######## design 1 ########
--- src/rtl/conv_pack_pkg.sv ---
`default_nettype none
// ============================================================================
//  Module      : conv_pack_pkg
//  Description : Shared types and default widths for the convolution result
//                packer.
//  Revision    : 1.0 - initial release
// ============================================================================
package conv_pack_pkg;

    localparam int DATA_W_IN  = 16;
    localparam int ADDR_IN_W  = 6;
    localparam int ADDR_OUT_W = 5;
    localparam int PACK_RATIO = 2;

    typedef enum logic [1:0] {
        IDLE    = 2'd0,
        COLLECT = 2'd1,
        FLUSH   = 2'd2,
        DONE    = 2'd3
    } pack_state_e;

endpackage : conv_pack_pkg
`default_nettype wire

--- src/rtl/conv_result_packer.sv ---
`default_nettype none
// ============================================================================
//  Module      : conv_result_packer
//  Description : Packs 16-bit convolution results two per 32-bit output word,
//                flushes a trailing odd sample and signals completion.
//  Revision    : 1.0 - initial release
// ============================================================================
module conv_result_packer #(
    parameter int DATA_W_IN  = conv_pack_pkg::DATA_W_IN,
    parameter int ADDR_IN_W  = conv_pack_pkg::ADDR_IN_W,
    parameter int ADDR_OUT_W = conv_pack_pkg::ADDR_OUT_W
) (
    input  logic                                        clk,
    input  logic                                        rst_a,
    input  logic                                        in_start,
    input  logic                                        in_valid,
    input  logic [ADDR_IN_W-1:0]                        in_addr,
    input  logic [DATA_W_IN-1:0]                        in_data,
    input  logic                                        in_done,
    output logic                                        out_wr_en,
    output logic [ADDR_OUT_W-1:0]                       out_addr,
    output logic [conv_pack_pkg::PACK_RATIO*DATA_W_IN-1:0] out_data,
    output logic                                        busy,
    output logic                                        done,
    output logic [ADDR_IN_W:0]                          count,
    output logic                                        overflow,
    output logic                                        seq_err
);
    import conv_pack_pkg::*;

    localparam int OUT_W = PACK_RATIO * DATA_W_IN;

    pack_state_e             state_q,    state_d;
    logic [ADDR_IN_W:0]      count_q,    count_d;
    logic [DATA_W_IN-1:0]    low_q,      low_d;
    logic                    overflow_q, overflow_d;
    logic                    seq_err_q,  seq_err_d;
    logic                    wr_en_q,    wr_en_d;
    logic [ADDR_OUT_W-1:0]   addr_q,     addr_d;
    logic [OUT_W-1:0]        data_q,     data_d;
    logic                    done_q,     done_d;

    // Count saturates at exactly 2**ADDR_IN_W, so its MSB alone marks "full".
    logic full;
    assign full = count_q[ADDR_IN_W];

    always_comb begin
        state_d    = state_q;
        count_d    = count_q;
        low_d      = low_q;
        overflow_d = overflow_q;
        seq_err_d  = seq_err_q;
        wr_en_d    = 1'b0;
        addr_d     = addr_q;
        data_d     = data_q;
        done_d     = 1'b0;

        if (in_start) begin
            state_d    = COLLECT;
            count_d    = '0;
            low_d      = '0;
            overflow_d = 1'b0;
            seq_err_d  = 1'b0;
        end else begin
            case (state_q)
                IDLE: ;
                COLLECT: begin
                    if (in_valid) begin
                        if (full) begin
                            overflow_d = 1'b1;
                        end else begin
                            if (in_addr != count_q[ADDR_IN_W-1:0])
                                seq_err_d = 1'b1;
                            if (!count_q[0]) begin
                                low_d = in_data;
                            end else begin
                                wr_en_d = 1'b1;
                                addr_d  = count_q[ADDR_IN_W-1:1];
                                data_d  = {in_data, low_q};
                            end
                            count_d = count_q + {{ADDR_IN_W{1'b0}}, 1'b1};
                        end
                    end
                    if (in_done) begin
                        if (count_d[0]) begin
                            state_d = FLUSH;
                        end else begin
                            state_d = DONE;
                            // With no closing write, pulse done straight away;
                            // otherwise DONE raises it after the write cycle.
                            done_d  = !wr_en_d;
                        end
                    end
                end
                FLUSH: begin
                    wr_en_d = 1'b1;
                    addr_d  = count_q[ADDR_IN_W-1:1];
                    data_d  = {{DATA_W_IN{1'b0}}, low_q};
                    state_d = DONE;
                end
                DONE: begin
                    done_d  = !done_q;
                    state_d = IDLE;
                end
                default: state_d = IDLE;
            endcase
        end
    end

    always_ff @(posedge clk or posedge rst_a) begin
        if (rst_a) begin
            state_q    <= IDLE;
            count_q    <= '0;
            low_q      <= '0;
            overflow_q <= 1'b0;
            seq_err_q  <= 1'b0;
            wr_en_q    <= 1'b0;
            addr_q     <= '0;
            data_q     <= '0;
            done_q     <= 1'b0;
        end else begin
            state_q    <= state_d;
            count_q    <= count_d;
            low_q      <= low_d;
            overflow_q <= overflow_d;
            seq_err_q  <= seq_err_d;
            wr_en_q    <= wr_en_d;
            addr_q     <= addr_d;
            data_q     <= data_d;
            done_q     <= done_d;
        end
    end

    assign out_wr_en = wr_en_q;
    assign out_addr  = addr_q;
    assign out_data  = data_q;
    assign busy      = (state_q != IDLE);
    assign done      = done_q;
    assign count     = count_q;
    assign overflow  = overflow_q;
    assign seq_err   = seq_err_q;

endmodule : conv_result_packer
`default_nettype wire

--- config.mk ---
export PLATFORM = sky130hd
export DESIGN_NAME = conv_result_packer
export DESIGN_NICKNAME = d
export VERILOG_FILES = /design/src/rtl/conv_pack_pkg.sv /design/src/rtl/conv_result_packer.sv
export SDC_FILE = /design/constraint.sdc
export NUM_CORES = 1
export LEC_CHECK = 0
export ABC_AREA = 1
export CORE_ASPECT_RATIO = 1.75
export CORE_MARGIN = 1
export CORE_UTILIZATION = 50
export CTS_BUF_LIST = sky130_fd_sc_hd__clkbuf_8
export CTS_CLUSTER_DIAMETER = 60
export DETAILED_ROUTE_END_ITERATION = 12
export DONT_BUFFER_PORTS = 1
export SYNTH_ARGS = -nofsm -noshare
export SYNTH_HDL_FRONTEND = slang
export SYNTH_SLANG_ARGS = --single-unit
--- constraint.sdc ---
create_clock -name clk -period 2.1 [get_ports clk]
set_input_delay 0.21 -clock clk [delete_from_list [all_inputs] [get_ports clk]]
set_output_delay 0.21 -clock clk [all_outputs]
set_load 0.005 [all_outputs]
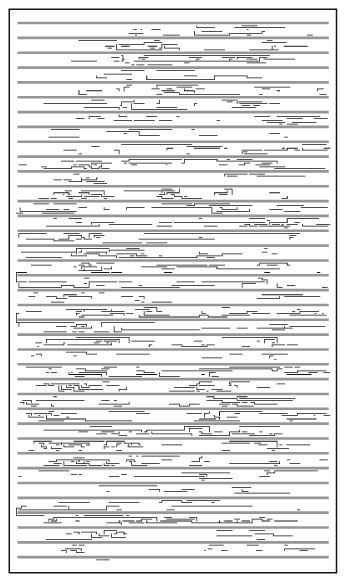
Figure 1: design 1, metal 1.
Supply wires on this layer in grey.
longest straight run: 28.5 um
wire length on this layer: 2430 um
nets with wire on the layer: 326
share of all routed wire: 40%
main direction: horizontal

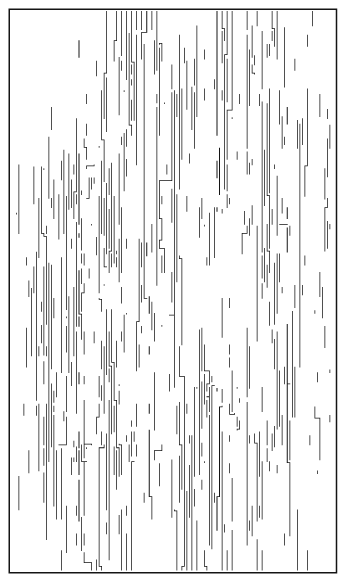
Figure 2: design 1, metal 2.
longest straight run: 54.4 um
main direction: vertical
drt total wl: 6010 um
DR vias: 2011
met2 usage: 0.353

==> flow_metrics.tcl <==
# place-and-route summary
set metrics [dict create \
    yosysSeqAreaShare 0.566 \
    clkbuf_count 10 \
    topCombFamilyByArea "AND-OR/OR-AND gates" \
    p_int_uw 2800 \
    row_count 36 \
    path_delay_family "buffers and inverters" \
    hold_depth 3 \
    aoi_share 0.168 \
    cts_setup_buffers 0 \
    reg2reg_from "state_q[1]" \
    pg_comb_uw 1040 \
    min_to "count[3]" \
    worstSetupStartpoint "state_q[1]" \
    layout.nets 349 \
    r2r-end "out_data[12]" \
    drt_iter0_markers 111 \
    io_pins 76 \
    synth.cellmix.simpleShare 0.115 \
    status "completed" \
    ys_sh_xor 0 \
    finalPower_uw 4220 \
    fp.dieW_um 59.7 \
    cts_made_buffers 9 \
    skew_ns 0.00999 \
    syn_area_mm2 0.00292 \
    num-multi-input-gates 157 \
    flops 66 \
    grtUsageMet3 0.0690 \
    rsz0062_at_grt "false" \
    worstSetupStartpointType "register" \
    cp_max_fo 15 \
    synth_nets 339 \
    cp-endpoint "out_data[12]" \
    slowest_delay_ns 0.41 \
    drc 0 \
    ctsHoldBuffers 2 \
    maxPowerGroup "sequential cells" \
    switchingPower_uw 1420 \
    placed_cells 377 \
    placed_cell_area_mm2 0.00300 \
    die_h_um 103 \
    cts_htree_levels 3 \
    syn_to_final_growth_pct 11.7 \
    yosys_area_mm2 0.00292 \
    clk_latency_ns 0.34 \
    crit_buf_inv 3 \
    fin_area_mm2 0.00326 \
    crit_chain "inv_1, ha_1, nand2_4, nor2_8, nand2_2, o31ai_4, buf_4, buf_4, nor2_1, a21oi_1" \
    cts-root-buf "clkbuf_8" \
    peakVddDrop_v 0.000634 \
    critPathArrivalTime_ns 2.18 \
    crit_cells 10 \
    pwr-share-clk 0.285 \
    r2r_cells 10 \
]
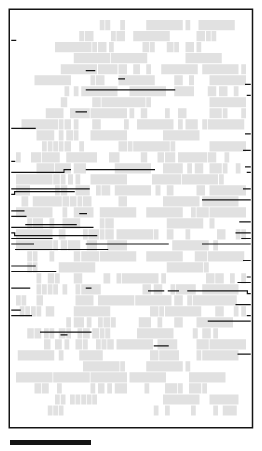
Figure 3: design 1, the metal 3 layer.
Scale bar: 20 um.
share of all routed wire: 5.9%
nets with wire on the layer: 42

## flip-flops by register name (all words and copies together) (netlist names)
name / count
state_q: 2
out_wr_en: 1
count: 7
out_addr: 5
out_data: 32
low_q: 16
seq_err: 1
done: 1
overflow: 1
## cell usage after synthesis
library cell / n / area share
inv_1: 71 / 0.091
nand2_1: 30 / 0.039
buf_8: 2 / 0.010
nand2_2: 1 / 0.0021
o21ai_0: 9 / 0.015
o31ai_1: 1 / 0.0026
inv_2: 1 / 0.0013
nand3_1: 5 / 0.0086
nor2_8: 1 / 0.0069
ha_1: 6 / 0.026
buf_4: 1 / 0.0026
nand4_2: 1 / 0.0043
o21ai_4: 1 / 0.0056
nand4_1: 2 / 0.0043
o21a_1: 1 / 0.0026
clkinv_1: 1 / 0.0013
o22ai_1: 32 / 0.069
buf_6: 3 / 0.012
dfrtp_1: 66 / 0.57
nand2_4: 1 / 0.0039
a21oi_2: 10 / 0.030
o31ai_4: 1 / 0.0073
buf_2: 4 / 0.0069
a21oi_1: 21 / 0.036
nor2_1: 33 / 0.042
nand3_2: 1 / 0.0034
## tightest hold or removal path: stages
cell	delay [ns]
a21oi_1	0.02
nand2_1	0.06
inv_1	0.03

######## design 2 ########
--- config.mk ---
export PLATFORM = sky130hd
export DESIGN_NAME = mem_stage_ctrl
export DESIGN_NICKNAME = d
export VERILOG_FILES = /design/src/rtl/mips_pkg.sv /design/src/rtl/mem_lane_align.sv /design/src/rtl/mem_stage_ctrl.sv
export SDC_FILE = /design/constraint.sdc
export NUM_CORES = 1
export LEC_CHECK = 0
export CAP_MARGIN = 20
export CORE_MARGIN = 4
export CORE_UTILIZATION = 50
export CTS_BUF_LIST = sky130_fd_sc_hd__clkbuf_2 sky130_fd_sc_hd__clkbuf_4 sky130_fd_sc_hd__clkbuf_8
export CTS_CLUSTER_DIAMETER = 60
export DETAILED_ROUTE_END_ITERATION = 8
export PLACE_DENSITY_LB_ADDON = 0.05
export SYNTH_ARGS = -nofsm -noshare
export SYNTH_HDL_FRONTEND = slang
export SYNTH_SLANG_ARGS = --single-unit
--- constraint.sdc ---
create_clock -name Clk -period 2.3 [get_ports Clk]
set_input_delay 0.46 -clock Clk [delete_from_list [all_inputs] [get_ports Clk]]
set_output_delay 0.46 -clock Clk [all_outputs]
set_load 0.005 [all_outputs]
--- src/rtl/mips_pkg.sv ---
// Shared definitions for the MIPS memory-access stage and its lane aligner.
package mips_pkg;

  localparam int DATA_W = 32;
  localparam int REG_W  = 5;

  // Access size encodings carried on MemSize; 2'b11 is reserved and behaves as a word.
  typedef enum logic [1:0] {
    SZ_BYTE = 2'b00,
    SZ_HALF = 2'b01,
    SZ_WORD = 2'b10,
    SZ_RSVD = 2'b11
  } mem_size_e;

  typedef enum logic {
    ST_IDLE = 1'b0,
    ST_REQ  = 1'b1
  } state_e;

  // One MEM/WB result slot.
  typedef struct packed {
    logic              valid;
    logic              regwrite;
    logic              memtoreg;
    logic              misalign;
    logic [DATA_W-1:0] rdata;
    logic [DATA_W-1:0] alu;
    logic [REG_W-1:0]  wreg;
  } result_t;

  // Natural alignment: bytes anywhere, halves on even addresses, words on multiples of 4.
  function automatic logic is_aligned(input logic [1:0] size, input logic [1:0] offset);
    logic ok;
    case (size)
      SZ_BYTE: ok = 1'b1;
      SZ_HALF: ok = ~offset[0];
      default: ok = (offset == 2'b00);
    endcase
    return ok;
  endfunction

endpackage

--- src/rtl/mem_lane_align.sv ---
// Little-endian lane steering for stores and lane extraction / extension for loads.
// Purely combinational; the store side and load side are independent.
module mem_lane_align
  import mips_pkg::*;
(
  input  logic [1:0]        st_size,
  input  logic [1:0]        st_offset,
  input  logic [DATA_W-1:0] st_data,
  output logic [3:0]        st_be,
  output logic [DATA_W-1:0] st_wdata,
  input  logic [1:0]        ld_size,
  input  logic              ld_signed,
  input  logic [1:0]        ld_offset,
  input  logic [DATA_W-1:0] ld_rdata,
  output logic [DATA_W-1:0] ld_data
);

  logic [DATA_W-1:0] ld_shift;

  // Store: enable the addressed lanes and replicate the data across all of them.
  always_comb begin
    st_be    = 4'b1111;
    st_wdata = st_data;
    case (st_size)
      SZ_BYTE: begin
        st_be    = 4'b0001 << st_offset;
        st_wdata = {4{st_data[7:0]}};
      end
      SZ_HALF: begin
        st_be    = 4'b0011 << st_offset;
        st_wdata = {2{st_data[15:0]}};
      end
      default: ;
    endcase
  end

  // Load: bring the addressed lane down to bit 0, then sign- or zero-extend.
  always_comb begin
    ld_shift = ld_rdata >> {ld_offset, 3'b000};
    case (ld_size)
      SZ_BYTE: ld_data = {{24{ld_signed & ld_shift[7]}}, ld_shift[7:0]};
      SZ_HALF: ld_data = {{16{ld_signed & ld_shift[15]}}, ld_shift[15:0]};
      default: ld_data = ld_shift;
    endcase
  end

endmodule

--- src/rtl/mem_stage_ctrl.sv ---
// MIPS memory-access stage: issues req/ack data-memory accesses and registers
// results toward MEM/WB. Optional MEM_TIMEOUT_EN adds a wait timeout with bus_err.
//
// state   | meaning
// --------+-----------------------------------------------------------
// ST_IDLE | no access outstanding; accepts a new instruction each cycle
// ST_REQ  | mem_req held with stable address/data until mem_ack (or timeout)
//
// A pass-through result accepted on the ack cycle cannot share the output
// register with the access being completed, so it waits one cycle in pend_q.
module mem_stage_ctrl
  import mips_pkg::*;
#(
  parameter int TIMEOUT = 255
)
(
  input  logic              Clk,
  input  logic              Rst_n,
  input  logic              valid_in,
  input  logic              RegWrite_in,
  input  logic              MemtoReg_in,
  input  logic              MemRead,
  input  logic              MemWrite,
  input  logic [1:0]        MemSize,
  input  logic              MemSigned,
  input  logic [DATA_W-1:0] ALUResult,
  input  logic [DATA_W-1:0] WriteData,
  input  logic [REG_W-1:0]  WriteReg,
  output logic              Stall,
  output logic              mem_req,
  output logic              mem_we,
  output logic [DATA_W-1:0] mem_addr,
  output logic [3:0]        mem_be,
  output logic [DATA_W-1:0] mem_wdata,
  input  logic              mem_ack,
  input  logic [DATA_W-1:0] mem_rdata,
  output logic              valid_out,
  output logic              RegWrite_out,
  output logic              MemtoReg_out,
  output logic [DATA_W-1:0] ReadData_out,
  output logic [DATA_W-1:0] ALUResult_out,
  output logic [REG_W-1:0]  WriteReg_out,
`ifdef MEM_TIMEOUT_EN
  output logic              bus_err,
`endif
  output logic              misalign
);

  state_e            state_q, state_d;
  result_t           out_q, out_d, pend_q, pend_d, new_res, done_res;

  logic              op_load_q, op_load_d;
  logic [1:0]        op_size_q, op_size_d;
  logic              op_signed_q, op_signed_d;
  logic [1:0]        op_off_q, op_off_d;
  logic              op_rw_q, op_rw_d;
  logic              op_mtr_q, op_mtr_d;
  logic [DATA_W-1:0] op_alu_q, op_alu_d;
  logic [REG_W-1:0]  op_wreg_q, op_wreg_d;

  logic              mem_req_q, mem_req_d;
  logic              mem_we_q, mem_we_d;
  logic [DATA_W-1:0] mem_addr_q, mem_addr_d;
  logic [3:0]        mem_be_q, mem_be_d;
  logic [DATA_W-1:0] mem_wdata_q, mem_wdata_d;

  logic [3:0]        st_be;
  logic [DATA_W-1:0] st_wdata, ld_data;
  logic              ack_fire, timeout_fire, done, accept, is_mem, aligned, start_req;

  mem_lane_align u_align (
    .st_size   (MemSize),
    .st_offset (ALUResult[1:0]),
    .st_data   (WriteData),
    .st_be     (st_be),
    .st_wdata  (st_wdata),
    .ld_size   (op_size_q),
    .ld_signed (op_signed_q),
    .ld_offset (op_off_q),
    .ld_rdata  (mem_rdata),
    .ld_data   (ld_data)
  );

  assign Stall     = (state_q == ST_REQ) & ~mem_ack;
  assign ack_fire  = (state_q == ST_REQ) & mem_ack;
  assign done      = ack_fire | timeout_fire;
  assign accept    = valid_in & ~Stall;
  assign is_mem    = MemRead | MemWrite;
  assign aligned   = is_aligned(MemSize, ALUResult[1:0]);
  assign start_req = accept & is_mem & aligned;

`ifdef MEM_TIMEOUT_EN
  localparam int CNT_W = $clog2(TIMEOUT + 1);
  logic [CNT_W-1:0] cnt_q, cnt_d;
  logic             bus_err_q;

  assign timeout_fire = (state_q == ST_REQ) & ~mem_ack & ((cnt_q + CNT_W'(1)) == CNT_W'(TIMEOUT));
  assign bus_err      = bus_err_q;

  // Wait counter: cleared on entry to REQ, counts REQ cycles without ack.
  always_comb begin
    cnt_d = cnt_q;
    if (start_req) begin
      cnt_d = '0;
    end else if ((state_q == ST_REQ) && !mem_ack) begin
      cnt_d = cnt_q + CNT_W'(1);
    end
  end

  // Timeout counter and bus_err pulse registers.
  always_ff @(posedge Clk or negedge Rst_n) begin
    if (!Rst_n) begin
      cnt_q     <= '0;
      bus_err_q <= 1'b0;
    end else begin
      cnt_q     <= cnt_d;
      bus_err_q <= timeout_fire;
    end
  end
`else
  assign timeout_fire = 1'b0;
`endif

  // Result of an instruction completing without a memory access (ALU op or misaligned drop).
  always_comb begin
    new_res.valid    = accept & ~(is_mem & aligned);
    new_res.regwrite = is_mem ? 1'b0 : RegWrite_in;
    new_res.memtoreg = is_mem ? 1'b0 : MemtoReg_in;
    new_res.misalign = is_mem & ~aligned;
    new_res.rdata    = '0;
    new_res.alu      = ALUResult;
    new_res.wreg     = WriteReg;
  end

  // Result of the outstanding access, either acked or timed out.
  always_comb begin
    done_res.valid    = 1'b1;
    done_res.regwrite = ack_fire & op_rw_q;
    done_res.memtoreg = ack_fire & op_mtr_q;
    done_res.misalign = 1'b0;
    done_res.rdata    = (ack_fire & op_load_q) ? ld_data : '0;
    done_res.alu      = op_alu_q;
    done_res.wreg     = op_wreg_q;
  end

  // Next state, output-slot arbitration and request latching.
  always_comb begin
    state_d     = state_q;
    out_d       = out_q;
    out_d.valid = 1'b0;
    out_d.misalign = 1'b0;
    pend_d      = pend_q;
    op_load_d   = op_load_q;
    op_size_d   = op_size_q;
    op_signed_d = op_signed_q;
    op_off_d    = op_off_q;
    op_rw_d     = op_rw_q;
    op_mtr_d    = op_mtr_q;
    op_alu_d    = op_alu_q;
    op_wreg_d   = op_wreg_q;
    mem_req_d   = mem_req_q;
    mem_we_d    = mem_we_q;
    mem_addr_d  = mem_addr_q;
    mem_be_d    = mem_be_q;
    mem_wdata_d = mem_wdata_q;

    if (done) begin
      out_d  = done_res;
      pend_d = new_res;
    end else if (pend_q.valid) begin
      out_d  = pend_q;
      pend_d = new_res;
    end else begin
      pend_d.valid = 1'b0;
      if (new_res.valid) out_d = new_res;
    end

    case (state_q)
      ST_IDLE: if (start_req) state_d = ST_REQ;
      ST_REQ:  if (!start_req && done) state_d = ST_IDLE;
      default: state_d = ST_IDLE;
    endcase

    if (start_req) begin
      op_load_d   = ~MemWrite;
      op_size_d   = MemSize;
      op_signed_d = MemSigned;
      op_off_d    = ALUResult[1:0];
      op_rw_d     = RegWrite_in;
      op_mtr_d    = MemtoReg_in;
      op_alu_d    = ALUResult;
      op_wreg_d   = WriteReg;
      mem_req_d   = 1'b1;
      mem_we_d    = MemWrite;
      mem_addr_d  = {ALUResult[DATA_W-1:2], 2'b00};
      mem_be_d    = st_be;
      mem_wdata_d = st_wdata;
    end else if (done) begin
      mem_req_d   = 1'b0;
    end
  end

  // State, result and memory-port registers.
  always_ff @(posedge Clk or negedge Rst_n) begin
    if (!Rst_n) begin
      state_q     <= ST_IDLE;
      out_q       <= '0;
      pend_q      <= '0;
      op_load_q   <= 1'b0;
      op_size_q   <= 2'b00;
      op_signed_q <= 1'b0;
      op_off_q    <= 2'b00;
      op_rw_q     <= 1'b0;
      op_mtr_q    <= 1'b0;
      op_alu_q    <= '0;
      op_wreg_q   <= '0;
      mem_req_q   <= 1'b0;
      mem_we_q    <= 1'b0;
      mem_addr_q  <= '0;
      mem_be_q    <= 4'b0000;
      mem_wdata_q <= '0;
    end else begin
      state_q     <= state_d;
      out_q       <= out_d;
      pend_q      <= pend_d;
      op_load_q   <= op_load_d;
      op_size_q   <= op_size_d;
      op_signed_q <= op_signed_d;
      op_off_q    <= op_off_d;
      op_rw_q     <= op_rw_d;
      op_mtr_q    <= op_mtr_d;
      op_alu_q    <= op_alu_d;
      op_wreg_q   <= op_wreg_d;
      mem_req_q   <= mem_req_d;
      mem_we_q    <= mem_we_d;
      mem_addr_q  <= mem_addr_d;
      mem_be_q    <= mem_be_d;
      mem_wdata_q <= mem_wdata_d;
    end
  end

  assign mem_req       = mem_req_q;
  assign mem_we        = mem_we_q;
  assign mem_addr      = mem_addr_q;
  assign mem_be        = mem_be_q;
  assign mem_wdata     = mem_wdata_q;
  assign valid_out     = out_q.valid;
  assign RegWrite_out  = out_q.regwrite;
  assign MemtoReg_out  = out_q.memtoreg;
  assign ReadData_out  = out_q.rdata;
  assign ALUResult_out = out_q.alu;
  assign WriteReg_out  = out_q.wreg;
  assign misalign      = out_q.misalign;

endmodule

==> flow_metrics.tcl <==
# place-and-route summary
set metrics [dict create \
    met3WireLength_um 1950 \
    switchingPower_uw 3050 \
    syn_to_final_growth_pct 34.3 \
    cp_max_fo 3 \
    synth.top_cell.area_share 0.541 \
    clockBufferDepth 2 \
    row_count 48 \
    regToRegSetupSlack_ns 0.52 \
    drtPass1Iterations 5 \
    antenna_found_initial 1 \
    status "completed" \
    seq_power_uw 4820 \
    synth_cells 794 \
    end_kind "output port" \
    placed_cell_area_mm2 0.0118 \
    wl_per_cell_um 19.2 \
    maxSlewViolCount 0 \
    grt_pass1_wl_um 38200 \
]
## logic make-up (layout without fill, tap and decap cells)
kind of cell              after synthesis  count (layout)
DFF                                   196             196
AOI/OAI and AO/OA                     193             193
and+or+nand+nor                       171             171
muxes                                 131             131
buffers and inverters                 101             331
other                                   1               2
xor gates and xnor gates                1               1
## sequential cells by signal (all words and copies together), names as in the netlist, 2 cells and up
name,cells
pend_q,41
ReadData_out,32
mem_be,4
WriteReg_out,5
mem_wdata,32
ALUResult_out,32
op_wreg_q,5
op_alu_q,31
op_size_q,2
## what timing repair did
item / in CTS / in global routing
setup endpoints to repair: 0 / 0
endpoints found under the hold margin: 38 / 0
hold buffers: 1 / 0
## worst max-delay path: stages
cell and delay (ns):
clkdlybuf4s50_1 0.44, nand2b_1 0.18, inv_1 0.06, clkdlybuf4s50_1 0.55
## cell type report
type | count | area (um^2) | area share
inverter | 6 | 22.5 | 0.00185
timing repair buffer | 293 | 2960 | 0.243
clock inverter | 13 | 161 | 0.0132
multi-input combinational | 498 | 3590 | 0.294
clock buffer | 19 | 262 | 0.0215
sequential | 196 | 4910 | 0.403
tap | 225 | 282 | 0.0231
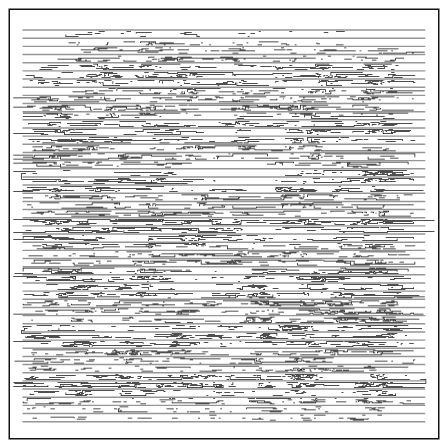
Figure 4: design 2, metal 1.
Supply wires on this layer in grey.
wire length on this layer: 9590 um
share of all routed wire: 40%

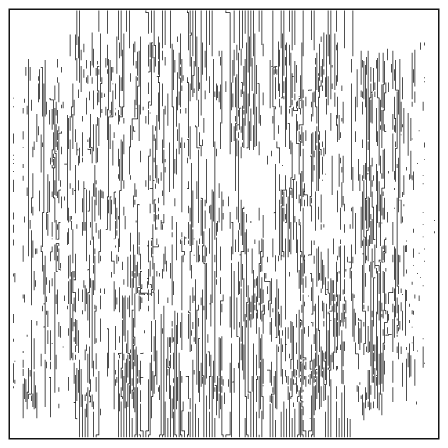
Figure 5: design 2, metal 2.
nets with wire on the layer: 990
longest straight run: 65.6 um
share of all routed wire: 50%
main direction: vertical
wire length on this layer: 12000 um


######## design 3 ########
Figure 6. Metal 1 (design 3).
Supply wires on this layer in grey.
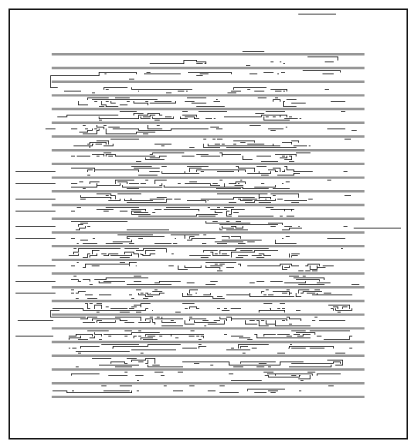
Figure 7. Metal 2 (design 3).
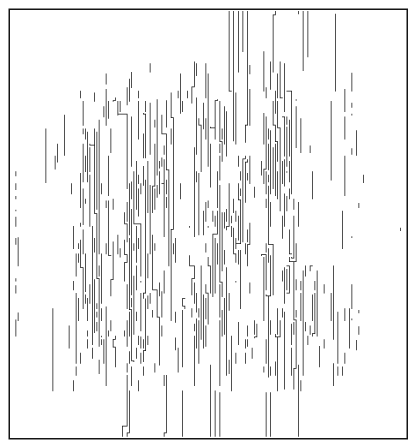
Figure 8. The metal 3 layer (design 3).
Scale bar: 20 um.
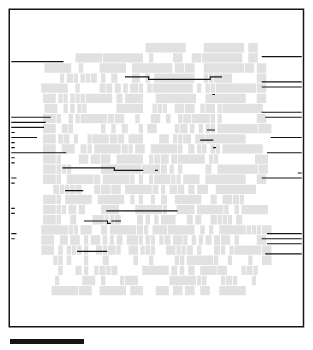
$ cat config.mk
export PLATFORM = sky130hd
export DESIGN_NAME = dice_roll_gen
export DESIGN_NICKNAME = d
export VERILOG_FILES = /design/src/rtl/dice_pkg.sv /design/src/rtl/dice_lfsr16.sv /design/src/rtl/dice_roll_gen.sv
export SDC_FILE = /design/constraint.sdc
export NUM_CORES = 1
export LEC_CHECK = 0
export ABC_AREA = 1
export CAP_MARGIN = 20
export CORE_ASPECT_RATIO = 1.1
export CORE_MARGIN = 8
export CORE_UTILIZATION = 52
export CTS_BUF_LIST = sky130_fd_sc_hd__clkbuf_8
export CTS_CLUSTER_DIAMETER = 200
export CTS_CLUSTER_SIZE = 16
export DETAILED_ROUTE_END_ITERATION = 8
export HOLD_SLACK_MARGIN = 0.02
export PLACE_DENSITY_LB_ADDON = 0.08
export SYNTH_ARGS = -nofsm -noshare
export SYNTH_HDL_FRONTEND = slang
export SYNTH_SLANG_ARGS = --single-unit
$ cat constraint.sdc
create_clock -name clk -period 1.74 [get_ports clk]
set_input_delay 0.261 -clock clk [delete_from_list [all_inputs] [get_ports clk]]
set_output_delay 0.261 -clock clk [all_outputs]
set_load 0.05 [all_outputs]
$ cat src/rtl/dice_pkg.sv
// Shared constants, state encoding and LFSR step function for the six-die roll generator.
package dice_pkg;

   localparam int FACE_COUNT = 6;
   localparam int DIE_W      = 3;
   localparam int LFSR_W     = 16;

   localparam logic [LFSR_W-1:0] LFSR_MASK    = 16'hB400;
   localparam logic [LFSR_W-1:0] DEFAULT_SEED = 16'hACE1;

   typedef enum logic [1:0] {
      IDLE,
      ROLL,
      HOLD
   } state_e;

   // Right-shifting Galois step for x^16+x^14+x^13+x^11+1.
   function automatic logic [LFSR_W-1:0] lfsr_step(input logic [LFSR_W-1:0] s);
      return (s >> 1) ^ (s[0] ? LFSR_MASK : '0);
   endfunction

endpackage

$ cat src/rtl/dice_lfsr16.sv
// 16-bit Galois LFSR with seed load; an all-zero seed is replaced by SEED so the
// register can never enter the lock-up state.
module dice_lfsr16
   import dice_pkg::*;
#(
   parameter logic [LFSR_W-1:0] SEED = DEFAULT_SEED
) (
   input  logic              clk,
   input  logic              rst_n,
   input  logic              load,
   input  logic [LFSR_W-1:0] load_val,
   input  logic              en,
   output logic [LFSR_W-1:0] state
);

   logic [LFSR_W-1:0] lfsr_q;
   logic [LFSR_W-1:0] lfsr_d;

   always_comb begin
      lfsr_d = lfsr_q;
      if (load) begin
         lfsr_d = (load_val == '0) ? SEED : load_val;
      end else if (en) begin
         lfsr_d = lfsr_step(lfsr_q);
      end
   end

   always_ff @(posedge clk) begin
      if (!rst_n) begin
         lfsr_q <= SEED;
      end else begin
         lfsr_q <= lfsr_d;
      end
   end

   assign state = lfsr_q;

endmodule

$ cat src/rtl/dice_roll_gen.sv
// Six-die roll generator: rejection-samples LFSR[2:0] into six die registers and
// presents the completed roll with a valid/ready handshake.
module dice_roll_gen
   import dice_pkg::*;
#(
   parameter logic [LFSR_W-1:0] SEED = DEFAULT_SEED
) (
   input  logic              clk,
   input  logic              rst_n,
   input  logic              seed_load,
   input  logic [LFSR_W-1:0] seed,
   input  logic              roll_req,
   input  logic              ready,
   output logic [DIE_W-1:0]  D1,
   output logic [DIE_W-1:0]  D2,
   output logic [DIE_W-1:0]  D3,
   output logic [DIE_W-1:0]  D4,
   output logic [DIE_W-1:0]  D5,
   output logic [DIE_W-1:0]  D6,
   output logic              valid,
   output logic              busy,
   output logic [7:0]        roll_count
);

   state_e            state_q, state_d;
   logic [2:0]        k_q, k_d;
   logic [7:0]        count_q, count_d;
   logic [DIE_W-1:0]  die_q [FACE_COUNT];

   logic [LFSR_W-1:0] lfsr_state;
   logic [DIE_W-1:0]  cand;
   logic              accept;
   logic              lfsr_load;
   logic              lfsr_en;
   logic              unused_lfsr_hi;

   assign cand           = lfsr_state[DIE_W-1:0];
   assign unused_lfsr_hi = ^lfsr_state[LFSR_W-1:DIE_W];
   assign accept         = (state_q == ROLL) && (cand < DIE_W'(FACE_COUNT));
   assign lfsr_load      = (state_q == IDLE) && seed_load;
   assign lfsr_en        = (state_q == ROLL);

   dice_lfsr16 #(
      .SEED(SEED)
   ) u_lfsr (
      .clk      (clk),
      .rst_n    (rst_n),
      .load     (lfsr_load),
      .load_val (seed),
      .en       (lfsr_en),
      .state    (lfsr_state)
   );

   always_comb begin
      state_d = state_q;
      k_d     = k_q;
      count_d = count_q;
      unique case (state_q)
         IDLE: begin
            if (roll_req) begin
               state_d = ROLL;
               k_d     = '0;
            end
         end
         ROLL: begin
            if (accept) begin
               if (k_q == 3'(FACE_COUNT - 1)) begin
                  state_d = HOLD;
               end else begin
                  k_d = k_q + 3'd1;
               end
            end
         end
         HOLD: begin
            if (ready) begin
               state_d = IDLE;
               count_d = count_q + 8'd1;
            end
         end
         default: state_d = IDLE;
      endcase
   end

   always_ff @(posedge clk) begin
      if (!rst_n) begin
         state_q <= IDLE;
         k_q     <= '0;
         count_q <= '0;
         for (int i = 0; i < FACE_COUNT; i++) begin
            die_q[i] <= '0;
         end
      end else begin
         state_q <= state_d;
         k_q     <= k_d;
         count_q <= count_d;
         // Rejected candidates leave every die untouched.
         if (accept) begin
            die_q[k_q] <= cand;
         end
      end
   end

   assign D1         = die_q[0];
   assign D2         = die_q[1];
   assign D3         = die_q[2];
   assign D4         = die_q[3];
   assign D5         = die_q[4];
   assign D6         = die_q[5];
   assign valid      = (state_q == HOLD);
   assign busy       = (state_q == ROLL);
   assign roll_count = count_q;

endmodule

==> flow_metrics.tcl <==
# place-and-route summary
set metrics [dict create \
    antenna_found_initial 0 \
    inverters 38 \
    cts-root-buf "clkbuf_8" \
    status "completed" \
    die_h_um 84.9 \
    setup_tns_ns 0 \
    dieArea_mm2 0.00668 \
    clk_latency_ns 0.30 \
    edf_count 18 \
    coreArea_mm2 0.00422 \
    power.density_mw_per_mm2 889 \
    clk_share 0.0401 \
    largest_reg_flops 18 \
    path_delay_family "buffers and inverters" \
    ant_nets 0 \
    lay_top_count "nand2_1" \
    ys_sh_xor 0.0156 \
    place_congestion 0.804 \
    final_cell_mix "nand2_1 (85), buf_4 (37), nor2_1 (34)" \
    synth.cellmix.simpleShare 0.268 \
    diodes 0 \
    taps 54 \
    cts_tree "yes" \
    cts_htree_levels 2 \
    io_pins 49 \
    layout-drive-gt1-share 0.175 \
    cp.required_ns 1.48 \
    min_period_ns 1.68 \
    fp-utilization 0.532 \
    warnings 27 \
    worstSetupStartpointType "register" \
    ctsHoldBuffers 0 \
    yosys-top-cells-area "dfxtp_1 (26%), edfxtp_1 (24%), nand2_1 (14%)" \
    row_count 25 \
    yosysSeqAreaShare 0.499 \
    end_kind "output port" \
    hold_depth 2 \
]
Notes on Figure 6 above:
share of all routed wire: 41%
wire length on this layer: 2020 um
main direction: horizontal
nets with wire on the layer: 346

Notes on Figure 7 above:
nets with wire on the layer: 300
longest straight run: 26.5 um
wire length on this layer: 2510 um
met2 usage: 0.278
DR vias: 2024
drt total wl: 4890 um

Notes on Figure 8 above:
share of all routed wire: 5.8%
longest straight run: 18.9 um
nets with wire on the layer: 37
main direction: horizontal

## how the worst max path moves through the flow
stage,start,endpoint,slack [ns],cells past startpoint
detailed placement,rst_n,die_q[0][1],0.05,7
global route,die_q[4][1],D5[1],0.03,1
finish,die_q[4][1],D5[1],0.06,1
global placement,rst_n,die_q[3][2],0.08,7
floorplan,state_q[0],die_q[2][0],0.05,8
CTS,die_q[4][1],D5[1],0.04,1
## layer usage
| layer | vias to the layer above | track usage |
|---|---|---|
| met5 | - | 0 |
| met4 | 0 | 0.0523 |
| met3 | 7 | 0.0507 |
| met2 | 49 | 0.278 |
| met1 | 911 | 0.159 |
| li1 | 1057 | - |
## power breakdown
| group | internal [uW] | switching (uW) | leakage, uW |
|---|---|---|---|
| Combinational | 201 | 314 | 0.000792 |
| Clock | 465 | 358 | 0.0000612 |
| Sequential | 1220 | 46.8 | 0.000425 |
| Total | 1890 | 719 | 0.00128 |
## through the flow
stage	area [um^2]	hold WS, ns	power (uW)	util
2_1_floorplan	2250	0.408	1620	-
3_3_place_gp	2810	0.445	1800	0.666
3_5_place_dp	2810	0.449	1810	0.666
4_1_cts	2930	0.471	2630	0.694
5_1_grt	2930	0.501	2720	0.694
6_report	2930	0.465	2600	0.694

######## design 4 ########
Figure 9. Metal 1 (design 4).
Supply wires on this layer in grey.
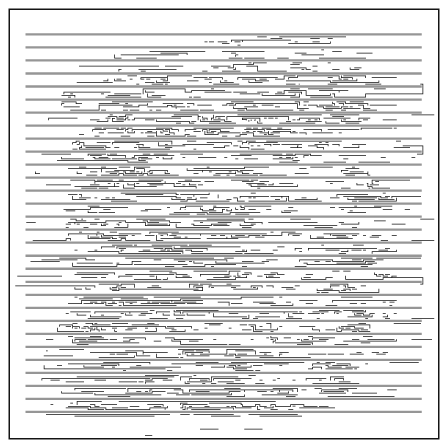
Figure 10. Metal 2 (design 4).
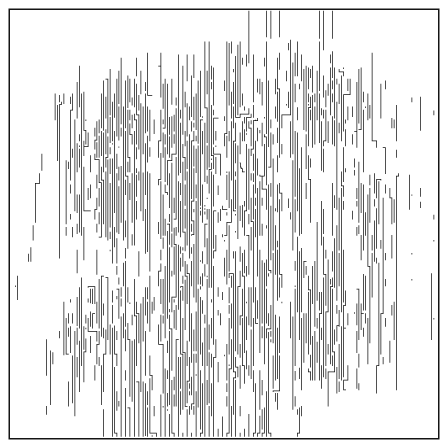
Figure 11. The metal 3 layer (design 4).
Scale bar: 20 um.
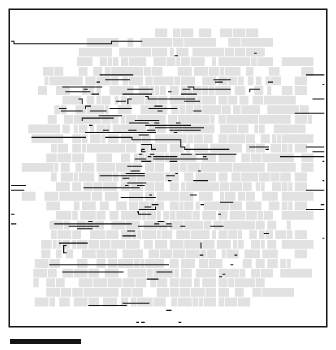
$ cat config.mk
export PLATFORM = sky130hd
export DESIGN_NAME = brainfuck_core_flat
export DESIGN_NICKNAME = d
export VERILOG_FILES = /design/src/rtl/brainfuck_core_if.sv /design/src/rtl/brainfuck_core.sv /design/src/flat_wrapper.sv
export SDC_FILE = /design/constraint.sdc
export NUM_CORES = 1
export LEC_CHECK = 0
export CAP_MARGIN = 20
export CORE_MARGIN = 3
export CORE_UTILIZATION = 40
export DETAILED_ROUTE_END_ITERATION = 8
export MAX_ROUTING_LAYER = met4
export PLACE_DENSITY_LB_ADDON = 0.3
export SETUP_SLACK_MARGIN = 0.4
export SLEW_MARGIN = 20
export SYNTH_ARGS = -nofsm -noshare
export SYNTH_HDL_FRONTEND = slang
export SYNTH_SLANG_ARGS = --single-unit
$ cat constraint.sdc
create_clock -name clk -period 2.4 [get_ports clk]
set_input_delay 0.24 -clock clk [delete_from_list [all_inputs] [get_ports clk]]
set_output_delay 0.24 -clock clk [all_outputs]
set_load 0.005 [all_outputs]
$ cat src/rtl/brainfuck_core_if.sv
// ---------------------------------------------------------------------------
// brainfuck_core_if
//   Bus bundle between the brainfuck core and its surroundings. It carries the
//   code ROM port, the data RAM port and the character I/O strobes.
//
//   Parameters:
//     ARRAY_ADDR_WIDTH  width of the data-array address
//     CODE_ADDR_WIDTH   width of the code (program counter) address
//
//   Signals (direction as seen from the core, modport master):
//     code_out       in   instruction byte, valid one cycle after addr_code
//     addr_code      out  program counter to the code ROM
//     done           out  program finished
//     data_in        in   current cell value, valid one cycle after addr_array
//     addr_array     out  data pointer to the data RAM
//     dataOut_array  out  value to write to the current cell
//     write_rq       out  RAM write strobe
//     receivingChar  in   input byte valid strobe
//     receivedChar   in   input byte
//     sendingChar    out  output byte valid strobe
//     sendedChar     out  output byte
//
//   Modport slave is the ROM/RAM/IO side of the same bundle.
// ---------------------------------------------------------------------------
interface brainfuck_core_if #(
    parameter int ARRAY_ADDR_WIDTH = 9,
    parameter int CODE_ADDR_WIDTH  = 9
);
    logic [7:0]                  code_out;
    logic [CODE_ADDR_WIDTH-1:0]  addr_code;
    logic                        done;
    logic [7:0]                  data_in;
    logic [ARRAY_ADDR_WIDTH-1:0] addr_array;
    logic [7:0]                  dataOut_array;
    logic                        write_rq;
    logic                        receivingChar;
    logic [7:0]                  receivedChar;
    logic                        sendingChar;
    logic [7:0]                  sendedChar;

    modport master (
        input  code_out,
        output addr_code,
        output done,
        input  data_in,
        output addr_array,
        output dataOut_array,
        output write_rq,
        input  receivingChar,
        input  receivedChar,
        output sendingChar,
        output sendedChar
    );

    modport slave (
        output code_out,
        input  addr_code,
        input  done,
        output data_in,
        input  addr_array,
        input  dataOut_array,
        input  write_rq,
        output receivingChar,
        output receivedChar,
        input  sendingChar,
        input  sendedChar
    );
endinterface

$ cat src/rtl/brainfuck_core.sv
// ---------------------------------------------------------------------------
// brainfuck_core
//   Brainfuck interpreter core driving a synchronous code ROM and data RAM.
//   Every instruction takes a FETCH cycle (pc presented to the ROM, ptr to the
//   RAM) followed by one EXEC or scan cycle in which the fetched byte and the
//   current cell value are both valid. Loop skipping walks the program one
//   instruction per FETCH+scan pair, tracking bracket nesting in a depth
//   counter.
//
//   Ports:
//     clk    rising-edge clock
//     reset  asynchronous, active-high reset
//     bus    brainfuck_core_if.master (code ROM, data RAM, char I/O, done)
//     probe  [3:0] current state encoding, only when BRAINFUCK_CORE_PROBE_EN
//            is defined (FETCH=0 EXEC=1 SCAN_FWD=2 SCAN_BACK=3 WAIT_IN=4
//            DONE=5)
//
//   Optional feature macro: BRAINFUCK_CORE_PROBE_EN
// ---------------------------------------------------------------------------
module brainfuck_core #(
    parameter int ARRAY_ADDR_WIDTH = 9,
    parameter int CODE_ADDR_WIDTH  = 9
) (
    input  logic             clk,
    input  logic             reset,
    brainfuck_core_if.master bus
`ifdef BRAINFUCK_CORE_PROBE_EN
    ,
    output logic [3:0]       probe
`endif
);

    typedef enum logic [2:0] {
        FETCH     = 3'd0,
        EXEC      = 3'd1,
        SCAN_FWD  = 3'd2,
        SCAN_BACK = 3'd3,
        WAIT_IN   = 3'd4,
        DONE      = 3'd5
    } state_t;

    localparam logic [7:0] OP_INC   = 8'h2B; // '+'
    localparam logic [7:0] OP_DEC   = 8'h2D; // '-'
    localparam logic [7:0] OP_RIGHT = 8'h3E; // '>'
    localparam logic [7:0] OP_LEFT  = 8'h3C; // '<'
    localparam logic [7:0] OP_OUT   = 8'h2E; // '.'
    localparam logic [7:0] OP_IN    = 8'h2C; // ','
    localparam logic [7:0] OP_LOOP  = 8'h5B; // '['
    localparam logic [7:0] OP_END   = 8'h5D; // ']'
    localparam logic [7:0] OP_HALT  = 8'h00;

    localparam logic [CODE_ADDR_WIDTH-1:0]  PC_ONE  = CODE_ADDR_WIDTH'(1);
    localparam logic [ARRAY_ADDR_WIDTH-1:0] PTR_ONE = ARRAY_ADDR_WIDTH'(1);

    state_t                      state_q, state_d;
    logic [CODE_ADDR_WIDTH-1:0]  pc_q, pc_d;
    logic [ARRAY_ADDR_WIDTH-1:0] ptr_q, ptr_d;
    logic [CODE_ADDR_WIDTH-1:0]  depth_q, depth_d;
    // Scan direction; only meaningful while depth_q != 0.
    logic                        back_q, back_d;

    logic       wr_en;
    logic [7:0] wr_data;
    logic       send_en;
    logic [7:0] send_char;

    // NOTE: state registers use non-blocking assignments so every flop samples
    // the values from before the edge, independent of statement order.
    always_ff @(posedge clk or posedge reset) begin
        if (reset) begin
            state_q <= FETCH;
            pc_q    <= '0;
            ptr_q   <= '0;
            depth_q <= '0;
            back_q  <= 1'b0;
        end else begin
            state_q <= state_d;
            pc_q    <= pc_d;
            ptr_q   <= ptr_d;
            depth_q <= depth_d;
            back_q  <= back_d;
        end
    end

    // NOTE: every signal assigned below gets a default first, so no path
    // through the case statements leaves one unassigned and infers a latch.
    always_comb begin
        state_d   = state_q;
        pc_d      = pc_q;
        ptr_d     = ptr_q;
        depth_d   = depth_q;
        back_d    = back_q;
        wr_en     = 1'b0;
        wr_data   = 8'h00;
        send_en   = 1'b0;
        send_char = 8'h00;

        case (state_q)
            FETCH: begin
                // A non-zero depth means a bracket search is in progress.
                if (depth_q != '0) begin
                    state_d = back_q ? SCAN_BACK : SCAN_FWD;
                end else begin
                    state_d = EXEC;
                end
            end

            EXEC: begin
                state_d = FETCH;
                pc_d    = pc_q + PC_ONE;
                case (bus.code_out)
                    OP_INC: begin
                        wr_en   = 1'b1;
                        wr_data = bus.data_in + 8'd1;
                    end
                    OP_DEC: begin
                        wr_en   = 1'b1;
                        wr_data = bus.data_in - 8'd1;
                    end
                    OP_RIGHT: ptr_d = ptr_q + PTR_ONE;
                    OP_LEFT:  ptr_d = ptr_q - PTR_ONE;
                    OP_OUT: begin
                        send_en   = 1'b1;
                        send_char = bus.data_in;
                    end
                    OP_IN: begin
                        // pc advances only once the byte has been written.
                        pc_d    = pc_q;
                        state_d = WAIT_IN;
                    end
                    OP_LOOP: begin
                        if (bus.data_in == 8'h00) begin
                            depth_d = PC_ONE;
                            back_d  = 1'b0;
                        end
                    end
                    OP_END: begin
                        if (bus.data_in != 8'h00) begin
                            depth_d = PC_ONE;
                            back_d  = 1'b1;
                            pc_d    = pc_q - PC_ONE;
                        end
                    end
                    OP_HALT: begin
                        pc_d    = pc_q;
                        state_d = DONE;
                    end
                    default: ;
                endcase
            end

            SCAN_FWD: begin
                state_d = FETCH;
                pc_d    = pc_q + PC_ONE;
                case (bus.code_out)
                    OP_LOOP: depth_d = depth_q + PC_ONE;
                    // Reaching depth 0 here lands pc just past the matching ']'.
                    OP_END:  depth_d = depth_q - PC_ONE;
                    OP_HALT: begin
                        pc_d    = pc_q;
                        state_d = DONE;
                    end
                    default: ;
                endcase
            end

            SCAN_BACK: begin
                state_d = FETCH;
                pc_d    = pc_q - PC_ONE;
                case (bus.code_out)
                    OP_END: depth_d = depth_q + PC_ONE;
                    OP_LOOP: begin
                        depth_d = depth_q - PC_ONE;
                        // Matching '[' found: resume at the instruction after it.
                        if (depth_q == PC_ONE) begin
                            pc_d = pc_q + PC_ONE;
                        end
                    end
                    OP_HALT: begin
                        pc_d    = pc_q;
                        state_d = DONE;
                    end
                    default: ;
                endcase
            end

            WAIT_IN: begin
                if (bus.receivingChar) begin
                    wr_en   = 1'b1;
                    wr_data = bus.receivedChar;
                    pc_d    = pc_q + PC_ONE;
                    state_d = FETCH;
                end
            end

            DONE: ;

            default: state_d = FETCH;
        endcase
    end

    assign bus.addr_code     = pc_q;
    assign bus.addr_array    = ptr_q;
    assign bus.done          = (state_q == DONE);
    assign bus.write_rq      = wr_en;
    assign bus.dataOut_array = wr_data;
    assign bus.sendingChar   = send_en;
    assign bus.sendedChar    = send_char;

`ifdef BRAINFUCK_CORE_PROBE_EN
    assign probe = {1'b0, state_q};
`endif

endmodule

$ cat src/flat_wrapper.sv
// flat-port wrapper written by rule: the top's interface ports become plain ports
module brainfuck_core_flat 
#(
    parameter int ARRAY_ADDR_WIDTH = 9,
    parameter int CODE_ADDR_WIDTH  = 9
)
  (clk, reset, bus_code_out, bus_addr_code, bus_done, bus_data_in, bus_addr_array, bus_dataOut_array, bus_write_rq, bus_receivingChar, bus_receivedChar, bus_sendingChar, bus_sendedChar);
  brainfuck_core_if #(.ARRAY_ADDR_WIDTH(ARRAY_ADDR_WIDTH), .CODE_ADDR_WIDTH(CODE_ADDR_WIDTH)) bus_i ();
  input  logic clk;
  input  logic reset;
  input wire logic [$bits(bus_i.code_out)-1:0] bus_code_out;
  output wire logic [$bits(bus_i.addr_code)-1:0] bus_addr_code;
  output wire logic [$bits(bus_i.done)-1:0] bus_done;
  input wire logic [$bits(bus_i.data_in)-1:0] bus_data_in;
  output wire logic [$bits(bus_i.addr_array)-1:0] bus_addr_array;
  output wire logic [$bits(bus_i.dataOut_array)-1:0] bus_dataOut_array;
  output wire logic [$bits(bus_i.write_rq)-1:0] bus_write_rq;
  input wire logic [$bits(bus_i.receivingChar)-1:0] bus_receivingChar;
  input wire logic [$bits(bus_i.receivedChar)-1:0] bus_receivedChar;
  output wire logic [$bits(bus_i.sendingChar)-1:0] bus_sendingChar;
  output wire logic [$bits(bus_i.sendedChar)-1:0] bus_sendedChar;
  assign bus_i.code_out = bus_code_out;
  assign bus_addr_code = bus_i.addr_code;
  assign bus_done = bus_i.done;
  assign bus_i.data_in = bus_data_in;
  assign bus_addr_array = bus_i.addr_array;
  assign bus_dataOut_array = bus_i.dataOut_array;
  assign bus_write_rq = bus_i.write_rq;
  assign bus_i.receivingChar = bus_receivingChar;
  assign bus_i.receivedChar = bus_receivedChar;
  assign bus_sendingChar = bus_i.sendingChar;
  assign bus_sendedChar = bus_i.sendedChar;
  brainfuck_core #(.ARRAY_ADDR_WIDTH(ARRAY_ADDR_WIDTH), .CODE_ADDR_WIDTH(CODE_ADDR_WIDTH)) u_core (.clk(clk), .reset(reset), .bus(bus_i));
endmodule
==> flow_metrics.tcl <==
# place-and-route summary
set metrics [dict create \
    die_h_um 89.4 \
    fin_util 0.755 \
    drt-total-wl_um 11300 \
    ys_dominant_reg_cell "dfrtp_1" \
    grt_max_degree 32 \
    regToRegSetupSlack_ns 0.21 \
    yosys-top-cells-area "dfrtp_1 (28%), ha_1 (5.8%), o21ai_0 (5.2%)" \
    pwr-share-seq 0.314 \
    drt_iter0_markers 202 \
    antenna_found_initial 0 \
    yosys_area_mm2 0.00278 \
    maxSlewViolCount 0 \
    cts_setup_buffers 19 \
    dieArea_mm2 0.00800 \
    clkbuf_count 6 \
    ctsResizeCount 175 \
    layout-drive-gt1-share 0.470 \
    end_kind "register" \
    cp-endpoint "u_core.bus.addr_code[3]" \
    hold_path_class "in -> async" \
    use_met1 0.304 \
    grt_busiest_layer "met2" \
    wl_per_cell_um 19.6 \
    async_reset_ff_frac 1.00 \
    layout_setup_ws_ns 0.134 \
    largest_class "multi-input combinational cells" \
    inverters 12 \
    synth.top_cell.area_share 0.279 \
    ys_ff 31 \
    fin_area_mm2 0.00493 \
    whs_ns 0.332 \
    worstSetupStartpoint "bus_code_out[4]" \
    post-route-period-util 0.944 \
    cts_made_buffers 5 \
    p_leak_uw 0.00226 \
    clk_share 0.0239 \
    finalSetupViolCount 0 \
    syn_area_mm2 0.00278 \
    timing_worst_slew_pin_value_ns 0.442 \
    relSlewSlack 0.705 \
    fillers 410 \
    maxCapViolations 0 \
    vias 3553 \
    grt_pass1_vias 3225 \
    clk_pin_slew_ns 0.08 \
    drtPass1Iterations 7 \
    place_ws_ns -0.504 \
    syn_to_final_growth_pct 77.1 \
    hold_viol 0 \
    cp.required_ns 2.57 \
    status "completed" \
    reg2reg_from "u_core.state_q[1]" \
    buffers 170 \
    skew_ns 0.00679 \
    num-multi-input-gates 281 \
    wl_met2_um 5720 \
    r2r-end "u_core.bus.addr_code[3]" \
    power_frac_comb 0.451 \
    cts-root-buf "clkbuf_8" \
]
About Figure 9:
main direction: horizontal
nets with wire on the layer: 502
longest straight run: 32.7 um
wire length on this layer: 4250 um
share of all routed wire: 37%

About Figure 10:
share of all routed wire: 50%
longest straight run: 44.7 um

About Figure 11:
nets with wire on the layer: 95
share of all routed wire: 6.0%
wire length on this layer: 679 um

==> synth_stat cells (4+ instances only) <==
master	number
nand2b_1	4
o31ai_1	8
ha_1	13
o21ai_0	29
clkbuf_1	10
nand2_1	34
nor2_1	24
mux2i_1	5
xnor2_1	16
nand3_1	9
o211ai_1	5
nor3b_1	4
xor2_1	11
and2_1	9
a31oi_1	4
inv_1	12
o2111ai_1	4
dfrtp_1	31
nor3_1	17
nand4_1	8
a21oi_1	10
==> sequential cells by signal (all words and copies together) (netlist names) <==
register               cells
u_core.depth_q             9
u_core.bus.addr_array      9
u_core.bus.addr_code       9
u_core.back_q              1
u_core.state_q             3
==> worst max-delay path, stage by stage <==
cell	delay [ns]
buf_8	0.10
buf_6	0.11
or4b_4	0.58
buf_6	0.16
buf_6	0.11
nor3_4	0.22
buf_6	0.14
a311oi_4	0.05
buf_4	0.17
buf_6	0.12
o211ai_1	0.14
o31ai_2	0.13
xor2_1	0.15
==> power groups by stage <==
stage | logic (uW) | clock network [uW] | registers, uW
5_1_grt | 1140 | 590 | 750
2_1_floorplan | 469 | 0 | 707
4_1_cts | 884 | 559 | 725
6_report | 1060 | 556 | 739
3_3_place_gp | 763 | 0 | 728
3_5_place_dp | 786 | 0 | 733

######## design 5 ########
--- src/rtl/dither_pixel_writer.sv ---
// Packs dithered R/G/B channel bytes into RGB444 words and writes them to the VGA frame buffer in raster order.
// Optional SOF resynchronisation in GET_R is enabled by defining DITHER_PIXEL_WRITER_SOF_RESYNC_EN.
module dither_pixel_writer #(
    parameter int unsigned H_PIXELS = 320,
    parameter int unsigned V_PIXELS = 240,
    parameter int unsigned ADDR_W   = 17
) (
    input  logic              clk,
    input  logic              rst,
    input  logic              in_valid,
    output logic              in_ready,
    input  logic [7:0]        in_color,
    input  logic              in_sof,
    output logic              fb_we,
    input  logic              fb_ready,
    output logic [ADDR_W-1:0] fb_addr,
    output logic [11:0]       fb_data,
    output logic              frame_done,
    output logic              dith_clr,
    output logic              sync_err
);

    localparam int unsigned XW = (H_PIXELS > 1) ? $clog2(H_PIXELS) : 1;
    localparam int unsigned YW = (V_PIXELS > 1) ? $clog2(V_PIXELS) : 1;

    typedef enum logic [2:0] {
        WAIT_SOF = 3'd0,
        GET_R    = 3'd1,
        GET_G    = 3'd2,
        GET_B    = 3'd3,
        WRITE    = 3'd4
    } state_t;

    state_t            state, state_nxt;
    logic [XW-1:0]     x, x_nxt;
    logic [YW-1:0]     y, y_nxt;
    logic [3:0]        r, r_nxt;
    logic [3:0]        g, g_nxt;
    logic [ADDR_W-1:0] addr_nxt;
    logic [11:0]       data_nxt;
    logic              we_nxt, done_nxt, clr_nxt, err_nxt;
    logic              xfer, last_px, resync;
    logic              unused_low_nibble;

    // Low nibble carries only dither residue and is discarded.
    assign unused_low_nibble = ^in_color[3:0];

    // Ready depends on state only, forced low while reset is held.
    assign in_ready = rst && (state != WRITE);
    assign xfer     = in_valid && in_ready;
    assign last_px  = (x == XW'(H_PIXELS - 1)) && (y == YW'(V_PIXELS - 1));

`ifdef DITHER_PIXEL_WRITER_SOF_RESYNC_EN
    assign resync = (state == GET_R) && xfer && in_sof && (fb_addr != '0);
`else
    assign resync = 1'b0;
`endif

    always_comb begin
        state_nxt = state;
        x_nxt     = x;
        y_nxt     = y;
        r_nxt     = r;
        g_nxt     = g;
        addr_nxt  = fb_addr;
        data_nxt  = fb_data;
        we_nxt    = fb_we;
        done_nxt  = 1'b0;
        clr_nxt   = 1'b0;
        err_nxt   = 1'b0;
        case (state)
            WAIT_SOF: begin
                if (xfer && in_sof) begin
                    r_nxt     = in_color[7:4];
                    clr_nxt   = 1'b1;
                    state_nxt = GET_G;
                end
            end
            GET_R: begin
                if (xfer) begin
                    r_nxt     = in_color[7:4];
                    state_nxt = GET_G;
                    if (resync) begin
                        err_nxt  = 1'b1;
                        clr_nxt  = 1'b1;
                        x_nxt    = '0;
                        y_nxt    = '0;
                        addr_nxt = '0;
                    end
                end
            end
            GET_G: begin
                if (xfer) begin
                    g_nxt     = in_color[7:4];
                    state_nxt = GET_B;
                end
            end
            GET_B: begin
                if (xfer) begin
                    data_nxt  = {r, g, in_color[7:4]};
                    we_nxt    = 1'b1;
                    state_nxt = WRITE;
                end
            end
            WRITE: begin
                if (fb_we && fb_ready) begin
                    we_nxt = 1'b0;
                    if (last_px) begin
                        x_nxt     = '0;
                        y_nxt     = '0;
                        addr_nxt  = '0;
                        done_nxt  = 1'b1;
                        state_nxt = WAIT_SOF;
                    end else begin
                        addr_nxt  = fb_addr + ADDR_W'(1);
                        state_nxt = GET_R;
                        if (x == XW'(H_PIXELS - 1)) begin
                            x_nxt = '0;
                            y_nxt = y + YW'(1);
                        end else begin
                            x_nxt = x + XW'(1);
                        end
                    end
                end
            end
            default: state_nxt = WAIT_SOF;
        endcase
    end

    always_ff @(posedge clk or negedge rst) begin
        if (!rst) begin
            state      <= WAIT_SOF;
            x          <= '0;
            y          <= '0;
            r          <= '0;
            g          <= '0;
            fb_addr    <= '0;
            fb_data    <= '0;
            fb_we      <= 1'b0;
            frame_done <= 1'b0;
            dith_clr   <= 1'b0;
            sync_err   <= 1'b0;
        end else begin
            state      <= state_nxt;
            x          <= x_nxt;
            y          <= y_nxt;
            r          <= r_nxt;
            g          <= g_nxt;
            fb_addr    <= addr_nxt;
            fb_data    <= data_nxt;
            fb_we      <= we_nxt;
            frame_done <= done_nxt;
            dith_clr   <= clr_nxt;
            sync_err   <= err_nxt;
        end
    end

endmodule

--- config.mk ---
export PLATFORM = sky130hd
export DESIGN_NAME = dither_pixel_writer
export DESIGN_NICKNAME = d
export VERILOG_FILES = /design/src/rtl/dither_pixel_writer.sv
export SDC_FILE = /design/constraint.sdc
export NUM_CORES = 1
export LEC_CHECK = 0
export CORE_UTILIZATION = 40
export CTS_CLUSTER_DIAMETER = 150
export CTS_CLUSTER_SIZE = 8
export DETAILED_ROUTE_END_ITERATION = 10
export PLACE_DENSITY_LB_ADDON = 0.05
export SLEW_MARGIN = 25
export SYNTH_ARGS = -nofsm -noshare
export SYNTH_HDL_FRONTEND = slang
export SYNTH_SLANG_ARGS = --single-unit
export TNS_END_PERCENT = 1
--- constraint.sdc ---
create_clock -name clk -period 6 [get_ports clk]
set_input_delay 1.2 -clock clk [delete_from_list [all_inputs] [get_ports clk]]
set_output_delay 1.2 -clock clk [all_outputs]
set_load 0.05 [all_outputs]
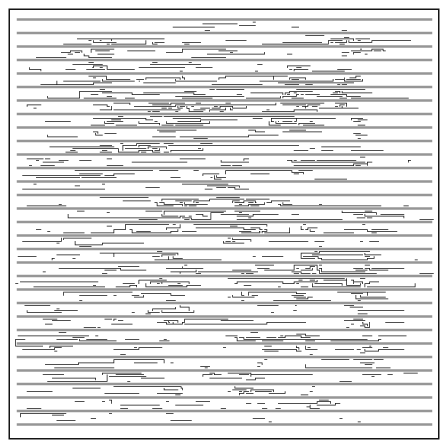
Figure 12: design 5, metal 1.
Supply wires on this layer in grey.
main direction: horizontal
share of all routed wire: 47%
drt total wl: 6130 um
DR vias: 2215
met1 GRT Util: 0.230

==> flow_metrics.tcl <==
# place-and-route summary
set metrics [dict create \
    lay_top_count "dfrtp_1" \
    cts_made_buffers 9 \
    powerClk_uw 347 \
    cts-root-buf "clkbuf_8" \
    syn_to_final_growth_pct 23.2 \
    syn_area_per_cell_um2 10.6 \
    hold_viol 0 \
    clockBufferDepth 2 \
    place_congestion 0.764 \
    dieArea_mm2 0.00744 \
    fin_area_mm2 0.00350 \
    top_area_cell "dfrtp_1" \
    synth.cellmix.simpleShare 0.206 \
    r2r_cells 4 \
    path_delay_family "simple AND/OR/NAND/NOR gates" \
    rsz0062_at_grt "false" \
    min_period_ns 3.52 \
    finalSetupViolCount 0 \
    hold_depth 1 \
    status "completed" \
    synth_nets 283 \
    largest_reg_flops 17 \
    cp.required_ns 4.80 \
    ctsResizeCount 0 \
    power.density_mw_per_mm2 360 \
    hold_path.startpoint "y[7]" \
    power_frac_comb 0.290 \
    layout-drive-gt1-share 0.130 \
    end_kind "output port" \
    drtPass1Iterations 4 \
    fmax_mhz 284 \
    worstSetupStartpoint "state[1]" \
    drt_iter0_markers 102 \
    port_buffers 41 \
    fp-utilization 0.416 \
    edf_count 0 \
    cts_htree_levels 3 \
    placed_cell_area_mm2 0.00331 \
    placed_cells 395 \
    row_count 30 \
    seq_power_uw 546 \
    setup_tns_ns 0 \
    antenna_found_initial 0 \
    pwr-share-seq 0.434 \
    r2r-end "fb_addr[13]" \
    cts_setup_buffers 0 \
    post-route-period-util 0.587 \
    die_h_um 86.2 \
    aoi_share 0.102 \
    fin_util 0.512 \
    ys_sh_adder 0.0132 \
    peakVddDrop_v 0.000269 \
    grt_max_degree 62 \
    min_to "y[7]" \
    regToRegSetupSlack_ns 3.27 \
    timing_worst_slew_pin_value_ns 0.958 \
    cts_tree "yes" \
    layout.nets 326 \
    drc 0 \
    yosysSeqAreaShare 0.529 \
    hold_path_class "reg -> reg" \
]
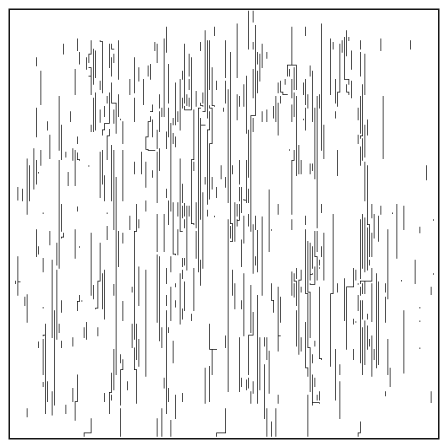
Figure 13: design 5, metal 2.
main direction: vertical
share of all routed wire: 46%
nets with wire on the layer: 278

cell families after synthesis:
family / count (synthesis)
flops: 60
buf+inv: 18
fa+ha+maj: 3
simple gates: 106
other cells: 1
mux: 23
xor+xnor: 8
compound gates: 48
final cells by class:
| cell class | count | area (um^2) | area share |
|---|---|---|---|
| Clock buffer | 11 | 131 | 0.0376 |
| Clock inverter | 5 | 52.6 | 0.0150 |
| Inverter | 8 | 30.0 | 0.00859 |
| Multi-Input combinational cell | 189 | 1250 | 0.357 |
| Sequential cell | 60 | 1500 | 0.429 |
| Tap cell | 96 | 120 | 0.0343 |
| Timing Repair Buffer | 42 | 413 | 0.118 |
per-layer routing:
layer	vias to the layer above	routed length [um]	global-route usage
li1	1057	-	-
met1	1095	2860	0.230
met2	55	2810	0.284
met3	8	361	0.0524
met4	0	94	0.0818
met5	-	0	0
stage by stage:
stage	hold WS, ns	total power [uW]	setup slack (ns)
detailed placement	0.470	919	2.16
CTS	0.482	1270	2.44
finish	0.481	1260	2.48
global placement	0.459	916	2.23
floorplan	0.431	800	3.19
global route	0.508	1320	2.36

######## design 6 ########
===== config.mk =====
export PLATFORM = sky130hd
export DESIGN_NAME = morse_module_ctrl_flat
export DESIGN_NICKNAME = d
export VERILOG_FILES = /design/src/rtl/morse_module_ctrl_if.sv /design/src/rtl/morse_module_ctrl.sv /design/src/flat_wrapper.sv
export SDC_FILE = /design/constraint.sdc
export NUM_CORES = 1
export LEC_CHECK = 0
export CAP_MARGIN = 0
export CORE_ASPECT_RATIO = 0.6
export CORE_MARGIN = 2
export CORE_UTILIZATION = 40
export DETAILED_ROUTE_END_ITERATION = 16
export PLACE_DENSITY_LB_ADDON = 0.25
export SYNTH_ARGS = -nofsm -noshare
export SYNTH_HDL_FRONTEND = slang
export SYNTH_SLANG_ARGS = --single-unit

===== constraint.sdc =====
create_clock -name clk -period 2.67 [get_ports clk]
set_clock_uncertainty 0.1 [all_clocks]
set_input_delay 0.801 -clock clk [delete_from_list [all_inputs] [get_ports clk]]
set_output_delay 0.801 -clock clk [all_outputs]
set_load 0.005 [all_outputs]

===== src/rtl/morse_module_ctrl_if.sv =====
// Port bundle between the Morse puzzle controller and its surroundings.
// The buttons and arm are plain debounced levels, not handshakes. dbg_state exposes the controller FSM state.
interface morse_module_ctrl_if;
  logic        arm;
  logic        btn_up;
  logic        btn_down;
  logic        btn_tx;
  logic [15:0] blink_data;
  logic        blink_set;
  logic        blink_reset_n;
  logic [3:0]  freq_idx;
  logic        busy;
  logic        solved;
  logic        strike;
  logic [1:0]  strike_count;
  logic [2:0]  dbg_state;

  modport master (
    output arm, btn_up, btn_down, btn_tx,
    input  blink_data, blink_set, blink_reset_n, freq_idx, busy, solved,
           strike, strike_count, dbg_state
  );

  modport slave (
    input  arm, btn_up, btn_down, btn_tx,
    output blink_data, blink_set, blink_reset_n, freq_idx, busy, solved,
           strike, strike_count, dbg_state
  );
endinterface


===== src/rtl/morse_module_ctrl.sv =====
// Morse puzzle game controller: picks a word, drives the blinker, judges the tuned frequency.
// Optional post-strike input lockout is enabled by defining MORSE_LOCKOUT_EN.
module morse_module_ctrl #(
  parameter logic [15:0] LFSR_SEED      = 16'hACE1,
  parameter int          MAX_STRIKES    = 3,
  parameter int          LOCKOUT_CYCLES = 50000
) (
  input logic                clk,
  input logic                reset,
  morse_module_ctrl_if.slave bus
);

  typedef enum logic [2:0] {
    IDLE    = 3'd0,
    LOAD    = 3'd1,
    RUN     = 3'd2,
    CHECK   = 3'd3,
`ifdef MORSE_LOCKOUT_EN
    LOCKOUT = 3'd5,
`endif
    SOLVED  = 3'd4
  } state_t;

  state_t      state_q, state_d;
  logic [15:0] lfsr_q;
  logic        up_q, down_q, tx_q;
  logic [2:0]  word_q, word_d;
  logic [3:0]  freq_q, freq_d;
  logic        strike_q, strike_d;
  logic [1:0]  count_q, count_d;
  logic        blink_set_c, blink_run_c;
  logic        rise_up, rise_down, rise_tx;
  logic        lfsr_fb;

  assign rise_up   = bus.btn_up   & ~up_q;
  assign rise_down = bus.btn_down & ~down_q;
  assign rise_tx   = bus.btn_tx   & ~tx_q;
  assign lfsr_fb   = lfsr_q[15] ^ lfsr_q[13] ^ lfsr_q[12] ^ lfsr_q[10];

  function automatic logic [3:0] expected_idx(input logic [2:0] word);
    case (word)
      3'd1:    expected_idx = 4'd3;
      3'd2:    expected_idx = 4'd5;
      3'd3:    expected_idx = 4'd9;
      3'd4:    expected_idx = 4'd12;
      default: expected_idx = 4'd0;
    endcase
  endfunction

`ifdef MORSE_LOCKOUT_EN
  logic [15:0] lock_cnt_q, lock_cnt_d;
`else
  wire unused_lockout_cycles = ^LOCKOUT_CYCLES;
`endif

  always_ff @(posedge clk) begin
    if (!reset) state_q <= IDLE;
    else        state_q <= state_d;
  end

  always_comb begin
    state_d     = state_q;
    word_d      = word_q;
    freq_d      = freq_q;
    strike_d    = 1'b0;
    count_d     = count_q;
    blink_set_c = 1'b0;
    blink_run_c = 1'b0;
`ifdef MORSE_LOCKOUT_EN
    lock_cnt_d  = lock_cnt_q;
`endif
    case (state_q)
      IDLE: begin
        freq_d = 4'd0;
        if (bus.arm) begin
          word_d  = {1'b0, lfsr_q[1:0]} + 3'd1;
          state_d = LOAD;
        end
      end
      LOAD: begin
        blink_set_c = 1'b1;
        blink_run_c = 1'b1;
        state_d     = RUN;
      end
      RUN: begin
        blink_run_c = 1'b1;
        // A submit edge freezes the index so the judged value is the pre-edge one.
        if (rise_tx) state_d = CHECK;
        else if (rise_up && !rise_down && freq_q != 4'd15) freq_d = freq_q + 4'd1;
        else if (rise_down && !rise_up && freq_q != 4'd0)  freq_d = freq_q - 4'd1;
      end
      CHECK: begin
        blink_run_c = 1'b1;
        if (freq_q == expected_idx(word_q)) begin
          state_d = SOLVED;
        end else begin
          strike_d = 1'b1;
          if (count_q != 2'(MAX_STRIKES)) count_d = count_q + 2'd1;
`ifdef MORSE_LOCKOUT_EN
          lock_cnt_d = 16'(LOCKOUT_CYCLES - 1);
          state_d    = LOCKOUT;
`else
          state_d    = RUN;
`endif
        end
      end
`ifdef MORSE_LOCKOUT_EN
      LOCKOUT: begin
        blink_run_c = 1'b1;
        if (lock_cnt_q == 16'd0) state_d = RUN;
        else                     lock_cnt_d = lock_cnt_q - 16'd1;
      end
`endif
      SOLVED: state_d = SOLVED;
      default: state_d = IDLE;
    endcase
  end

  always_ff @(posedge clk) begin
    if (!reset) begin
      lfsr_q   <= LFSR_SEED;
      up_q     <= 1'b0;
      down_q   <= 1'b0;
      tx_q     <= 1'b0;
      word_q   <= 3'd0;
      freq_q   <= 4'd0;
      strike_q <= 1'b0;
      count_q  <= 2'd0;
`ifdef MORSE_LOCKOUT_EN
      lock_cnt_q <= 16'd0;
`endif
    end else begin
      lfsr_q   <= {lfsr_q[14:0], lfsr_fb};
      up_q     <= bus.btn_up;
      down_q   <= bus.btn_down;
      tx_q     <= bus.btn_tx;
      word_q   <= word_d;
      freq_q   <= freq_d;
      strike_q <= strike_d;
      count_q  <= count_d;
`ifdef MORSE_LOCKOUT_EN
      lock_cnt_q <= lock_cnt_d;
`endif
    end
  end

  assign bus.blink_data    = {13'd0, word_q};
  assign bus.blink_set     = blink_set_c;
  assign bus.blink_reset_n = blink_run_c;
  assign bus.freq_idx      = freq_q;
  assign bus.busy          = (state_q != IDLE);
  assign bus.solved        = (state_q == SOLVED);
  assign bus.strike        = strike_q;
  assign bus.strike_count  = count_q;
  assign bus.dbg_state     = state_q;

endmodule


===== src/flat_wrapper.sv =====
// flat-port wrapper written by rule: the top's interface ports become plain ports
module morse_module_ctrl_flat 
#(
  parameter logic [15:0] LFSR_SEED      = 16'hACE1,
  parameter int          MAX_STRIKES    = 3,
  parameter int          LOCKOUT_CYCLES = 50000
)
  (clk, reset, bus_arm, bus_btn_up, bus_btn_down, bus_btn_tx, bus_blink_data, bus_blink_set, bus_blink_reset_n, bus_freq_idx, bus_busy, bus_solved, bus_strike, bus_strike_count, bus_dbg_state);
  morse_module_ctrl_if bus_i ();
  input logic clk;
  input logic reset;
  input wire logic [$bits(bus_i.arm)-1:0] bus_arm;
  input wire logic [$bits(bus_i.btn_up)-1:0] bus_btn_up;
  input wire logic [$bits(bus_i.btn_down)-1:0] bus_btn_down;
  input wire logic [$bits(bus_i.btn_tx)-1:0] bus_btn_tx;
  output wire logic [$bits(bus_i.blink_data)-1:0] bus_blink_data;
  output wire logic [$bits(bus_i.blink_set)-1:0] bus_blink_set;
  output wire logic [$bits(bus_i.blink_reset_n)-1:0] bus_blink_reset_n;
  output wire logic [$bits(bus_i.freq_idx)-1:0] bus_freq_idx;
  output wire logic [$bits(bus_i.busy)-1:0] bus_busy;
  output wire logic [$bits(bus_i.solved)-1:0] bus_solved;
  output wire logic [$bits(bus_i.strike)-1:0] bus_strike;
  output wire logic [$bits(bus_i.strike_count)-1:0] bus_strike_count;
  output wire logic [$bits(bus_i.dbg_state)-1:0] bus_dbg_state;
  assign bus_i.arm = bus_arm;
  assign bus_i.btn_up = bus_btn_up;
  assign bus_i.btn_down = bus_btn_down;
  assign bus_i.btn_tx = bus_btn_tx;
  assign bus_blink_data = bus_i.blink_data;
  assign bus_blink_set = bus_i.blink_set;
  assign bus_blink_reset_n = bus_i.blink_reset_n;
  assign bus_freq_idx = bus_i.freq_idx;
  assign bus_busy = bus_i.busy;
  assign bus_solved = bus_i.solved;
  assign bus_strike = bus_i.strike;
  assign bus_strike_count = bus_i.strike_count;
  assign bus_dbg_state = bus_i.dbg_state;
  morse_module_ctrl #(.LFSR_SEED(LFSR_SEED), .MAX_STRIKES(MAX_STRIKES), .LOCKOUT_CYCLES(LOCKOUT_CYCLES)) u_core (.clk(clk), .reset(reset), .bus(bus_i));
endmodule

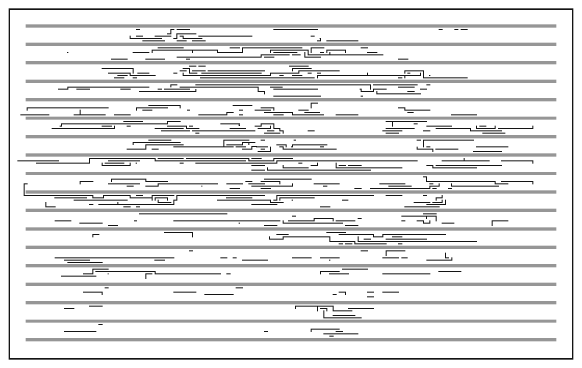
Figure 14: design 6, metal 1.
Supply wires on this layer in grey.
share of all routed wire: 47%
wire length on this layer: 1370 um
nets with wire on the layer: 165
met1 GRT Util: 0.171
DR vias: 1094
drt total wl: 2890 um

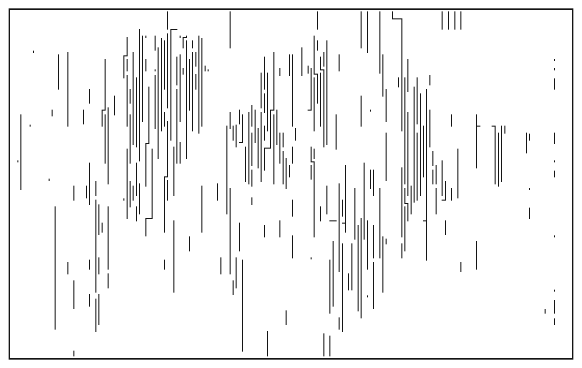
Figure 15: design 6, metal 2.
longest straight run: 25.2 um
wire length on this layer: 1320 um
share of all routed wire: 46%
nets with wire on the layer: 165
main direction: vertical

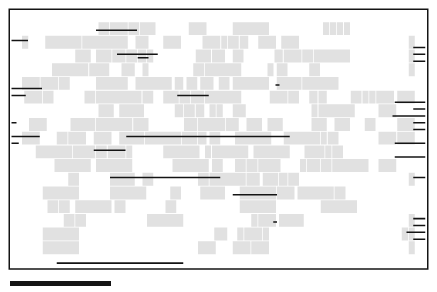
Figure 16: design 6, the metal 3 layer.
Scale bar: 20 um.
nets with wire on the layer: 29
wire length on this layer: 183 um
share of all routed wire: 6.3%
longest straight run: 32.2 um

==> flow_metrics.tcl <==
# place-and-route summary
set metrics [dict create \
    end_kind "register" \
    fin_area_mm2 0.00186 \
    grt_use_met2 0.231 \
    cts_tree "yes" \
    diodes 0 \
    fin_cells 230 \
    regToRegSetupSlack_ns 0.43 \
    finalPower_uw 1160 \
    grt_pass1_wl_um 4640 \
    maxPowerGroup "sequential cells" \
    drc 0 \
    clk_latency_ns 0.28 \
    hold_viol 0 \
    dieArea_mm2 0.00425 \
    cts-root-buf "clkbuf_8" \
    min_to "u_core.lfsr_q[7]" \
    wl_per_cell_um 12.6 \
    ctsResizeCount 1 \
    setup_tns_ns 0 \
    layout-drive-gt1-share 0.137 \
    grtUsageMet3 0.0517 \
    pwr-share-seq 0.473 \
    yosys_warnings 0 \
    worstSetupStartpointType "input port" \
    place_ws_ns -0.316 \
    grt_max_degree 19 \
    cp.required_ns 2.78 \
    fmax_mhz 382 \
    row_count 17 \
    placed_cells 222 \
    whs_ns 0.307 \
    syn_area_per_cell_um2 9.62 \
    overflow 0 \
    synth_cell_types 40 \
    pg_comb_uw 236 \
    critical_path_class "in -> reg" \
    drt_iter0_markers 49 \
    port_buffers 22 \
    regMostFlops "u_core.lfsr_q" \
    grt_pass1_vias 1014 \
    dpl.hpwl_um 2050 \
    drtPass1Iterations 4 \
    status "completed" \
]
-- layout by cell type (no fill, tap or decap), types with 2 or more instances in the layout --
cell             netlist  layout
dfxtp_1               32      32
clkdlybuf4s50_1        0      22
and2_1                15      15
conb_1                 1      13
nor2b_1               10       9
nand2b_1               9       9
nand2_1                7       7
nor2_1                 6       6
clkbuf_8               0       6
mux2i_1                5       5
inv_1                  4       4
a21oi_1                5       4
buf_4                 14       4
xor2_1                 3       3
xnor2_1                3       3
a31oi_1                3       3
nand4_1                2       2
or3_1                  2       2
or3b_1                 2       2
a21boi_1               2       2
a21o_2                 2       2
a21oi_2                1       2
ha_4                   0       2
ha_1                   4       2
clkinv_2               0       2
-- critical path: cells and delay by family --
family | cells | cell delay (ns)
buffers and inverters | 1 | 0.48
AND-OR/OR-AND | 3 | 0.47
adder cells (fa/ha/maj) | 1 | 0.24
XOR/XNOR | 1 | 0.10
AND/OR/NAND/NOR | 3 | 0.63
-- cell type report --
type	instances	area (um^2)	share of cell area
Inverter	4	15.0	0.00808
Clock inverter	2	10.0	0.00538
Sequential cell	32	641	0.345
Tap cell	47	58.8	0.0316
Timing Repair Buffer	27	262	0.141
Multi-Input combinational cell	112	791	0.425
Clock buffer	6	82.6	0.0444

######## design 7 ########
Figure 17. Metal 1 (design 7).
Supply wires on this layer in grey.
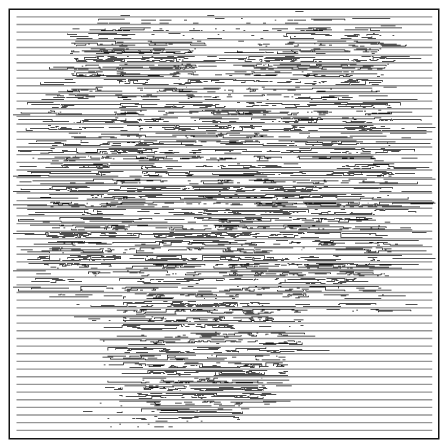
--- config.mk ---
export PLATFORM = sky130hd
export DESIGN_NAME = id_issue_ctrl_flat
export DESIGN_NICKNAME = d
export VERILOG_FILES = /design/src/rtl/rv_isa_pkg.sv /design/src/rtl/id_issue_ctrl_if.sv /design/src/rtl/id_scoreboard.sv /design/src/rtl/id_issue_ctrl.sv /design/src/flat_wrapper.sv
export SDC_FILE = /design/constraint.sdc
export NUM_CORES = 1
export LEC_CHECK = 0
export CELL_PAD_IN_SITES_DETAIL_PLACEMENT = 1
export CELL_PAD_IN_SITES_GLOBAL_PLACEMENT = 2
export CORE_MARGIN = 2
export CORE_UTILIZATION = 30
export CTS_CLUSTER_SIZE = 12
export DETAILED_ROUTE_END_ITERATION = 8
export GPL_TIMING_DRIVEN = 0
export PLACE_DENSITY = 0.81
export SETUP_SLACK_MARGIN = 0.1
export SLEW_MARGIN = 20
export SYNTH_ARGS = -nofsm -noshare
export SYNTH_HDL_FRONTEND = slang
export SYNTH_SLANG_ARGS = --single-unit
--- constraint.sdc ---
create_clock -name CLK -period 2.6 [get_ports CLK]
set_input_delay 0.39 -clock CLK [delete_from_list [all_inputs] [get_ports CLK]]
set_output_delay 0.39 -clock CLK [all_outputs]
set_load 0.05 [all_outputs]
--- src/rtl/rv_isa_pkg.sv ---
// RV32I decode helpers shared by the ID stage: opcodes, register index type,
// and the per-opcode register-usage lookup.
package rv_isa_pkg;

  localparam logic [6:0] OPC_OP     = 7'b0110011;
  localparam logic [6:0] OPC_OP_IMM = 7'b0010011;
  localparam logic [6:0] OPC_LOAD   = 7'b0000011;
  localparam logic [6:0] OPC_STORE  = 7'b0100011;
  localparam logic [6:0] OPC_BRANCH = 7'b1100011;
  localparam logic [6:0] OPC_JAL    = 7'b1101111;
  localparam logic [6:0] OPC_JALR   = 7'b1100111;
  localparam logic [6:0] OPC_LUI    = 7'b0110111;
  localparam logic [6:0] OPC_AUIPC  = 7'b0010111;

  typedef logic [4:0] reg_idx_t;

  typedef struct packed {
    logic use_rs1;
    logic use_rs2;
    logic use_rd;
  } reg_use_t;

  // Unknown opcodes report no register use so they can never stall.
  function automatic reg_use_t reg_use(input logic [6:0] opcode);
    reg_use_t u;
    u = '0;
    case (opcode)
      OPC_OP: begin
        u.use_rs1 = 1'b1;
        u.use_rs2 = 1'b1;
        u.use_rd  = 1'b1;
      end
      OPC_OP_IMM, OPC_LOAD, OPC_JALR: begin
        u.use_rs1 = 1'b1;
        u.use_rd  = 1'b1;
      end
      OPC_STORE, OPC_BRANCH: begin
        u.use_rs1 = 1'b1;
        u.use_rs2 = 1'b1;
      end
      OPC_LUI, OPC_AUIPC, OPC_JAL: begin
        u.use_rd = 1'b1;
      end
      default: u = '0;
    endcase
    return u;
  endfunction

endpackage

--- src/rtl/id_issue_ctrl_if.sv ---
// IF -> ID -> EX handshake bundle plus the writeback retire port.
// slave = the ID issue controller, master = the surrounding pipeline.
interface id_issue_ctrl_if #(
  parameter int unsigned BITS = 32
);
  import rv_isa_pkg::*;

  logic            IF_VALID;
  logic [BITS-1:0] IF_INSTR;
  logic [BITS-1:0] IF_PC;
  logic            id_ready;
  logic            FLUSH;
  logic            EX_READY;
  logic            ex_valid;
  logic [BITS-1:0] ex_instr;
  logic [BITS-1:0] ex_pc;
  logic            WB_VALID;
  reg_idx_t        WB_RD;
  logic            stall_hazard;

  modport master (
    output IF_VALID, IF_INSTR, IF_PC, FLUSH, EX_READY, WB_VALID, WB_RD,
    input  id_ready, ex_valid, ex_instr, ex_pc, stall_hazard
  );

  modport slave (
    input  IF_VALID, IF_INSTR, IF_PC, FLUSH, EX_READY, WB_VALID, WB_RD,
    output id_ready, ex_valid, ex_instr, ex_pc, stall_hazard
  );

endinterface

--- src/rtl/id_scoreboard.sv ---
// 32-entry pending-write scoreboard with hazard lookup for one instruction.
// Optional macro ID_WB_BYPASS_EN masks the register retiring this cycle.
module id_scoreboard
  import rv_isa_pkg::*;
(
  input  logic     clk,
  input  logic     rst_n,
  input  logic     set_en,
  input  reg_idx_t set_idx,
  input  logic     clr_en,
  input  reg_idx_t clr_idx,
  input  reg_use_t use_i,
  input  reg_idx_t rs1,
  input  reg_idx_t rs2,
  input  reg_idx_t rd,
  output logic     hit
);

  logic [31:0] sb_q;
  logic [31:0] sb_d;
  logic [31:0] pend;

  // Set is applied after clear so a new writer outlives a stale retire.
  always_comb begin
    sb_d = sb_q;
    if (clr_en) sb_d[clr_idx] = 1'b0;
    if (set_en) sb_d[set_idx] = 1'b1;
    sb_d[0] = 1'b0;
  end

  always_comb begin
    pend = sb_q;
`ifdef ID_WB_BYPASS_EN
    // Relies on the register file writing before it is read in the same cycle.
    if (clr_en) pend[clr_idx] = 1'b0;
`endif
    hit = (use_i.use_rs1 & pend[rs1]) |
          (use_i.use_rs2 & pend[rs2]) |
          (use_i.use_rd  & pend[rd]);
  end

  always_ff @(posedge clk or negedge rst_n) begin
    if (!rst_n) sb_q <= '0;
    else        sb_q <= sb_d;
  end

endmodule

--- src/rtl/id_issue_ctrl.sv ---
// ID-stage issue controller: IF/ID holding register, field slicing, hazard-gated
// issue to EX. Optional macro ID_WB_BYPASS_EN (handled in id_scoreboard).
module id_issue_ctrl
  import rv_isa_pkg::*;
#(
  parameter int unsigned BITS = 32
) (
  input logic            CLK,
  input logic            RST_N,
  id_issue_ctrl_if.slave bus
);

  logic            hold_valid_q, hold_valid_d;
  logic [BITS-1:0] hold_instr_q, hold_instr_d;
  logic [BITS-1:0] hold_pc_q,    hold_pc_d;

  reg_idx_t rs1, rs2, rd;
  reg_use_t use_w;
  logic     sb_hit;
  logic     hazard;
  logic     ex_valid;
  logic     issue;
  logic     id_ready;
  logic     load;

  assign rd    = hold_instr_q[11:7];
  assign rs1   = hold_instr_q[19:15];
  assign rs2   = hold_instr_q[24:20];
  assign use_w = reg_use(hold_instr_q[6:0]);

  assign hazard   = hold_valid_q & sb_hit;
  assign ex_valid = hold_valid_q & ~hazard & ~bus.FLUSH;
  assign issue    = ex_valid & bus.EX_READY;
  assign id_ready = ~hold_valid_q | issue | bus.FLUSH;
  assign load     = id_ready & bus.IF_VALID & ~bus.FLUSH;

  id_scoreboard u_sb (
    .clk     (CLK),
    .rst_n   (RST_N),
    .set_en  (issue & use_w.use_rd),
    .set_idx (rd),
    .clr_en  (bus.WB_VALID),
    .clr_idx (bus.WB_RD),
    .use_i   (use_w),
    .rs1     (rs1),
    .rs2     (rs2),
    .rd      (rd),
    .hit     (sb_hit)
  );

  // A load in the issue cycle refills the slot, giving zero-bubble issue.
  always_comb begin
    hold_valid_d = hold_valid_q;
    hold_instr_d = hold_instr_q;
    hold_pc_d    = hold_pc_q;
    if (load) begin
      hold_valid_d = 1'b1;
      hold_instr_d = bus.IF_INSTR;
      hold_pc_d    = bus.IF_PC;
    end else if (issue || bus.FLUSH) begin
      hold_valid_d = 1'b0;
    end
  end

  always_ff @(posedge CLK or negedge RST_N) begin
    if (!RST_N) begin
      hold_valid_q <= 1'b0;
      hold_instr_q <= '0;
      hold_pc_q    <= '0;
    end else begin
      hold_valid_q <= hold_valid_d;
      hold_instr_q <= hold_instr_d;
      hold_pc_q    <= hold_pc_d;
    end
  end

  assign bus.id_ready     = id_ready;
  assign bus.ex_valid     = ex_valid;
  assign bus.ex_instr     = hold_instr_q;
  assign bus.ex_pc        = hold_pc_q;
  assign bus.stall_hazard = hazard;

endmodule

--- src/flat_wrapper.sv ---
// flat-port wrapper written by rule: the top's interface ports become plain ports
module id_issue_ctrl_flat import rv_isa_pkg::*;
#(
  parameter int unsigned BITS = 32
)
  (CLK, RST_N, bus_IF_VALID, bus_IF_INSTR, bus_IF_PC, bus_FLUSH, bus_EX_READY, bus_WB_VALID, bus_WB_RD, bus_id_ready, bus_ex_valid, bus_ex_instr, bus_ex_pc, bus_stall_hazard);
  id_issue_ctrl_if #(.BITS(BITS)) bus_i ();
  input logic CLK;
  input logic RST_N;
  input wire logic [$bits(bus_i.IF_VALID)-1:0] bus_IF_VALID;
  input wire logic [$bits(bus_i.IF_INSTR)-1:0] bus_IF_INSTR;
  input wire logic [$bits(bus_i.IF_PC)-1:0] bus_IF_PC;
  input wire logic [$bits(bus_i.FLUSH)-1:0] bus_FLUSH;
  input wire logic [$bits(bus_i.EX_READY)-1:0] bus_EX_READY;
  input wire logic [$bits(bus_i.WB_VALID)-1:0] bus_WB_VALID;
  input wire logic [$bits(bus_i.WB_RD)-1:0] bus_WB_RD;
  output wire logic [$bits(bus_i.id_ready)-1:0] bus_id_ready;
  output wire logic [$bits(bus_i.ex_valid)-1:0] bus_ex_valid;
  output wire logic [$bits(bus_i.ex_instr)-1:0] bus_ex_instr;
  output wire logic [$bits(bus_i.ex_pc)-1:0] bus_ex_pc;
  output wire logic [$bits(bus_i.stall_hazard)-1:0] bus_stall_hazard;
  assign bus_i.IF_VALID = bus_IF_VALID;
  assign bus_i.IF_INSTR = bus_IF_INSTR;
  assign bus_i.IF_PC = bus_IF_PC;
  assign bus_i.FLUSH = bus_FLUSH;
  assign bus_i.EX_READY = bus_EX_READY;
  assign bus_i.WB_VALID = bus_WB_VALID;
  assign bus_i.WB_RD = bus_WB_RD;
  assign bus_id_ready = bus_i.id_ready;
  assign bus_ex_valid = bus_i.ex_valid;
  assign bus_ex_instr = bus_i.ex_instr;
  assign bus_ex_pc = bus_i.ex_pc;
  assign bus_stall_hazard = bus_i.stall_hazard;
  id_issue_ctrl #(.BITS(BITS)) u_core (.CLK(CLK), .RST_N(RST_N), .bus(bus_i));
endmodule
==> flow_metrics.tcl <==
# place-and-route summary
set metrics [dict create \
    warnings 29 \
    whs_ns 0.518 \
    clk_latency_ns 0.37 \
    viasPerCell 5.76 \
    critical_path_class "reg -> out" \
    drt-met1-wl_um 12200 \
    p_leak_uw 0.00394 \
    synth.area.mux_share 0.0788 \
    syn_area_mm2 0.00657 \
    ys_sh_xor 0 \
    clk_pin_slew_ns 0.07 \
    timing_worst_slew_pin_value_ns 0.764 \
    ys_ff 96 \
    power.density_mw_per_mm2 614 \
    dpl.hpwl_um 17500 \
    port_buffers 141 \
    worstSetupStartpointType "register" \
    end_kind "output port" \
    ctsResizeCount 53 \
    layout.nets 954 \
    synth.cellmix.simpleShare 0.297 \
    cts-root-buf "clkbuf_16" \
    syn_area_per_cell_um2 9.57 \
    hold_viol 0 \
    yosys_area_mm2 0.00657 \
    powerClk_uw 1690 \
    rsz0062_at_grt "true" \
    top_cell "dfrtp_1" \
    crit_cells 8 \
    placed_cells 1109 \
    ys_sh_adder 0 \
    cts_tree "yes" \
    skew_ns 0.0104 \
    peakVddDrop_v 0.000305 \
    relSlewSlack 0.489 \
    syn_to_final_growth_pct 47.0 \
    layout_setup_ws_ns -0.303 \
    aoi_share 0.195 \
    finalSetupViolCount 3 \
    seq_power_uw 1870 \
    die_h_um 152 \
    top_area_cell "dfrtp_1" \
    ctsHoldBuffers 1 \
    status "finished with violations" \
    crit_buf_inv 2 \
    violations "negative setup slack" \
    logic_area_mm2 0.00399 \
    fin_cells 1164 \
    p_int_uw 3650 \
    maxSlewViolCount 0 \
    diodes 0 \
    switchingPower_uw 2280 \
]
## Picture notes: Figure 17
wire length on this layer: 12200 um
longest straight run: 49.7 um
drt total wl: 25900 um
met1 GRT Util: 0.307
DR vias: 6704

-- metrics by stage --
step	utilization	setup slack [ns]	power [uW]	instance area, um^2
2_1_floorplan	-	-0.0381	3200	6640
3_3_place_gp	0.387	-3.25	4010	8400
3_5_place_dp	0.388	-0.897	4040	8430
4_1_cts	0.415	-0.281	5780	9010
5_1_grt	0.445	-0.388	6160	9660
6_report	0.445	-0.303	5930	9660
-- area by class of cell --
cell class                 instances  area share
multi-input combinational        506       0.413
sequential                        96       0.250
timing repair buffer             182       0.201
inverter                           6     0.00233
buffer                            78      0.0604
clock buffer                      10      0.0237
clock inverter                     6      0.0137
tap                              280      0.0363
-- layout by cell type, fill, tap and decap left out, types with 4 or more instances in the layout --
master           count
nand4_1             64
buf_6               17
nor2_1               9
inv_1                6
o41ai_2             14
clkbuf_2            11
buf_8                8
mux2i_1              8
and3_1              64
o21ai_0             31
buf_12               7
nor2b_1              4
nor4_4               4
mux4_2              18
dfrtp_2             14
bufinv_16            4
nand2_1             72
nand3_1              8
o21ai_1              9
buf_2                4
nand3b_1            77
clkdlybuf4s50_1    137
clkbuf_1            35
dfrtp_1             82
o211ai_1            48
buf_4               29
o211ai_2            18
clkbuf_16           18
o21ai_2              6

######## design 8 ########
Figure 18. Metal 1 (design 8).
Supply wires on this layer in grey.
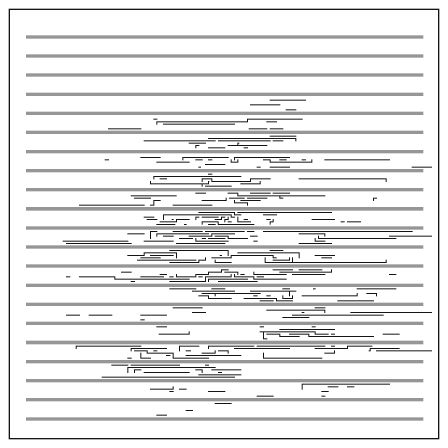
Figure 19. Metal 2 (design 8).
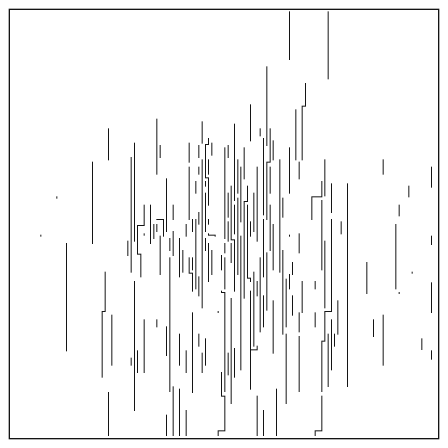
[src/rtl/digital_clock_pkg.sv]
// Shared types and BCD hour limits for the digital clock hour stage.
package digital_clock_pkg;

   typedef enum logic [1:0] {
      IDLE      = 2'd0,
      LOAD      = 2'd1,
      ACK       = 2'd2,
      WAIT_DROP = 2'd3
   } state_t;

   localparam logic [7:0] HR12_MIN = 8'h01;
   localparam logic [7:0] HR12_MAX = 8'h12;
   localparam logic [7:0] HR24_MAX = 8'h23;

endpackage

[src/rtl/hour_counter_bcd_next.sv]
// hour_bcd_next: combinational BCD hour increment with 11->12 wrap flag.
// Build option HOUR24_EN selects the 00..23 sequence (wrap flag held low).
module hour_bcd_next
   import digital_clock_pkg::*;
(
   input  logic [7:0] hr,
   output logic [7:0] hr_next,
   output logic       wrap_11_12
);

`ifdef HOUR24_EN
   localparam logic [7:0] TOP_HR   = HR24_MAX;
   localparam logic [7:0] FIRST_HR = 8'h00;
   localparam bit         AMPM_EN  = 1'b0;
`else
   localparam logic [7:0] TOP_HR   = HR12_MAX;
   localparam logic [7:0] FIRST_HR = HR12_MIN;
   localparam bit         AMPM_EN  = 1'b1;
`endif

   always_comb begin
      hr_next    = hr;
      wrap_11_12 = AMPM_EN && (hr == 8'h11);
      if (hr >= TOP_HR)
         hr_next = FIRST_HR;
      else if (hr[3:0] >= 4'd9)
         hr_next = {hr[7:4] + 4'd1, 4'd0};
      else
         hr_next = {hr[7:4], hr[3:0] + 4'd1};
   end

endmodule

[src/rtl/hour_counter_bcd.sv]
// BCD hour counter with set handshake and AM/PM toggle pulse.
// Build option HOUR24_EN selects 24-hour mode (ampm_tgl never pulses).
//
// state     | meaning
// IDLE      | counting; hr_tick advances hour, set_req starts a load
// LOAD      | write set_val if valid, raise set_ack/set_err next cycle
// ACK       | set_ack (and set_err if rejected) high for this cycle
// WAIT_DROP | handshake done, wait for set_req to fall
module hour_counter_bcd
   import digital_clock_pkg::*;
#(
   parameter logic [7:0] RST_HOUR = 8'h12
)
(
   input  logic       clk1,
   input  logic       clr,
   input  logic       hr_tick,
   input  logic       set_req,
   input  logic [7:0] set_val,
   output logic       set_ack,
   output logic       set_err,
   output logic [7:0] hr_bcd,
   output logic       ampm_tgl
);

   state_t     state;
   logic [7:0] hr_next;
   logic       wrap_11_12;
   logic       set_valid;

   hour_bcd_next u_next (
      .hr         (hr_bcd),
      .hr_next    (hr_next),
      .wrap_11_12 (wrap_11_12)
   );

   // Nibble check first, then range; packed BCD compares correctly once nibbles are decimal.
   always_comb begin
      set_valid = 1'b1;
      if (set_val[7:4] > 4'd9 || set_val[3:0] > 4'd9)
         set_valid = 1'b0;
`ifdef HOUR24_EN
      else if (set_val > HR24_MAX)
         set_valid = 1'b0;
`else
      else if (set_val < HR12_MIN || set_val > HR12_MAX)
         set_valid = 1'b0;
`endif
   end

   always_ff @(posedge clk1 or posedge clr) begin
      if (clr) begin
         state    <= IDLE;
         hr_bcd   <= RST_HOUR;
         set_ack  <= 1'b0;
         set_err  <= 1'b0;
         ampm_tgl <= 1'b0;
      end else begin
         set_ack  <= 1'b0;
         set_err  <= 1'b0;
         ampm_tgl <= 1'b0;
         case (state)
            IDLE: begin
               // A load request outranks a tick arriving in the same cycle.
               if (set_req)
                  state <= LOAD;
               else if (hr_tick) begin
                  hr_bcd   <= hr_next;
                  ampm_tgl <= wrap_11_12;
               end
            end
            LOAD: begin
               if (set_valid)
                  hr_bcd <= set_val;
               set_ack <= 1'b1;
               set_err <= ~set_valid;
               state   <= ACK;
            end
            ACK:
               state <= WAIT_DROP;
            WAIT_DROP:
               if (!set_req)
                  state <= IDLE;
            default:
               state <= IDLE;
         endcase
      end
   end

endmodule

[config.mk]
export PLATFORM = sky130hd
export DESIGN_NAME = hour_counter_bcd
export DESIGN_NICKNAME = d
export VERILOG_FILES = /design/src/rtl/digital_clock_pkg.sv /design/src/rtl/hour_counter_bcd_next.sv /design/src/rtl/hour_counter_bcd.sv
export SDC_FILE = /design/constraint.sdc
export NUM_CORES = 1
export LEC_CHECK = 0
export CAP_MARGIN = 20
export CORE_MARGIN = 2
export CORE_UTILIZATION = 28
export CTS_CLUSTER_DIAMETER = 100
export DETAILED_ROUTE_END_ITERATION = 12
export SKIP_LAST_GASP = 1
export SYNTH_ARGS = -nofsm -noshare
export SYNTH_HDL_FRONTEND = slang
export SYNTH_SLANG_ARGS = --single-unit
export TNS_END_PERCENT = 100
[constraint.sdc]
create_clock -name clk1 -period 2.95 [get_ports clk1]
set_clock_uncertainty 0.05 [all_clocks]
set_input_delay 0.4425 -clock clk1 [delete_from_list [all_inputs] [get_ports clk1]]
set_output_delay 0.4425 -clock clk1 [all_outputs]
set_load 0.03 [all_outputs]
==> flow_metrics.tcl <==
# place-and-route summary
set metrics [dict create \
    status "completed" \
    seq_area_frac 0.273 \
    drtPass1Iterations 4 \
    port_buffers 22 \
    buffers 22 \
    clk_latency_ns 0.28 \
    min_period_ns 2.40 \
    top_area_cell "dfrtp_1" \
    ctsHoldBuffers 0 \
    fin_area_mm2 0.00120 \
    cts_htree_levels 1 \
    fp.dieW_um 61.0 \
    placed_cell_area_mm2 0.00118 \
    drt-met1-wl_um 996 \
    overflow 0 \
    synth.area.mux_share 0.0565 \
    synth.cellmix.simpleShare 0.169 \
    setup_tns_ns 0 \
    finalPower_uw 1130 \
    dpl.hpwl_um 1640 \
    layout.nets 139 \
    top_cell "dfrtp_1" \
    hold_path_class "in -> async" \
    clkbuf_count 4 \
    warnings 33 \
    largest_class "multi-input combinational cells" \
    fillers 302 \
    layout-drive-gt1-share 0.121 \
    ys_dominant_reg_cell "dfrtp_1" \
    cp.required_ns 3.07 \
]
## Picture notes: Figure 18
share of all routed wire: 49%
wire length on this layer: 996 um
main direction: horizontal
longest straight run: 21.2 um
met1 GRT Util: 0.160
DR vias: 770
drt total wl: 2040 um

## Picture notes: Figure 19
longest straight run: 28.9 um
share of all routed wire: 48%
nets with wire on the layer: 110
wire length on this layer: 974 um
main direction: vertical
met2 usage: 0.194

[where the power goes]
group	switching [uW]	total, uW	internal (uW)
Clock	58.1	111	52.5
Combinational	384	688	304
Sequential	77.3	328	251
[layout by cell type (no fill, tap or decap), types with 2 or more instances in the layout]
cell | netlist | layout
o21ai_0 | 3 | 3
o22ai_1 | 2 | 2
nor3b_1 | 2 | 2
o31ai_1 | 3 | 3
nor3_1 | 5 | 5
clkbuf_4 | 0 | 3
o2bb2ai_1 | 2 | 2
a32oi_1 | 2 | 2
dfstp_2 | 2 | 2
inv_1 | 9 | 9
nand2_1 | 7 | 7
clkdlybuf4s50_1 | 0 | 22
a2111oi_0 | 2 | 2
o2111a_1 | 2 | 2
dfrtp_1 | 11 | 11
a21oi_1 | 3 | 3
ha_1 | 10 | 10
mux2_4 | 2 | 2
nor2_1 | 4 | 4
[worst max-delay path, cell delays in order, from the launching register on]
cell and delay [ns]:
dfrtp_1 0.41, inv_1 0.10, ha_1 0.49, inv_1 0.16
a2bb2oi_1 0.21, or4_4 0.57, mux2_4 0.31
[sequential cells by signal, summed over array words and instances, names as in the netlist]
name      flops
ampm_tgl      1
set_err       1
state         2
hr_bcd        8
set_ack       1

######## design 9 ########
Figure 20. Met4 routing (design 9).
Supply wires on this layer in grey.
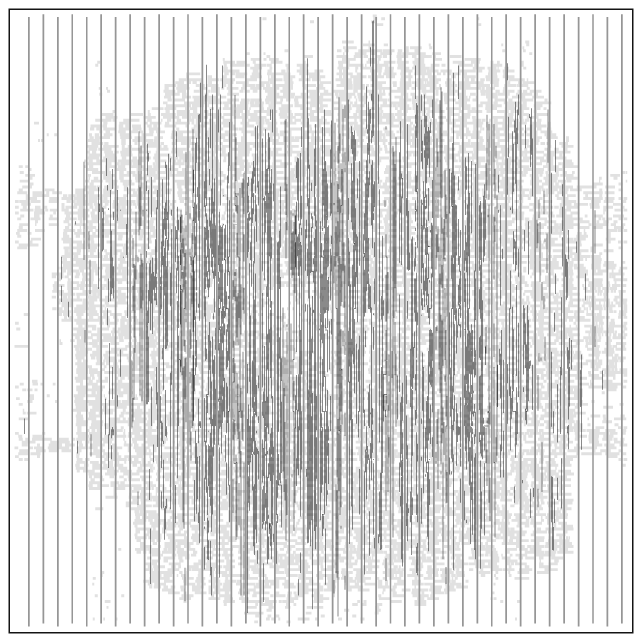
Figure 21. The clock network (design 9).
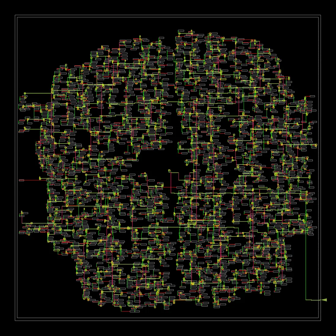
===== src/rtl/simd_bram_pkg.sv =====
// Shared types and defaults for the SIMD block-RAM register file.
package simd_bram_pkg;

    typedef enum logic [1:0] {
        CLR_IDLE = 2'd0,
        CLR_RUN  = 2'd1,
        CLR_DONE = 2'd2
    } clr_state_t;

    localparam logic [31:0] DEF_IDLE_WORD = 32'd399;
    localparam logic [31:0] DEF_OOR_WORD  = 32'd199;

    function automatic int unsigned BYTES_OF(input int unsigned data_w);
        return data_w / 8;
    endfunction

endpackage


===== src/rtl/simd_bram_rd_pipe.sv =====
// Read-response pipeline: READ_LAT-deep shift of {valid, oor, perr, data}.
module simd_bram_rd_pipe #(
    parameter int unsigned       DATA_W    = 32,
    parameter int unsigned       READ_LAT  = 2,
    parameter logic [DATA_W-1:0] IDLE_WORD = '0
) (
    input  logic              CLK,
    input  logic              RST,
    input  logic              in_valid,
    input  logic              in_oor,
    input  logic              in_perr,
    input  logic [DATA_W-1:0] in_data,
    output logic              valid,
    output logic              oor,
    output logic              perr,
    output logic [DATA_W-1:0] dout
);

    logic [READ_LAT-1:0] v_q, o_q, p_q;
    logic [DATA_W-1:0]   d_q [READ_LAT];

    // Flags and data are masked at entry so an empty slot always shows IDLE_WORD.
    always_ff @(posedge CLK or posedge RST) begin
        if (RST) begin
            v_q <= '0;
            o_q <= '0;
            p_q <= '0;
            for (int i = 0; i < READ_LAT; i++) d_q[i] <= IDLE_WORD;
        end else begin
            v_q[0] <= in_valid;
            o_q[0] <= in_valid & in_oor;
            p_q[0] <= in_valid & in_perr;
            d_q[0] <= in_valid ? in_data : IDLE_WORD;
            for (int i = 1; i < READ_LAT; i++) begin
                v_q[i] <= v_q[i-1];
                o_q[i] <= o_q[i-1];
                p_q[i] <= p_q[i-1];
                d_q[i] <= d_q[i-1];
            end
        end
    end

    assign valid = v_q[READ_LAT-1];
    assign oor   = o_q[READ_LAT-1];
    assign perr  = p_q[READ_LAT-1];
    assign dout  = d_q[READ_LAT-1];

endmodule


===== src/rtl/simd_bram_rf_dp.sv =====
// Dual-port register file for operand/result matrices with clear engine.
// Optional per-byte parity storage when SIMD_BRAM_PARITY_EN is defined.
module simd_bram_rf_dp
    import simd_bram_pkg::*;
#(
    parameter int unsigned       DATA_W     = 32,
    parameter int unsigned       DEPTH      = 64,
    parameter int unsigned       ADDR_W     = 13,
    parameter int unsigned       READ_LAT   = 2,
    parameter int unsigned       READ_FIRST = 1,
    parameter logic [DATA_W-1:0] IDLE_WORD  = DATA_W'(DEF_IDLE_WORD),
    parameter logic [DATA_W-1:0] OOR_WORD   = DATA_W'(DEF_OOR_WORD)
) (
    input  logic                CLK,
    input  logic                RST,
    input  logic                a_en,
    input  logic [DATA_W/8-1:0] a_we,
    input  logic [ADDR_W-1:0]   a_addr,
    input  logic [DATA_W-1:0]   a_din,
    output logic [DATA_W-1:0]   a_dout,
    output logic                a_valid,
    output logic                a_oor,
    input  logic                b_en,
    input  logic [DATA_W/8-1:0] b_we,
    input  logic [ADDR_W-1:0]   b_addr,
    input  logic [DATA_W-1:0]   b_din,
    output logic [DATA_W-1:0]   b_dout,
    output logic                b_valid,
    output logic                b_oor,
    output logic                b_ready,
    input  logic                clr_start,
    input  logic [ADDR_W-1:0]   clr_base,
    input  logic [ADDR_W-1:0]   clr_len,
    output logic                clr_busy,
    output logic                clr_done,
    output logic [1:0]          perr
);

    localparam int unsigned       BYTES     = BYTES_OF(DATA_W);
    localparam int unsigned       IDX_W     = (DEPTH > 1) ? $clog2(DEPTH) : 1;
    localparam logic [ADDR_W:0]   DEPTH_X   = (ADDR_W+1)'(DEPTH);
    localparam logic [ADDR_W-1:0] LAST_ADDR = ADDR_W'(DEPTH - 1);

    logic [DATA_W-1:0] mem [DEPTH];

    clr_state_t        clr_state;
    logic [ADDR_W-1:0] clr_addr, clr_rem;

    logic              a_in, b_in, clr_in;
    logic [IDX_W-1:0]  a_idx, b_idx, clr_idx, bw_idx;
    logic [BYTES-1:0]  a_wr_we, b_wr_we;
    logic [DATA_W-1:0] bw_data, a_old, b_old, a_rd_data, b_rd_data;
    logic              b_acc, a_rd, b_rd, a_perr_in, b_perr_in, a_pe, b_pe;

    function automatic logic [DATA_W-1:0] merge_bytes(input logic [DATA_W-1:0] old_w,
                                                      input logic [DATA_W-1:0] new_w,
                                                      input logic [BYTES-1:0]  be);
        logic [DATA_W-1:0] r;
        r = old_w;
        for (int i = 0; i < BYTES; i++) if (be[i]) r[i*8 +: 8] = new_w[i*8 +: 8];
        return r;
    endfunction

    assign a_in    = {1'b0, a_addr}   < DEPTH_X;
    assign b_in    = {1'b0, b_addr}   < DEPTH_X;
    assign clr_in  = {1'b0, clr_addr} < DEPTH_X;
    assign a_idx   = a_addr[IDX_W-1:0];
    assign b_idx   = b_addr[IDX_W-1:0];
    assign clr_idx = clr_addr[IDX_W-1:0];

    // The clear engine borrows the port B write slot while busy.
    always_comb begin
        b_acc   = b_en && !clr_busy;
        a_wr_we = (a_en && a_in) ? a_we : '0;
        b_wr_we = (b_acc && b_in) ? b_we : '0;
        bw_idx  = b_idx;
        bw_data = b_din;
        if (clr_busy) begin
            b_wr_we = clr_in ? '1 : '0;
            bw_idx  = clr_idx;
            bw_data = '0;
        end
    end

    // Port A is applied last so it wins on bytes both sources enable.
    always_ff @(posedge CLK) begin
        for (int i = 0; i < BYTES; i++) begin
            if (b_wr_we[i]) mem[bw_idx][i*8 +: 8] <= bw_data[i*8 +: 8];
            if (a_wr_we[i]) mem[a_idx][i*8 +: 8]  <= a_din[i*8 +: 8];
        end
    end

    assign a_old = mem[a_idx];
    assign b_old = mem[b_idx];
    assign a_rd  = a_en  && (a_we == '0);
    assign b_rd  = b_acc && (b_we == '0);

    always_comb begin
        a_rd_data = OOR_WORD;
        b_rd_data = OOR_WORD;
        if (a_in) a_rd_data = (READ_FIRST != 0) ? a_old : merge_bytes(a_old, a_din, a_we);
        if (b_in) b_rd_data = (READ_FIRST != 0) ? b_old : merge_bytes(b_old, b_din, b_we);
    end

`ifdef SIMD_BRAM_PARITY_EN
    logic [BYTES-1:0] par [DEPTH];

    function automatic logic [BYTES-1:0] par_of(input logic [DATA_W-1:0] w);
        logic [BYTES-1:0] p;
        for (int i = 0; i < BYTES; i++) p[i] = ^w[i*8 +: 8];
        return p;
    endfunction

    always_ff @(posedge CLK) begin
        for (int i = 0; i < BYTES; i++) begin
            if (b_wr_we[i]) par[bw_idx][i] <= ^bw_data[i*8 +: 8];
            if (a_wr_we[i]) par[a_idx][i]  <= ^a_din[i*8 +: 8];
        end
    end

    assign a_perr_in = a_in && (par_of(a_old) != par[a_idx]);
    assign b_perr_in = b_in && (par_of(b_old) != par[b_idx]);
`else
    assign a_perr_in = 1'b0;
    assign b_perr_in = 1'b0;
`endif

    simd_bram_rd_pipe #(.DATA_W(DATA_W), .READ_LAT(READ_LAT), .IDLE_WORD(IDLE_WORD)) u_pipe_a (
        .CLK(CLK), .RST(RST),
        .in_valid(a_rd), .in_oor(!a_in), .in_perr(a_perr_in), .in_data(a_rd_data),
        .valid(a_valid), .oor(a_oor), .perr(a_pe), .dout(a_dout)
    );

    simd_bram_rd_pipe #(.DATA_W(DATA_W), .READ_LAT(READ_LAT), .IDLE_WORD(IDLE_WORD)) u_pipe_b (
        .CLK(CLK), .RST(RST),
        .in_valid(b_rd), .in_oor(!b_in), .in_perr(b_perr_in), .in_data(b_rd_data),
        .valid(b_valid), .oor(b_oor), .perr(b_pe), .dout(b_dout)
    );

    assign perr = {b_pe, a_pe};

    // Clear engine: one word per cycle, wrapping at DEPTH-1; out-of-range words just burn a cycle.
    always_ff @(posedge CLK or posedge RST) begin
        if (RST) begin
            clr_state <= CLR_IDLE;
            clr_busy  <= 1'b0;
            clr_done  <= 1'b0;
            b_ready   <= 1'b1;
            clr_addr  <= '0;
            clr_rem   <= '0;
        end else begin
            clr_done <= 1'b0;
            unique case (clr_state)
                CLR_IDLE: begin
                    if (clr_start) begin
                        if (clr_len != '0) begin
                            clr_state <= CLR_RUN;
                            clr_busy  <= 1'b1;
                            b_ready   <= 1'b0;
                            clr_addr  <= clr_base;
                            clr_rem   <= clr_len;
                        end else begin
                            clr_state <= CLR_DONE;
                            clr_done  <= 1'b1;
                        end
                    end
                end
                CLR_RUN: begin
                    clr_addr <= (clr_addr == LAST_ADDR) ? '0 : clr_addr + ADDR_W'(1);
                    clr_rem  <= clr_rem - ADDR_W'(1);
                    if (clr_rem == ADDR_W'(1)) begin
                        clr_state <= CLR_DONE;
                        clr_busy  <= 1'b0;
                        b_ready   <= 1'b1;
                        clr_done  <= 1'b1;
                    end
                end
                CLR_DONE: clr_state <= CLR_IDLE;
                default:  clr_state <= CLR_IDLE;
            endcase
        end
    end

endmodule


===== config.mk =====
export PLATFORM = sky130hd
export DESIGN_NAME = simd_bram_rf_dp
export DESIGN_NICKNAME = d
export VERILOG_FILES = /design/src/rtl/simd_bram_pkg.sv /design/src/rtl/simd_bram_rd_pipe.sv /design/src/rtl/simd_bram_rf_dp.sv
export SDC_FILE = /design/constraint.sdc
export NUM_CORES = 2
export LEC_CHECK = 0
export CAP_MARGIN = 10
export CORE_MARGIN = 4
export CORE_UTILIZATION = 40
export CTS_BUF_LIST = sky130_fd_sc_hd__clkbuf_4
export DETAILED_ROUTE_END_ITERATION = 7
export PLACE_DENSITY = 0.63
export SETUP_SLACK_MARGIN = 0.3
export SLEW_MARGIN = 20
export SYNTH_ARGS = -nofsm -noshare
export SYNTH_HDL_FRONTEND = slang
export SYNTH_SLANG_ARGS = --single-unit

===== constraint.sdc =====
create_clock -name CLK -period 8.15 [get_ports CLK]
set_clock_uncertainty 0.15 [all_clocks]
set_input_delay 1.63 -clock CLK [delete_from_list [all_inputs] [get_ports CLK]]
set_output_delay 1.63 -clock CLK [all_outputs]
set_load 0.01 [all_outputs]

==> flow_metrics.tcl <==
# place-and-route summary
set metrics [dict create \
    hold_path_class "reg -> reg" \
    grt_max_degree 94 \
    setup_tns_ns 0 \
    synth.cellmix.simpleShare 0.0585 \
    drc 0 \
    yosysSeqAreaShare 0.496 \
    edf_count 2048 \
    io_pins 202 \
    crit_cells 2 \
    grt_util_all_layers 0.345 \
    num-multi-input-gates 5694 \
    diodes 69 \
    grt_pass1_vias 96700 \
    fmax_mhz 178 \
    fin_area_mm2 0.148 \
    regToRegSetupSlack_ns 2.97 \
    path_delay_family "buffers and inverters" \
    reg2reg_from "clr_busy" \
    dpl.hpwl_um 387000 \
    met3WireLength_um 97300 \
    switchingPower_uw 9570 \
    top_cells_by_count "edfxtp_1 (2048), mux2_2 (2021), mux4_2 (732), clkbuf_1 (618), o22ai_1 (371)" \
    async_reset_ff_frac 0.0754 \
    grt_busiest_layer "met2" \
    die_h_um 584 \
    p_leak_uw 0.0561 \
    pwr-share-seq 0.427 \
    drt_iter0_markers 17700 \
    largest_class "flip-flops and latches" \
    status "completed" \
    fin_util 0.448 \
    relSlewSlack 0.118 \
    hold_depth 0 \
    placed_cell_area_mm2 0.139 \
]
About Figure 20:
nets with wire on the layer: 621
main direction: vertical
longest straight run: 367 um
share of all routed wire: 9.0%
drt total wl: 606000 um
DR vias: 100000

About Figure 21:
Power Clock: 11400 uW
Layout clock buffers: 924
clk ins delay skew pair: 1.75 ns
registers: 2215
CTS sink count: 2215

-- layout by cell type (no fill, tap or decap), drive strengths merged, types with 37 or more instances in the layout --
cell,n
dfrtp,142
clkinv,153
nor2b,64
mux4,732
o22ai,371
clkdlybuf4s50,158
nand3,50
nor2,439
nor3,39
mux2,2180
a31oi,64
a221oi,210
o21ai,123
buf,483
diode,69
a211oi,40
nand2,360
mux2i,329
clkbuf,924
a22oi,173
a21oi,198
a22o,37
edfxtp,2048
-- power by group through the flow --
| stage | Clock [uW] | Sequential, uW | Combinational (uW) |
|---|---|---|---|
| after detailed placement | 0 | 13600 | 6170 |
| final | 11400 | 13400 | 6500 |
| after CTS | 11400 | 13300 | 6200 |
| after floorplan | 0 | 13400 | 4070 |
| after global routing | 12000 | 13400 | 6660 |
| after global placement | 0 | 13600 | 6000 |
-- registers in the layout, indices dropped and copies added, names as in the netlist, 13 cells and up --
| signal | flops |
|---|---|
| mem | 2048 |
| u_pipe_a.d_q | 32 |
| u_pipe_a.dout | 32 |
| u_pipe_b.d_q | 32 |
| u_pipe_b.dout | 32 |
| clr_addr | 13 |
| clr_rem | 13 |

######## design 10 ########
Figure 22. Metal 1 (design 10).
Supply wires on this layer in grey.
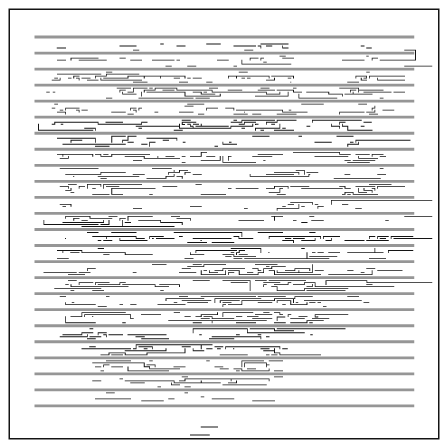
<file path="src/rtl/bus_cycle_pkg.sv">
// Shared types for the multiplexed bus cycle controller:
// FSM state encoding, cycle kinds and S1/S0 status codes.
package bus_cycle_pkg;

    typedef enum logic [2:0] {
        T_IDLE,
        T1,
        T2,
        TW,
        T3
    } state_t;

    typedef enum logic [1:0] {
        READ  = 2'd0,
        WRITE = 2'd1,
        FETCH = 2'd2
    } cyc_kind_t;

    localparam logic [1:0] S1S0_IDLE  = 2'b00;
    localparam logic [1:0] S1S0_READ  = 2'b10;
    localparam logic [1:0] S1S0_WRITE = 2'b01;
    localparam logic [1:0] S1S0_FETCH = 2'b11;

    // The unused kind encoding is treated as a plain read.
    function automatic logic [1:0] kind_status(input cyc_kind_t k);
        logic [1:0] s;
        case (k)
            WRITE:   s = S1S0_WRITE;
            FETCH:   s = S1S0_FETCH;
            default: s = S1S0_READ;
        endcase
        return s;
    endfunction

endpackage

</file>
<file path="src/rtl/bus_cycle_ctrl.sv">
// Multiplexed address/data bus cycle controller (T1/T2/TW/T3).
// Ports: req_* request side, rsp_* completion side, bus pins ALE..READY.
module bus_cycle_ctrl
    import bus_cycle_pkg::*;
#(
    parameter int ADDR_W   = 16,
    parameter int DATA_W   = 8,
    parameter int MAX_WAIT = 7
) (
    input  logic                     clk,
    input  logic                     rst,
    input  logic                     req_valid,
    output logic                     req_ready,
    input  cyc_kind_t                req_kind,
    input  logic                     req_io,
    input  logic [ADDR_W-1:0]        req_addr,
    input  logic [DATA_W-1:0]        req_wdata,
    output logic                     rsp_valid,
    output logic [DATA_W-1:0]        rsp_rdata,
    output logic                     rsp_timeout,
    output logic                     ALE,
    output logic                     S0,
    output logic                     S1,
    output logic                     IOMn,
    output logic                     RDn,
    output logic                     WRn,
    output logic [ADDR_W-DATA_W-1:0] A_HI,
    output logic [DATA_W-1:0]        AD_out,
    output logic                     AD_oe,
    input  logic [DATA_W-1:0]        AD_in,
    input  logic                     READY
);

    localparam int CNT_W = (MAX_WAIT > 0) ? $clog2(MAX_WAIT + 1) : 1;
    localparam logic [CNT_W-1:0] MAX_CNT = CNT_W'(MAX_WAIT);
    localparam bit TMO_EN = (MAX_WAIT > 0);

    state_t              r_state;
    state_t              w_next;
    cyc_kind_t           r_kind;
    logic                r_io;
    logic [ADDR_W-1:0]   r_addr;
    logic [DATA_W-1:0]   r_wdata;
    logic [CNT_W-1:0]    r_wcnt;
    logic                r_to;
    logic                r_rsp_valid;
    logic                r_rsp_timeout;
    logic [DATA_W-1:0]   r_rsp_rdata;

    logic                w_accept;
    logic                w_is_wr;
    logic [CNT_W-1:0]    w_wcnt_inc;
    logic                w_tmo;

    assign w_accept   = (r_state == T_IDLE) && req_valid;
    assign w_is_wr    = (r_kind == WRITE);
    assign w_wcnt_inc = r_wcnt + 1'b1;
    // Timeout fires on the TW cycle whose increment reaches the limit,
    // so exactly MAX_WAIT wait states are inserted; READY still wins.
    assign w_tmo      = TMO_EN && !READY && (w_wcnt_inc == MAX_CNT);

    assign rsp_valid   = r_rsp_valid;
    assign rsp_timeout = r_rsp_timeout;
    assign rsp_rdata   = r_rsp_rdata;

    always_ff @(posedge clk) begin
        if (rst) begin
            r_state <= T_IDLE;
        end else begin
            r_state <= w_next;
        end
    end

    always_comb begin
        w_next    = r_state;
        req_ready = 1'b0;
        ALE       = 1'b0;
        S1        = 1'b0;
        S0        = 1'b0;
        IOMn      = 1'b0;
        RDn       = 1'b1;
        WRn       = 1'b1;
        A_HI      = '0;
        AD_out    = '0;
        AD_oe     = 1'b0;

        // Status and upper address are held for the whole cycle.
        if (r_state != T_IDLE) begin
            {S1, S0} = kind_status(r_kind);
            IOMn     = r_io;
            A_HI     = r_addr[ADDR_W-1:DATA_W];
        end

        if (r_state inside {T2, TW, T3}) begin
            if (w_is_wr) begin
                WRn    = 1'b0;
                AD_out = r_wdata;
                AD_oe  = 1'b1;
            end else begin
                RDn    = 1'b0;
            end
        end

        unique case (r_state)
            T_IDLE: begin
                req_ready = 1'b1;
                if (req_valid) begin
                    w_next = T1;
                end
            end
            T1: begin
                ALE    = 1'b1;
                AD_out = r_addr[DATA_W-1:0];
                AD_oe  = 1'b1;
                w_next = T2;
            end
            T2: begin
                w_next = READY ? T3 : TW;
            end
            TW: begin
                w_next = (READY || w_tmo) ? T3 : TW;
            end
            T3: begin
                w_next = T_IDLE;
            end
            default: begin
                w_next = T_IDLE;
            end
        endcase
    end

    always_ff @(posedge clk) begin
        if (rst) begin
            r_kind        <= READ;
            r_io          <= 1'b0;
            r_addr        <= '0;
            r_wdata       <= '0;
            r_wcnt        <= '0;
            r_to          <= 1'b0;
            r_rsp_valid   <= 1'b0;
            r_rsp_timeout <= 1'b0;
            r_rsp_rdata   <= '0;
        end else begin
            r_rsp_valid <= 1'b0;
            if (w_accept) begin
                r_kind  <= req_kind;
                r_io    <= req_io;
                r_addr  <= req_addr;
                r_wdata <= req_wdata;
                r_wcnt  <= '0;
                r_to    <= 1'b0;
            end
            if (r_state == TW) begin
                r_wcnt <= w_wcnt_inc;
                if (w_tmo) begin
                    r_to <= 1'b1;
                end
            end
            if (r_state == T3) begin
                r_rsp_valid   <= 1'b1;
                r_rsp_timeout <= r_to;
                if (!w_is_wr) begin
                    r_rsp_rdata <= AD_in;
                end
            end
        end
    end

endmodule

</file>
<file path="config.mk">
export PLATFORM = sky130hd
export DESIGN_NAME = bus_cycle_ctrl
export DESIGN_NICKNAME = d
export VERILOG_FILES = /design/src/rtl/bus_cycle_pkg.sv /design/src/rtl/bus_cycle_ctrl.sv
export SDC_FILE = /design/constraint.sdc
export NUM_CORES = 1
export LEC_CHECK = 0
export ABC_AREA = 0
export CAP_MARGIN = 25
export CORE_MARGIN = 4
export CORE_UTILIZATION = 45
export CTS_BUF_LIST = sky130_fd_sc_hd__clkbuf_8
export DETAILED_ROUTE_END_ITERATION = 12
export PLACE_DENSITY = 0.82
export SLEW_MARGIN = 10
export SYNTH_ARGS = -nofsm -noshare
export SYNTH_HDL_FRONTEND = slang
export SYNTH_SLANG_ARGS = --single-unit
</file>
<file path="constraint.sdc">
create_clock -name clk -period 2 [get_ports clk]
set_input_delay 0.3 -clock clk [delete_from_list [all_inputs] [get_ports clk]]
set_output_delay 0.3 -clock clk [all_outputs]
set_load 0.03 [all_outputs]
</file>
==> flow_metrics.tcl <==
# place-and-route summary
set metrics [dict create \
    top_area_cell "dfxtp_1" \
    fp-utilization 0.466 \
    power.density_mw_per_mm2 696 \
    die_h_um 72.6 \
    p_int_uw 1370 \
    final_cell_mix "nand2_1 (74), clkdlybuf4s50_1 (48), dfxtp_1 (44)" \
    port_buffers 72 \
    drt_iter0_markers 93 \
    cts_setup_buffers 0 \
    finalPower_uw 1900 \
    seq_power_uw 943 \
    grt_max_degree 28 \
    cts-root-buf "clkbuf_8" \
    top_cell "nand2_1" \
    status "completed" \
]
About Figure 22:
nets with wire on the layer: 300
share of all routed wire: 41%
main direction: horizontal
drt total wl: 4490 um
met1 GRT Util: 0.202
DR vias: 1803

==> path summary, 6_finish.rpt <==
check,startpoint,to,slack (ns),depth (start not counted)
max,r_state[2],AD_out[7],0.06,6
min,r_addr[15],r_addr[15],0.45,2
max reg2reg,r_state[0],r_addr[2],0.37,5
min reg2reg,r_addr[15],r_addr[15],0.45,2
==> worst reg2reg max path, delay by kind of cell, from the launching register on <==
kind                   cells  cell delay (ns)
AND-OR/OR-AND              1             0.06
AND/OR/NAND/NOR            2             0.72
buffers and inverters      2             0.43
flip-flops                 1             0.32
==> state kept, by name, summed over array words and instances (netlist names), 2 cells and up <==
signal     count
rsp_rdata      8
r_state        3
r_kind         2
r_wdata        8
r_addr        16
r_wcnt         3
==> area by class of cell <==
type	instances	area [um^2]
well taps	50	62.6
multi-input cells	167	915
flip-flops and latches	44	881
repair buffers	84	758
fillers	358	1300
inverters	5	18.8
clock buffers	6	82.6
clock inverters	2	11.3
==> logic make-up (layout without fill, tap and decap cells) <==
kind of cell,Yosys count,count (layout),share of synthesized area
and+or+nand+nor,107,107,0.271
adders and majority gates,3,3,0.0200
AOI/OAI and AO/OA,56,56,0.184
buffers and inverters,20,97,0.0513
xor gates and xnor gates,1,1,0.00467
DFF,44,44,0.469

######## design 11 ########
$ cat src/rtl/ffstdp_sweep_ctrl.sv
// FF-STDP training sweep sequencer: streams every synapse address through the weight
// SRAM read port and issues the matching write-back a fixed latency later.
module ffstdp_sweep_ctrl #(
  parameter int N_PRE  = 256,
  parameter int N_POST = 256,
  parameter int PRE_W  = 8,
  parameter int POST_W = 8,
  parameter int ADDR_W = PRE_W + POST_W,
  parameter int WB_LAT = 3
) (
  input  logic              CLK,
  input  logic              RST,
  input  logic              START,
  input  logic              IS_TRAIN,
  input  logic              POS_LABEL,
  input  logic              HOLD,
  output logic              SRAM_RE,
  output logic [ADDR_W-1:0] SRAM_RADDR,
  output logic [PRE_W-1:0]  PRE_IDX,
  output logic [POST_W-1:0] POST_IDX,
  output logic              IS_POS,
  output logic              UPD_EN,
  output logic              SRAM_WE,
  output logic [ADDR_W-1:0] SRAM_WADDR,
  output logic              BUSY,
  output logic              DONE
);

  typedef enum logic [1:0] {S_IDLE, S_ISSUE, S_DRAIN, S_DONE} state_t;

  localparam logic [PRE_W-1:0]  PRE_LAST  = PRE_W'(N_PRE - 1);
  localparam logic [POST_W-1:0] POST_LAST = POST_W'(N_POST - 1);

  state_t              state_reg;
  logic [PRE_W-1:0]    pre_reg;
  logic [POST_W-1:0]   post_reg;
  logic                is_pos_reg;
  logic                busy_reg;
  logic                done_reg;
  logic [WB_LAT-1:0]   we_sr;
  logic [ADDR_W-1:0]   addr_sr [WB_LAT];
  logic                wb_pending;

  // HOLD gates the read in the same cycle so inference can take the port immediately.
  assign SRAM_RE    = (state_reg == S_ISSUE) && !HOLD;
  assign SRAM_RADDR = {post_reg, pre_reg};
  assign PRE_IDX    = pre_reg;
  assign POST_IDX   = post_reg;
  assign IS_POS     = is_pos_reg;
  assign BUSY       = busy_reg;
  assign DONE       = done_reg;
  assign SRAM_WE    = we_sr[WB_LAT-1];
  assign UPD_EN     = we_sr[WB_LAT-1];
  assign SRAM_WADDR = addr_sr[WB_LAT-1];

  // Pending ignores the final stage: it is being written this cycle, so DONE lands right after it.
  assign wb_pending = |(we_sr & ~(WB_LAT'(1) << (WB_LAT - 1)));

  always_ff @(posedge CLK or posedge RST) begin
    if (RST) begin
      we_sr <= '0;
      for (int i = 0; i < WB_LAT; i++) addr_sr[i] <= '0;
    end else begin
      we_sr[0]   <= SRAM_RE;
      addr_sr[0] <= SRAM_RADDR;
      for (int i = 1; i < WB_LAT; i++) begin
        we_sr[i]   <= we_sr[i-1];
        addr_sr[i] <= addr_sr[i-1];
      end
    end
  end

  always_ff @(posedge CLK or posedge RST) begin
    if (RST) begin
      state_reg  <= S_IDLE;
      pre_reg    <= '0;
      post_reg   <= '0;
      is_pos_reg <= 1'b0;
      busy_reg   <= 1'b0;
      done_reg   <= 1'b0;
    end else begin
      done_reg <= 1'b0;
      case (state_reg)
        S_IDLE: begin
          if (START && IS_TRAIN) begin
            state_reg  <= S_ISSUE;
            busy_reg   <= 1'b1;
            is_pos_reg <= POS_LABEL;
            pre_reg    <= '0;
            post_reg   <= '0;
          end
        end
        S_ISSUE: begin
          if (!HOLD) begin
            if (pre_reg == PRE_LAST) begin
              pre_reg <= '0;
              if (post_reg == POST_LAST) state_reg <= S_DRAIN;
              else                       post_reg  <= post_reg + 1'b1;
            end else begin
              pre_reg <= pre_reg + 1'b1;
            end
          end
        end
        S_DRAIN: begin
          if (!wb_pending) begin
            state_reg <= S_DONE;
            busy_reg  <= 1'b0;
            done_reg  <= 1'b1;
          end
        end
        S_DONE: state_reg <= S_IDLE;
        default: state_reg <= S_IDLE;
      endcase
    end
  end

endmodule

$ cat config.mk
export PLATFORM = sky130hd
export DESIGN_NAME = ffstdp_sweep_ctrl
export DESIGN_NICKNAME = d
export VERILOG_FILES = /design/src/rtl/ffstdp_sweep_ctrl.sv
export SDC_FILE = /design/constraint.sdc
export NUM_CORES = 1
export LEC_CHECK = 0
export CORE_MARGIN = 2
export CORE_UTILIZATION = 60
export CTS_BUF_LIST = sky130_fd_sc_hd__clkbuf_4
export CTS_CLUSTER_DIAMETER = 40
export DETAILED_ROUTE_END_ITERATION = 8
export DONT_BUFFER_PORTS = 1
export GPL_TIMING_DRIVEN = 0
export MAX_ROUTING_LAYER = met4
export PLACE_DENSITY = 0.77
export SLEW_MARGIN = 40
export SYNTH_ARGS = -nofsm -noshare
export SYNTH_HDL_FRONTEND = slang
export SYNTH_SLANG_ARGS = --single-unit
$ cat constraint.sdc
create_clock -name CLK -period 5.4 [get_ports CLK]
set_input_delay 1.08 -clock CLK [delete_from_list [all_inputs] [get_ports CLK]]
set_output_delay 1.08 -clock CLK [all_outputs]
set_load 0.02 [all_outputs]
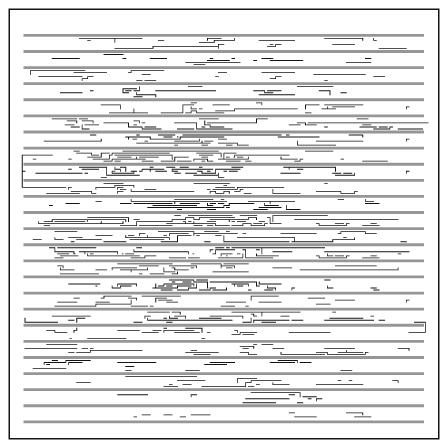
Figure 23: design 11, metal 1.
Supply wires on this layer in grey.
longest straight run: 20.2 um
nets with wire on the layer: 212
main direction: horizontal
DR vias: 1610
met1 GRT Util: 0.239

==> flow_metrics.tcl <==
# place-and-route summary
set metrics [dict create \
    dpl.hpwl_um 3140 \
    maxSlewViolCount 0 \
    logic_area_um2 698 \
    clk_pin_slew_ns 0.11 \
    fmax_mhz 374 \
    diodes 0 \
    port_buffers 0 \
    ys_ff 72 \
    power.density_mw_per_mm2 459 \
    fp-utilization 0.634 \
    lay_top_count "dfrtp_1" \
    finalPower_uw 1400 \
    hold_path_class "reg -> reg" \
    status "completed" \
    ctsResizeCount 0 \
    cp.required_ns 4.32 \
    min_period_ns 2.68 \
    peakVddDrop_v 0.000202 \
    synth_cell_types 44 \
    row_count 24 \
    layout-drive-gt1-share 0.249 \
    grt_pass1_vias 1493 \
    cts_made_buffers 9 \
    syn_area_per_cell_um2 12.7 \
    largest_reg_flops 32 \
    seq_area_frac 0.590 \
    fin_util 0.692 \
    ctsHoldBuffers 0 \
    setup_tns_ns 0 \
    yosysSeqAreaShare 0.644 \
    cts_htree_levels 3 \
    num-multi-input-gates 104 \
    grtUsageMet3 0.0681 \
    crit_chain "inv_1, ha_1, nor2b_1" \
    cts-root-buf "clkbuf_4" \
    syn_to_final_growth_pct 9.21 \
    clk_share 0.0532 \
    synth_cells 220 \
    hold_viol 0 \
    grt_max_degree 49 \
    p_leak_uw 0.00147 \
    clkbuf_count 9 \
    top_layer "met4" \
    synth_nets 232 \
    place_congestion 0.936 \
    yosys_warnings 0 \
    path_delay_family "simple AND/OR/NAND/NOR gates" \
    yosys_area_mm2 0.00280 \
]
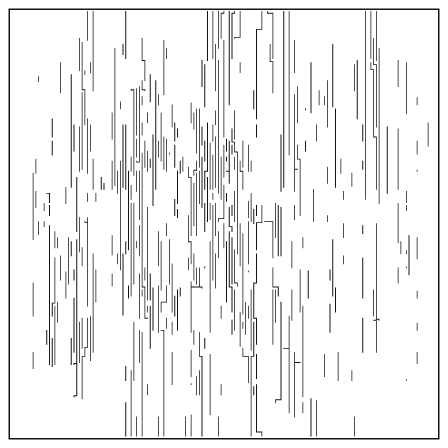
Figure 24: design 11, metal 2.
nets with wire on the layer: 204
share of all routed wire: 49%
longest straight run: 31.8 um
wire length on this layer: 2210 um
main direction: vertical
drt total wl: 4490 um
met2 usage: 0.294

==> final timing paths <==
check / to / slack (ns) / cells after the start
max: SRAM_RE / 2.72 / 3
min: addr_sr[17] / 0.35 / 0
max reg2reg: state_reg[1] / 3.26 / 5
min reg2reg: addr_sr[17] / 0.35 / 0
max in group asynchronous: PRE_IDX[1] / 4.38 / 2
min in group asynchronous: SRAM_WADDR[11] / 0.49 / 1
==> kinds of logic (layout without fill, tap and decap cells) <==
kind of cell    after synthesis  in the layout  share of synthesized area
compound gates               33             33                     0.0850
xor+xnor                      1              1                    0.00313
mux                           4              4                     0.0152
simple gates                 60             60                      0.119
fa+ha+maj                     6              6                     0.0268
flops                        72             72                      0.644
buf+inv                      44             61                      0.106
==> through the flow <==
stage                     cells  cell area (um^2)  hold slack [ns]  setup WS (ns)
final                       289              3060            0.351           2.72
after global routing        289              3060            0.360           2.60
after CTS                   289              3060            0.349           2.70
after detailed placement    273              2890            0.335           2.81
after global placement      272              2860            0.331           1.92
after floorplan             220              2800            0.331           2.50
==> where the power goes <==
| group | internal [uW] | total (uW) | switching (uW) |
|---|---|---|---|
| clock network | 188 | 375 | 186 |
| logic | 110 | 259 | 148 |
| registers | 651 | 769 | 118 |

######## design 12 ########
Figure 25. Metal 1 (design 12).
Supply wires on this layer in grey.
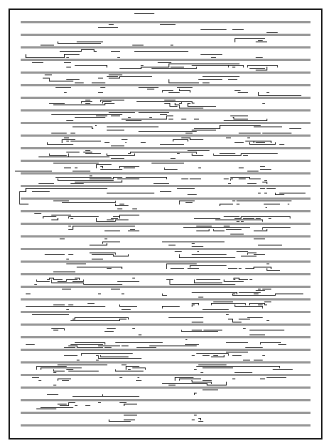
==> src/rtl/fifo_uart_tx.sv <==
// -----------------------------------------------------------------------------
// fifo_uart_tx
//
// Purpose:
//   Reader-side consumer for the FIFO read port (re/empty/rdata). Pops one
//   byte at a time and serialises it as an 8N1 UART frame (start bit, data
//   LSB first, stop bit) on the tx line. The FIFO only presents rdata while
//   re && !empty, so the byte is captured in the same cycle re is asserted.
//
// Optional feature:
//   `define FIFO_UART_TX_PARITY_EN inserts an even-parity bit between the last
//   data bit and the stop bit (frame becomes DATA_WIDTH+3 bit times). With the
//   macro undefined there is no PARITY state and no parity register.
//
// Parameters:
//   CLK_FREQ     system clock frequency in Hz
//   BAUD         line rate in bit/s
//   CLKS_PER_BIT clocks per UART bit (defaults to CLK_FREQ/BAUD, must be >= 2)
//   DATA_WIDTH   payload bits per frame (matches the FIFO data width)
//
// Ports:
//   clk      in   system clock, rising edge
//   rst      in   asynchronous reset, active low
//   empty    in   FIFO empty flag
//   rdata    in   FIFO read data, valid only while re=1 and empty=0
//   re       out  FIFO pop, combinational, one cycle per byte
//   tx       out  serial line, registered, idle high
//   tx_busy  out  high while a frame is in progress
//   tx_done  out  one-clock pulse after the stop bit completes
// -----------------------------------------------------------------------------
module fifo_uart_tx #(
    parameter int CLK_FREQ     = 100_000_000,
    parameter int BAUD         = 9600,
    parameter int CLKS_PER_BIT = CLK_FREQ / BAUD,
    parameter int DATA_WIDTH   = 8
) (
    input  logic                  clk,
    input  logic                  rst,
    input  logic                  empty,
    input  logic [DATA_WIDTH-1:0] rdata,
    output logic                  re,
    output logic                  tx,
    output logic                  tx_busy,
    output logic                  tx_done
);

    localparam int CNT_W = (CLKS_PER_BIT > 1) ? $clog2(CLKS_PER_BIT) : 1;
    localparam int IDX_W = (DATA_WIDTH > 1) ? $clog2(DATA_WIDTH) : 1;

    localparam logic [CNT_W-1:0] CNT_LAST = CNT_W'(CLKS_PER_BIT - 1);
    localparam logic [IDX_W-1:0] IDX_LAST = IDX_W'(DATA_WIDTH - 1);

`ifdef FIFO_UART_TX_PARITY_EN
    typedef enum logic [2:0] {
        S_IDLE,
        S_START,
        S_DATA,
        S_PARITY,
        S_STOP
    } state_t;
`else
    typedef enum logic [1:0] {
        S_IDLE,
        S_START,
        S_DATA,
        S_STOP
    } state_t;
`endif

    state_t                  state_q, state_d;
    logic [CNT_W-1:0]        cnt_q,   cnt_d;
    logic [IDX_W-1:0]        idx_q,   idx_d;
    logic [DATA_WIDTH-1:0]   shreg_q, shreg_d;
    logic                    tx_q,    tx_d;
    logic                    done_q,  done_d;
`ifdef FIFO_UART_TX_PARITY_EN
    logic                    par_q,   par_d;
`endif

    logic bit_tick;

    assign bit_tick = (cnt_q == CNT_LAST);

    // The pop is gated by rst so that no byte is lost from the FIFO while the
    // block is held in reset, even though the state register already reads IDLE.
    assign re      = rst && (state_q == S_IDLE) && !empty;
    assign tx      = tx_q;
    assign tx_busy = (state_q != S_IDLE);
    assign tx_done = done_q;

    always_comb begin
        state_d = state_q;
        cnt_d   = cnt_q;
        idx_d   = idx_q;
        shreg_d = shreg_q;
        tx_d    = tx_q;
        done_d  = 1'b0;
`ifdef FIFO_UART_TX_PARITY_EN
        par_d   = par_q;
`endif

        // Free-running bit timer in every non-IDLE state; it wraps on bit_tick
        // so each state's exit lines up with the next bit boundary.
        if (state_q != S_IDLE) begin
            cnt_d = bit_tick ? '0 : cnt_q + CNT_W'(1);
        end

        case (state_q)
            S_IDLE: begin
                tx_d  = 1'b1;
                cnt_d = '0;
                if (re) begin
                    // rdata is only valid in this cycle, so latch it now.
                    shreg_d = rdata;
                    state_d = S_START;
                    tx_d    = 1'b0;
`ifdef FIFO_UART_TX_PARITY_EN
                    par_d   = ^rdata;
`endif
                end
            end

            S_START: begin
                if (bit_tick) begin
                    state_d = S_DATA;
                    idx_d   = '0;
                    tx_d    = shreg_q[0];
                end
            end

            S_DATA: begin
                if (bit_tick) begin
                    if (idx_q != IDX_LAST) begin
                        shreg_d = shreg_q >> 1;
                        idx_d   = idx_q + IDX_W'(1);
                        tx_d    = shreg_d[0];
                    end else begin
`ifdef FIFO_UART_TX_PARITY_EN
                        state_d = S_PARITY;
                        tx_d    = par_q;
`else
                        state_d = S_STOP;
                        tx_d    = 1'b1;
`endif
                    end
                end
            end

`ifdef FIFO_UART_TX_PARITY_EN
            S_PARITY: begin
                if (bit_tick) begin
                    state_d = S_STOP;
                    tx_d    = 1'b1;
                end
            end
`endif

            S_STOP: begin
                if (bit_tick) begin
                    state_d = S_IDLE;
                    tx_d    = 1'b1;
                    done_d  = 1'b1;
                end
            end

            default: begin
                state_d = S_IDLE;
                tx_d    = 1'b1;
            end
        endcase
    end

    // Reset drives the line high immediately, abandoning any partial frame.
    always_ff @(posedge clk or negedge rst) begin
        if (!rst) begin
            state_q <= S_IDLE;
            cnt_q   <= '0;
            idx_q   <= '0;
            shreg_q <= '0;
            tx_q    <= 1'b1;
            done_q  <= 1'b0;
`ifdef FIFO_UART_TX_PARITY_EN
            par_q   <= 1'b0;
`endif
        end else begin
            state_q <= state_d;
            cnt_q   <= cnt_d;
            idx_q   <= idx_d;
            shreg_q <= shreg_d;
            tx_q    <= tx_d;
            done_q  <= done_d;
`ifdef FIFO_UART_TX_PARITY_EN
            par_q   <= par_d;
`endif
        end
    end

endmodule

==> config.mk <==
export PLATFORM = sky130hd
export DESIGN_NAME = fifo_uart_tx
export DESIGN_NICKNAME = d
export VERILOG_FILES = /design/src/rtl/fifo_uart_tx.sv
export SDC_FILE = /design/constraint.sdc
export NUM_CORES = 1
export LEC_CHECK = 0
export ABC_AREA = 1
export CELL_PAD_IN_SITES_DETAIL_PLACEMENT = 2
export CELL_PAD_IN_SITES_GLOBAL_PLACEMENT = 2
export CORE_ASPECT_RATIO = 1.4
export CORE_MARGIN = 2
export CORE_UTILIZATION = 30
export CTS_CLUSTER_DIAMETER = 40
export DETAILED_ROUTE_END_ITERATION = 10
export GPL_TIMING_DRIVEN = 0
export PLACE_DENSITY_LB_ADDON = 0.05
export SLEW_MARGIN = 20
export SYNTH_ARGS = -nofsm -noshare
export SYNTH_HDL_FRONTEND = slang
export SYNTH_SLANG_ARGS = --single-unit
==> constraint.sdc <==
create_clock -name clk -period 2.5 [get_ports clk]
set_clock_uncertainty 0.1 [all_clocks]
set_input_delay 0.5 -clock clk [delete_from_list [all_inputs] [get_ports clk]]
set_output_delay 0.5 -clock clk [all_outputs]
set_load 0.01 [all_outputs]
==> flow_metrics.tcl <==
# place-and-route summary
set metrics [dict create \
    drtPass1Iterations 2 \
    finalPower_uw 1880 \
    largestRegisters "cnt_q: 14 flops, shreg_q: 8 flops, idx_q: 3 flops" \
    async_reset_ff_frac 1.00 \
    maxSlewViolCount 0 \
    taps 68 \
    worstSetupStartpointType "register" \
    cts_setup_buffers 0 \
    ys_sh_adder 0.0598 \
    fin_area_mm2 0.00201 \
    grt_max_degree 17 \
    largest_class "multi-input combinational cells" \
    aoi_share 0.0306 \
    worstSetupStartpoint "state_q[0]" \
    critPathSlowestCell "dfrtp_1" \
    inverters 23 \
    cts_made_buffers 5 \
    grt_pass1_vias 1636 \
    status "completed" \
    grt_busiest_layer "met2" \
    ant_nets 0 \
    crit_buf_inv 5 \
]
## Picture notes: Figure 25
main direction: horizontal
wire length on this layer: 1730 um
nets with wire on the layer: 224
share of all routed wire: 41%
met1 GRT Util: 0.179
drt total wl: 4240 um

## worst min-delay path by stage
stage / startpoint / to / cells past startpoint
6_report: rst / cnt_q[13] / 1
5_1_grt: rst / cnt_q[13] / 1
4_1_cts: rst / cnt_q[13] / 1
3_5_place_dp: rst / cnt_q[13] / 1
3_3_place_gp: shreg_q[2] / shreg_q[2] / 2
2_1_floorplan: rst / cnt_q[0] / 0
## through the flow
stage / cells / utilization / hold slack [ns]
2_1_floorplan: 211 / - / 0.104
3_3_place_gp: 293 / 0.349 / 0.354
3_5_place_dp: 294 / 0.353 / 0.358
4_1_cts: 302 / 0.369 / 0.0484
5_1_grt: 302 / 0.369 / 0.0604
6_report: 302 / 0.369 / 0.0398
## power groups by stage
stage	registers, uW	clock network, uW	logic [uW]
2_1_floorplan	655	0	579
3_3_place_gp	663	0	811
3_5_place_dp	671	0	851
4_1_cts	664	393	863
5_1_grt	679	411	967
6_report	664	380	831
## cells by family after synthesis
group,after synthesis
flops,29
simple gates,135
fa+ha+maj,8
xor+xnor,5
compound gates,9
buf+inv,25
## routing by layer
layer	share of wire	vias up
li1	-	702
met5	0	-
met4	0.012	0
met1	0.41	705
met3	0.017	4
met2	0.56	10

######## design 13 ########
Figure 26. Metal 1 (design 13).
Supply wires on this layer in grey.
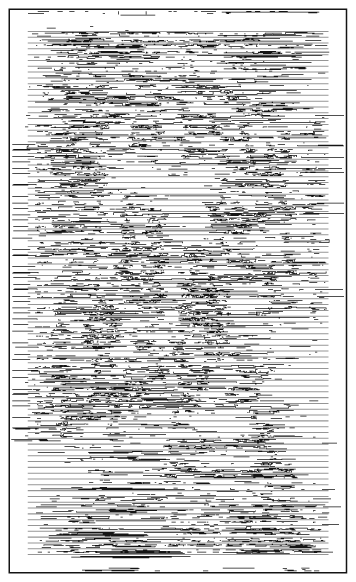
Figure 27. Metal 2 (design 13).
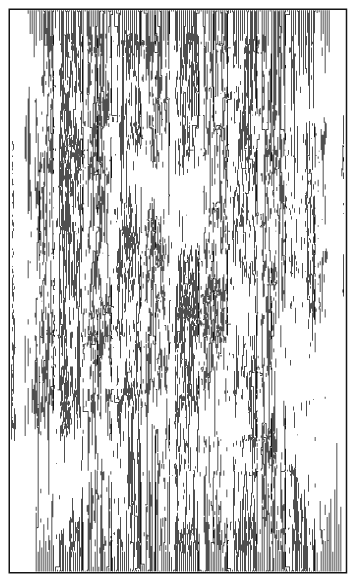
File: config.mk
export PLATFORM = sky130hd
export DESIGN_NAME = arcade_session_mgr
export DESIGN_NICKNAME = d
export VERILOG_FILES = /design/src/rtl/vericade_pkg.sv /design/src/rtl/attract_pattern_gen.sv /design/src/rtl/arcade_session_mgr.sv
export SDC_FILE = /design/constraint.sdc
export NUM_CORES = 1
export LEC_CHECK = 0
export CAP_MARGIN = 20
export CORE_ASPECT_RATIO = 1.75
export CORE_MARGIN = 8
export CORE_UTILIZATION = 40
export CTS_CLUSTER_DIAMETER = 120
export DETAILED_ROUTE_END_ITERATION = 16
export PLACE_DENSITY = 0.73
export SYNTH_ARGS = -nofsm -noshare
export SYNTH_HDL_FRONTEND = slang
export SYNTH_SLANG_ARGS = --single-unit
File: constraint.sdc
create_clock -name clk -period 6.7 [get_ports clk]
set_input_delay 1.005 -clock clk [delete_from_list [all_inputs] [get_ports clk]]
set_output_delay 1.005 -clock clk [all_outputs]
set_load 0.02 [all_outputs]
File: src/rtl/vericade_pkg.sv
// Shared types and constants for the arcade session manager.
package vericade_pkg;

  typedef enum logic [1:0] {
    ST_BLANK   = 2'd0,
    ST_ACTIVE  = 2'd1,
    ST_ATTRACT = 2'd2
  } state_t;

  localparam int GRID_W = 64;
  localparam int LED_W  = 16;
  localparam int BTN_W  = 5;

  localparam logic [GRID_W-1:0] ATTRACT_SEED = 64'h8040201008040201;

  // Rotate the 8x8 grid left by one row (8 bits).
  function automatic logic [GRID_W-1:0] rotl_row(input logic [GRID_W-1:0] g);
    return {g[GRID_W-9:0], g[GRID_W-1:GRID_W-8]};
  endfunction

endpackage

File: src/rtl/attract_pattern_gen.sv
// Attract-mode grid pattern: seeded on load, rotated one row every ATTRACT_STEP cycles while running.
module attract_pattern_gen
  import vericade_pkg::*;
#(
  parameter int ATTRACT_STEP = 5_000_000
) (
  input  logic              clk,
  input  logic              rst,
  input  logic              load,
  input  logic              run,
  output logic [GRID_W-1:0] pattern
);

  localparam int STEP_W = (ATTRACT_STEP > 1) ? $clog2(ATTRACT_STEP) : 1;
  localparam logic [STEP_W-1:0] STEP_LAST = STEP_W'(ATTRACT_STEP - 1);

  logic [STEP_W-1:0] step_cnt;

  always_ff @(posedge clk or negedge rst) begin
    if (!rst) begin
      step_cnt <= '0;
      pattern  <= '0;
    end else if (load) begin
      step_cnt <= '0;
      pattern  <= ATTRACT_SEED;
    end else if (run) begin
      if (step_cnt == STEP_LAST) begin
        step_cnt <= '0;
        pattern  <= rotl_row(pattern);
      end else begin
        step_cnt <= step_cnt + 1'b1;
      end
    end
  end

endmodule

File: src/rtl/arcade_session_mgr.sv
// Arcade session manager: selects the running game, blanks the display on switches,
// tracks per-game high scores and falls back to an attract pattern when idle.
module arcade_session_mgr
  import vericade_pkg::*;
#(
  parameter int          NUM_GAMES    = 4,
  parameter int          SEL_W        = $clog2(NUM_GAMES),
  parameter int          SCORE_W      = 8,
  parameter int          BLANK_CYCLES = 1024,
  parameter logic [31:0] IDLE_CYCLES  = 32'd1_500_000_000,
  parameter int          ATTRACT_STEP = 5_000_000
) (
  input  logic                         clk,
  input  logic                         rst,
  input  logic [SEL_W-1:0]             game_select,
  input  logic [BTN_W-1:0]             btn_pulse,
  input  logic [NUM_GAMES*LED_W-1:0]   led_in,
  input  logic [NUM_GAMES*GRID_W-1:0]  grid_in,
  input  logic [NUM_GAMES*SCORE_W-1:0] score_in,
  output logic [NUM_GAMES-1:0]         game_en,
  output logic [NUM_GAMES-1:0]         game_rst_req,
  output logic [BTN_W-1:0]             btn_out,
  output logic [LED_W-1:0]             led_out,
  output logic [GRID_W-1:0]            grid_out,
  output logic [SCORE_W-1:0]           score_out,
  output logic [SCORE_W-1:0]           high_score,
  output logic [SEL_W-1:0]             active_game,
  output logic [1:0]                   state_o
);

  localparam int IDX_W = $clog2(NUM_GAMES);
  localparam int BLK_W = $clog2(BLANK_CYCLES);
  localparam logic [BLK_W-1:0]     BLANK_LAST = BLK_W'(BLANK_CYCLES - 1);
  localparam logic [31:0]          IDLE_LAST  = IDLE_CYCLES - 32'd1;
  localparam logic [SEL_W:0]       NUM_G      = (SEL_W+1)'(NUM_GAMES);
  localparam logic [NUM_GAMES-1:0] GAME_ONE   = NUM_GAMES'(1);

  state_t               state, state_nxt;
  logic [SEL_W-1:0]     target, target_nxt, active_nxt;
  logic [BLK_W-1:0]     blank_cnt, blank_nxt;
  logic [31:0]          idle_cnt, idle_nxt;
  logic [NUM_GAMES-1:0] rst_req_nxt;
  logic                 boot;
  logic                 sel_legal, switch_req;
  logic                 pat_load, pat_run;
  logic [GRID_W-1:0]    pattern;
  logic [IDX_W-1:0]     act_idx;

  logic [LED_W-1:0]   led_slot   [NUM_GAMES];
  logic [GRID_W-1:0]  grid_slot  [NUM_GAMES];
  logic [SCORE_W-1:0] score_slot [NUM_GAMES];
  logic [SCORE_W-1:0] hs_tbl     [NUM_GAMES];

  always_comb begin
    for (int g = 0; g < NUM_GAMES; g++) begin
      led_slot[g]   = led_in[g*LED_W +: LED_W];
      grid_slot[g]  = grid_in[g*GRID_W +: GRID_W];
      score_slot[g] = score_in[g*SCORE_W +: SCORE_W];
    end
  end

  assign act_idx    = IDX_W'(active_game);
  assign sel_legal  = {1'b0, game_select} < NUM_G;
  assign switch_req = sel_legal && (game_select != active_game);
  assign state_o    = state;
  assign game_en    = (state == ST_ACTIVE) ? (GAME_ONE << active_game) : '0;

  // boot makes the first edge after reset behave like a fresh entry into BLANK.
  always_ff @(posedge clk or negedge rst) begin
    if (!rst) begin
      state       <= ST_BLANK;
      target      <= '0;
      active_game <= '0;
      blank_cnt   <= '0;
      idle_cnt    <= '0;
      boot        <= 1'b1;
    end else begin
      state       <= state_nxt;
      target      <= target_nxt;
      active_game <= active_nxt;
      blank_cnt   <= blank_nxt;
      idle_cnt    <= idle_nxt;
      boot        <= 1'b0;
    end
  end

  always_comb begin
    state_nxt   = state;
    target_nxt  = target;
    active_nxt  = active_game;
    blank_nxt   = blank_cnt;
    idle_nxt    = '0;
    rst_req_nxt = '0;
    case (state)
      ST_BLANK: begin
        if (sel_legal && (game_select != target)) begin
          target_nxt  = game_select;
          blank_nxt   = '0;
          rst_req_nxt = GAME_ONE << game_select;
        end else if (boot) begin
          blank_nxt   = '0;
          rst_req_nxt = GAME_ONE << target;
        end else if (blank_cnt == BLANK_LAST) begin
          state_nxt  = ST_ACTIVE;
          active_nxt = target;
          blank_nxt  = '0;
        end else begin
          blank_nxt = blank_cnt + 1'b1;
        end
      end
      ST_ACTIVE: begin
        if (switch_req) begin
          state_nxt   = ST_BLANK;
          target_nxt  = game_select;
          blank_nxt   = '0;
          rst_req_nxt = GAME_ONE << game_select;
        end else if (|btn_pulse) begin
          idle_nxt = '0;
        end else if (idle_cnt == IDLE_LAST) begin
          state_nxt = ST_ATTRACT;
        end else begin
          idle_nxt = idle_cnt + 32'd1;
        end
      end
      ST_ATTRACT: begin
        // A select change outranks the wake-up button; the button itself is swallowed.
        if (switch_req) begin
          state_nxt   = ST_BLANK;
          target_nxt  = game_select;
          blank_nxt   = '0;
          rst_req_nxt = GAME_ONE << game_select;
        end else if (|btn_pulse) begin
          state_nxt = ST_ACTIVE;
        end
      end
      default: state_nxt = ST_BLANK;
    endcase
  end

  assign pat_load = (state == ST_ACTIVE) && (state_nxt == ST_ATTRACT);
  assign pat_run  = (state == ST_ATTRACT);

  attract_pattern_gen #(.ATTRACT_STEP(ATTRACT_STEP)) u_attract (
    .clk     (clk),
    .rst     (rst),
    .load    (pat_load),
    .run     (pat_run),
    .pattern (pattern)
  );

  always_ff @(posedge clk or negedge rst) begin
    if (!rst) begin
      game_rst_req <= '0;
      btn_out      <= '0;
      led_out      <= '0;
      grid_out     <= '0;
      score_out    <= '0;
      high_score   <= '0;
      for (int g = 0; g < NUM_GAMES; g++) hs_tbl[g] <= '0;
    end else begin
      game_rst_req <= rst_req_nxt;
      high_score   <= hs_tbl[act_idx];
      case (state)
        ST_ACTIVE: begin
          btn_out   <= btn_pulse;
          led_out   <= led_slot[act_idx];
          grid_out  <= grid_slot[act_idx];
          score_out <= score_slot[act_idx];
          if (score_slot[act_idx] > hs_tbl[act_idx]) hs_tbl[act_idx] <= score_slot[act_idx];
        end
        ST_ATTRACT: begin
          btn_out   <= '0;
          led_out   <= '0;
          grid_out  <= pattern;
          score_out <= hs_tbl[act_idx];
        end
        default: begin
          btn_out   <= '0;
          led_out   <= '0;
          grid_out  <= '0;
          score_out <= '0;
        end
      endcase
    end
  end

endmodule
==> flow_metrics.tcl <==
# place-and-route summary
set metrics [dict create \
    dpl.hpwl_um 37100 \
    clockBufferDepth 3 \
    syn_area_mm2 0.0139 \
    maxSlewViolCount 0 \
    p_leak_uw 0.00791 \
    comb_area_frac 0.336 \
    synth_cells 1249 \
    edf_count 0 \
    fillers 2900 \
    fp-utilization 0.405 \
    regArea_mm2 0.00684 \
    place_congestion 0.902 \
    critical_path_class "reg -> reg" \
    diodes 1 \
    hold_path_class "in -> async" \
    taps 460 \
    ys_cells 1249 \
    num-multi-input-gates 873 \
    slowest_delay_ns 0.72 \
    grt_pass1_wl_um 74700 \
    syn_to_final_growth_pct 42.9 \
    reg2reg_from "active_game[0]" \
    viasPerCell 5.46 \
    top_cells_by_count "dfrtp_1 (272), nand2_1 (171), nor2_1 (151), mux4_2 (96), a21oi_1 (76)" \
    crit_buf_inv 1 \
    fp.dieW_um 157 \
    fin_util 0.578 \
    critPathArrivalTime_ns 4.76 \
    yosysSeqAreaShare 0.490 \
    synth.top_cell.area_share 0.488 \
    skew_ns 0.0125 \
    worstSetupStartpointType "register" \
    overflow 0 \
    cts_tree "yes" \
    r2r_cells 8 \
    status "completed" \
    ctsResizeCount 0 \
    placed_cells 2112 \
    buf_share 0.243 \
    cts_htree_levels 1 \
    cts_sinks 273 \
    cp.required_ns 7.13 \
    clkbuf_count 39 \
    finalPower_uw 3520 \
    maxCapViolations 0 \
]
## Picture notes: Figure 26
main direction: horizontal
longest straight run: 58.4 um
wire length on this layer: 18300 um
DR vias: 11800
met1 GRT Util: 0.281
drt total wl: 48800 um

## Picture notes: Figure 27
share of all routed wire: 54%
wire length on this layer: 26.5 mm

-- layer usage --
layer  GRT usage  wire length (um)  up-vias
met4      0.0568               946        0
met2       0.422             26500      426
met1       0.281             18300     5961
met5           0                 0        -
li1            -                 -     5344
met3      0.0409              3110       63
-- registers in the layout (all words and copies together) (netlist names) --
| signal | flops |
|---|---|
| grid_out | 64 |
| u_attract.pattern | 64 |
| hs_tbl | 32 |
| idle_cnt | 32 |
| u_attract.step_cnt | 23 |
| led_out | 16 |
| blank_cnt | 10 |
| high_score | 8 |
| score_out | 8 |
| btn_out | 5 |
| game_rst_req | 4 |
| active_game | 2 |
| state_o | 2 |
| target | 2 |
| boot | 1 |
-- power groups by stage --
stage                     Clock, uW  Sequential, uW  Combinational (uW)
after detailed placement          0            1690                 342
final                          1530            1660                 341
after floorplan                   0            1690                61.5
after global routing           1620            1650                 364
after global placement            0            1690                 337
after CTS                      1560            1650                 344
-- logic make-up after synthesis --
kind of cell,after synthesis,share of synthesized area
other cells,1,0.000269
buf+inv,103,0.0315
mux,133,0.185
flops,273,0.490
fa+ha+maj,15,0.0135
simple gates,484,0.162
xor+xnor,43,0.0270
compound gates,197,0.0913

######## design 14 ########
[src/rtl/alu_pkg.sv]
// Shared encodings for the ALU issue controller: opcodes, instruction field
// positions and FSM states.
package alu_pkg;

  typedef enum logic [1:0] {
    OP_ADD = 2'b00,
    OP_MUL = 2'b01,
    OP_AND = 2'b10,
    OP_OR  = 2'b11
  } op_e;

  localparam int INSTR_W = 16;
  localparam int OP_LSB  = 14;
  localparam int RD_LSB  = 12;
  localparam int RS1_LSB = 10;
  localparam int RS2_LSB = 8;

  typedef enum logic [1:0] {
    IDLE = 2'b00,
    EXEC = 2'b01,
    MUL  = 2'b10,
    RESP = 2'b11
  } state_t;

endpackage

[src/rtl/alu_issue_mul.sv]
// Sequential shift-add multiplier, W cycles after start, low W bits of product.
// Only instantiated when ALU_ISSUE_MUL_EN is defined.
module alu_issue_mul #(
  parameter int W = 16
) (
  input  logic         clk,
  input  logic         rst,
  input  logic         start,
  input  logic [W-1:0] a,
  input  logic [W-1:0] b,
  output logic         done,
  output logic [W-1:0] prod
);
  localparam int CW = $clog2(W);

  logic          busy;
  logic [CW-1:0] cnt;
  logic [W-1:0]  mcand, mplier, acc, next_acc;

  assign next_acc = acc + (mplier[0] ? mcand : '0);
  // done fires in the last step, so prod already includes the final partial term
  assign done     = busy && (cnt == CW'(W - 1));
  assign prod     = next_acc;

  always_ff @(posedge clk or posedge rst) begin
    if (rst) begin
      busy   <= 1'b0;
      cnt    <= '0;
      mcand  <= '0;
      mplier <= '0;
      acc    <= '0;
    end else if (start) begin
      busy   <= 1'b1;
      cnt    <= '0;
      mcand  <= a;
      mplier <= b;
      acc    <= '0;
    end else if (busy) begin
      acc    <= next_acc;
      mcand  <= mcand << 1;
      mplier <= mplier >> 1;
      cnt    <= cnt + 1'b1;
      if (cnt == CW'(W - 1)) busy <= 1'b0;
    end
  end

endmodule

[src/rtl/alu_issue_ctrl.sv]
// Issue controller for an external combinational ALU with a 4-entry register file.
// Define ALU_ISSUE_MUL_EN to run op 01 on the internal multiplier; otherwise op 01 errors.
module alu_issue_ctrl
  import alu_pkg::*;
#(
  parameter int DATA_W = 16,
  parameter int NREG   = 4
) (
  input  logic              clk,
  input  logic              rst,
  input  logic              instr_valid,
  output logic              instr_ready,
  input  logic [15:0]       instr,
  output logic [DATA_W-1:0] alu_in1,
  output logic [DATA_W-1:0] alu_in2,
  output logic [1:0]        alu_con_sig,
  input  logic [DATA_W-1:0] alu_out,
  output logic              res_valid,
  input  logic              res_ready,
  output logic [DATA_W-1:0] res_data,
  output logic              res_err
);

  state_t            state;
  logic [1:0]        rd_q;
  logic [DATA_W-1:0] rf [NREG];

  logic [1:0] op_in, rd_in, rs1_in, rs2_in;
  logic [7:0] unused_low;

  assign op_in      = instr[OP_LSB  +: 2];
  assign rd_in      = instr[RD_LSB  +: 2];
  assign rs1_in     = instr[RS1_LSB +: 2];
  assign rs2_in     = instr[RS2_LSB +: 2];
  assign unused_low = instr[RS2_LSB-1:0];

  assign instr_ready = (state == IDLE);
  assign res_valid   = (state == RESP);

`ifdef ALU_ISSUE_MUL_EN
  logic              mul_start, mul_done;
  logic [DATA_W-1:0] mul_prod;

  assign mul_start = (state == IDLE) && instr_valid && (op_in == OP_MUL);

  alu_issue_mul #(.W(DATA_W)) u_mul (
    .clk   (clk),
    .rst   (rst),
    .start (mul_start),
    .a     (rf[rs1_in]),
    .b     (rf[rs2_in]),
    .done  (mul_done),
    .prod  (mul_prod)
  );
`endif

  // alu_in1/alu_in2/alu_con_sig double as the operand registers and hold between ops
  always_ff @(posedge clk or posedge rst) begin
    if (rst) begin
      state       <= IDLE;
      rd_q        <= '0;
      alu_in1     <= '0;
      alu_in2     <= '0;
      alu_con_sig <= '0;
      res_data    <= '0;
      res_err     <= 1'b0;
      for (int i = 0; i < NREG; i++) rf[i] <= '0;
    end else begin
      case (state)
        IDLE: if (instr_valid) begin
          rd_q        <= rd_in;
          alu_in1     <= rf[rs1_in];
          alu_in2     <= rf[rs2_in];
          alu_con_sig <= op_in;
          res_err     <= 1'b0;
`ifdef ALU_ISSUE_MUL_EN
          state       <= (op_in == OP_MUL) ? MUL : EXEC;
`else
          state       <= EXEC;
`endif
        end
        EXEC: begin
          // op 01 only reaches EXEC when the multiplier is not built
          if (alu_con_sig == OP_MUL) begin
            res_err  <= 1'b1;
            res_data <= '0;
          end else begin
            res_data <= alu_out;
            rf[rd_q] <= alu_out;
          end
          state <= RESP;
        end
`ifdef ALU_ISSUE_MUL_EN
        MUL: if (mul_done) begin
          res_data <= mul_prod;
          rf[rd_q] <= mul_prod;
          state    <= RESP;
        end
`endif
        RESP: if (res_ready) state <= IDLE;
        default: state <= IDLE;
      endcase
    end
  end

endmodule

[config.mk]
export PLATFORM = sky130hd
export DESIGN_NAME = alu_issue_ctrl
export DESIGN_NICKNAME = d
export VERILOG_FILES = /design/src/rtl/alu_pkg.sv /design/src/rtl/alu_issue_mul.sv /design/src/rtl/alu_issue_ctrl.sv
export SDC_FILE = /design/constraint.sdc
export NUM_CORES = 1
export LEC_CHECK = 0
export CAP_MARGIN = 30
export CORE_MARGIN = 3
export CORE_UTILIZATION = 53
export CTS_CLUSTER_SIZE = 14
export DETAILED_ROUTE_END_ITERATION = 12
export HOLD_SLACK_MARGIN = 0.02
export PLACE_DENSITY = 0.8
export SETUP_SLACK_MARGIN = 0.3
export SLEW_MARGIN = 20
export SYNTH_ARGS = -nofsm -noshare
export SYNTH_HDL_FRONTEND = slang
export SYNTH_SLANG_ARGS = --single-unit
export TNS_END_PERCENT = 30
[constraint.sdc]
create_clock -name clk -period 5.5 [get_ports clk]
set_input_delay 1.65 -clock clk [delete_from_list [all_inputs] [get_ports clk]]
set_output_delay 1.65 -clock clk [all_outputs]
set_load 0.05 [all_outputs]
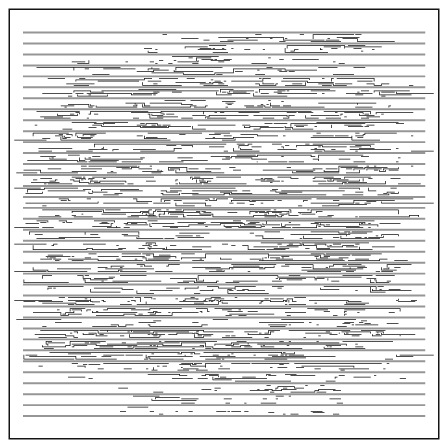
Figure 28: design 14, metal 1.
Supply wires on this layer in grey.
nets with wire on the layer: 439
share of all routed wire: 42%
wire length on this layer: 5610 um
main direction: horizontal
longest straight run: 37.3 um
drt total wl: 13200 um
met1 GRT Util: 0.323

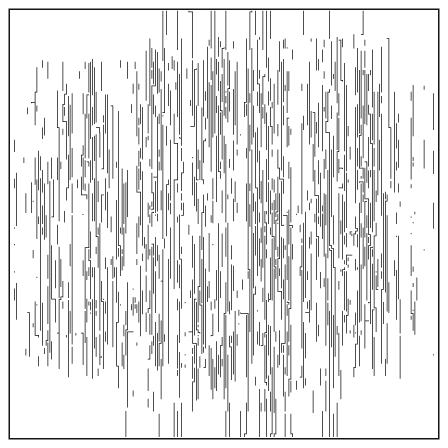
Figure 29: design 14, metal 2.
share of all routed wire: 50%
longest straight run: 53.0 um
wire length on this layer: 6670 um
main direction: vertical
nets with wire on the layer: 452
met2 usage: 0.409
DR vias: 3616

==> flow_metrics.tcl <==
# place-and-route summary
set metrics [dict create \
    status "completed" \
    syn_area_mm2 0.00533 \
    ant_nets 0 \
    power.density_mw_per_mm2 694 \
    grt_util_all_layers 0.245 \
    cts-root-buf "clkbuf_8" \
    yosys_warnings 0 \
    place_ws_ns 1.87 \
    fillers 627 \
    diodes 0 \
    slowest_delay_ns 0.79 \
    r2r-end "rf[50]" \
    crit_chain "and2_1, clkdlybuf4s50_1" \
    pwr-share-clk 0.228 \
    fmax_mhz 280 \
    cp.required_ns 3.85 \
    timing_worst_slew_pin_value_ns 0.997 \
    synth_cell_types 30 \
    worstSetupStartpoint "state[0]" \
    drt-met1-wl_um 5610 \
    fin_area_mm2 0.00683 \
    largest_reg_flops 64 \
    hold_depth 2 \
    ys_cells 382 \
    edf_count 0 \
    ctsHoldBuffers 0 \
    regToRegSetupSlack_ns 3.07 \
    dpl.hpwl_um 7540 \
    viasPerCell 5.99 \
    top_area_cell "dfrtp_1" \
    cp-endpoint "res_valid" \
    hold_viol 0 \
    syn_to_final_growth_pct 28.3 \
    final_cell_mix "dfrtp_1 (119), clkdlybuf4s50_1 (78), mux2i_1 (64)" \
    fp-utilization 0.560 \
    coreArea_mm2 0.00950 \
    drc 0 \
    reg2reg_from "state[1]" \
    synth_cells 382 \
    drt_iter0_markers 180 \
    drtPass1Iterations 4 \
    antenna_found_initial 0 \
    ys_ff 119 \
    ys_dominant_reg_cell "dfrtp_1" \
    layout-drive-gt1-share 0.240 \
    finalSetupViolCount 0 \
    clk_latency_ns 0.51 \
    relSlewSlack 0.333 \
    placed_cells 569 \
    grt_pass1_vias 3850 \
    yosysSeqAreaShare 0.559 \
]
area by class of cell:
type / count / area (um^2) / share of cell area
Sequential cell: 119 / 2980 / 0.436
Multi-Input combinational cell: 233 / 2190 / 0.320
Timing Repair Buffer: 89 / 918 / 0.134
Clock buffer: 20 / 425 / 0.0622
Tap cell: 129 / 161 / 0.0236
Clock inverter: 12 / 154 / 0.0225
Inverter: 2 / 10.0 / 0.00146
power by group through the flow:
stage,sequential [uW],combinational [uW],clock (uW)
global placement,1580,1970,0
finish,1620,2040,1080
floorplan,2090,926,0
global route,1680,2160,1130
detailed placement,1610,2010,0
CTS,1610,2040,1090
cell families (layout without fill, tap and decap cells):
kind of cell / count (synthesis) / after routing / share of synthesized area
flip-flops: 119 / 119 / 0.559
AND-OR/OR-AND: 50 / 50 / 0.0813
buffers and inverters: 30 / 123 / 0.0301
multiplexers: 132 / 132 / 0.278
AND/OR/NAND/NOR: 51 / 51 / 0.0512
Yosys cell counts (2+ instances only):
master    number
clkbuf_1      16
dfrtp_1      119
mux2i_1       64
a22o_1        16
mux2_2        47
nor2b_1        2
inv_1          2
buf_2          4
nand3b_1       2
buf_1          3
o221ai_1      32
nand2_1       34
or3_1          2
buf_6          3
nor2_1         2
mux2_4        20

######## design 15 ########
Figure 30. Metal 1 (design 15).
Supply wires on this layer in grey.
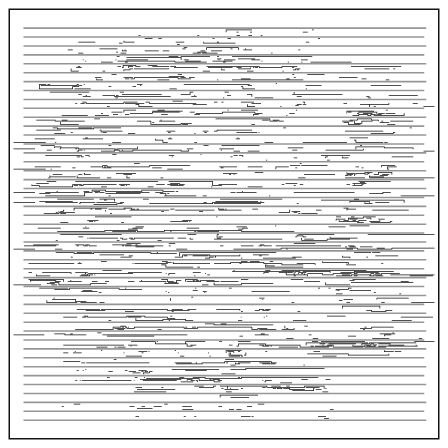
Figure 31. Metal 2 (design 15).
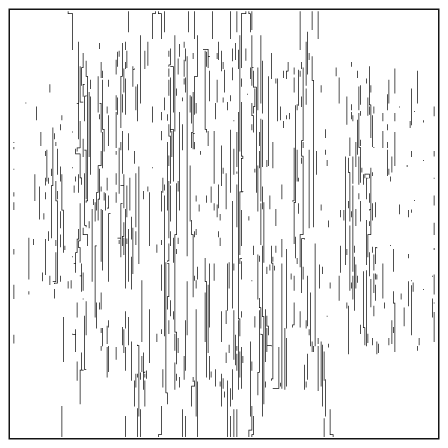
Figure 32. The metal 3 layer (design 15).
Scale bar: 50 um.
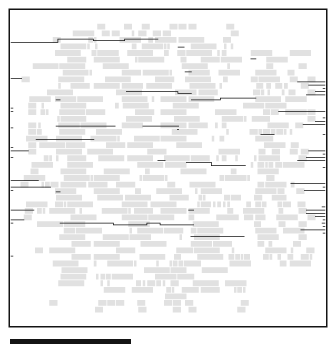
$ cat src/rtl/ws2811_frame_ctrl.sv
// ---------------------------------------------------------------------------
// ws2811_frame_ctrl
//
// Pixel frame buffer between a host and a WS2811 bit-serial driver. The host
// writes 24-bit colours by pixel index. The driver pulls one colour per
// drv_data_request, and the colour is presented one cycle after the request.
//
// Build option (macro WS2811_FRAME_CTRL_DBUF_EN):
//   defined   : two banks. The host writes the back bank. A commit pulse
//               requests a front/back swap, and the swap happens at the next
//               frame start (a request with rd_ptr == 0).
//   undefined : one bank serves as both front and back, so writes are
//               visible immediately. commit is ignored, commit_pending stays
//               0 and wr_ready stays 1.
//
// Ports:
//   clk               clock, rising edge
//   rst               asynchronous active-high reset
//   wr_valid/wr_ready host write handshake
//   wr_addr, wr_rgb   pixel index and colour {R,G,B}; out-of-range indices
//                     are accepted and dropped
//   commit            one-cycle pulse requesting a bank swap
//   commit_pending    commit accepted, swap not yet done
//   blank             forces zero colour onto the outputs
//   drv_data_request  driver pulls the next pixel
//   red/green/blue_out colour for the driver, held between requests
//   frame_done        one-cycle pulse after the last pixel of a frame
//   frame_count       completed frames, wraps at 16 bits
// ---------------------------------------------------------------------------
module ws2811_frame_ctrl #(
   parameter int NUM_LEDS = 4,
   parameter int ADDR_W   = (NUM_LEDS > 2) ? $clog2(NUM_LEDS) : 1
) (
   input  logic              clk,
   input  logic              rst,
   input  logic              wr_valid,
   output logic              wr_ready,
   input  logic [ADDR_W-1:0] wr_addr,
   input  logic [23:0]       wr_rgb,
   input  logic              commit,
   output logic              commit_pending,
   input  logic              blank,
   input  logic              drv_data_request,
   output logic [7:0]        red_out,
   output logic [7:0]        green_out,
   output logic [7:0]        blue_out,
   output logic              frame_done,
   output logic [15:0]       frame_count
);

`ifdef WS2811_FRAME_CTRL_DBUF_EN
   localparam int NUM_BANKS = 2;
`else
   localparam int NUM_BANKS = 1;
`endif

   typedef enum logic {
      IDLE    = 1'b0,
      PENDING = 1'b1
   } swap_state_t;

   swap_state_t       state_reg, state_next;
   logic              swap_now;
   logic              bank_sel_reg;
   logic              front_sel;
   logic              back_sel;
   logic [ADDR_W-1:0] rd_ptr_reg;
   logic [23:0]       colour_reg;
   logic              frame_done_reg;
   logic [15:0]       frame_count_reg;
   logic              frame_start;
   logic              last_pixel;
   logic              wr_fire;
   logic [23:0]       bank_rd [NUM_BANKS];
   logic [23:0]       rd_rgb;

   assign frame_start    = drv_data_request && (rd_ptr_reg == '0);
   assign last_pixel     = (rd_ptr_reg == ADDR_W'(NUM_LEDS - 1));
   assign commit_pending = (state_reg == PENDING);
   assign wr_ready       = !commit_pending;
   assign wr_fire        = wr_valid && wr_ready && (int'(wr_addr) < NUM_LEDS);

`ifdef WS2811_FRAME_CTRL_DBUF_EN
   // At a swapping frame start the read already targets the new front bank.
   assign front_sel = swap_now ? ~bank_sel_reg : bank_sel_reg;
   assign back_sel  = ~bank_sel_reg;
`else
   // With a single bank, front and back are the same bank. bank_sel_reg
   // never toggles because swap_now is never raised.
   logic unused_commit;
   assign unused_commit = commit;
   assign front_sel     = bank_sel_reg;
   assign back_sel      = bank_sel_reg;
`endif

   // ---------------- swap control FSM ----------------
   always_ff @(posedge clk or posedge rst) begin
      if (rst) begin
         state_reg <= IDLE;
      end else begin
         state_reg <= state_next;
      end
   end

   always_comb begin
      state_next = state_reg;
      swap_now   = 1'b0;
      case (state_reg)
         IDLE: begin
`ifdef WS2811_FRAME_CTRL_DBUF_EN
            // A commit that coincides with a frame start only arms the swap.
            // The swap waits for the following frame start.
            if (commit) state_next = PENDING;
`endif
         end
         PENDING: begin
            if (frame_start) begin
               state_next = IDLE;
               swap_now   = 1'b1;
            end
         end
      endcase
   end

   // ---------------- pixel banks ----------------
   // Contents are not reset. A write can only reach the back bank, and
   // writes are blocked while a swap is pending, so no write collides with
   // the swap.
   genvar gi;
   generate
      for (gi = 0; gi < NUM_BANKS; gi++) begin : g_bank
         logic [23:0] mem [NUM_LEDS];

         always_ff @(posedge clk) begin
            if (wr_fire && (back_sel == 1'(gi))) begin
               mem[wr_addr] <= wr_rgb;
            end
         end

         assign bank_rd[gi] = (front_sel == 1'(gi)) ? mem[rd_ptr_reg] : 24'h0;
      end
   endgenerate

   always_comb begin
      rd_rgb = 24'h0;
      for (int i = 0; i < NUM_BANKS; i++) begin
         rd_rgb = rd_rgb | bank_rd[i];
      end
   end

   // ---------------- read side / frame bookkeeping ----------------
   always_ff @(posedge clk or posedge rst) begin
      if (rst) begin
         rd_ptr_reg      <= '0;
         bank_sel_reg    <= 1'b0;
         colour_reg      <= 24'h0;
         frame_done_reg  <= 1'b0;
         frame_count_reg <= 16'h0;
      end else begin
         frame_done_reg <= drv_data_request && last_pixel;
         if (swap_now) begin
            bank_sel_reg <= ~bank_sel_reg;
         end
         if (drv_data_request) begin
            colour_reg <= blank ? 24'h0 : rd_rgb;
            rd_ptr_reg <= last_pixel ? '0 : rd_ptr_reg + 1'b1;
            if (last_pixel) begin
               frame_count_reg <= frame_count_reg + 16'd1;
            end
         end
      end
   end

   assign red_out     = colour_reg[23:16];
   assign green_out   = colour_reg[15:8];
   assign blue_out    = colour_reg[7:0];
   assign frame_done  = frame_done_reg;
   assign frame_count = frame_count_reg;

endmodule

$ cat config.mk
export PLATFORM = sky130hd
export DESIGN_NAME = ws2811_frame_ctrl
export DESIGN_NICKNAME = d
export VERILOG_FILES = /design/src/rtl/ws2811_frame_ctrl.sv
export SDC_FILE = /design/constraint.sdc
export NUM_CORES = 1
export LEC_CHECK = 0
export CAP_MARGIN = 5
export CELL_PAD_IN_SITES_DETAIL_PLACEMENT = 0
export CELL_PAD_IN_SITES_GLOBAL_PLACEMENT = 2
export CORE_MARGIN = 4
export CORE_UTILIZATION = 36
export DETAILED_ROUTE_END_ITERATION = 12
export GPL_ROUTABILITY_DRIVEN = 0
export PLACE_DENSITY_LB_ADDON = 0.2
export SYNTH_ARGS = -nofsm -noshare
export SYNTH_HDL_FRONTEND = slang
export SYNTH_SLANG_ARGS = --single-unit
$ cat constraint.sdc
create_clock -name clk -period 2.9 [get_ports clk]
set_clock_uncertainty 0.2 [all_clocks]
set_input_delay 0.435 -clock clk [delete_from_list [all_inputs] [get_ports clk]]
set_output_delay 0.435 -clock clk [all_outputs]
set_load 0.01 [all_outputs]
==> flow_metrics.tcl <==
# place-and-route summary
set metrics [dict create \
    cp.required_ns 2.27 \
    relSlewSlack 0.650 \
    logic_area_mm2 0.00114 \
    ys_sh_xor 0.0259 \
    top_cells_by_count "edfxtp_1 (96), inv_1 (53), dfrtp_1 (45), mux4_2 (24), o22ai_1 (24)" \
    grt_pass1_wl_um 16400 \
    fmax_mhz 477 \
    worstSetupStartpointType "register" \
    timing_worst_slew_pin_value_ns 0.525 \
    ant_nets 0 \
    hold_path_class "in -> async" \
    warnings 28 \
    cts_setup_buffers 0 \
    row_count 44 \
    cts_tree "yes" \
    yosys_area_mm2 0.00542 \
    syn_area_mm2 0.00542 \
    overflow 0 \
    ys_ff 141 \
    ctsResizeCount 0 \
    wl_met2_um 5080 \
    fillers 1283 \
    port_buffers 73 \
    min_period_ns 2.10 \
    crit_chain "clkdlybuf4s50_1" \
    largest_reg_flops 96 \
    layout-drive-gt1-share 0.176 \
    grt_pass1_vias 2990 \
    ctsHoldBuffers 0 \
    topCombFamilyByArea "multiplexers" \
    top_layer "met4" \
    p_leak_uw 0.00263 \
    critPathSlowestCell "clkdlybuf4s50_1" \
    synth.top_cell.area_share 0.532 \
    slowest_delay_ns 0.59 \
    aoi_share 0.0305 \
    status "completed" \
    cts_made_buffers 17 \
    grt_max_degree 27 \
    diodes 0 \
    place_ws_ns 0.664 \
    ys_cells 312 \
    clk_pin_slew_ns 0.06 \
    fin_cells 599 \
    die_h_um 131 \
    yosys-top-cells-area "edfxtp_1 (53%), dfrtp_1 (21%), mux4_2 (10%)" \
    synth.area.mux_share 0.102 \
    io_pins 75 \
    yosysSeqAreaShare 0.740 \
    fp.dieW_um 131 \
    end_kind "output port" \
    drtPass1Iterations 4 \
    fin_util 0.479 \
    drc 0 \
    placed_cells 567 \
    regArea_mm2 0.00401 \
    crit_buf_inv 1 \
    clk_latency_ns 0.41 \
    synth_cells 312 \
    syn_area_per_cell_um2 17.4 \
    cts_htree_levels 4 \
    grt_util_all_layers 0.134 \
    maxSlewViolCount 0 \
    syn_to_final_growth_pct 29.4 \
]
Notes on Figure 30 above:
share of all routed wire: 43%
main direction: horizontal
wire length on this layer: 4450 um
DR vias: 2838
drt total wl: 10300 um

Notes on Figure 31 above:
share of all routed wire: 50%
wire length on this layer: 5080 um

Notes on Figure 32 above:
longest straight run: 24.4 um
nets with wire on the layer: 47

-- path summary, 6_finish.rpt --
| path | start | endpoint | slack (ns) | cells past startpoint |
|---|---|---|---|---|
| setup / recovery | frame_count[2] | frame_count[2] | 0.80 | 1 |
| hold / removal | rst | frame_count[10] | 0.19 | 2 |
| setup reg to reg | rd_ptr_reg[0] | colour_reg[8] | 1.04 | 4 |
| hold reg to reg | frame_count[15] | frame_count[15] | 0.28 | 1 |
| max in group asynchronous | rst | colour_reg[13] | 1.71 | 3 |
| min in group clk | drv_data_request | commit_pending | 0.23 | 2 |
-- layout make-up --
type,count,area share
clock buffer,22,0.0648
clock inverter,10,0.0166
multi-input combinational,105,0.163
timing repair buffer,84,0.122
sequential,141,0.572
inverter,53,0.0284
tap,184,0.0329
-- power breakdown --
part	switching, uW	internal, uW	total (uW)
registers	118	2390	2510
logic	587	665	1250
clock network	777	1280	2060
-- routing by layer --
layer  vias up  track usage
met5         -            0
met4         0       0.0544
met3        17       0.0492
met2        66        0.216
met1      1423        0.165
li1       1332            -

######## design 16 ########
Figure 33. The metal 3 layer (design 16).
Scale bar: 20 um.
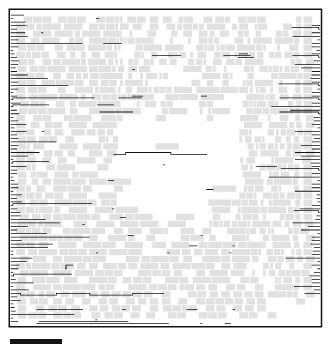
Figure 34. Metal 2 (design 16).
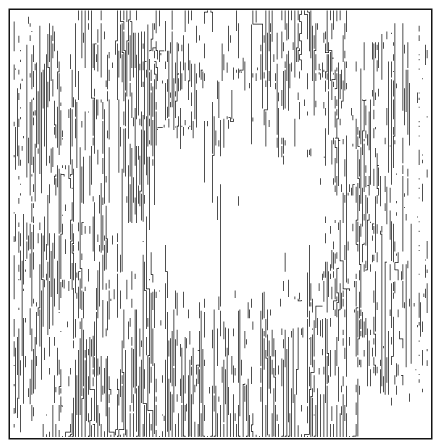
--- src/rtl/mem_data_arbiter_if.sv ---
// Request/response bundle between the two requesters (CPU MEM stage, loader) and the
// data-memory arbiter. Signal names keep the arbiter's port-level direction prefixes.
interface mem_data_arbiter_if;
   logic        i_req0_valid;
   logic        o_req0_ready;
   logic        i_req0_write;
   logic [31:0] i_req0_addr;
   logic [31:0] i_req0_wdata;
   logic        o_rsp0_valid;
   logic        i_rsp0_ready;
   logic [31:0] o_rsp0_rdata;
   logic        o_rsp0_err;

   logic        i_req1_valid;
   logic        o_req1_ready;
   logic        i_req1_write;
   logic [31:0] i_req1_addr;
   logic [31:0] i_req1_wdata;
   logic        o_rsp1_valid;
   logic        i_rsp1_ready;
   logic [31:0] o_rsp1_rdata;
   logic        o_rsp1_err;

   modport slave (
      input  i_req0_valid, i_req0_write, i_req0_addr, i_req0_wdata, i_rsp0_ready,
      input  i_req1_valid, i_req1_write, i_req1_addr, i_req1_wdata, i_rsp1_ready,
      output o_req0_ready, o_rsp0_valid, o_rsp0_rdata, o_rsp0_err,
      output o_req1_ready, o_rsp1_valid, o_rsp1_rdata, o_rsp1_err
   );

   modport master (
      output i_req0_valid, i_req0_write, i_req0_addr, i_req0_wdata, i_rsp0_ready,
      output i_req1_valid, i_req1_write, i_req1_addr, i_req1_wdata, i_rsp1_ready,
      input  o_req0_ready, o_rsp0_valid, o_rsp0_rdata, o_rsp0_err,
      input  o_req1_ready, o_rsp1_valid, o_rsp1_rdata, o_rsp1_err
   );
endinterface

--- src/rtl/mem_data_arbiter.sv ---
// Two-port round-robin arbiter and access sequencer for the single-ported data memory.
// One access in flight; misaligned or out-of-window requests are answered without a strobe.
module mem_data_arbiter #(
   parameter int unsigned ACC_CYCLES = 2,
   parameter logic [31:0] ADDR_LO    = 32'h0000_3000,
   parameter logic [31:0] ADDR_HI    = 32'h000E_FFFC
) (
   input  logic               i_clk,
   input  logic               i_rst,
   mem_data_arbiter_if.slave  bus,
   output logic               o_memwrite,
   output logic               o_memread,
   output logic [31:0]        o_address,
   output logic [31:0]        o_write_data,
   input  logic [31:0]        i_read_data
);

   typedef enum logic [1:0] {StIdle, StAccess, StResp} state_e;

   localparam int unsigned   CntW    = (ACC_CYCLES > 1) ? $clog2(ACC_CYCLES) : 1;
   localparam logic [CntW-1:0] CntLast = CntW'(ACC_CYCLES - 1);

   state_e            state_q, state_d;
   logic [CntW-1:0]   cnt_q, cnt_d;
   logic              last_q, last_d;
   logic              port_q, port_d;
   logic              memwrite_q, memwrite_d;
   logic              memread_q, memread_d;
   logic [31:0]       addr_q, addr_d;
   logic [31:0]       wdata_q, wdata_d;
   logic [1:0]        rsp_valid_q, rsp_valid_d;
   logic [31:0]       rdata_q, rdata_d;
   logic              err_q, err_d;

   logic              grant0, grant1;
   logic              ready0, ready1;
   logic              accept, sel;
   logic              sel_write;
   logic [31:0]       sel_addr, sel_wdata;
   logic              addr_bad;
   logic              rsp_ready_sel;

   // Round robin: a lone requester always wins; on contention the port that did not win last.
   always_comb begin
      grant0    = bus.i_req0_valid & (~bus.i_req1_valid | last_q);
      grant1    = bus.i_req1_valid & (~bus.i_req0_valid | ~last_q);
      ready0    = (state_q == StIdle) & ~i_rst & grant0;
      ready1    = (state_q == StIdle) & ~i_rst & grant1;
      accept    = ready0 | ready1;
      sel       = ready1;
      sel_write = sel ? bus.i_req1_write : bus.i_req0_write;
      sel_addr  = sel ? bus.i_req1_addr  : bus.i_req0_addr;
      sel_wdata = sel ? bus.i_req1_wdata : bus.i_req0_wdata;
      addr_bad  = (sel_addr[1:0] != 2'b00) | (sel_addr < ADDR_LO) | (sel_addr > ADDR_HI);
      rsp_ready_sel = port_q ? bus.i_rsp1_ready : bus.i_rsp0_ready;
   end

   always_comb begin
      state_d     = state_q;
      cnt_d       = cnt_q;
      last_d      = last_q;
      port_d      = port_q;
      memwrite_d  = memwrite_q;
      memread_d   = memread_q;
      addr_d      = addr_q;
      wdata_d     = wdata_q;
      rsp_valid_d = rsp_valid_q;
      rdata_d     = rdata_q;
      err_d       = err_q;
      unique case (state_q)
         StIdle: begin
            if (accept) begin
               last_d = sel;
               port_d = sel;
               if (addr_bad) begin
                  state_d     = StResp;
                  rsp_valid_d = sel ? 2'b10 : 2'b01;
                  rdata_d     = '0;
                  err_d       = 1'b1;
               end else begin
                  state_d    = StAccess;
                  cnt_d      = '0;
                  memwrite_d = sel_write;
                  memread_d  = ~sel_write;
                  addr_d     = sel_addr;
                  wdata_d    = sel_write ? sel_wdata : 32'h0;
               end
            end
         end
         StAccess: begin
            if (cnt_q == CntLast) begin
               state_d     = StResp;
               memwrite_d  = 1'b0;
               memread_d   = 1'b0;
               addr_d      = '0;
               wdata_d     = '0;
               rsp_valid_d = port_q ? 2'b10 : 2'b01;
               rdata_d     = memread_q ? i_read_data : 32'h0;
               err_d       = 1'b0;
            end else begin
               cnt_d = cnt_q + CntW'(1);
            end
         end
         StResp: begin
            if (rsp_ready_sel) begin
               state_d     = StIdle;
               rsp_valid_d = '0;
               rdata_d     = '0;
               err_d       = 1'b0;
            end
         end
         default: state_d = StIdle;
      endcase
   end

   // Reset also discards any latched request, so an aborted access never responds.
   always_ff @(posedge i_clk) begin
      if (i_rst) begin
         state_q     <= StIdle;
         cnt_q       <= '0;
         last_q      <= 1'b1;
         port_q      <= 1'b0;
         memwrite_q  <= 1'b0;
         memread_q   <= 1'b0;
         addr_q      <= '0;
         wdata_q     <= '0;
         rsp_valid_q <= '0;
         rdata_q     <= '0;
         err_q       <= 1'b0;
      end else begin
         state_q     <= state_d;
         cnt_q       <= cnt_d;
         last_q      <= last_d;
         port_q      <= port_d;
         memwrite_q  <= memwrite_d;
         memread_q   <= memread_d;
         addr_q      <= addr_d;
         wdata_q     <= wdata_d;
         rsp_valid_q <= rsp_valid_d;
         rdata_q     <= rdata_d;
         err_q       <= err_d;
      end
   end

   assign bus.o_req0_ready = ready0;
   assign bus.o_req1_ready = ready1;
   assign bus.o_rsp0_valid = rsp_valid_q[0];
   assign bus.o_rsp1_valid = rsp_valid_q[1];
   assign bus.o_rsp0_rdata = rsp_valid_q[0] ? rdata_q : 32'h0;
   assign bus.o_rsp1_rdata = rsp_valid_q[1] ? rdata_q : 32'h0;
   assign bus.o_rsp0_err   = rsp_valid_q[0] & err_q;
   assign bus.o_rsp1_err   = rsp_valid_q[1] & err_q;

   assign o_memwrite   = memwrite_q;
   assign o_memread    = memread_q;
   assign o_address    = addr_q;
   assign o_write_data = wdata_q;

   a_strobe_excl: assert property (@(posedge i_clk) disable iff (i_rst)
      !(o_memread && o_memwrite));
   a_ready_excl: assert property (@(posedge i_clk) disable iff (i_rst)
      !(bus.o_req0_ready && bus.o_req1_ready));
   a_rsp_excl: assert property (@(posedge i_clk) disable iff (i_rst)
      !(bus.o_rsp0_valid && bus.o_rsp1_valid));

endmodule

--- src/flat_wrapper.sv ---
// flat-port wrapper written by rule: the top's interface ports become plain ports
module mem_data_arbiter_flat 
#(
   parameter int unsigned ACC_CYCLES = 2,
   parameter logic [31:0] ADDR_LO    = 32'h0000_3000,
   parameter logic [31:0] ADDR_HI    = 32'h000E_FFFC
)
  (i_clk, i_rst, o_memwrite, o_memread, o_address, o_write_data, i_read_data, bus_i_req0_valid, bus_i_req0_write, bus_i_req0_addr, bus_i_req0_wdata, bus_i_rsp0_ready, bus_i_req1_valid, bus_i_req1_write, bus_i_req1_addr, bus_i_req1_wdata, bus_i_rsp1_ready, bus_o_req0_ready, bus_o_rsp0_valid, bus_o_rsp0_rdata, bus_o_rsp0_err, bus_o_req1_ready, bus_o_rsp1_valid, bus_o_rsp1_rdata, bus_o_rsp1_err);
  mem_data_arbiter_if bus_i ();
  input  logic i_clk;
  input  logic i_rst;
  output logic o_memwrite;
  output logic o_memread;
  output logic [31:0] o_address;
  output logic [31:0] o_write_data;
  input  logic [31:0] i_read_data;
  input wire logic [$bits(bus_i.i_req0_valid)-1:0] bus_i_req0_valid;
  input wire logic [$bits(bus_i.i_req0_write)-1:0] bus_i_req0_write;
  input wire logic [$bits(bus_i.i_req0_addr)-1:0] bus_i_req0_addr;
  input wire logic [$bits(bus_i.i_req0_wdata)-1:0] bus_i_req0_wdata;
  input wire logic [$bits(bus_i.i_rsp0_ready)-1:0] bus_i_rsp0_ready;
  input wire logic [$bits(bus_i.i_req1_valid)-1:0] bus_i_req1_valid;
  input wire logic [$bits(bus_i.i_req1_write)-1:0] bus_i_req1_write;
  input wire logic [$bits(bus_i.i_req1_addr)-1:0] bus_i_req1_addr;
  input wire logic [$bits(bus_i.i_req1_wdata)-1:0] bus_i_req1_wdata;
  input wire logic [$bits(bus_i.i_rsp1_ready)-1:0] bus_i_rsp1_ready;
  output wire logic [$bits(bus_i.o_req0_ready)-1:0] bus_o_req0_ready;
  output wire logic [$bits(bus_i.o_rsp0_valid)-1:0] bus_o_rsp0_valid;
  output wire logic [$bits(bus_i.o_rsp0_rdata)-1:0] bus_o_rsp0_rdata;
  output wire logic [$bits(bus_i.o_rsp0_err)-1:0] bus_o_rsp0_err;
  output wire logic [$bits(bus_i.o_req1_ready)-1:0] bus_o_req1_ready;
  output wire logic [$bits(bus_i.o_rsp1_valid)-1:0] bus_o_rsp1_valid;
  output wire logic [$bits(bus_i.o_rsp1_rdata)-1:0] bus_o_rsp1_rdata;
  output wire logic [$bits(bus_i.o_rsp1_err)-1:0] bus_o_rsp1_err;
  assign bus_i.i_req0_valid = bus_i_req0_valid;
  assign bus_i.i_req0_write = bus_i_req0_write;
  assign bus_i.i_req0_addr = bus_i_req0_addr;
  assign bus_i.i_req0_wdata = bus_i_req0_wdata;
  assign bus_i.i_rsp0_ready = bus_i_rsp0_ready;
  assign bus_i.i_req1_valid = bus_i_req1_valid;
  assign bus_i.i_req1_write = bus_i_req1_write;
  assign bus_i.i_req1_addr = bus_i_req1_addr;
  assign bus_i.i_req1_wdata = bus_i_req1_wdata;
  assign bus_i.i_rsp1_ready = bus_i_rsp1_ready;
  assign bus_o_req0_ready = bus_i.o_req0_ready;
  assign bus_o_rsp0_valid = bus_i.o_rsp0_valid;
  assign bus_o_rsp0_rdata = bus_i.o_rsp0_rdata;
  assign bus_o_rsp0_err = bus_i.o_rsp0_err;
  assign bus_o_req1_ready = bus_i.o_req1_ready;
  assign bus_o_rsp1_valid = bus_i.o_rsp1_valid;
  assign bus_o_rsp1_rdata = bus_i.o_rsp1_rdata;
  assign bus_o_rsp1_err = bus_i.o_rsp1_err;
  mem_data_arbiter #(.ACC_CYCLES(ACC_CYCLES), .ADDR_LO(ADDR_LO), .ADDR_HI(ADDR_HI)) u_core (.i_clk(i_clk), .i_rst(i_rst), .bus(bus_i), .o_memwrite(o_memwrite), .o_memread(o_memread), .o_address(o_address), .o_write_data(o_write_data), .i_read_data(i_read_data));
endmodule
--- config.mk ---
export PLATFORM = sky130hd
export DESIGN_NAME = mem_data_arbiter_flat
export DESIGN_NICKNAME = d
export VERILOG_FILES = /design/src/rtl/mem_data_arbiter_if.sv /design/src/rtl/mem_data_arbiter.sv /design/src/flat_wrapper.sv
export SDC_FILE = /design/constraint.sdc
export NUM_CORES = 1
export LEC_CHECK = 0
export CAP_MARGIN = 20
export CORE_AREA = 2 2 118 120
export DETAILED_ROUTE_END_ITERATION = 12
export DIE_AREA = 0 0 120 122
export PLACE_DENSITY = 0.85
export SETUP_SLACK_MARGIN = 0.15
export SLEW_MARGIN = 20
export SYNTH_ARGS = -nofsm -noshare
export SYNTH_HDL_FRONTEND = slang
export SYNTH_SLANG_ARGS = --single-unit
--- constraint.sdc ---
create_clock -name i_clk -period 3.9 [get_ports i_clk]
set_input_delay 0.39 -clock i_clk [delete_from_list [all_inputs] [get_ports i_clk]]
set_output_delay 0.39 -clock i_clk [all_outputs]
set_load 0.03 [all_outputs]
==> flow_metrics.tcl <==
# place-and-route summary
set metrics [dict create \
    timing_worst_slew_pin_value_ns 0.915 \
    coreArea_mm2 0.0135 \
    fmax_mhz 344 \
    cp_max_fo 20 \
    p_leak_uw 0.00341 \
    status "completed" \
    drt_iter0_markers 282 \
    min_period_ns 2.91 \
    wl_per_cell_um 16.6 \
    drtPass1Iterations 4 \
    use_met1 0.255 \
    powerClk_uw 869 \
    final_cell_mix "clkdlybuf4s50_1 (302), dfxtp_1 (106), and2_1 (81)" \
    hold_viol 0 \
    ctsResizeCount 0 \
    yosys_area_mm2 0.00550 \
    end_kind "register" \
    critical_path_class "reg -> reg" \
    layout.nets 1005 \
    yosys-top-cells-area "dfxtp_1 (39%), o2bb2ai_2 (11%), mux2i_1 (9.3%)" \
    dpl.hpwl_um 13200 \
    place_congestion 0.804 \
    die_h_um 122 \
    fin_cells 1018 \
    seq_power_uw 1110 \
    clk_pin_slew_ns 0.07 \
    synth_cell_types 50 \
    syn_area_mm2 0.00550 \
    fin_util 0.660 \
    relSlewSlack 0.389 \
    clockBufferDepth 2 \
    maxCapViolations 0 \
    ys_ff 106 \
    fillers 1098 \
    ys_sh_xor 0 \
    lay_top_count "clkdlybuf4s50_1" \
    place_ws_ns 0.914 \
    grt_pass1_wl_um 26400 \
    maxSlewViolCount 0 \
    fp.dieW_um 120 \
    synth_cells 548 \
]
## Picture notes: Figure 33
share of all routed wire: 7.4%
wire length on this layer: 1260 um
nets with wire on the layer: 185
longest straight run: 50.8 um

## Picture notes: Figure 34
longest straight run: 43.4 um
share of all routed wire: 51%
wire length on this layer: 8590 um
nets with wire on the layer: 855

## worst paths after layout
check | slack, ns | from | cells past startpoint | end
worst min register to register | 0.47 | u_core.o_address[23] | 1 | u_core.o_address[23]
worst max-delay path | 0.99 | u_core.state_q[0] | 9 | u_core.o_address[21]
worst max register to register | 0.99 | u_core.state_q[0] | 9 | u_core.o_address[21]
worst min-delay path | 0.47 | u_core.o_address[23] | 1 | u_core.o_address[23]
## area by class of cell
type                            count  share of cell area
Tap cell                          180              0.0253
Multi-Input combinational cell    358               0.332
Clock buffer                       10              0.0268
Clock inverter                      6             0.00562
Timing Repair Buffer              317               0.355
Sequential cell                   106               0.238
Inverter                           41              0.0173
## flip-flops by register name, indices dropped and copies added, names as in the netlist, 2 cells and up
signal               cells
u_core.o_address        32
u_core.o_write_data     32
u_core.rdata_q          32
u_core.rsp_valid_q       2
u_core.state_q           2
## synthesized netlist by cell type (4+ instances only)
master and instances:
and2_1 81, nor4_1 7, mux2i_1 51, ha_1 4, a21oi_1 4, nand2_1 36, buf_2 12, o211ai_1 65
clkbuf_1 18, inv_1 40, o2bb2ai_2 41, nor2_1 10, buf_12 4, o2bb2ai_1 9, buf_6 6, dfxtp_1 106

######## design 17 ########
Figure 35. Metal 1 (design 17).
Supply wires on this layer in grey.
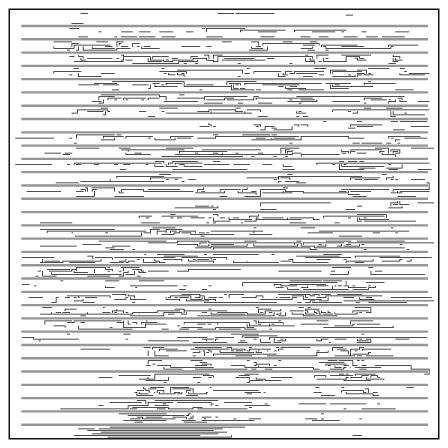
<file path="src/rtl/wb_intercon_pkg.sv">
`default_nettype none
// ------------------------------------------------------------------
// wb_intercon_pkg : shared types, J1 memory map and address decode
// Revision 1.0
// ------------------------------------------------------------------
package wb_intercon_pkg;

  localparam int N_SLAVES_MAX = 8;
  localparam int AW_MAX       = 32;

  // One extra code above the last real slave selects the internal error slave
  typedef logic [$clog2(N_SLAVES_MAX+1)-1:0] slv_idx_t;
  typedef logic [N_SLAVES_MAX*AW_MAX-1:0]    dec_tab_t;

  localparam int J1_N_SLAVES = 5;
  localparam int J1_AW       = 16;

  localparam logic [J1_N_SLAVES*J1_AW-1:0] J1_SLV_BASE =
    {16'h7000, 16'h6000, 16'h5000, 16'h4000, 16'h0000};
  localparam logic [J1_N_SLAVES*J1_AW-1:0] J1_SLV_MASK =
    {16'hF800, 16'hF800, 16'hF800, 16'hF800, 16'hE000};

  // Lowest-index hit wins; no hit returns n (the error slave)
  function automatic slv_idx_t decode(input logic [AW_MAX-1:0] adr,
                                      input dec_tab_t base,
                                      input dec_tab_t mask,
                                      input int n);
    slv_idx_t idx;
    idx = slv_idx_t'(n);
    for (int i = N_SLAVES_MAX-1; i >= 0; i--) begin
      if (i < n && ((adr & mask[i*AW_MAX +: AW_MAX]) == base[i*AW_MAX +: AW_MAX]))
        idx = slv_idx_t'(i);
    end
    return idx;
  endfunction

endpackage
`default_nettype wire

</file>
<file path="src/rtl/wb_intercon_pipe_if.sv">
`default_nettype none
// ------------------------------------------------------------------
// wb_intercon_pipe_if : master-side and slave-side Wishbone B4 signals
// Revision 1.0
// ------------------------------------------------------------------
interface wb_intercon_pipe_if #(
  parameter int N_SLAVES = 5,
  parameter int AW       = 16,
  parameter int DW       = 16
) ();

  logic                   m_cyc;
  logic                   m_stb;
  logic                   m_we;
  logic [AW-1:0]          m_adr;
  logic [DW-1:0]          m_dat_o;
  logic                   m_stall;
  logic                   m_ack;
  logic                   m_err;
  logic [DW-1:0]          m_dat_i;

  logic [AW-1:0]          s_adr;
  logic                   s_we;
  logic [DW-1:0]          s_dat_i;
  logic [N_SLAVES-1:0]    s_cyc;
  logic [N_SLAVES-1:0]    s_stb;
  logic [N_SLAVES-1:0]    s_stall;
  logic [N_SLAVES-1:0]    s_ack;
  logic [N_SLAVES-1:0]    s_err;
  logic [N_SLAVES*DW-1:0] s_dat_o;

  modport master (
    output m_cyc, m_stb, m_we, m_adr, m_dat_o,
    input  m_stall, m_ack, m_err, m_dat_i
  );

  modport slave (
    input  s_adr, s_we, s_dat_i, s_cyc, s_stb,
    output s_stall, s_ack, s_err, s_dat_o
  );

  modport intercon (
    input  m_cyc, m_stb, m_we, m_adr, m_dat_o,
    output m_stall, m_ack, m_err, m_dat_i,
    output s_adr, s_we, s_dat_i, s_cyc, s_stb,
    input  s_stall, s_ack, s_err, s_dat_o
  );

endinterface
`default_nettype wire

</file>
<file path="src/rtl/wb_resp_tracker.sv">
`default_nettype none
// ------------------------------------------------------------------
// wb_resp_tracker : outstanding-request count, owner, timeout, error slave
// Revision 1.0
// ------------------------------------------------------------------
module wb_resp_tracker
  import wb_intercon_pkg::*;
#(
  parameter int N_SLAVES = 5,
  parameter int MAX_OUT  = 4,
  parameter int TIMEOUT  = 255
) (
  input  logic     clk,
  input  logic     rst,
  input  logic     m_cyc,
  input  logic     accept,
  input  slv_idx_t target,
  input  logic     resp,
  output logic     blocked,
  output logic     busy,
  output slv_idx_t cur,
  output logic     err_pend,
  output logic     timeout_err
);

  localparam int       CW      = $clog2(MAX_OUT+1);
  localparam int       TW      = (TIMEOUT > 1) ? $clog2(TIMEOUT+1) : 1;
  localparam slv_idx_t INT_SLV = slv_idx_t'(N_SLAVES);

  logic [CW-1:0] r_cnt;
  logic [TW-1:0] r_timer;
  slv_idx_t      r_cur;
  logic          r_err_pend;

  assign busy     = (r_cnt != '0);
  assign cur      = r_cur;
  assign err_pend = r_err_pend;

  // Fires on the cycle the idle count would reach TIMEOUT
  assign timeout_err = (TIMEOUT != 0) && !rst && m_cyc && busy && !resp &&
                       (r_timer == TW'(TIMEOUT-1));

  // Switching slaves waits for a full drain so responses stay in order
  assign blocked = (r_cnt == CW'(MAX_OUT)) || (busy && (target != r_cur)) || timeout_err;

  always_ff @(posedge clk) begin
    if (rst) begin
      r_cnt      <= '0;
      r_cur      <= '0;
      r_timer    <= '0;
      r_err_pend <= 1'b0;
    end else if (!m_cyc) begin
      r_cnt      <= '0;
      r_timer    <= '0;
      r_err_pend <= 1'b0;
    end else begin
      if (accept)
        r_cur <= target;
      r_err_pend <= accept && (target == INT_SLV);

      if (timeout_err)
        r_cnt <= '0;
      else if (accept && !resp)
        r_cnt <= r_cnt + 1'b1;
      else if (!accept && resp)
        r_cnt <= r_cnt - 1'b1;

      // Restarting on accept measures the timeout from the most recent activity
      if (!busy || resp || accept || timeout_err)
        r_timer <= '0;
      else
        r_timer <= r_timer + 1'b1;
    end
  end

endmodule
`default_nettype wire

</file>
<file path="src/rtl/wb_intercon_pipe.sv">
`default_nettype none
// ------------------------------------------------------------------
// wb_intercon_pipe : pipelined Wishbone single-master N-slave interconnect
// Revision 1.0
// ------------------------------------------------------------------
module wb_intercon_pipe
  import wb_intercon_pkg::*;
#(
  parameter int                      N_SLAVES = J1_N_SLAVES,
  parameter int                      AW       = J1_AW,
  parameter int                      DW       = 16,
  parameter int                      MAX_OUT  = 4,
  parameter int                      TIMEOUT  = 255,
  parameter logic [N_SLAVES*AW-1:0]  SLV_BASE = J1_SLV_BASE,
  parameter logic [N_SLAVES*AW-1:0]  SLV_MASK = J1_SLV_MASK
) (
  input  logic                 clk,
  input  logic                 rst,
  wb_intercon_pipe_if.intercon bus
);

  localparam slv_idx_t INT_SLV = slv_idx_t'(N_SLAVES);

  dec_tab_t      w_base;
  dec_tab_t      w_mask;
  slv_idx_t      w_target;
  slv_idx_t      w_cur;
  logic          w_blocked;
  logic          w_busy;
  logic          w_err_pend;
  logic          w_timeout_err;
  logic          w_req;
  logic          w_tgt_stall;
  logic          w_stall;
  logic          w_accept;
  logic          w_resp_sel;
  logic          w_cur_ack;
  logic          w_cur_err;
  logic [DW-1:0] w_cur_dat;
  logic          w_ack;
  logic          w_err;

  always_comb begin
    w_base = '0;
    w_mask = '0;
    for (int i = 0; i < N_SLAVES; i++) begin
      w_base[i*AW_MAX +: AW_MAX] = AW_MAX'(SLV_BASE[i*AW +: AW]);
      w_mask[i*AW_MAX +: AW_MAX] = AW_MAX'(SLV_MASK[i*AW +: AW]);
    end
  end

  assign w_target = decode(AW_MAX'(bus.m_adr), w_base, w_mask, N_SLAVES);

  always_comb begin
    w_tgt_stall = 1'b0;
    w_cur_ack   = 1'b0;
    w_cur_err   = 1'b0;
    w_cur_dat   = '0;
    for (int i = 0; i < N_SLAVES; i++) begin
      if (w_target == slv_idx_t'(i))
        w_tgt_stall = bus.s_stall[i];
      if (w_cur == slv_idx_t'(i)) begin
        w_cur_ack = bus.s_ack[i];
        w_cur_err = bus.s_err[i];
        w_cur_dat = bus.s_dat_o[i*DW +: DW];
      end
    end
  end

  assign w_req      = !rst && bus.m_cyc && bus.m_stb;
  assign w_stall    = w_req && (w_blocked || w_tgt_stall);
  assign w_accept   = w_req && !w_stall;
  assign w_resp_sel = !rst && bus.m_cyc && w_busy;
  assign w_ack      = w_resp_sel && w_cur_ack;
  assign w_err      = w_resp_sel && (w_cur_err || ((w_cur == INT_SLV) && w_err_pend));

  wb_resp_tracker #(
    .N_SLAVES (N_SLAVES),
    .MAX_OUT  (MAX_OUT),
    .TIMEOUT  (TIMEOUT)
  ) u_trk (
    .clk         (clk),
    .rst         (rst),
    .m_cyc       (bus.m_cyc),
    .accept      (w_accept),
    .target      (w_target),
    .resp        (w_ack || w_err),
    .blocked     (w_blocked),
    .busy        (w_busy),
    .cur         (w_cur),
    .err_pend    (w_err_pend),
    .timeout_err (w_timeout_err)
  );

  assign bus.m_stall = w_stall;
  assign bus.m_ack   = w_ack;
  assign bus.m_err   = w_err || w_timeout_err;
  assign bus.m_dat_i = w_resp_sel ? w_cur_dat : '0;

  assign bus.s_adr   = bus.m_adr;
  assign bus.s_we    = bus.m_we;
  assign bus.s_dat_i = bus.m_dat_o;

  // The owner's cycle is dropped on the timeout cycle so it sees the abort
  generate
    for (genvar i = 0; i < N_SLAVES; i++) begin : g_port
      assign bus.s_stb[i] = w_req && (w_target == slv_idx_t'(i)) && !w_blocked;
      assign bus.s_cyc[i] = !rst && bus.m_cyc &&
                            (((w_target == slv_idx_t'(i)) && bus.m_stb) ||
                             (w_busy && (w_cur == slv_idx_t'(i)))) &&
                            !(w_timeout_err && (w_cur == slv_idx_t'(i)));
    end
  endgenerate

endmodule
`default_nettype wire

</file>
<file path="src/flat_wrapper.sv">
// flat-port wrapper written by rule: the top's interface ports become plain ports
module wb_intercon_pipe_flat import wb_intercon_pkg::*;
#(
  parameter int                      N_SLAVES = J1_N_SLAVES,
  parameter int                      AW       = J1_AW,
  parameter int                      DW       = 16,
  parameter int                      MAX_OUT  = 4,
  parameter int                      TIMEOUT  = 255,
  parameter logic [N_SLAVES*AW-1:0]  SLV_BASE = J1_SLV_BASE,
  parameter logic [N_SLAVES*AW-1:0]  SLV_MASK = J1_SLV_MASK
)
  (clk, rst, bus_m_cyc, bus_m_stb, bus_m_we, bus_m_adr, bus_m_dat_o, bus_m_stall, bus_m_ack, bus_m_err, bus_m_dat_i, bus_s_adr, bus_s_we, bus_s_dat_i, bus_s_cyc, bus_s_stb, bus_s_stall, bus_s_ack, bus_s_err, bus_s_dat_o);
  wb_intercon_pipe_if #(.N_SLAVES(N_SLAVES), .AW(AW), .DW(DW)) bus_i ();
  input  logic clk;
  input  logic rst;
  input wire logic [$bits(bus_i.m_cyc)-1:0] bus_m_cyc;
  input wire logic [$bits(bus_i.m_stb)-1:0] bus_m_stb;
  input wire logic [$bits(bus_i.m_we)-1:0] bus_m_we;
  input wire logic [$bits(bus_i.m_adr)-1:0] bus_m_adr;
  input wire logic [$bits(bus_i.m_dat_o)-1:0] bus_m_dat_o;
  output wire logic [$bits(bus_i.m_stall)-1:0] bus_m_stall;
  output wire logic [$bits(bus_i.m_ack)-1:0] bus_m_ack;
  output wire logic [$bits(bus_i.m_err)-1:0] bus_m_err;
  output wire logic [$bits(bus_i.m_dat_i)-1:0] bus_m_dat_i;
  output wire logic [$bits(bus_i.s_adr)-1:0] bus_s_adr;
  output wire logic [$bits(bus_i.s_we)-1:0] bus_s_we;
  output wire logic [$bits(bus_i.s_dat_i)-1:0] bus_s_dat_i;
  output wire logic [$bits(bus_i.s_cyc)-1:0] bus_s_cyc;
  output wire logic [$bits(bus_i.s_stb)-1:0] bus_s_stb;
  input wire logic [$bits(bus_i.s_stall)-1:0] bus_s_stall;
  input wire logic [$bits(bus_i.s_ack)-1:0] bus_s_ack;
  input wire logic [$bits(bus_i.s_err)-1:0] bus_s_err;
  input wire logic [$bits(bus_i.s_dat_o)-1:0] bus_s_dat_o;
  assign bus_i.m_cyc = bus_m_cyc;
  assign bus_i.m_stb = bus_m_stb;
  assign bus_i.m_we = bus_m_we;
  assign bus_i.m_adr = bus_m_adr;
  assign bus_i.m_dat_o = bus_m_dat_o;
  assign bus_m_stall = bus_i.m_stall;
  assign bus_m_ack = bus_i.m_ack;
  assign bus_m_err = bus_i.m_err;
  assign bus_m_dat_i = bus_i.m_dat_i;
  assign bus_s_adr = bus_i.s_adr;
  assign bus_s_we = bus_i.s_we;
  assign bus_s_dat_i = bus_i.s_dat_i;
  assign bus_s_cyc = bus_i.s_cyc;
  assign bus_s_stb = bus_i.s_stb;
  assign bus_i.s_stall = bus_s_stall;
  assign bus_i.s_ack = bus_s_ack;
  assign bus_i.s_err = bus_s_err;
  assign bus_i.s_dat_o = bus_s_dat_o;
  wb_intercon_pipe #(.N_SLAVES(N_SLAVES), .AW(AW), .DW(DW), .MAX_OUT(MAX_OUT), .TIMEOUT(TIMEOUT), .SLV_BASE(SLV_BASE), .SLV_MASK(SLV_MASK)) u_core (.clk(clk), .rst(rst), .bus(bus_i));
endmodule
</file>
<file path="config.mk">
export PLATFORM = sky130hd
export DESIGN_NAME = wb_intercon_pipe_flat
export DESIGN_NICKNAME = d
export VERILOG_FILES = /design/src/rtl/wb_intercon_pkg.sv /design/src/rtl/wb_intercon_pipe_if.sv /design/src/rtl/wb_resp_tracker.sv /design/src/rtl/wb_intercon_pipe.sv /design/src/flat_wrapper.sv
export SDC_FILE = /design/constraint.sdc
export NUM_CORES = 1
export LEC_CHECK = 0
export ABC_AREA = 1
export CAP_MARGIN = 25
export CORE_MARGIN = 2
export CORE_UTILIZATION = 33
export DETAILED_ROUTE_END_ITERATION = 10
export PLACE_DENSITY_LB_ADDON = 0.12
export REMOVE_ABC_BUFFERS = 1
export SLEW_MARGIN = 25
export SYNTH_ARGS = -nofsm -noshare
export SYNTH_HDL_FRONTEND = slang
export SYNTH_HIERARCHICAL = 1
export SYNTH_SLANG_ARGS = --single-unit
</file>
<file path="constraint.sdc">
create_clock -name clk -period 4.41 [get_ports clk]
set_input_delay 0.882 -clock clk [delete_from_list [all_inputs] [get_ports clk]]
set_output_delay 0.882 -clock clk [all_outputs]
set_load 0.01 [all_outputs]
</file>
==> flow_metrics.tcl <==
# place-and-route summary
set metrics [dict create \
    fillers 709 \
    met3WireLength_um 1040 \
    drt-total-wl_um 9130 \
    cts_made_buffers 3 \
    ctsHoldBuffers 0 \
    viasPerCell 4.66 \
    drc 0 \
    buffers 146 \
    skew_ns 0.00511 \
    layout-drive-gt1-share 0.0660 \
    grt_use_met2 0.363 \
    logic_area_mm2 0.00149 \
    grtUsageMet3 0.104 \
    maxPowerGroup "combinational logic" \
    fmax_mhz 243 \
    drt_iter0_markers 152 \
    peakVddDrop_v 0.000149 \
    critPathSlowestCell "clkdlybuf4s50_1" \
    crit_buf_inv 7 \
    clkbuf_count 4 \
    maxCapViolations 0 \
    overflow 0 \
    fp-utilization 0.339 \
    inverters 51 \
    grt_pass1_wl_um 13700 \
    taps 96 \
    crit_chain "clkdlybuf4s50_1, inv_1, nor2_1, inv_1, nor2_2, o21ai_0, inv_1, nand2_1, nand2_1, inv_1, nand2_2, nor2_4, nand2_1, inv_1, a21oi_1, clkdlybuf4s50_1" \
    power.density_mw_per_mm2 139 \
    hold_path.startpoint "u_core/u_trk/r_timer[0]" \
    hold_depth 1 \
    p_int_uw 356 \
    die_h_um 87.6 \
    ant_nets 0 \
    flops 16 \
    syn_to_final_growth_pct 57.6 \
    fin_cells 626 \
    antenna_found_initial 0 \
    yosysSeqAreaShare 0.139 \
    regMostFlops "u_core/u_trk/r_timer" \
    num-multi-input-gates 313 \
    ctsResizeCount 0 \
    hold_path_class "reg -> reg" \
    swShare 0.297 \
    drt-met1-wl_um 3870 \
    diodes 0 \
    seq_power_uw 151 \
    path_common_cell "inv_1" \
    pwr-share-seq 0.299 \
    fp.dieW_um 87.6 \
    placed_cell_area_mm2 0.00352 \
    critical_path_class "in -> out" \
    regArea_um2 320 \
    hold_viol 0 \
    status "completed" \
    cp_max_fo 5 \
    buf_share 0.401 \
    layout.nets 667 \
    critPathArrivalTime_ns 3.23 \
    dpl.hpwl_um 7140 \
]
Notes on Figure 35 above:
wire length on this layer: 3870 um
share of all routed wire: 42%
met1 GRT Util: 0.281
DR vias: 2915

cell usage after synthesis:
cell	instances	share of area
inv_1	48	0.078
xor2_1	4	0.015
nor2_2	3	0.0081
buf_4	36	0.12
xnor2_1	1	0.0038
mux2i_1	1	0.0043
nor3_1	7	0.015
o21ai_0	19	0.041
buf_6	3	0.015
nand3_4	1	0.0076
conb_1	1	0.0016
a22oi_1	3	0.0098
nand3b_1	1	0.0033
nor4_1	1	0.0027
nand4_1	5	0.014
nor2_4	4	0.020
fa_1	1	0.0087
a211oi_1	4	0.013
a21oi_1	5	0.011
buf_2	5	0.011
nor2_1	72	0.12
clkbuf_1	1	0.0016
inv_2	2	0.0033
inv_4	1	0.0027
nand2_1	124	0.20
dfxtp_1	16	0.14
o21ai_1	1	0.0022
nand3_1	48	0.10
nand2_2	4	0.011
buf_1	1	0.0016
ha_1	3	0.016
cells by family after synthesis:
family | synth area share
other | 0.00163
XOR/XNOR | 0.0190
buffers and inverters | 0.230
flip-flops | 0.139
adder cells (fa/ha/maj) | 0.0250
multiplexers | 0.00434
AND-OR/OR-AND | 0.0770
AND/OR/NAND/NOR | 0.504

######## design 18 ########
Figure 36. Metal 1 (design 18).
Supply wires on this layer in grey.
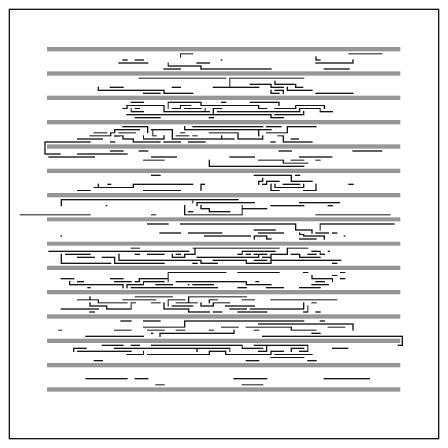
Figure 37. Metal 2 (design 18).
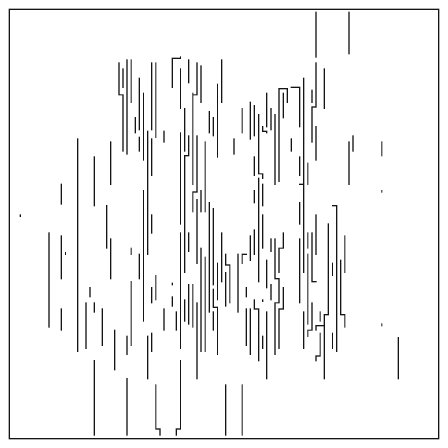
### config.mk
export PLATFORM = sky130hd
export DESIGN_NAME = sync_event_filter
export DESIGN_NICKNAME = d
export VERILOG_FILES = /design/src/rtl/sync_stage_pkg.sv /design/src/rtl/edge_event_counter.sv /design/src/rtl/sync_event_filter.sv
export SDC_FILE = /design/constraint.sdc
export NUM_CORES = 1
export LEC_CHECK = 0
export CAP_MARGIN = 20
export CORE_MARGIN = 4
export CORE_UTILIZATION = 53
export DETAILED_ROUTE_END_ITERATION = 10
export PLACE_DENSITY = 0.8
export SLEW_MARGIN = 30
export SYNTH_ARGS = -nofsm -noshare
export SYNTH_HDL_FRONTEND = slang
export SYNTH_HIERARCHICAL = 1
export SYNTH_SLANG_ARGS = --single-unit
### constraint.sdc
create_clock -name clk2 -period 2.96 [get_ports clk2]
set_input_delay 0.888 -clock clk2 [delete_from_list [all_inputs] [get_ports clk2]]
set_output_delay 0.888 -clock clk2 [all_outputs]
set_load 0.02 [all_outputs]
### src/rtl/sync_stage_pkg.sv
// -----------------------------------------------------------------------------
// sync_stage_pkg
// Shared types and constants for the clk2-side event filter.
//   filt_state_e       : glitch-filter FSM state, 2-bit encoding
//   FILT_CYCLES_MIN/MAX: legal range of the qualification length
//   CNT_W_MIN/MAX      : legal range of the event counter width
// -----------------------------------------------------------------------------
package sync_stage_pkg;

    typedef enum logic [1:0] {
        LOW     = 2'd0,
        QUAL_HI = 2'd1,
        HIGH    = 2'd2,
        QUAL_LO = 2'd3
    } filt_state_e;

    localparam int unsigned FILT_CYCLES_MIN = 1;
    localparam int unsigned FILT_CYCLES_MAX = 255;
    localparam int unsigned CNT_W_MIN       = 2;
    localparam int unsigned CNT_W_MAX       = 32;

endpackage : sync_stage_pkg

### src/rtl/edge_event_counter.sv
// -----------------------------------------------------------------------------
// edge_event_counter
// Saturating count of qualified rising events with a sticky overflow flag.
//   clk2       in  : clock
//   rst2       in  : synchronous active-high reset
//   rise_event in  : a rise is being registered on this edge
//   cnt_clr    in  : clear count and overflow (applied before the increment)
//   evt_count  out : saturating event count
//   evt_ovf    out : set when a rise arrives while evt_count is all-ones
// -----------------------------------------------------------------------------
module edge_event_counter
    import sync_stage_pkg::*;
#(
    parameter int unsigned CNT_W = 8
) (
    input  logic             clk2,
    input  logic             rst2,
    input  logic             rise_event,
    input  logic             cnt_clr,
    output logic [CNT_W-1:0] evt_count,
    output logic             evt_ovf
);

    logic [CNT_W-1:0] count_q, count_d;
    logic             ovf_q, ovf_d;

    // NOTE: every variable gets a default at the top of always_comb so no
    // path through the block can leave it unassigned and infer a latch.
    always_comb begin
        count_d = count_q;
        ovf_d   = ovf_q;
        // Clear first, then count: a clear coinciding with a rise yields 1.
        if (cnt_clr) begin
            count_d = '0;
            ovf_d   = 1'b0;
        end
        if (rise_event) begin
            if (count_d != {CNT_W{1'b1}}) begin
                count_d = count_d + CNT_W'(1);
            end else begin
                ovf_d = 1'b1;
            end
        end
    end

    // NOTE: sequential state is written with non-blocking assignments so all
    // flops sample their _d values from the same edge without ordering races.
    always_ff @(posedge clk2) begin
        if (rst2) begin
            count_q <= '0;
            ovf_q   <= 1'b0;
        end else begin
            count_q <= count_d;
            ovf_q   <= ovf_d;
        end
    end

    assign evt_count = count_q;
    assign evt_ovf   = ovf_q;

endmodule : edge_event_counter

### src/rtl/sync_event_filter.sv
// -----------------------------------------------------------------------------
// sync_event_filter
// Debounces an already-synchronized level: a change is accepted only after
// FILT_CYCLES consecutive samples differ from the current filtered level.
//   clk2       in  : sole clock
//   rst2       in  : synchronous active-high reset, overrides everything
//   sync_in    in  : synchronized level (metastability-safe)
//   cnt_clr    in  : one-cycle request to clear evt_count / evt_ovf
//   level_out  out : filtered level
//   rise_pulse out : one cycle high on level_out 0->1
//   fall_pulse out : one cycle high on level_out 1->0
//   evt_count  out : saturating count of rises
//   evt_ovf    out : sticky counter overflow
// All outputs are registered.
// -----------------------------------------------------------------------------
module sync_event_filter
    import sync_stage_pkg::*;
#(
    parameter int unsigned FILT_CYCLES = 4,
    parameter int unsigned CNT_W       = 8
) (
    input  logic             clk2,
    input  logic             rst2,
    input  logic             sync_in,
    input  logic             cnt_clr,
    output logic             level_out,
    output logic             rise_pulse,
    output logic             fall_pulse,
    output logic [CNT_W-1:0] evt_count,
    output logic             evt_ovf
);

    localparam int unsigned QW = $clog2(FILT_CYCLES + 1);
    // qcnt value at which the next agreeing sample completes qualification.
    localparam logic [QW-1:0] QLAST = QW'(FILT_CYCLES - 1);

    if (FILT_CYCLES < FILT_CYCLES_MIN || FILT_CYCLES > FILT_CYCLES_MAX) begin : g_bad_filt
        $error("sync_event_filter: FILT_CYCLES out of range");
    end
    if (CNT_W < CNT_W_MIN || CNT_W > CNT_W_MAX) begin : g_bad_cnt_w
        $error("sync_event_filter: CNT_W out of range");
    end

    filt_state_e   state_q, state_d;
    logic [QW-1:0] qcnt_q, qcnt_d;
    logic          level_q, level_d;
    logic          rise_q, rise_d;
    logic          fall_q, fall_d;

    always_comb begin
        state_d = state_q;
        qcnt_d  = qcnt_q;
        level_d = level_q;
        rise_d  = 1'b0;
        fall_d  = 1'b0;
        unique case (state_q)
            LOW: begin
                if (sync_in) begin
                    if (FILT_CYCLES == 1) begin
                        state_d = HIGH;
                        level_d = 1'b1;
                        rise_d  = 1'b1;
                    end else begin
                        state_d = QUAL_HI;
                        qcnt_d  = QW'(1);
                    end
                end
            end
            QUAL_HI: begin
                if (!sync_in) begin
                    state_d = LOW;
                    qcnt_d  = '0;
                end else if (qcnt_q == QLAST) begin
                    state_d = HIGH;
                    qcnt_d  = '0;
                    level_d = 1'b1;
                    rise_d  = 1'b1;
                end else begin
                    qcnt_d = qcnt_q + QW'(1);
                end
            end
            HIGH: begin
                if (!sync_in) begin
                    if (FILT_CYCLES == 1) begin
                        state_d = LOW;
                        level_d = 1'b0;
                        fall_d  = 1'b1;
                    end else begin
                        state_d = QUAL_LO;
                        qcnt_d  = QW'(1);
                    end
                end
            end
            QUAL_LO: begin
                if (sync_in) begin
                    state_d = HIGH;
                    qcnt_d  = '0;
                end else if (qcnt_q == QLAST) begin
                    state_d = LOW;
                    qcnt_d  = '0;
                    level_d = 1'b0;
                    fall_d  = 1'b1;
                end else begin
                    qcnt_d = qcnt_q + QW'(1);
                end
            end
            default: begin
                state_d = LOW;
                qcnt_d  = '0;
                level_d = 1'b0;
            end
        endcase
    end

    always_ff @(posedge clk2) begin
        if (rst2) begin
            state_q <= LOW;
            qcnt_q  <= '0;
            level_q <= 1'b0;
            rise_q  <= 1'b0;
            fall_q  <= 1'b0;
        end else begin
            state_q <= state_d;
            qcnt_q  <= qcnt_d;
            level_q <= level_d;
            rise_q  <= rise_d;
            fall_q  <= fall_d;
        end
    end

    assign level_out  = level_q;
    assign rise_pulse = rise_q;
    assign fall_pulse = fall_q;

    // The counter sees the rise being registered now, so evt_count moves on
    // the same edge that raises rise_pulse.
    edge_event_counter #(
        .CNT_W (CNT_W)
    ) u_counter (
        .clk2       (clk2),
        .rst2       (rst2),
        .rise_event (rise_d),
        .cnt_clr    (cnt_clr),
        .evt_count  (evt_count),
        .evt_ovf    (evt_ovf)
    );

endmodule : sync_event_filter
==> flow_metrics.tcl <==
# place-and-route summary
set metrics [dict create \
    hold_viol 0 \
    fp-utilization 0.561 \
    maxSlewViolCount 0 \
    hold_path.startpoint "qcnt_q[0]" \
    switchingPower_uw 94.1 \
    powerClk_uw 128 \
    cts_setup_buffers 0 \
    reg2reg_from "qcnt_q[0]" \
    swShare 0.239 \
    rsz0062_at_grt "false" \
    antenna_found_initial 0 \
    warnings 26 \
    skew_ns 0.00162 \
    synth_cells 86 \
    top_cells_by_count "dfxtp_1 (17), a21oi_1 (6), nor3_1 (6), a31oi_1 (5), nor2_1 (5)" \
    clkbuf_count 4 \
    yosys_area_um2 845 \
    port_buffers 15 \
    layout-drive-gt1-share 0.136 \
    peakVddDrop_v 0.000329 \
    place_congestion 0.860 \
    yosys_warnings 6 \
    layout_setup_ws_ns 0.599 \
    grtUsageMet3 0.0451 \
    num-multi-input-gates 62 \
    edf_count 0 \
    grt_pass1_vias 662 \
    regArea_um2 340 \
    timing_worst_slew_pin_value_ns 0.496 \
    grt_use_met2 0.256 \
    hold_path_class "reg -> reg" \
    async_reset_ff_frac 0 \
    r2r_cells 6 \
    viasPerCell 6.00 \
    synth.top_cell.area_share 0.403 \
    ctsResizeCount 0 \
    pwr-share-clk 0.324 \
    aoi_share 0.184 \
    cts_tree "yes" \
    clk_share 0.0257 \
    use_met1 0.252 \
    buffers 16 \
    regToRegSetupSlack_ns 1.05 \
    ys_ff 17 \
    seq_power_uw 236 \
    logic_area_um2 463 \
    status "completed" \
    vias 714 \
    grt_busiest_layer "met2" \
    p_leak_uw 0.000367 \
    critPathSlowestCell "clkdlybuf4s50_1" \
    min_to "qcnt_q[0]" \
    ys_dominant_reg_cell "dfxtp_1" \
    syn_area_per_cell_um2 9.82 \
    yosysSeqAreaShare 0.403 \
    min_period_ns 2.36 \
    syn_area_um2 845 \
    comb_area_frac 0.453 \
    power.density_mw_per_mm2 386 \
    overflow 0 \
    worstSetupStartpoint "sync_in" \
    coreArea_mm2 0.00151 \
    slowest_delay_ns 0.48 \
]
Notes on Figure 36 above:
nets with wire on the layer: 98
main direction: horizontal
wire length on this layer: 908 um

Notes on Figure 37 above:
main direction: vertical
wire length on this layer: 767 um
share of all routed wire: 43%

worst max-delay path: cells and delay by family:
kind	cells	cell delay, ns
compound gates	2	0.30
buf+inv	1	0.48
simple gates	3	0.91
cell usage in the layout (no fill, tap or decap), types with 3 or more instances in the layout:
cell | synthesis | final
nor2_1 | 5 | 5
dfxtp_1 | 17 | 17
a21oi_1 | 6 | 6
nor3_1 | 6 | 6
nand2_1 | 4 | 4
clkbuf_4 | 0 | 3
clkdlybuf4s50_1 | 0 | 15
a31oi_1 | 5 | 5
inv_1 | 4 | 4
flip-flops by register name, indices dropped and copies added, names as in the netlist, named ones only:
| name | cells |
|---|---|
| u_counter/evt_count | 8 |
| qcnt_q | 3 |
| fall_pulse | 1 |
| level_out | 1 |
| rise_pulse | 1 |
| state_q | 1 |
| u_counter/evt_ovf | 1 |
through the flow:
stage                     area [um^2]  hold WS (ns)  cells  power (uW)
after floorplan                   845         0.463     86         258
after global placement            996         0.475    115         270
after detailed placement          996         0.486    115         272
after CTS                        1020         0.500    119         396
after global routing             1020         0.512    119         410
final                            1020         0.499    119         394

######## design 19 ########
File: config.mk
export PLATFORM = sky130hd
export DESIGN_NAME = fetch_unit
export DESIGN_NICKNAME = d
export VERILOG_FILES = /design/src/rtl/fetch_unit.sv
export SDC_FILE = /design/constraint.sdc
export NUM_CORES = 1
export LEC_CHECK = 0
export CORE_AREA = 2 2 124 78
export CTS_CLUSTER_DIAMETER = 150
export DETAILED_ROUTE_END_ITERATION = 12
export DIE_AREA = 0 0 126 80
export PLACE_DENSITY = 0.77
export SYNTH_ARGS = -nofsm -noshare
export SYNTH_HDL_FRONTEND = slang
export SYNTH_SLANG_ARGS = --single-unit
File: constraint.sdc
create_clock -name clk -period 4.75 [get_ports clk]
set_input_delay 0.95 -clock clk [delete_from_list [all_inputs] [get_ports clk]]
set_output_delay 0.95 -clock clk [all_outputs]
set_load 0.02 [all_outputs]
File: src/rtl/fetch_unit.sv
// Instruction fetch unit: program counter, IDLE/REQ/WAIT memory fetch FSM and instruction register.
// Optional build macro FETCH_TIMEOUT_EN abandons a fetch after TIMEOUT_CYC silent WAIT cycles.
module fetch_unit #(
   parameter int TIMEOUT_CYC = 255
) (
   input  logic        clk,
   input  logic        rst_f,
   input  logic        pc_rst,
   input  logic        pc_write,
   input  logic        pc_sel,
   input  logic        br_sel,
   input  logic        ir_load,
   input  logic [15:0] imm,
   input  logic [31:0] mem_rdata,
   input  logic        mem_rvalid,
   output logic        mem_req,
   output logic [15:0] mem_addr,
   output logic [31:0] ir,
   output logic [15:0] pc_out,
   output logic        fetch_busy,
   output logic        fetch_done,
   output logic        fetch_err
);

   typedef enum logic [1:0] {
      IDLE,
      REQ,
      WAIT
   } state_t;

   state_t      state, state_nx;
   logic [15:0] pc, pc_nx;
   logic        discard, discard_nx;
   logic        start, accept, drop, timeout;

   generate
      if (TIMEOUT_CYC < 1) begin : g_bad_timeout
         $error("fetch_unit: TIMEOUT_CYC must be at least 1");
      end
   endgenerate

   // NOTE: every always_comb output gets a default first so no path leaves it unassigned (no latch).
   always_comb begin
      pc_nx = pc;
      if (pc_rst)
         pc_nx = '0;
      else if (pc_write) begin
         if (!pc_sel)
            pc_nx = pc + 16'd1;
         else if (br_sel)
            pc_nx = imm;
         else
            pc_nx = pc + imm;  // 16-bit add of the raw offset is the sign-extended sum mod 2^16
      end
   end

   // A response arriving while the discard flag is set belongs to an abandoned fetch.
   always_comb begin
      start   = (state == IDLE) && ir_load && !pc_rst;
      drop    = mem_rvalid && discard;
      accept  = (state != IDLE) && mem_rvalid && !discard && !pc_rst;
   end

   always_comb begin
      state_nx   = state;
      mem_req    = 1'b0;
      fetch_busy = 1'b0;
      case (state)
         IDLE: begin
            if (start)
               state_nx = REQ;
         end
         REQ, WAIT: begin
            fetch_busy = 1'b1;
            mem_req    = (state == REQ);
            if (pc_rst || accept || timeout)
               state_nx = IDLE;
            else if (state == REQ)
               state_nx = WAIT;
         end
         default: state_nx = IDLE;
      endcase
   end

   // An abort leaves a response outstanding unless this very cycle delivered it.
   always_comb begin
      discard_nx = discard;
      if (drop)
         discard_nx = 1'b0;
      if ((state != IDLE) && pc_rst && !(mem_rvalid && !discard))
         discard_nx = 1'b1;
      if (timeout)
         discard_nx = 1'b1;
   end

   // NOTE: sequential state uses non-blocking assignments so every register samples pre-edge values.
   always_ff @(posedge clk or negedge rst_f) begin
      if (!rst_f) begin
         state      <= IDLE;
         pc         <= '0;
         discard    <= 1'b0;
         mem_addr   <= '0;
         ir         <= '0;
         fetch_done <= 1'b0;
      end else begin
         state      <= state_nx;
         pc         <= pc_nx;
         discard    <= discard_nx;
         fetch_done <= accept;
         if (start)
            mem_addr <= pc;
         if (accept)
            ir <= mem_rdata;
      end
   end

   assign pc_out = pc;

`ifdef FETCH_TIMEOUT_EN
   localparam int CNT_W = $clog2(TIMEOUT_CYC + 1);

   logic [CNT_W-1:0] tmo_cnt;

   assign timeout = (state == WAIT) && !accept && !pc_rst &&
                    (tmo_cnt == CNT_W'(TIMEOUT_CYC - 1));

   always_ff @(posedge clk or negedge rst_f) begin
      if (!rst_f) begin
         tmo_cnt   <= '0;
         fetch_err <= 1'b0;
      end else begin
         if (start)
            tmo_cnt <= '0;
         else if (state == WAIT)
            tmo_cnt <= tmo_cnt + CNT_W'(1);
         if (pc_rst)
            fetch_err <= 1'b0;
         else if (timeout)
            fetch_err <= 1'b1;
      end
   end
`else
   assign timeout   = 1'b0;
   assign fetch_err = 1'b0;
`endif

endmodule

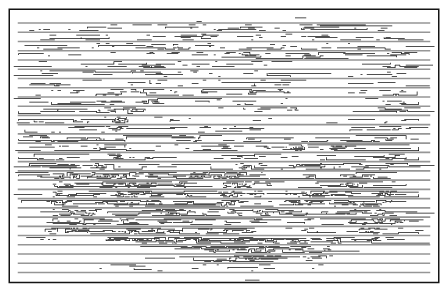
Figure 38: design 19, metal 1.
Supply wires on this layer in grey.
nets with wire on the layer: 518
share of all routed wire: 47%
longest straight run: 30.4 um
wire length on this layer: 4920 um
drt total wl: 10500 um
met1 GRT Util: 0.305
DR vias: 3528

==> flow_metrics.tcl <==
# place-and-route summary
set metrics [dict create \
    port_buffers 122 \
    drt_iter0_markers 207 \
    ctsResizeCount 0 \
    hold_viol 0 \
    clockBufferDepth 2 \
    ys_ff 68 \
    fin_area_mm2 0.00555 \
    cts_htree_levels 3 \
    crit_buf_inv 2 \
    final_cell_mix "clkdlybuf4s50_1 (121), dfrtp_1 (68), mux2_2 (45)" \
    grt_pass1_vias 3380 \
    grt_pass1_wl_um 17000 \
    top_area_cell "dfrtp_1" \
    drtPass1Iterations 4 \
    clk_pin_slew_ns 0.05 \
    status "completed" \
    clk_share 0.0520 \
    yosys-top-cells-area "dfrtp_1 (43%), mux2_2 (13%), ha_1 (6.4%)" \
    overflow 0 \
    met3WireLength_um 911 \
    end_kind "register" \
]
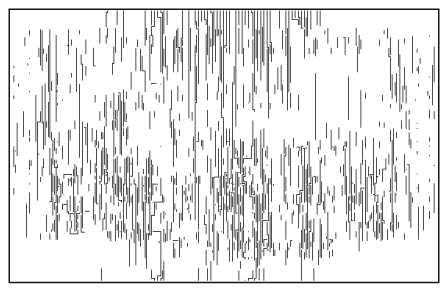
Figure 39: design 19, metal 2.
wire length on this layer: 4600 um
nets with wire on the layer: 508
met2 usage: 0.320

worst paths after layout:
| path | startpoint | endpoint | slack (ns) | cells past startpoint |
|---|---|---|---|---|
| worst max-delay path | imm[0] | pc_out[12] | 1.33 | 11 |
| worst min-delay path | mem_addr[6] | mem_addr[6] | 0.48 | 2 |
| worst max register to register | pc_out[0] | pc_out[12] | 1.94 | 10 |
| worst min register to register | mem_addr[6] | mem_addr[6] | 0.48 | 2 |
| max in group asynchronous | rst_f | discard | 3.06 | 2 |
| min in group asynchronous | rst_f | mem_addr[0] | 0.78 | 1 |
tightest hold or removal path: cells and delay by family, from the launching register on:
kind             cells  cell delay [ns]
flip-flops           1             0.34
AND-OR/OR-AND        1             0.06
AND/OR/NAND/NOR      1             0.04
sequential cells by signal, summed over array words and instances, names as in the netlist:
| register | cells |
|---|---|
| ir | 32 |
| mem_addr | 16 |
| discard | 1 |
| state | 2 |
| fetch_done | 1 |
| pc_out | 16 |
report_power, final:
part | total [uW] | leakage, uW | switching (uW) | internal (uW)
logic | 1220 | 0.00139 | 581 | 635
clock network | 629 | 0.000145 | 223 | 406
registers | 912 | 0.000863 | 124 | 787
total | 2760 | 0.00239 | 929 | 1830

######## design 20 ########
<file path="config.mk">
export PLATFORM = sky130hd
export DESIGN_NAME = vga_rx_monitor
export DESIGN_NICKNAME = d
export VERILOG_FILES = /design/src/rtl/vga_rx_monitor.sv
export SDC_FILE = /design/constraint.sdc
export NUM_CORES = 1
export LEC_CHECK = 0
export CORE_UTILIZATION = 49
export DETAILED_ROUTE_END_ITERATION = 16
export GPL_TIMING_DRIVEN = 1
export PLACE_DENSITY = 0.74
export SYNTH_ARGS = -nofsm -noshare
export SYNTH_HDL_FRONTEND = slang
export SYNTH_SLANG_ARGS = --single-unit
</file>
<file path="constraint.sdc">
create_clock -name clk -period 6.9 [get_ports clk]
set_clock_uncertainty 0.2 [all_clocks]
set_input_delay 1.38 -clock clk [delete_from_list [all_inputs] [get_ports clk]]
set_output_delay 1.38 -clock clk [all_outputs]
set_load 0.03 [all_outputs]
</file>
<file path="src/rtl/vga_rx_monitor.sv">
`default_nettype none
// vga_rx_monitor: VGA link receiver - pixel stream with rebuilt coordinates, line/frame timing checks and lock FSM.
// Optional per-frame checksum is built when VGA_RX_CRC_EN is defined.  Revision 1.0
module vga_rx_monitor #(
  parameter int HTOTAL      = 800,
  parameter int VTOTAL      = 525,
  parameter int LOCK_FRAMES = 2
) (
  input  logic        clk,
  input  logic        reset,
  input  logic        hsync,
  input  logic        vsync,
  input  logic        blank_b,
  input  logic [7:0]  r,
  input  logic [7:0]  g,
  input  logic [7:0]  b,
  output logic        pix_valid,
  output logic [9:0]  pix_x,
  output logic [9:0]  pix_y,
  output logic [23:0] pix_rgb,
  output logic        sof,
  output logic        locked,
  output logic        err_hlen,
  output logic        err_vlen,
  output logic [15:0] frame_cnt,
  output logic [15:0] crc_out,
  output logic        crc_valid
);

  typedef enum logic [1:0] {SEARCH = 2'd0, ACQUIRE = 2'd1, LOCKED = 2'd2} state_t;

  localparam logic [15:0] c_HTOTAL  = 16'(HTOTAL);
  localparam logic [15:0] c_VTOTAL  = 16'(VTOTAL);
  localparam logic [15:0] c_TIMEOUT = 16'(2 * VTOTAL);
  localparam logic [7:0]  c_LOCK    = 8'(LOCK_FRAMES);

  state_t      r_state;
  logic        r_hs, r_vs, r_bl, r_hs_d, r_vs_d;
  logic [23:0] r_rgb;
  logic [15:0] r_hcnt, r_lcnt;
  logic [9:0]  r_xcnt, r_ycnt;
  logic        r_line_act, r_sof_pend, r_bad;
  logic [7:0]  r_good;
  logic        r_pix_valid, r_sof, r_locked, r_err_hlen, r_err_vlen;
  logic [9:0]  r_pix_x, r_pix_y;
  logic [23:0] r_pix_rgb;
  logic [15:0] r_frame_cnt;

  logic        w_hfall, w_vfall, w_run, w_act, w_hbad, w_vbad, w_clean;
  logic [15:0] w_lines;
  logic [7:0]  w_good_nx;

  assign w_hfall   = r_hs_d & ~r_hs;
  assign w_vfall   = r_vs_d & ~r_vs;
  assign w_run     = (r_state != SEARCH);
  assign w_act     = w_run & r_bl;
  assign w_hbad    = w_run & w_hfall & ((r_hcnt + 16'd1) != c_HTOTAL);
  // A coincident hsync fall is counted as the frame's last line before the length check.
  assign w_lines   = r_lcnt + {15'd0, w_hfall};
  assign w_vbad    = w_run & w_vfall & (w_lines != c_VTOTAL);
  assign w_clean   = ~r_bad & ~w_hbad & ~w_vbad;
  assign w_good_nx = r_good + 8'd1;

  always_ff @(posedge clk or posedge reset) begin
    if (reset) begin
      r_state     <= SEARCH;
      r_hs        <= 1'b0;
      r_vs        <= 1'b0;
      r_bl        <= 1'b0;
      r_hs_d      <= 1'b0;
      r_vs_d      <= 1'b0;
      r_rgb       <= '0;
      r_hcnt      <= '0;
      r_lcnt      <= '0;
      r_xcnt      <= '0;
      r_ycnt      <= '0;
      r_line_act  <= 1'b0;
      r_sof_pend  <= 1'b0;
      r_bad       <= 1'b0;
      r_good      <= '0;
      r_pix_valid <= 1'b0;
      r_pix_x     <= '0;
      r_pix_y     <= '0;
      r_pix_rgb   <= '0;
      r_sof       <= 1'b0;
      r_locked    <= 1'b0;
      r_err_hlen  <= 1'b0;
      r_err_vlen  <= 1'b0;
      r_frame_cnt <= '0;
    end else begin
      r_hs   <= hsync;
      r_vs   <= vsync;
      r_bl   <= blank_b;
      r_rgb  <= {r, g, b};
      r_hs_d <= r_hs;
      r_vs_d <= r_vs;

      if (w_hfall)                r_hcnt <= '0;
      else if (r_hcnt != 16'hFFFF) r_hcnt <= r_hcnt + 16'd1;

      if (w_vfall)                            r_lcnt <= '0;
      else if (w_hfall && r_lcnt != 16'hFFFF) r_lcnt <= r_lcnt + 16'd1;

      if (w_hbad) r_err_hlen <= 1'b1;
      if (w_vbad) r_err_vlen <= 1'b1;

      if (w_vfall)     r_bad <= 1'b0;
      else if (w_hbad) r_bad <= 1'b1;

      case (r_state)
        SEARCH: if (w_vfall) begin
          r_state <= ACQUIRE;
          r_good  <= '0;
        end
        ACQUIRE: if (w_vfall) begin
          if (!w_clean) begin
            r_good <= '0;
          end else begin
            r_good <= w_good_nx;
            if (w_good_nx == c_LOCK) begin
              r_state  <= LOCKED;
              r_locked <= 1'b1;
            end
          end
        end
        LOCKED: if ((w_vfall && !w_clean) || (!w_vfall && r_lcnt >= c_TIMEOUT)) begin
          r_state  <= ACQUIRE;
          r_locked <= 1'b0;
          r_good   <= '0;
        end
        default: r_state <= SEARCH;
      endcase

      if (w_vfall && w_run) r_frame_cnt <= r_frame_cnt + 16'd1;

      r_pix_valid <= w_act;
      r_sof       <= w_act & r_sof_pend;
      if (w_act) begin
        r_pix_x   <= r_xcnt;
        r_pix_y   <= r_ycnt;
        r_pix_rgb <= r_rgb;
      end

      if (w_vfall)     r_sof_pend <= 1'b1;
      else if (w_act)  r_sof_pend <= 1'b0;

      // A pixel coincident with the hsync fall still belongs to the line that is ending.
      if (w_hfall)                        r_xcnt <= '0;
      else if (w_act && r_xcnt != 10'h3FF) r_xcnt <= r_xcnt + 10'd1;

      if (w_vfall) begin
        r_ycnt     <= '0;
        r_line_act <= 1'b0;
      end else if (w_hfall) begin
        if ((r_line_act || w_act) && (r_ycnt != 10'h3FF)) r_ycnt <= r_ycnt + 10'd1;
        r_line_act <= 1'b0;
      end else if (w_act) begin
        r_line_act <= 1'b1;
      end
    end
  end

`ifdef VGA_RX_CRC_EN
  logic [15:0] r_crc, r_crc_out;
  logic        r_crc_valid;
  logic [15:0] w_crc_base, w_crc_nx;

  assign w_crc_base = r_sof_pend ? 16'h0000 : r_crc;
  assign w_crc_nx   = {w_crc_base[14:0], w_crc_base[15]} ^ {8'h00, r_rgb[23:16]} ^ r_rgb[15:0];

  always_ff @(posedge clk or posedge reset) begin
    if (reset) begin
      r_crc       <= '0;
      r_crc_out   <= '0;
      r_crc_valid <= 1'b0;
    end else begin
      r_crc_valid <= w_vfall & w_run;
      if (w_act) r_crc <= w_crc_nx;
      if (w_vfall && w_run) r_crc_out <= w_act ? w_crc_nx : r_crc;
    end
  end

  assign crc_out   = r_crc_out;
  assign crc_valid = r_crc_valid;
`else
  assign crc_out   = 16'h0000;
  assign crc_valid = 1'b0;
`endif

  assign pix_valid = r_pix_valid;
  assign pix_x     = r_pix_x;
  assign pix_y     = r_pix_y;
  assign pix_rgb   = r_pix_rgb;
  assign sof       = r_sof;
  assign locked    = r_locked;
  assign err_hlen  = r_err_hlen;
  assign err_vlen  = r_err_vlen;
  assign frame_cnt = r_frame_cnt;

endmodule
`default_nettype wire

</file>
==> flow_metrics.tcl <==
# place-and-route summary
set metrics [dict create \
    status "completed" \
    maxCapViolations 0 \
    placed_cells 966 \
    reg2reg_from "r_hs" \
    worstSetupStartpointType "register" \
    aoi_share 0.0684 \
    fin_area_mm2 0.00877 \
    layout-drive-gt1-share 0.0636 \
    finalPower_uw 2870 \
    drc 0 \
    end_kind "register" \
    ys_dominant_reg_cell "dfrtp_1" \
    dieArea_mm2 0.0150 \
    port_buffers 93 \
    hold_depth 0 \
    wl_per_cell_um 15.1 \
    clockBufferDepth 2 \
    final_cell_mix "nand2_1 (177), dfrtp_1 (159), clkdlybuf4s50_1 (93)" \
    hold_viol 0 \
    die_h_um 122 \
    async_reset_ff_frac 1.00 \
    pg_comb_uw 667 \
    synth.area.mux_share 0.00934 \
    min_to "r_hs_d" \
    yosys-top-cells-area "dfrtp_1 (56%), nand2_1 (9.4%), xnor2_1 (4.4%)" \
    top_area_cell "dfrtp_1" \
    cts_sinks 159 \
    crit_cells 12 \
    setup_tns_ns 0 \
    relSlewSlack 0.278 \
    critical_path_class "reg -> reg" \
    min_period_ns 4.11 \
    cts_setup_buffers 0 \
    ys_sh_adder 0.0176 \
    coreArea_mm2 0.0140 \
    cts-root-buf "clkbuf_16" \
    overflow 0 \
    ys_sh_xor 0.0802 \
    r2r_cells 12 \
    layout_setup_ws_ns 2.79 \
    ant_nets 0 \
    fin_util 0.627 \
    fmax_mhz 243 \
    cp-endpoint "r_good[1]" \
    cts_htree_levels 4 \
    hold_path_class "reg -> reg" \
    fp-utilization 0.508 \
    critPathArrivalTime_ns 4.21 \
]
==> per-layer routing <==
metal,track usage,up-vias,wire (um)
met5,0,-,0
met4,0.0694,0,199
met3,0.0455,20,603
met2,0.341,135,7370
met1,0.284,2642,6890
li1,-,2549,-
==> synthesized netlist by cell type, drive strengths merged (6+ instances only) <==
library cell    n
a21o            6
a21oi          13
and3           14
buf            20
clkbuf         27
dfrtp         159
ha             10
inv            14
nand2         177
nand3          29
nand4          21
nor2           63
nor3            8
nor4            7
o21ai          25
or3             9
xnor2          36
xor2           29
==> sequential cells by signal, summed over array words and instances, names as in the netlist, 2 cells and up <==
signal,cells
r_rgb,24
pix_y,10
frame_cnt,16
r_state,2
r_xcnt,10
r_good,8
pix_rgb,24
r_ycnt,10
pix_x,10
r_lcnt,16
r_hcnt,16
==> cell type report <==
type                            instances  area [um^2]  area share
Sequential cell                       159         3980       0.454
Multi-Input combinational cell        517         2900       0.331
Timing Repair Buffer                   96          953       0.109
Clock buffer                           20          467      0.0532
Tap cell                              180          225      0.0257
Clock inverter                         12          181      0.0207
Inverter                               14         57.6     0.00657
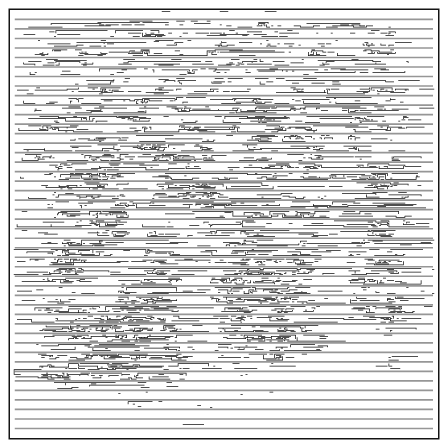
Figure 40: design 20, metal 1.
Supply wires on this layer in grey.
longest straight run: 37.7 um
nets with wire on the layer: 750


######## design 21 ########
Figure 41. Metal 1 (design 21).
Supply wires on this layer in grey.
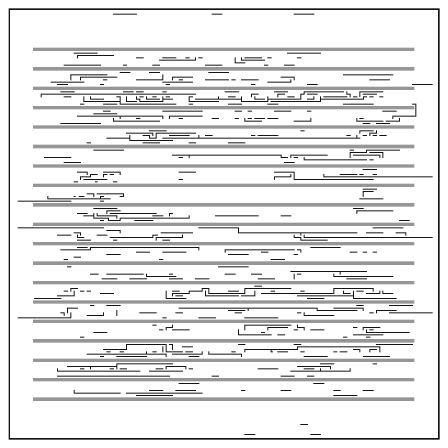
Figure 42. Gate-type map (design 21).
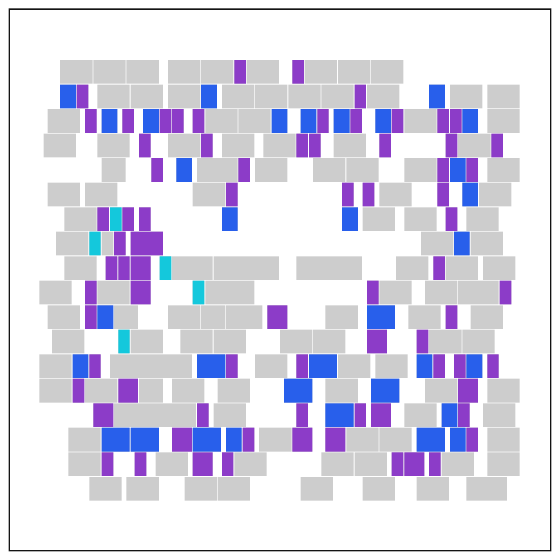
## src/rtl/ahb_pkg.sv

```systemverilog
// Shared encodings for the AHB response multiplexer and its default slave.
// HTRANS transfer types, HRESP codes, data-phase select encoding and the
// default-slave state encoding live here so every file agrees on them.
package ahb_pkg;

  // Master transfer type on HTRANS.
  typedef enum logic [1:0] {
    HTRANS_IDLE   = 2'b00,
    HTRANS_BUSY   = 2'b01,
    HTRANS_NONSEQ = 2'b10,
    HTRANS_SEQ    = 2'b11
  } htrans_t;

  // Slave response codes on HRESP.
  localparam logic HRESP_OKAY  = 1'b0;
  localparam logic HRESP_ERROR = 1'b1;

  // Which slave owns the current data phase.
  typedef enum logic [1:0] {
    DSEL_NONE = 2'b00,
    DSEL_S0   = 2'b01,
    DSEL_S1   = 2'b10,
    DSEL_DEF  = 2'b11
  } dsel_t;

  // Default-slave response sequence: two-cycle ERROR response.
  typedef enum logic [1:0] {
    DEF_IDLE = 2'b00,
    DEF_ERR1 = 2'b01,
    DEF_ERR2 = 2'b10
  } def_state_t;

  // NONSEQ and SEQ are the only transfer types that need a real response;
  // both have HTRANS[1] set.
  function automatic logic is_active(input logic [1:0] htrans);
    return htrans[1];
  endfunction

endpackage

```

## src/rtl/ahb_default_slave.sv

```systemverilog
// AHB default slave for unmapped address space.
// An active transfer (NONSEQ/SEQ) gets the standard two-cycle ERROR
// response: first cycle HREADYOUT=0/HRESP=ERROR, second cycle
// HREADYOUT=1/HRESP=ERROR. IDLE/BUSY transfers get a zero-wait OKAY.
// Outputs are a pure function of state, so feeding HREADY back from the
// response mux cannot form a combinational loop.
// Only instantiated by ahb_resp_mux when AHB_DEFAULT_SLAVE_EN is defined.
module ahb_default_slave (
  input  logic       HCLK,
  input  logic       HRESET,
  input  logic       HSEL,
  input  logic [1:0] HTRANS,
  input  logic       HREADY,
  output logic       HREADYOUT,
  output logic       HRESP
);
  import ahb_pkg::*;

  // Current and next FSM state; state is visible hierarchically for checkers.
  def_state_t state;
  def_state_t state_next;

  // An address phase addressed to us is accepted this edge.
  logic start;
  assign start = HREADY & HSEL & is_active(HTRANS);

  // State register; reset abandons any response in flight.
  always_ff @(posedge HCLK or posedge HRESET) begin
    if (HRESET) begin
      state <= DEF_IDLE;
    end else begin
      state <= state_next;
    end
  end

  // Next state and Moore outputs.
  always_comb begin
    state_next = state;
    HREADYOUT  = 1'b1;
    HRESP      = HRESP_OKAY;
    case (state)
      DEF_IDLE: begin
        if (start) state_next = DEF_ERR1;
      end
      DEF_ERR1: begin
        HREADYOUT  = 1'b0;
        HRESP      = HRESP_ERROR;
        state_next = DEF_ERR2;
      end
      DEF_ERR2: begin
        HRESP      = HRESP_ERROR;
        state_next = start ? DEF_ERR1 : DEF_IDLE;
      end
      default: begin
        state_next = DEF_IDLE;
      end
    endcase
  end

endmodule

```

## src/rtl/ahb_resp_mux.sv

```systemverilog
// AHB slave-to-master response multiplexer.
// The address-phase select is captured into a data-phase select register
// (dsel) whenever HREADY is high; dsel then steers the owning slave's
// HRDATA/HREADYOUT/HRESP straight to the master with no added latency.
// While a slave inserts wait states HREADY stays low, dsel holds, and a
// following address phase cannot steal the pending data phase.
// Optional feature macro: AHB_DEFAULT_SLAVE_EN adds the HSELDEF input and
// an ahb_default_slave that answers unmapped accesses with ERROR.
//
// Handshake: a transfer's address phase is accepted on a rising HCLK edge
// where HREADY=1; its data phase ends on the first later edge with HREADY=1.
module ahb_resp_mux #(
  parameter int DW = 32
) (
  input  logic          HCLK,
  input  logic          HRESET,
  input  logic          HSEL0,
  input  logic          HSEL1,
`ifdef AHB_DEFAULT_SLAVE_EN
  input  logic          HSELDEF,
`endif
  input  logic [1:0]    HTRANS,
  input  logic [DW-1:0] HRDATA_S0,
  input  logic [DW-1:0] HRDATA_S1,
  input  logic          HREADYOUT_S0,
  input  logic          HREADYOUT_S1,
  input  logic          HRESP_S0,
  input  logic          HRESP_S1,
  output logic [DW-1:0] HRDATA,
  output logic          HREADY,
  output logic          HRESP
);
  import ahb_pkg::*;

  // Data-phase owner and the owner the current address phase asks for.
  dsel_t dsel;
  dsel_t dsel_next;

  // Muxed ready, also returned to every slave as its HREADY.
  logic ready_mux;

`ifdef AHB_DEFAULT_SLAVE_EN
  // The default slave only sees a select when no mapped slave is chosen.
  logic def_sel;
  logic def_readyout;
  logic def_resp;

  assign def_sel = HSELDEF & ~HSEL0 & ~HSEL1;

  ahb_default_slave u_default_slave (
    .HCLK      (HCLK),
    .HRESET    (HRESET),
    .HSEL      (def_sel),
    .HTRANS    (HTRANS),
    .HREADY    (ready_mux),
    .HREADYOUT (def_readyout),
    .HRESP     (def_resp)
  );
`else
  // Without a default slave HTRANS has no consumer in this block.
  logic unused_htrans;
  assign unused_htrans = ^HTRANS;
`endif

  // Priority decode of the address-phase selects: S0, then S1, then default.
  always_comb begin
    dsel_next = DSEL_NONE;
    if (HSEL0) begin
      dsel_next = DSEL_S0;
    end else if (HSEL1) begin
      dsel_next = DSEL_S1;
`ifdef AHB_DEFAULT_SLAVE_EN
    end else if (HSELDEF) begin
      dsel_next = DSEL_DEF;
`endif
    end
  end

  // Data-phase select register: load on accepted address phase, hold on wait.
  always_ff @(posedge HCLK or posedge HRESET) begin
    if (HRESET) begin
      dsel <= DSEL_NONE;
    end else if (ready_mux) begin
      dsel <= dsel_next;
    end
  end

  // Combinational response steering; slave data passes through unmodified.
  always_comb begin
    HRDATA    = '0;
    ready_mux = 1'b1;
    HRESP     = HRESP_OKAY;
    case (dsel)
      DSEL_S0: begin
        HRDATA    = HRDATA_S0;
        ready_mux = HREADYOUT_S0;
        HRESP     = HRESP_S0;
      end
      DSEL_S1: begin
        HRDATA    = HRDATA_S1;
        ready_mux = HREADYOUT_S1;
        HRESP     = HRESP_S1;
      end
`ifdef AHB_DEFAULT_SLAVE_EN
      DSEL_DEF: begin
        HRDATA    = '0;
        ready_mux = def_readyout;
        HRESP     = def_resp;
      end
`endif
      default: begin
        HRDATA    = '0;
        ready_mux = 1'b1;
        HRESP     = HRESP_OKAY;
      end
    endcase
  end

  assign HREADY = ready_mux;

endmodule

```

## config.mk

```make
export PLATFORM = sky130hd
export DESIGN_NAME = ahb_resp_mux
export DESIGN_NICKNAME = d
export VERILOG_FILES = /design/src/rtl/ahb_pkg.sv /design/src/rtl/ahb_default_slave.sv /design/src/rtl/ahb_resp_mux.sv
export SDC_FILE = /design/constraint.sdc
export NUM_CORES = 1
export LEC_CHECK = 0
export ABC_AREA = 1
export CAP_MARGIN = 10
export CORE_MARGIN = 3
export CORE_UTILIZATION = 26
export DETAILED_ROUTE_END_ITERATION = 10
export PLACE_DENSITY_LB_ADDON = 0.25
export SLEW_MARGIN = 30
export SYNTH_ARGS = -nofsm -noshare
export SYNTH_HDL_FRONTEND = slang
export SYNTH_SLANG_ARGS = --single-unit
```

## constraint.sdc

```tcl
create_clock -name HCLK -period 2.4 [get_ports HCLK]
set_clock_uncertainty 0.1 [all_clocks]
set_input_delay 0.24 -clock HCLK [delete_from_list [all_inputs] [get_ports HCLK]]
set_output_delay 0.24 -clock HCLK [all_outputs]
set_load 0.01 [all_outputs]
```

==> flow_metrics.tcl <==
# place-and-route summary
set metrics [dict create \
    pwr-share-seq 0.036 \
    finalSetupViolCount 0 \
    cts-root-buf "clkbuf_4" \
    maxCapViolations 0 \
    warnings 29 \
    ys_ff 2 \
    vias 1205 \
    wl_per_cell_um 13.2 \
    coreArea_mm2 0.00261 \
    die_h_um 59.9 \
    syn_area_um2 756 \
    grt_max_degree 35 \
    power_frac_comb 0.921 \
    p_leak_uw 0.000703 \
    cp-endpoint "HRDATA[10]" \
    r2r_cells 7 \
    reg2reg_from "dsel[0]" \
    viasPerCell 4.63 \
    overflow 0 \
    critPathArrivalTime_ns 1.93 \
    layout.nets 308 \
    drt-total-wl_um 3430 \
    yosysSeqAreaShare 0.0662 \
    cts_tree "yes" \
    maxPowerGroup "combinational logic" \
    regToRegSetupSlack_ns 0.95 \
    top_cell "nand2_1" \
    cts_htree_levels 1 \
    port_buffers 105 \
    status "completed" \
    clockBufferDepth 2 \
    setup_tns_ns 0 \
    dieArea_mm2 0.00359 \
    cts_sinks 2 \
    synth.top_cell.area_share 0.303 \
    synth.cellmix.simpleShare 0.429 \
    p_int_uw 948 \
    swShare 0.489 \
    place_congestion 0.674 \
    ys_sh_adder 0.0331 \
    largest_reg_flops 2 \
    drtPass1Iterations 4 \
    clk_pin_slew_ns 0.03 \
    aoi_share 0.268 \
    critical_path_class "reg -> out" \
    hold_path_class "in -> async" \
    fillers 239 \
    syn_to_final_growth_pct 138 \
    ant_nets 0 \
]
About Figure 41:
share of all routed wire: 35%
nets with wire on the layer: 247
longest straight run: 27.6 um

About Figure 42:
[aoi and oai cells] blue | cells: 33 | most used: a21oi_1
[nand cells] purple | cells: 75 | most used: nand2_1
[inv cells] cyan | cells: 5 | most used: inv_1 | where: left middle

==> critical path: stages, from the launching register on <==
cell and delay [ns]:
dfrtp_1 0.39, inv_1 0.07, ha_1 0.18, buf_12 0.21
nand2_1 0.07, a21oi_1 0.19, clkdlybuf4s50_1 0.58
==> final cells by class <==
cell class | instances | share of cell area
repair buffers | 109 | 0.621
multi-input cells | 111 | 0.308
flip-flops and latches | 2 | 0.0278
well taps | 30 | 0.0208
clock buffers | 3 | 0.0125
inverters | 5 | 0.0104
==> stage by stage <==
stage	power, uW	worst slack [ns]	util	instance area (um^2)	std cells
3_3_place_gp	1720	0.334	0.675	1760	257
5_1_grt	2010	0.0176	0.689	1800	260
2_1_floorplan	1120	0.891	-	756	130
6_report	1850	0.131	0.689	1800	260
4_1_cts	1850	0.0384	0.684	1790	260
3_5_place_dp	1770	0.292	0.675	1760	257
==> per-layer routing <==
| metal | GRT usage | routed length (um) | vias up |
|---|---|---|---|
| li1 | - | - | 613 |
| met1 | 0.189 | 1200 | 534 |
| met2 | 0.353 | 1890 | 55 |
| met3 | 0.0367 | 318 | 3 |
| met4 | 0.0411 | 24 | 0 |
| met5 | 0 | 0 | - |


==> notes/layouts.md <==
Pictures saved along the way, in no particular order.

The metal 3 layer.
image #1
Scale bar: 20 um.
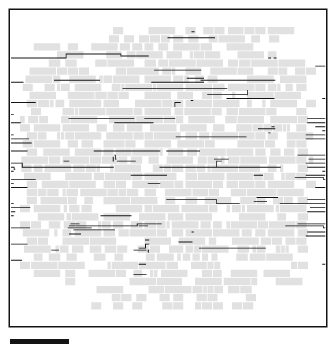
image #2
Scale bar: 50 um.
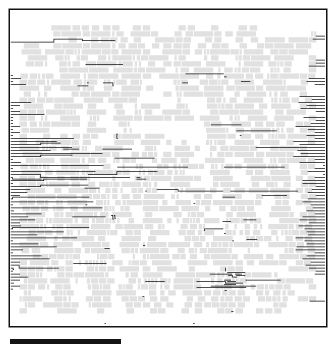
image #3
Scale bar: 20 um.
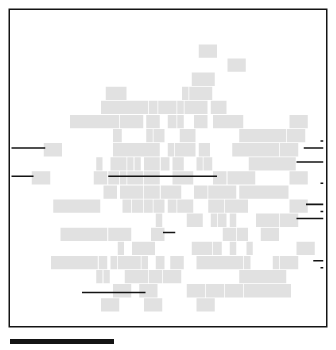
image #4
Scale bar: 20 um.
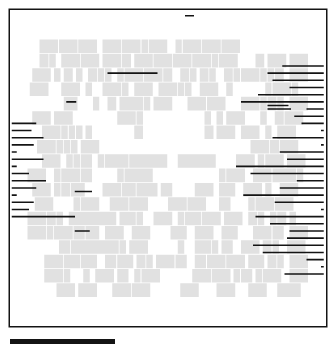
image #5
Scale bar: 20 um.
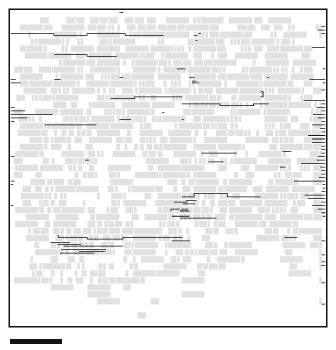
image #6
Scale bar: 20 um.
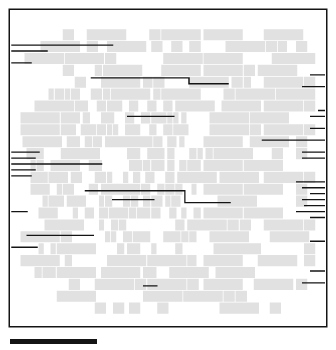
Of these, largest die: image #2
| picture | from |
|---|---|
| image #3 | design 8 |
| image #2 | design 2 |
| image #1 | design 14 |
| image #5 | design 20 |
| image #6 | design 11 |
| image #4 | design 21 |

Key to image #2:
wire length on this layer: 1950 um
share of all routed wire: 8.1%
longest straight run: 41.6 um


## Gallery

Metal 2.
panel A
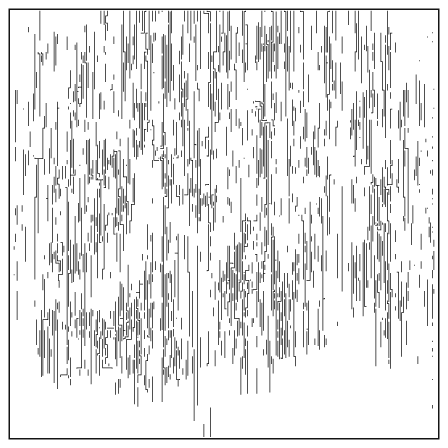
panel B
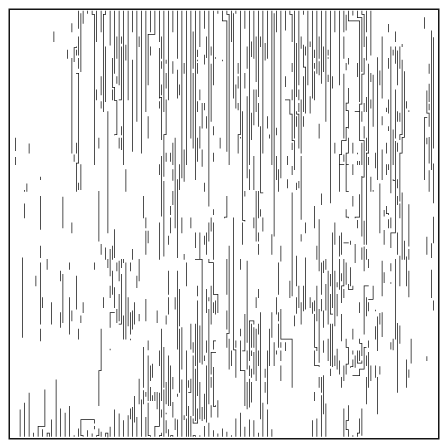
panel C
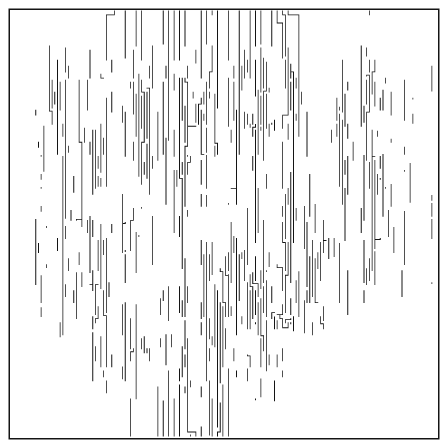
panel D
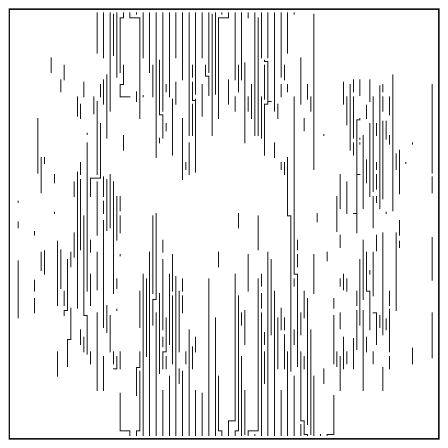
panel E
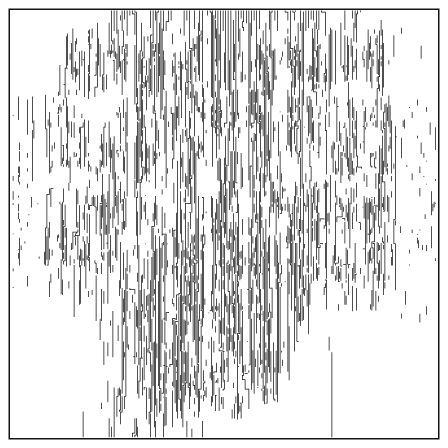
panel F
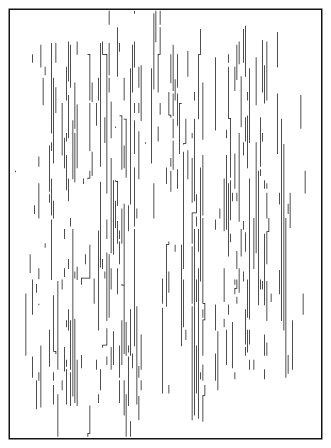
| from | picture |
|---|---|
| design 17 | panel B |
| design 20 | panel A |
| design 12 | panel F |
| design 21 | panel D |
| design 7 | panel E |
| design 10 | panel C |

Power and IR drop assume default switching activity.
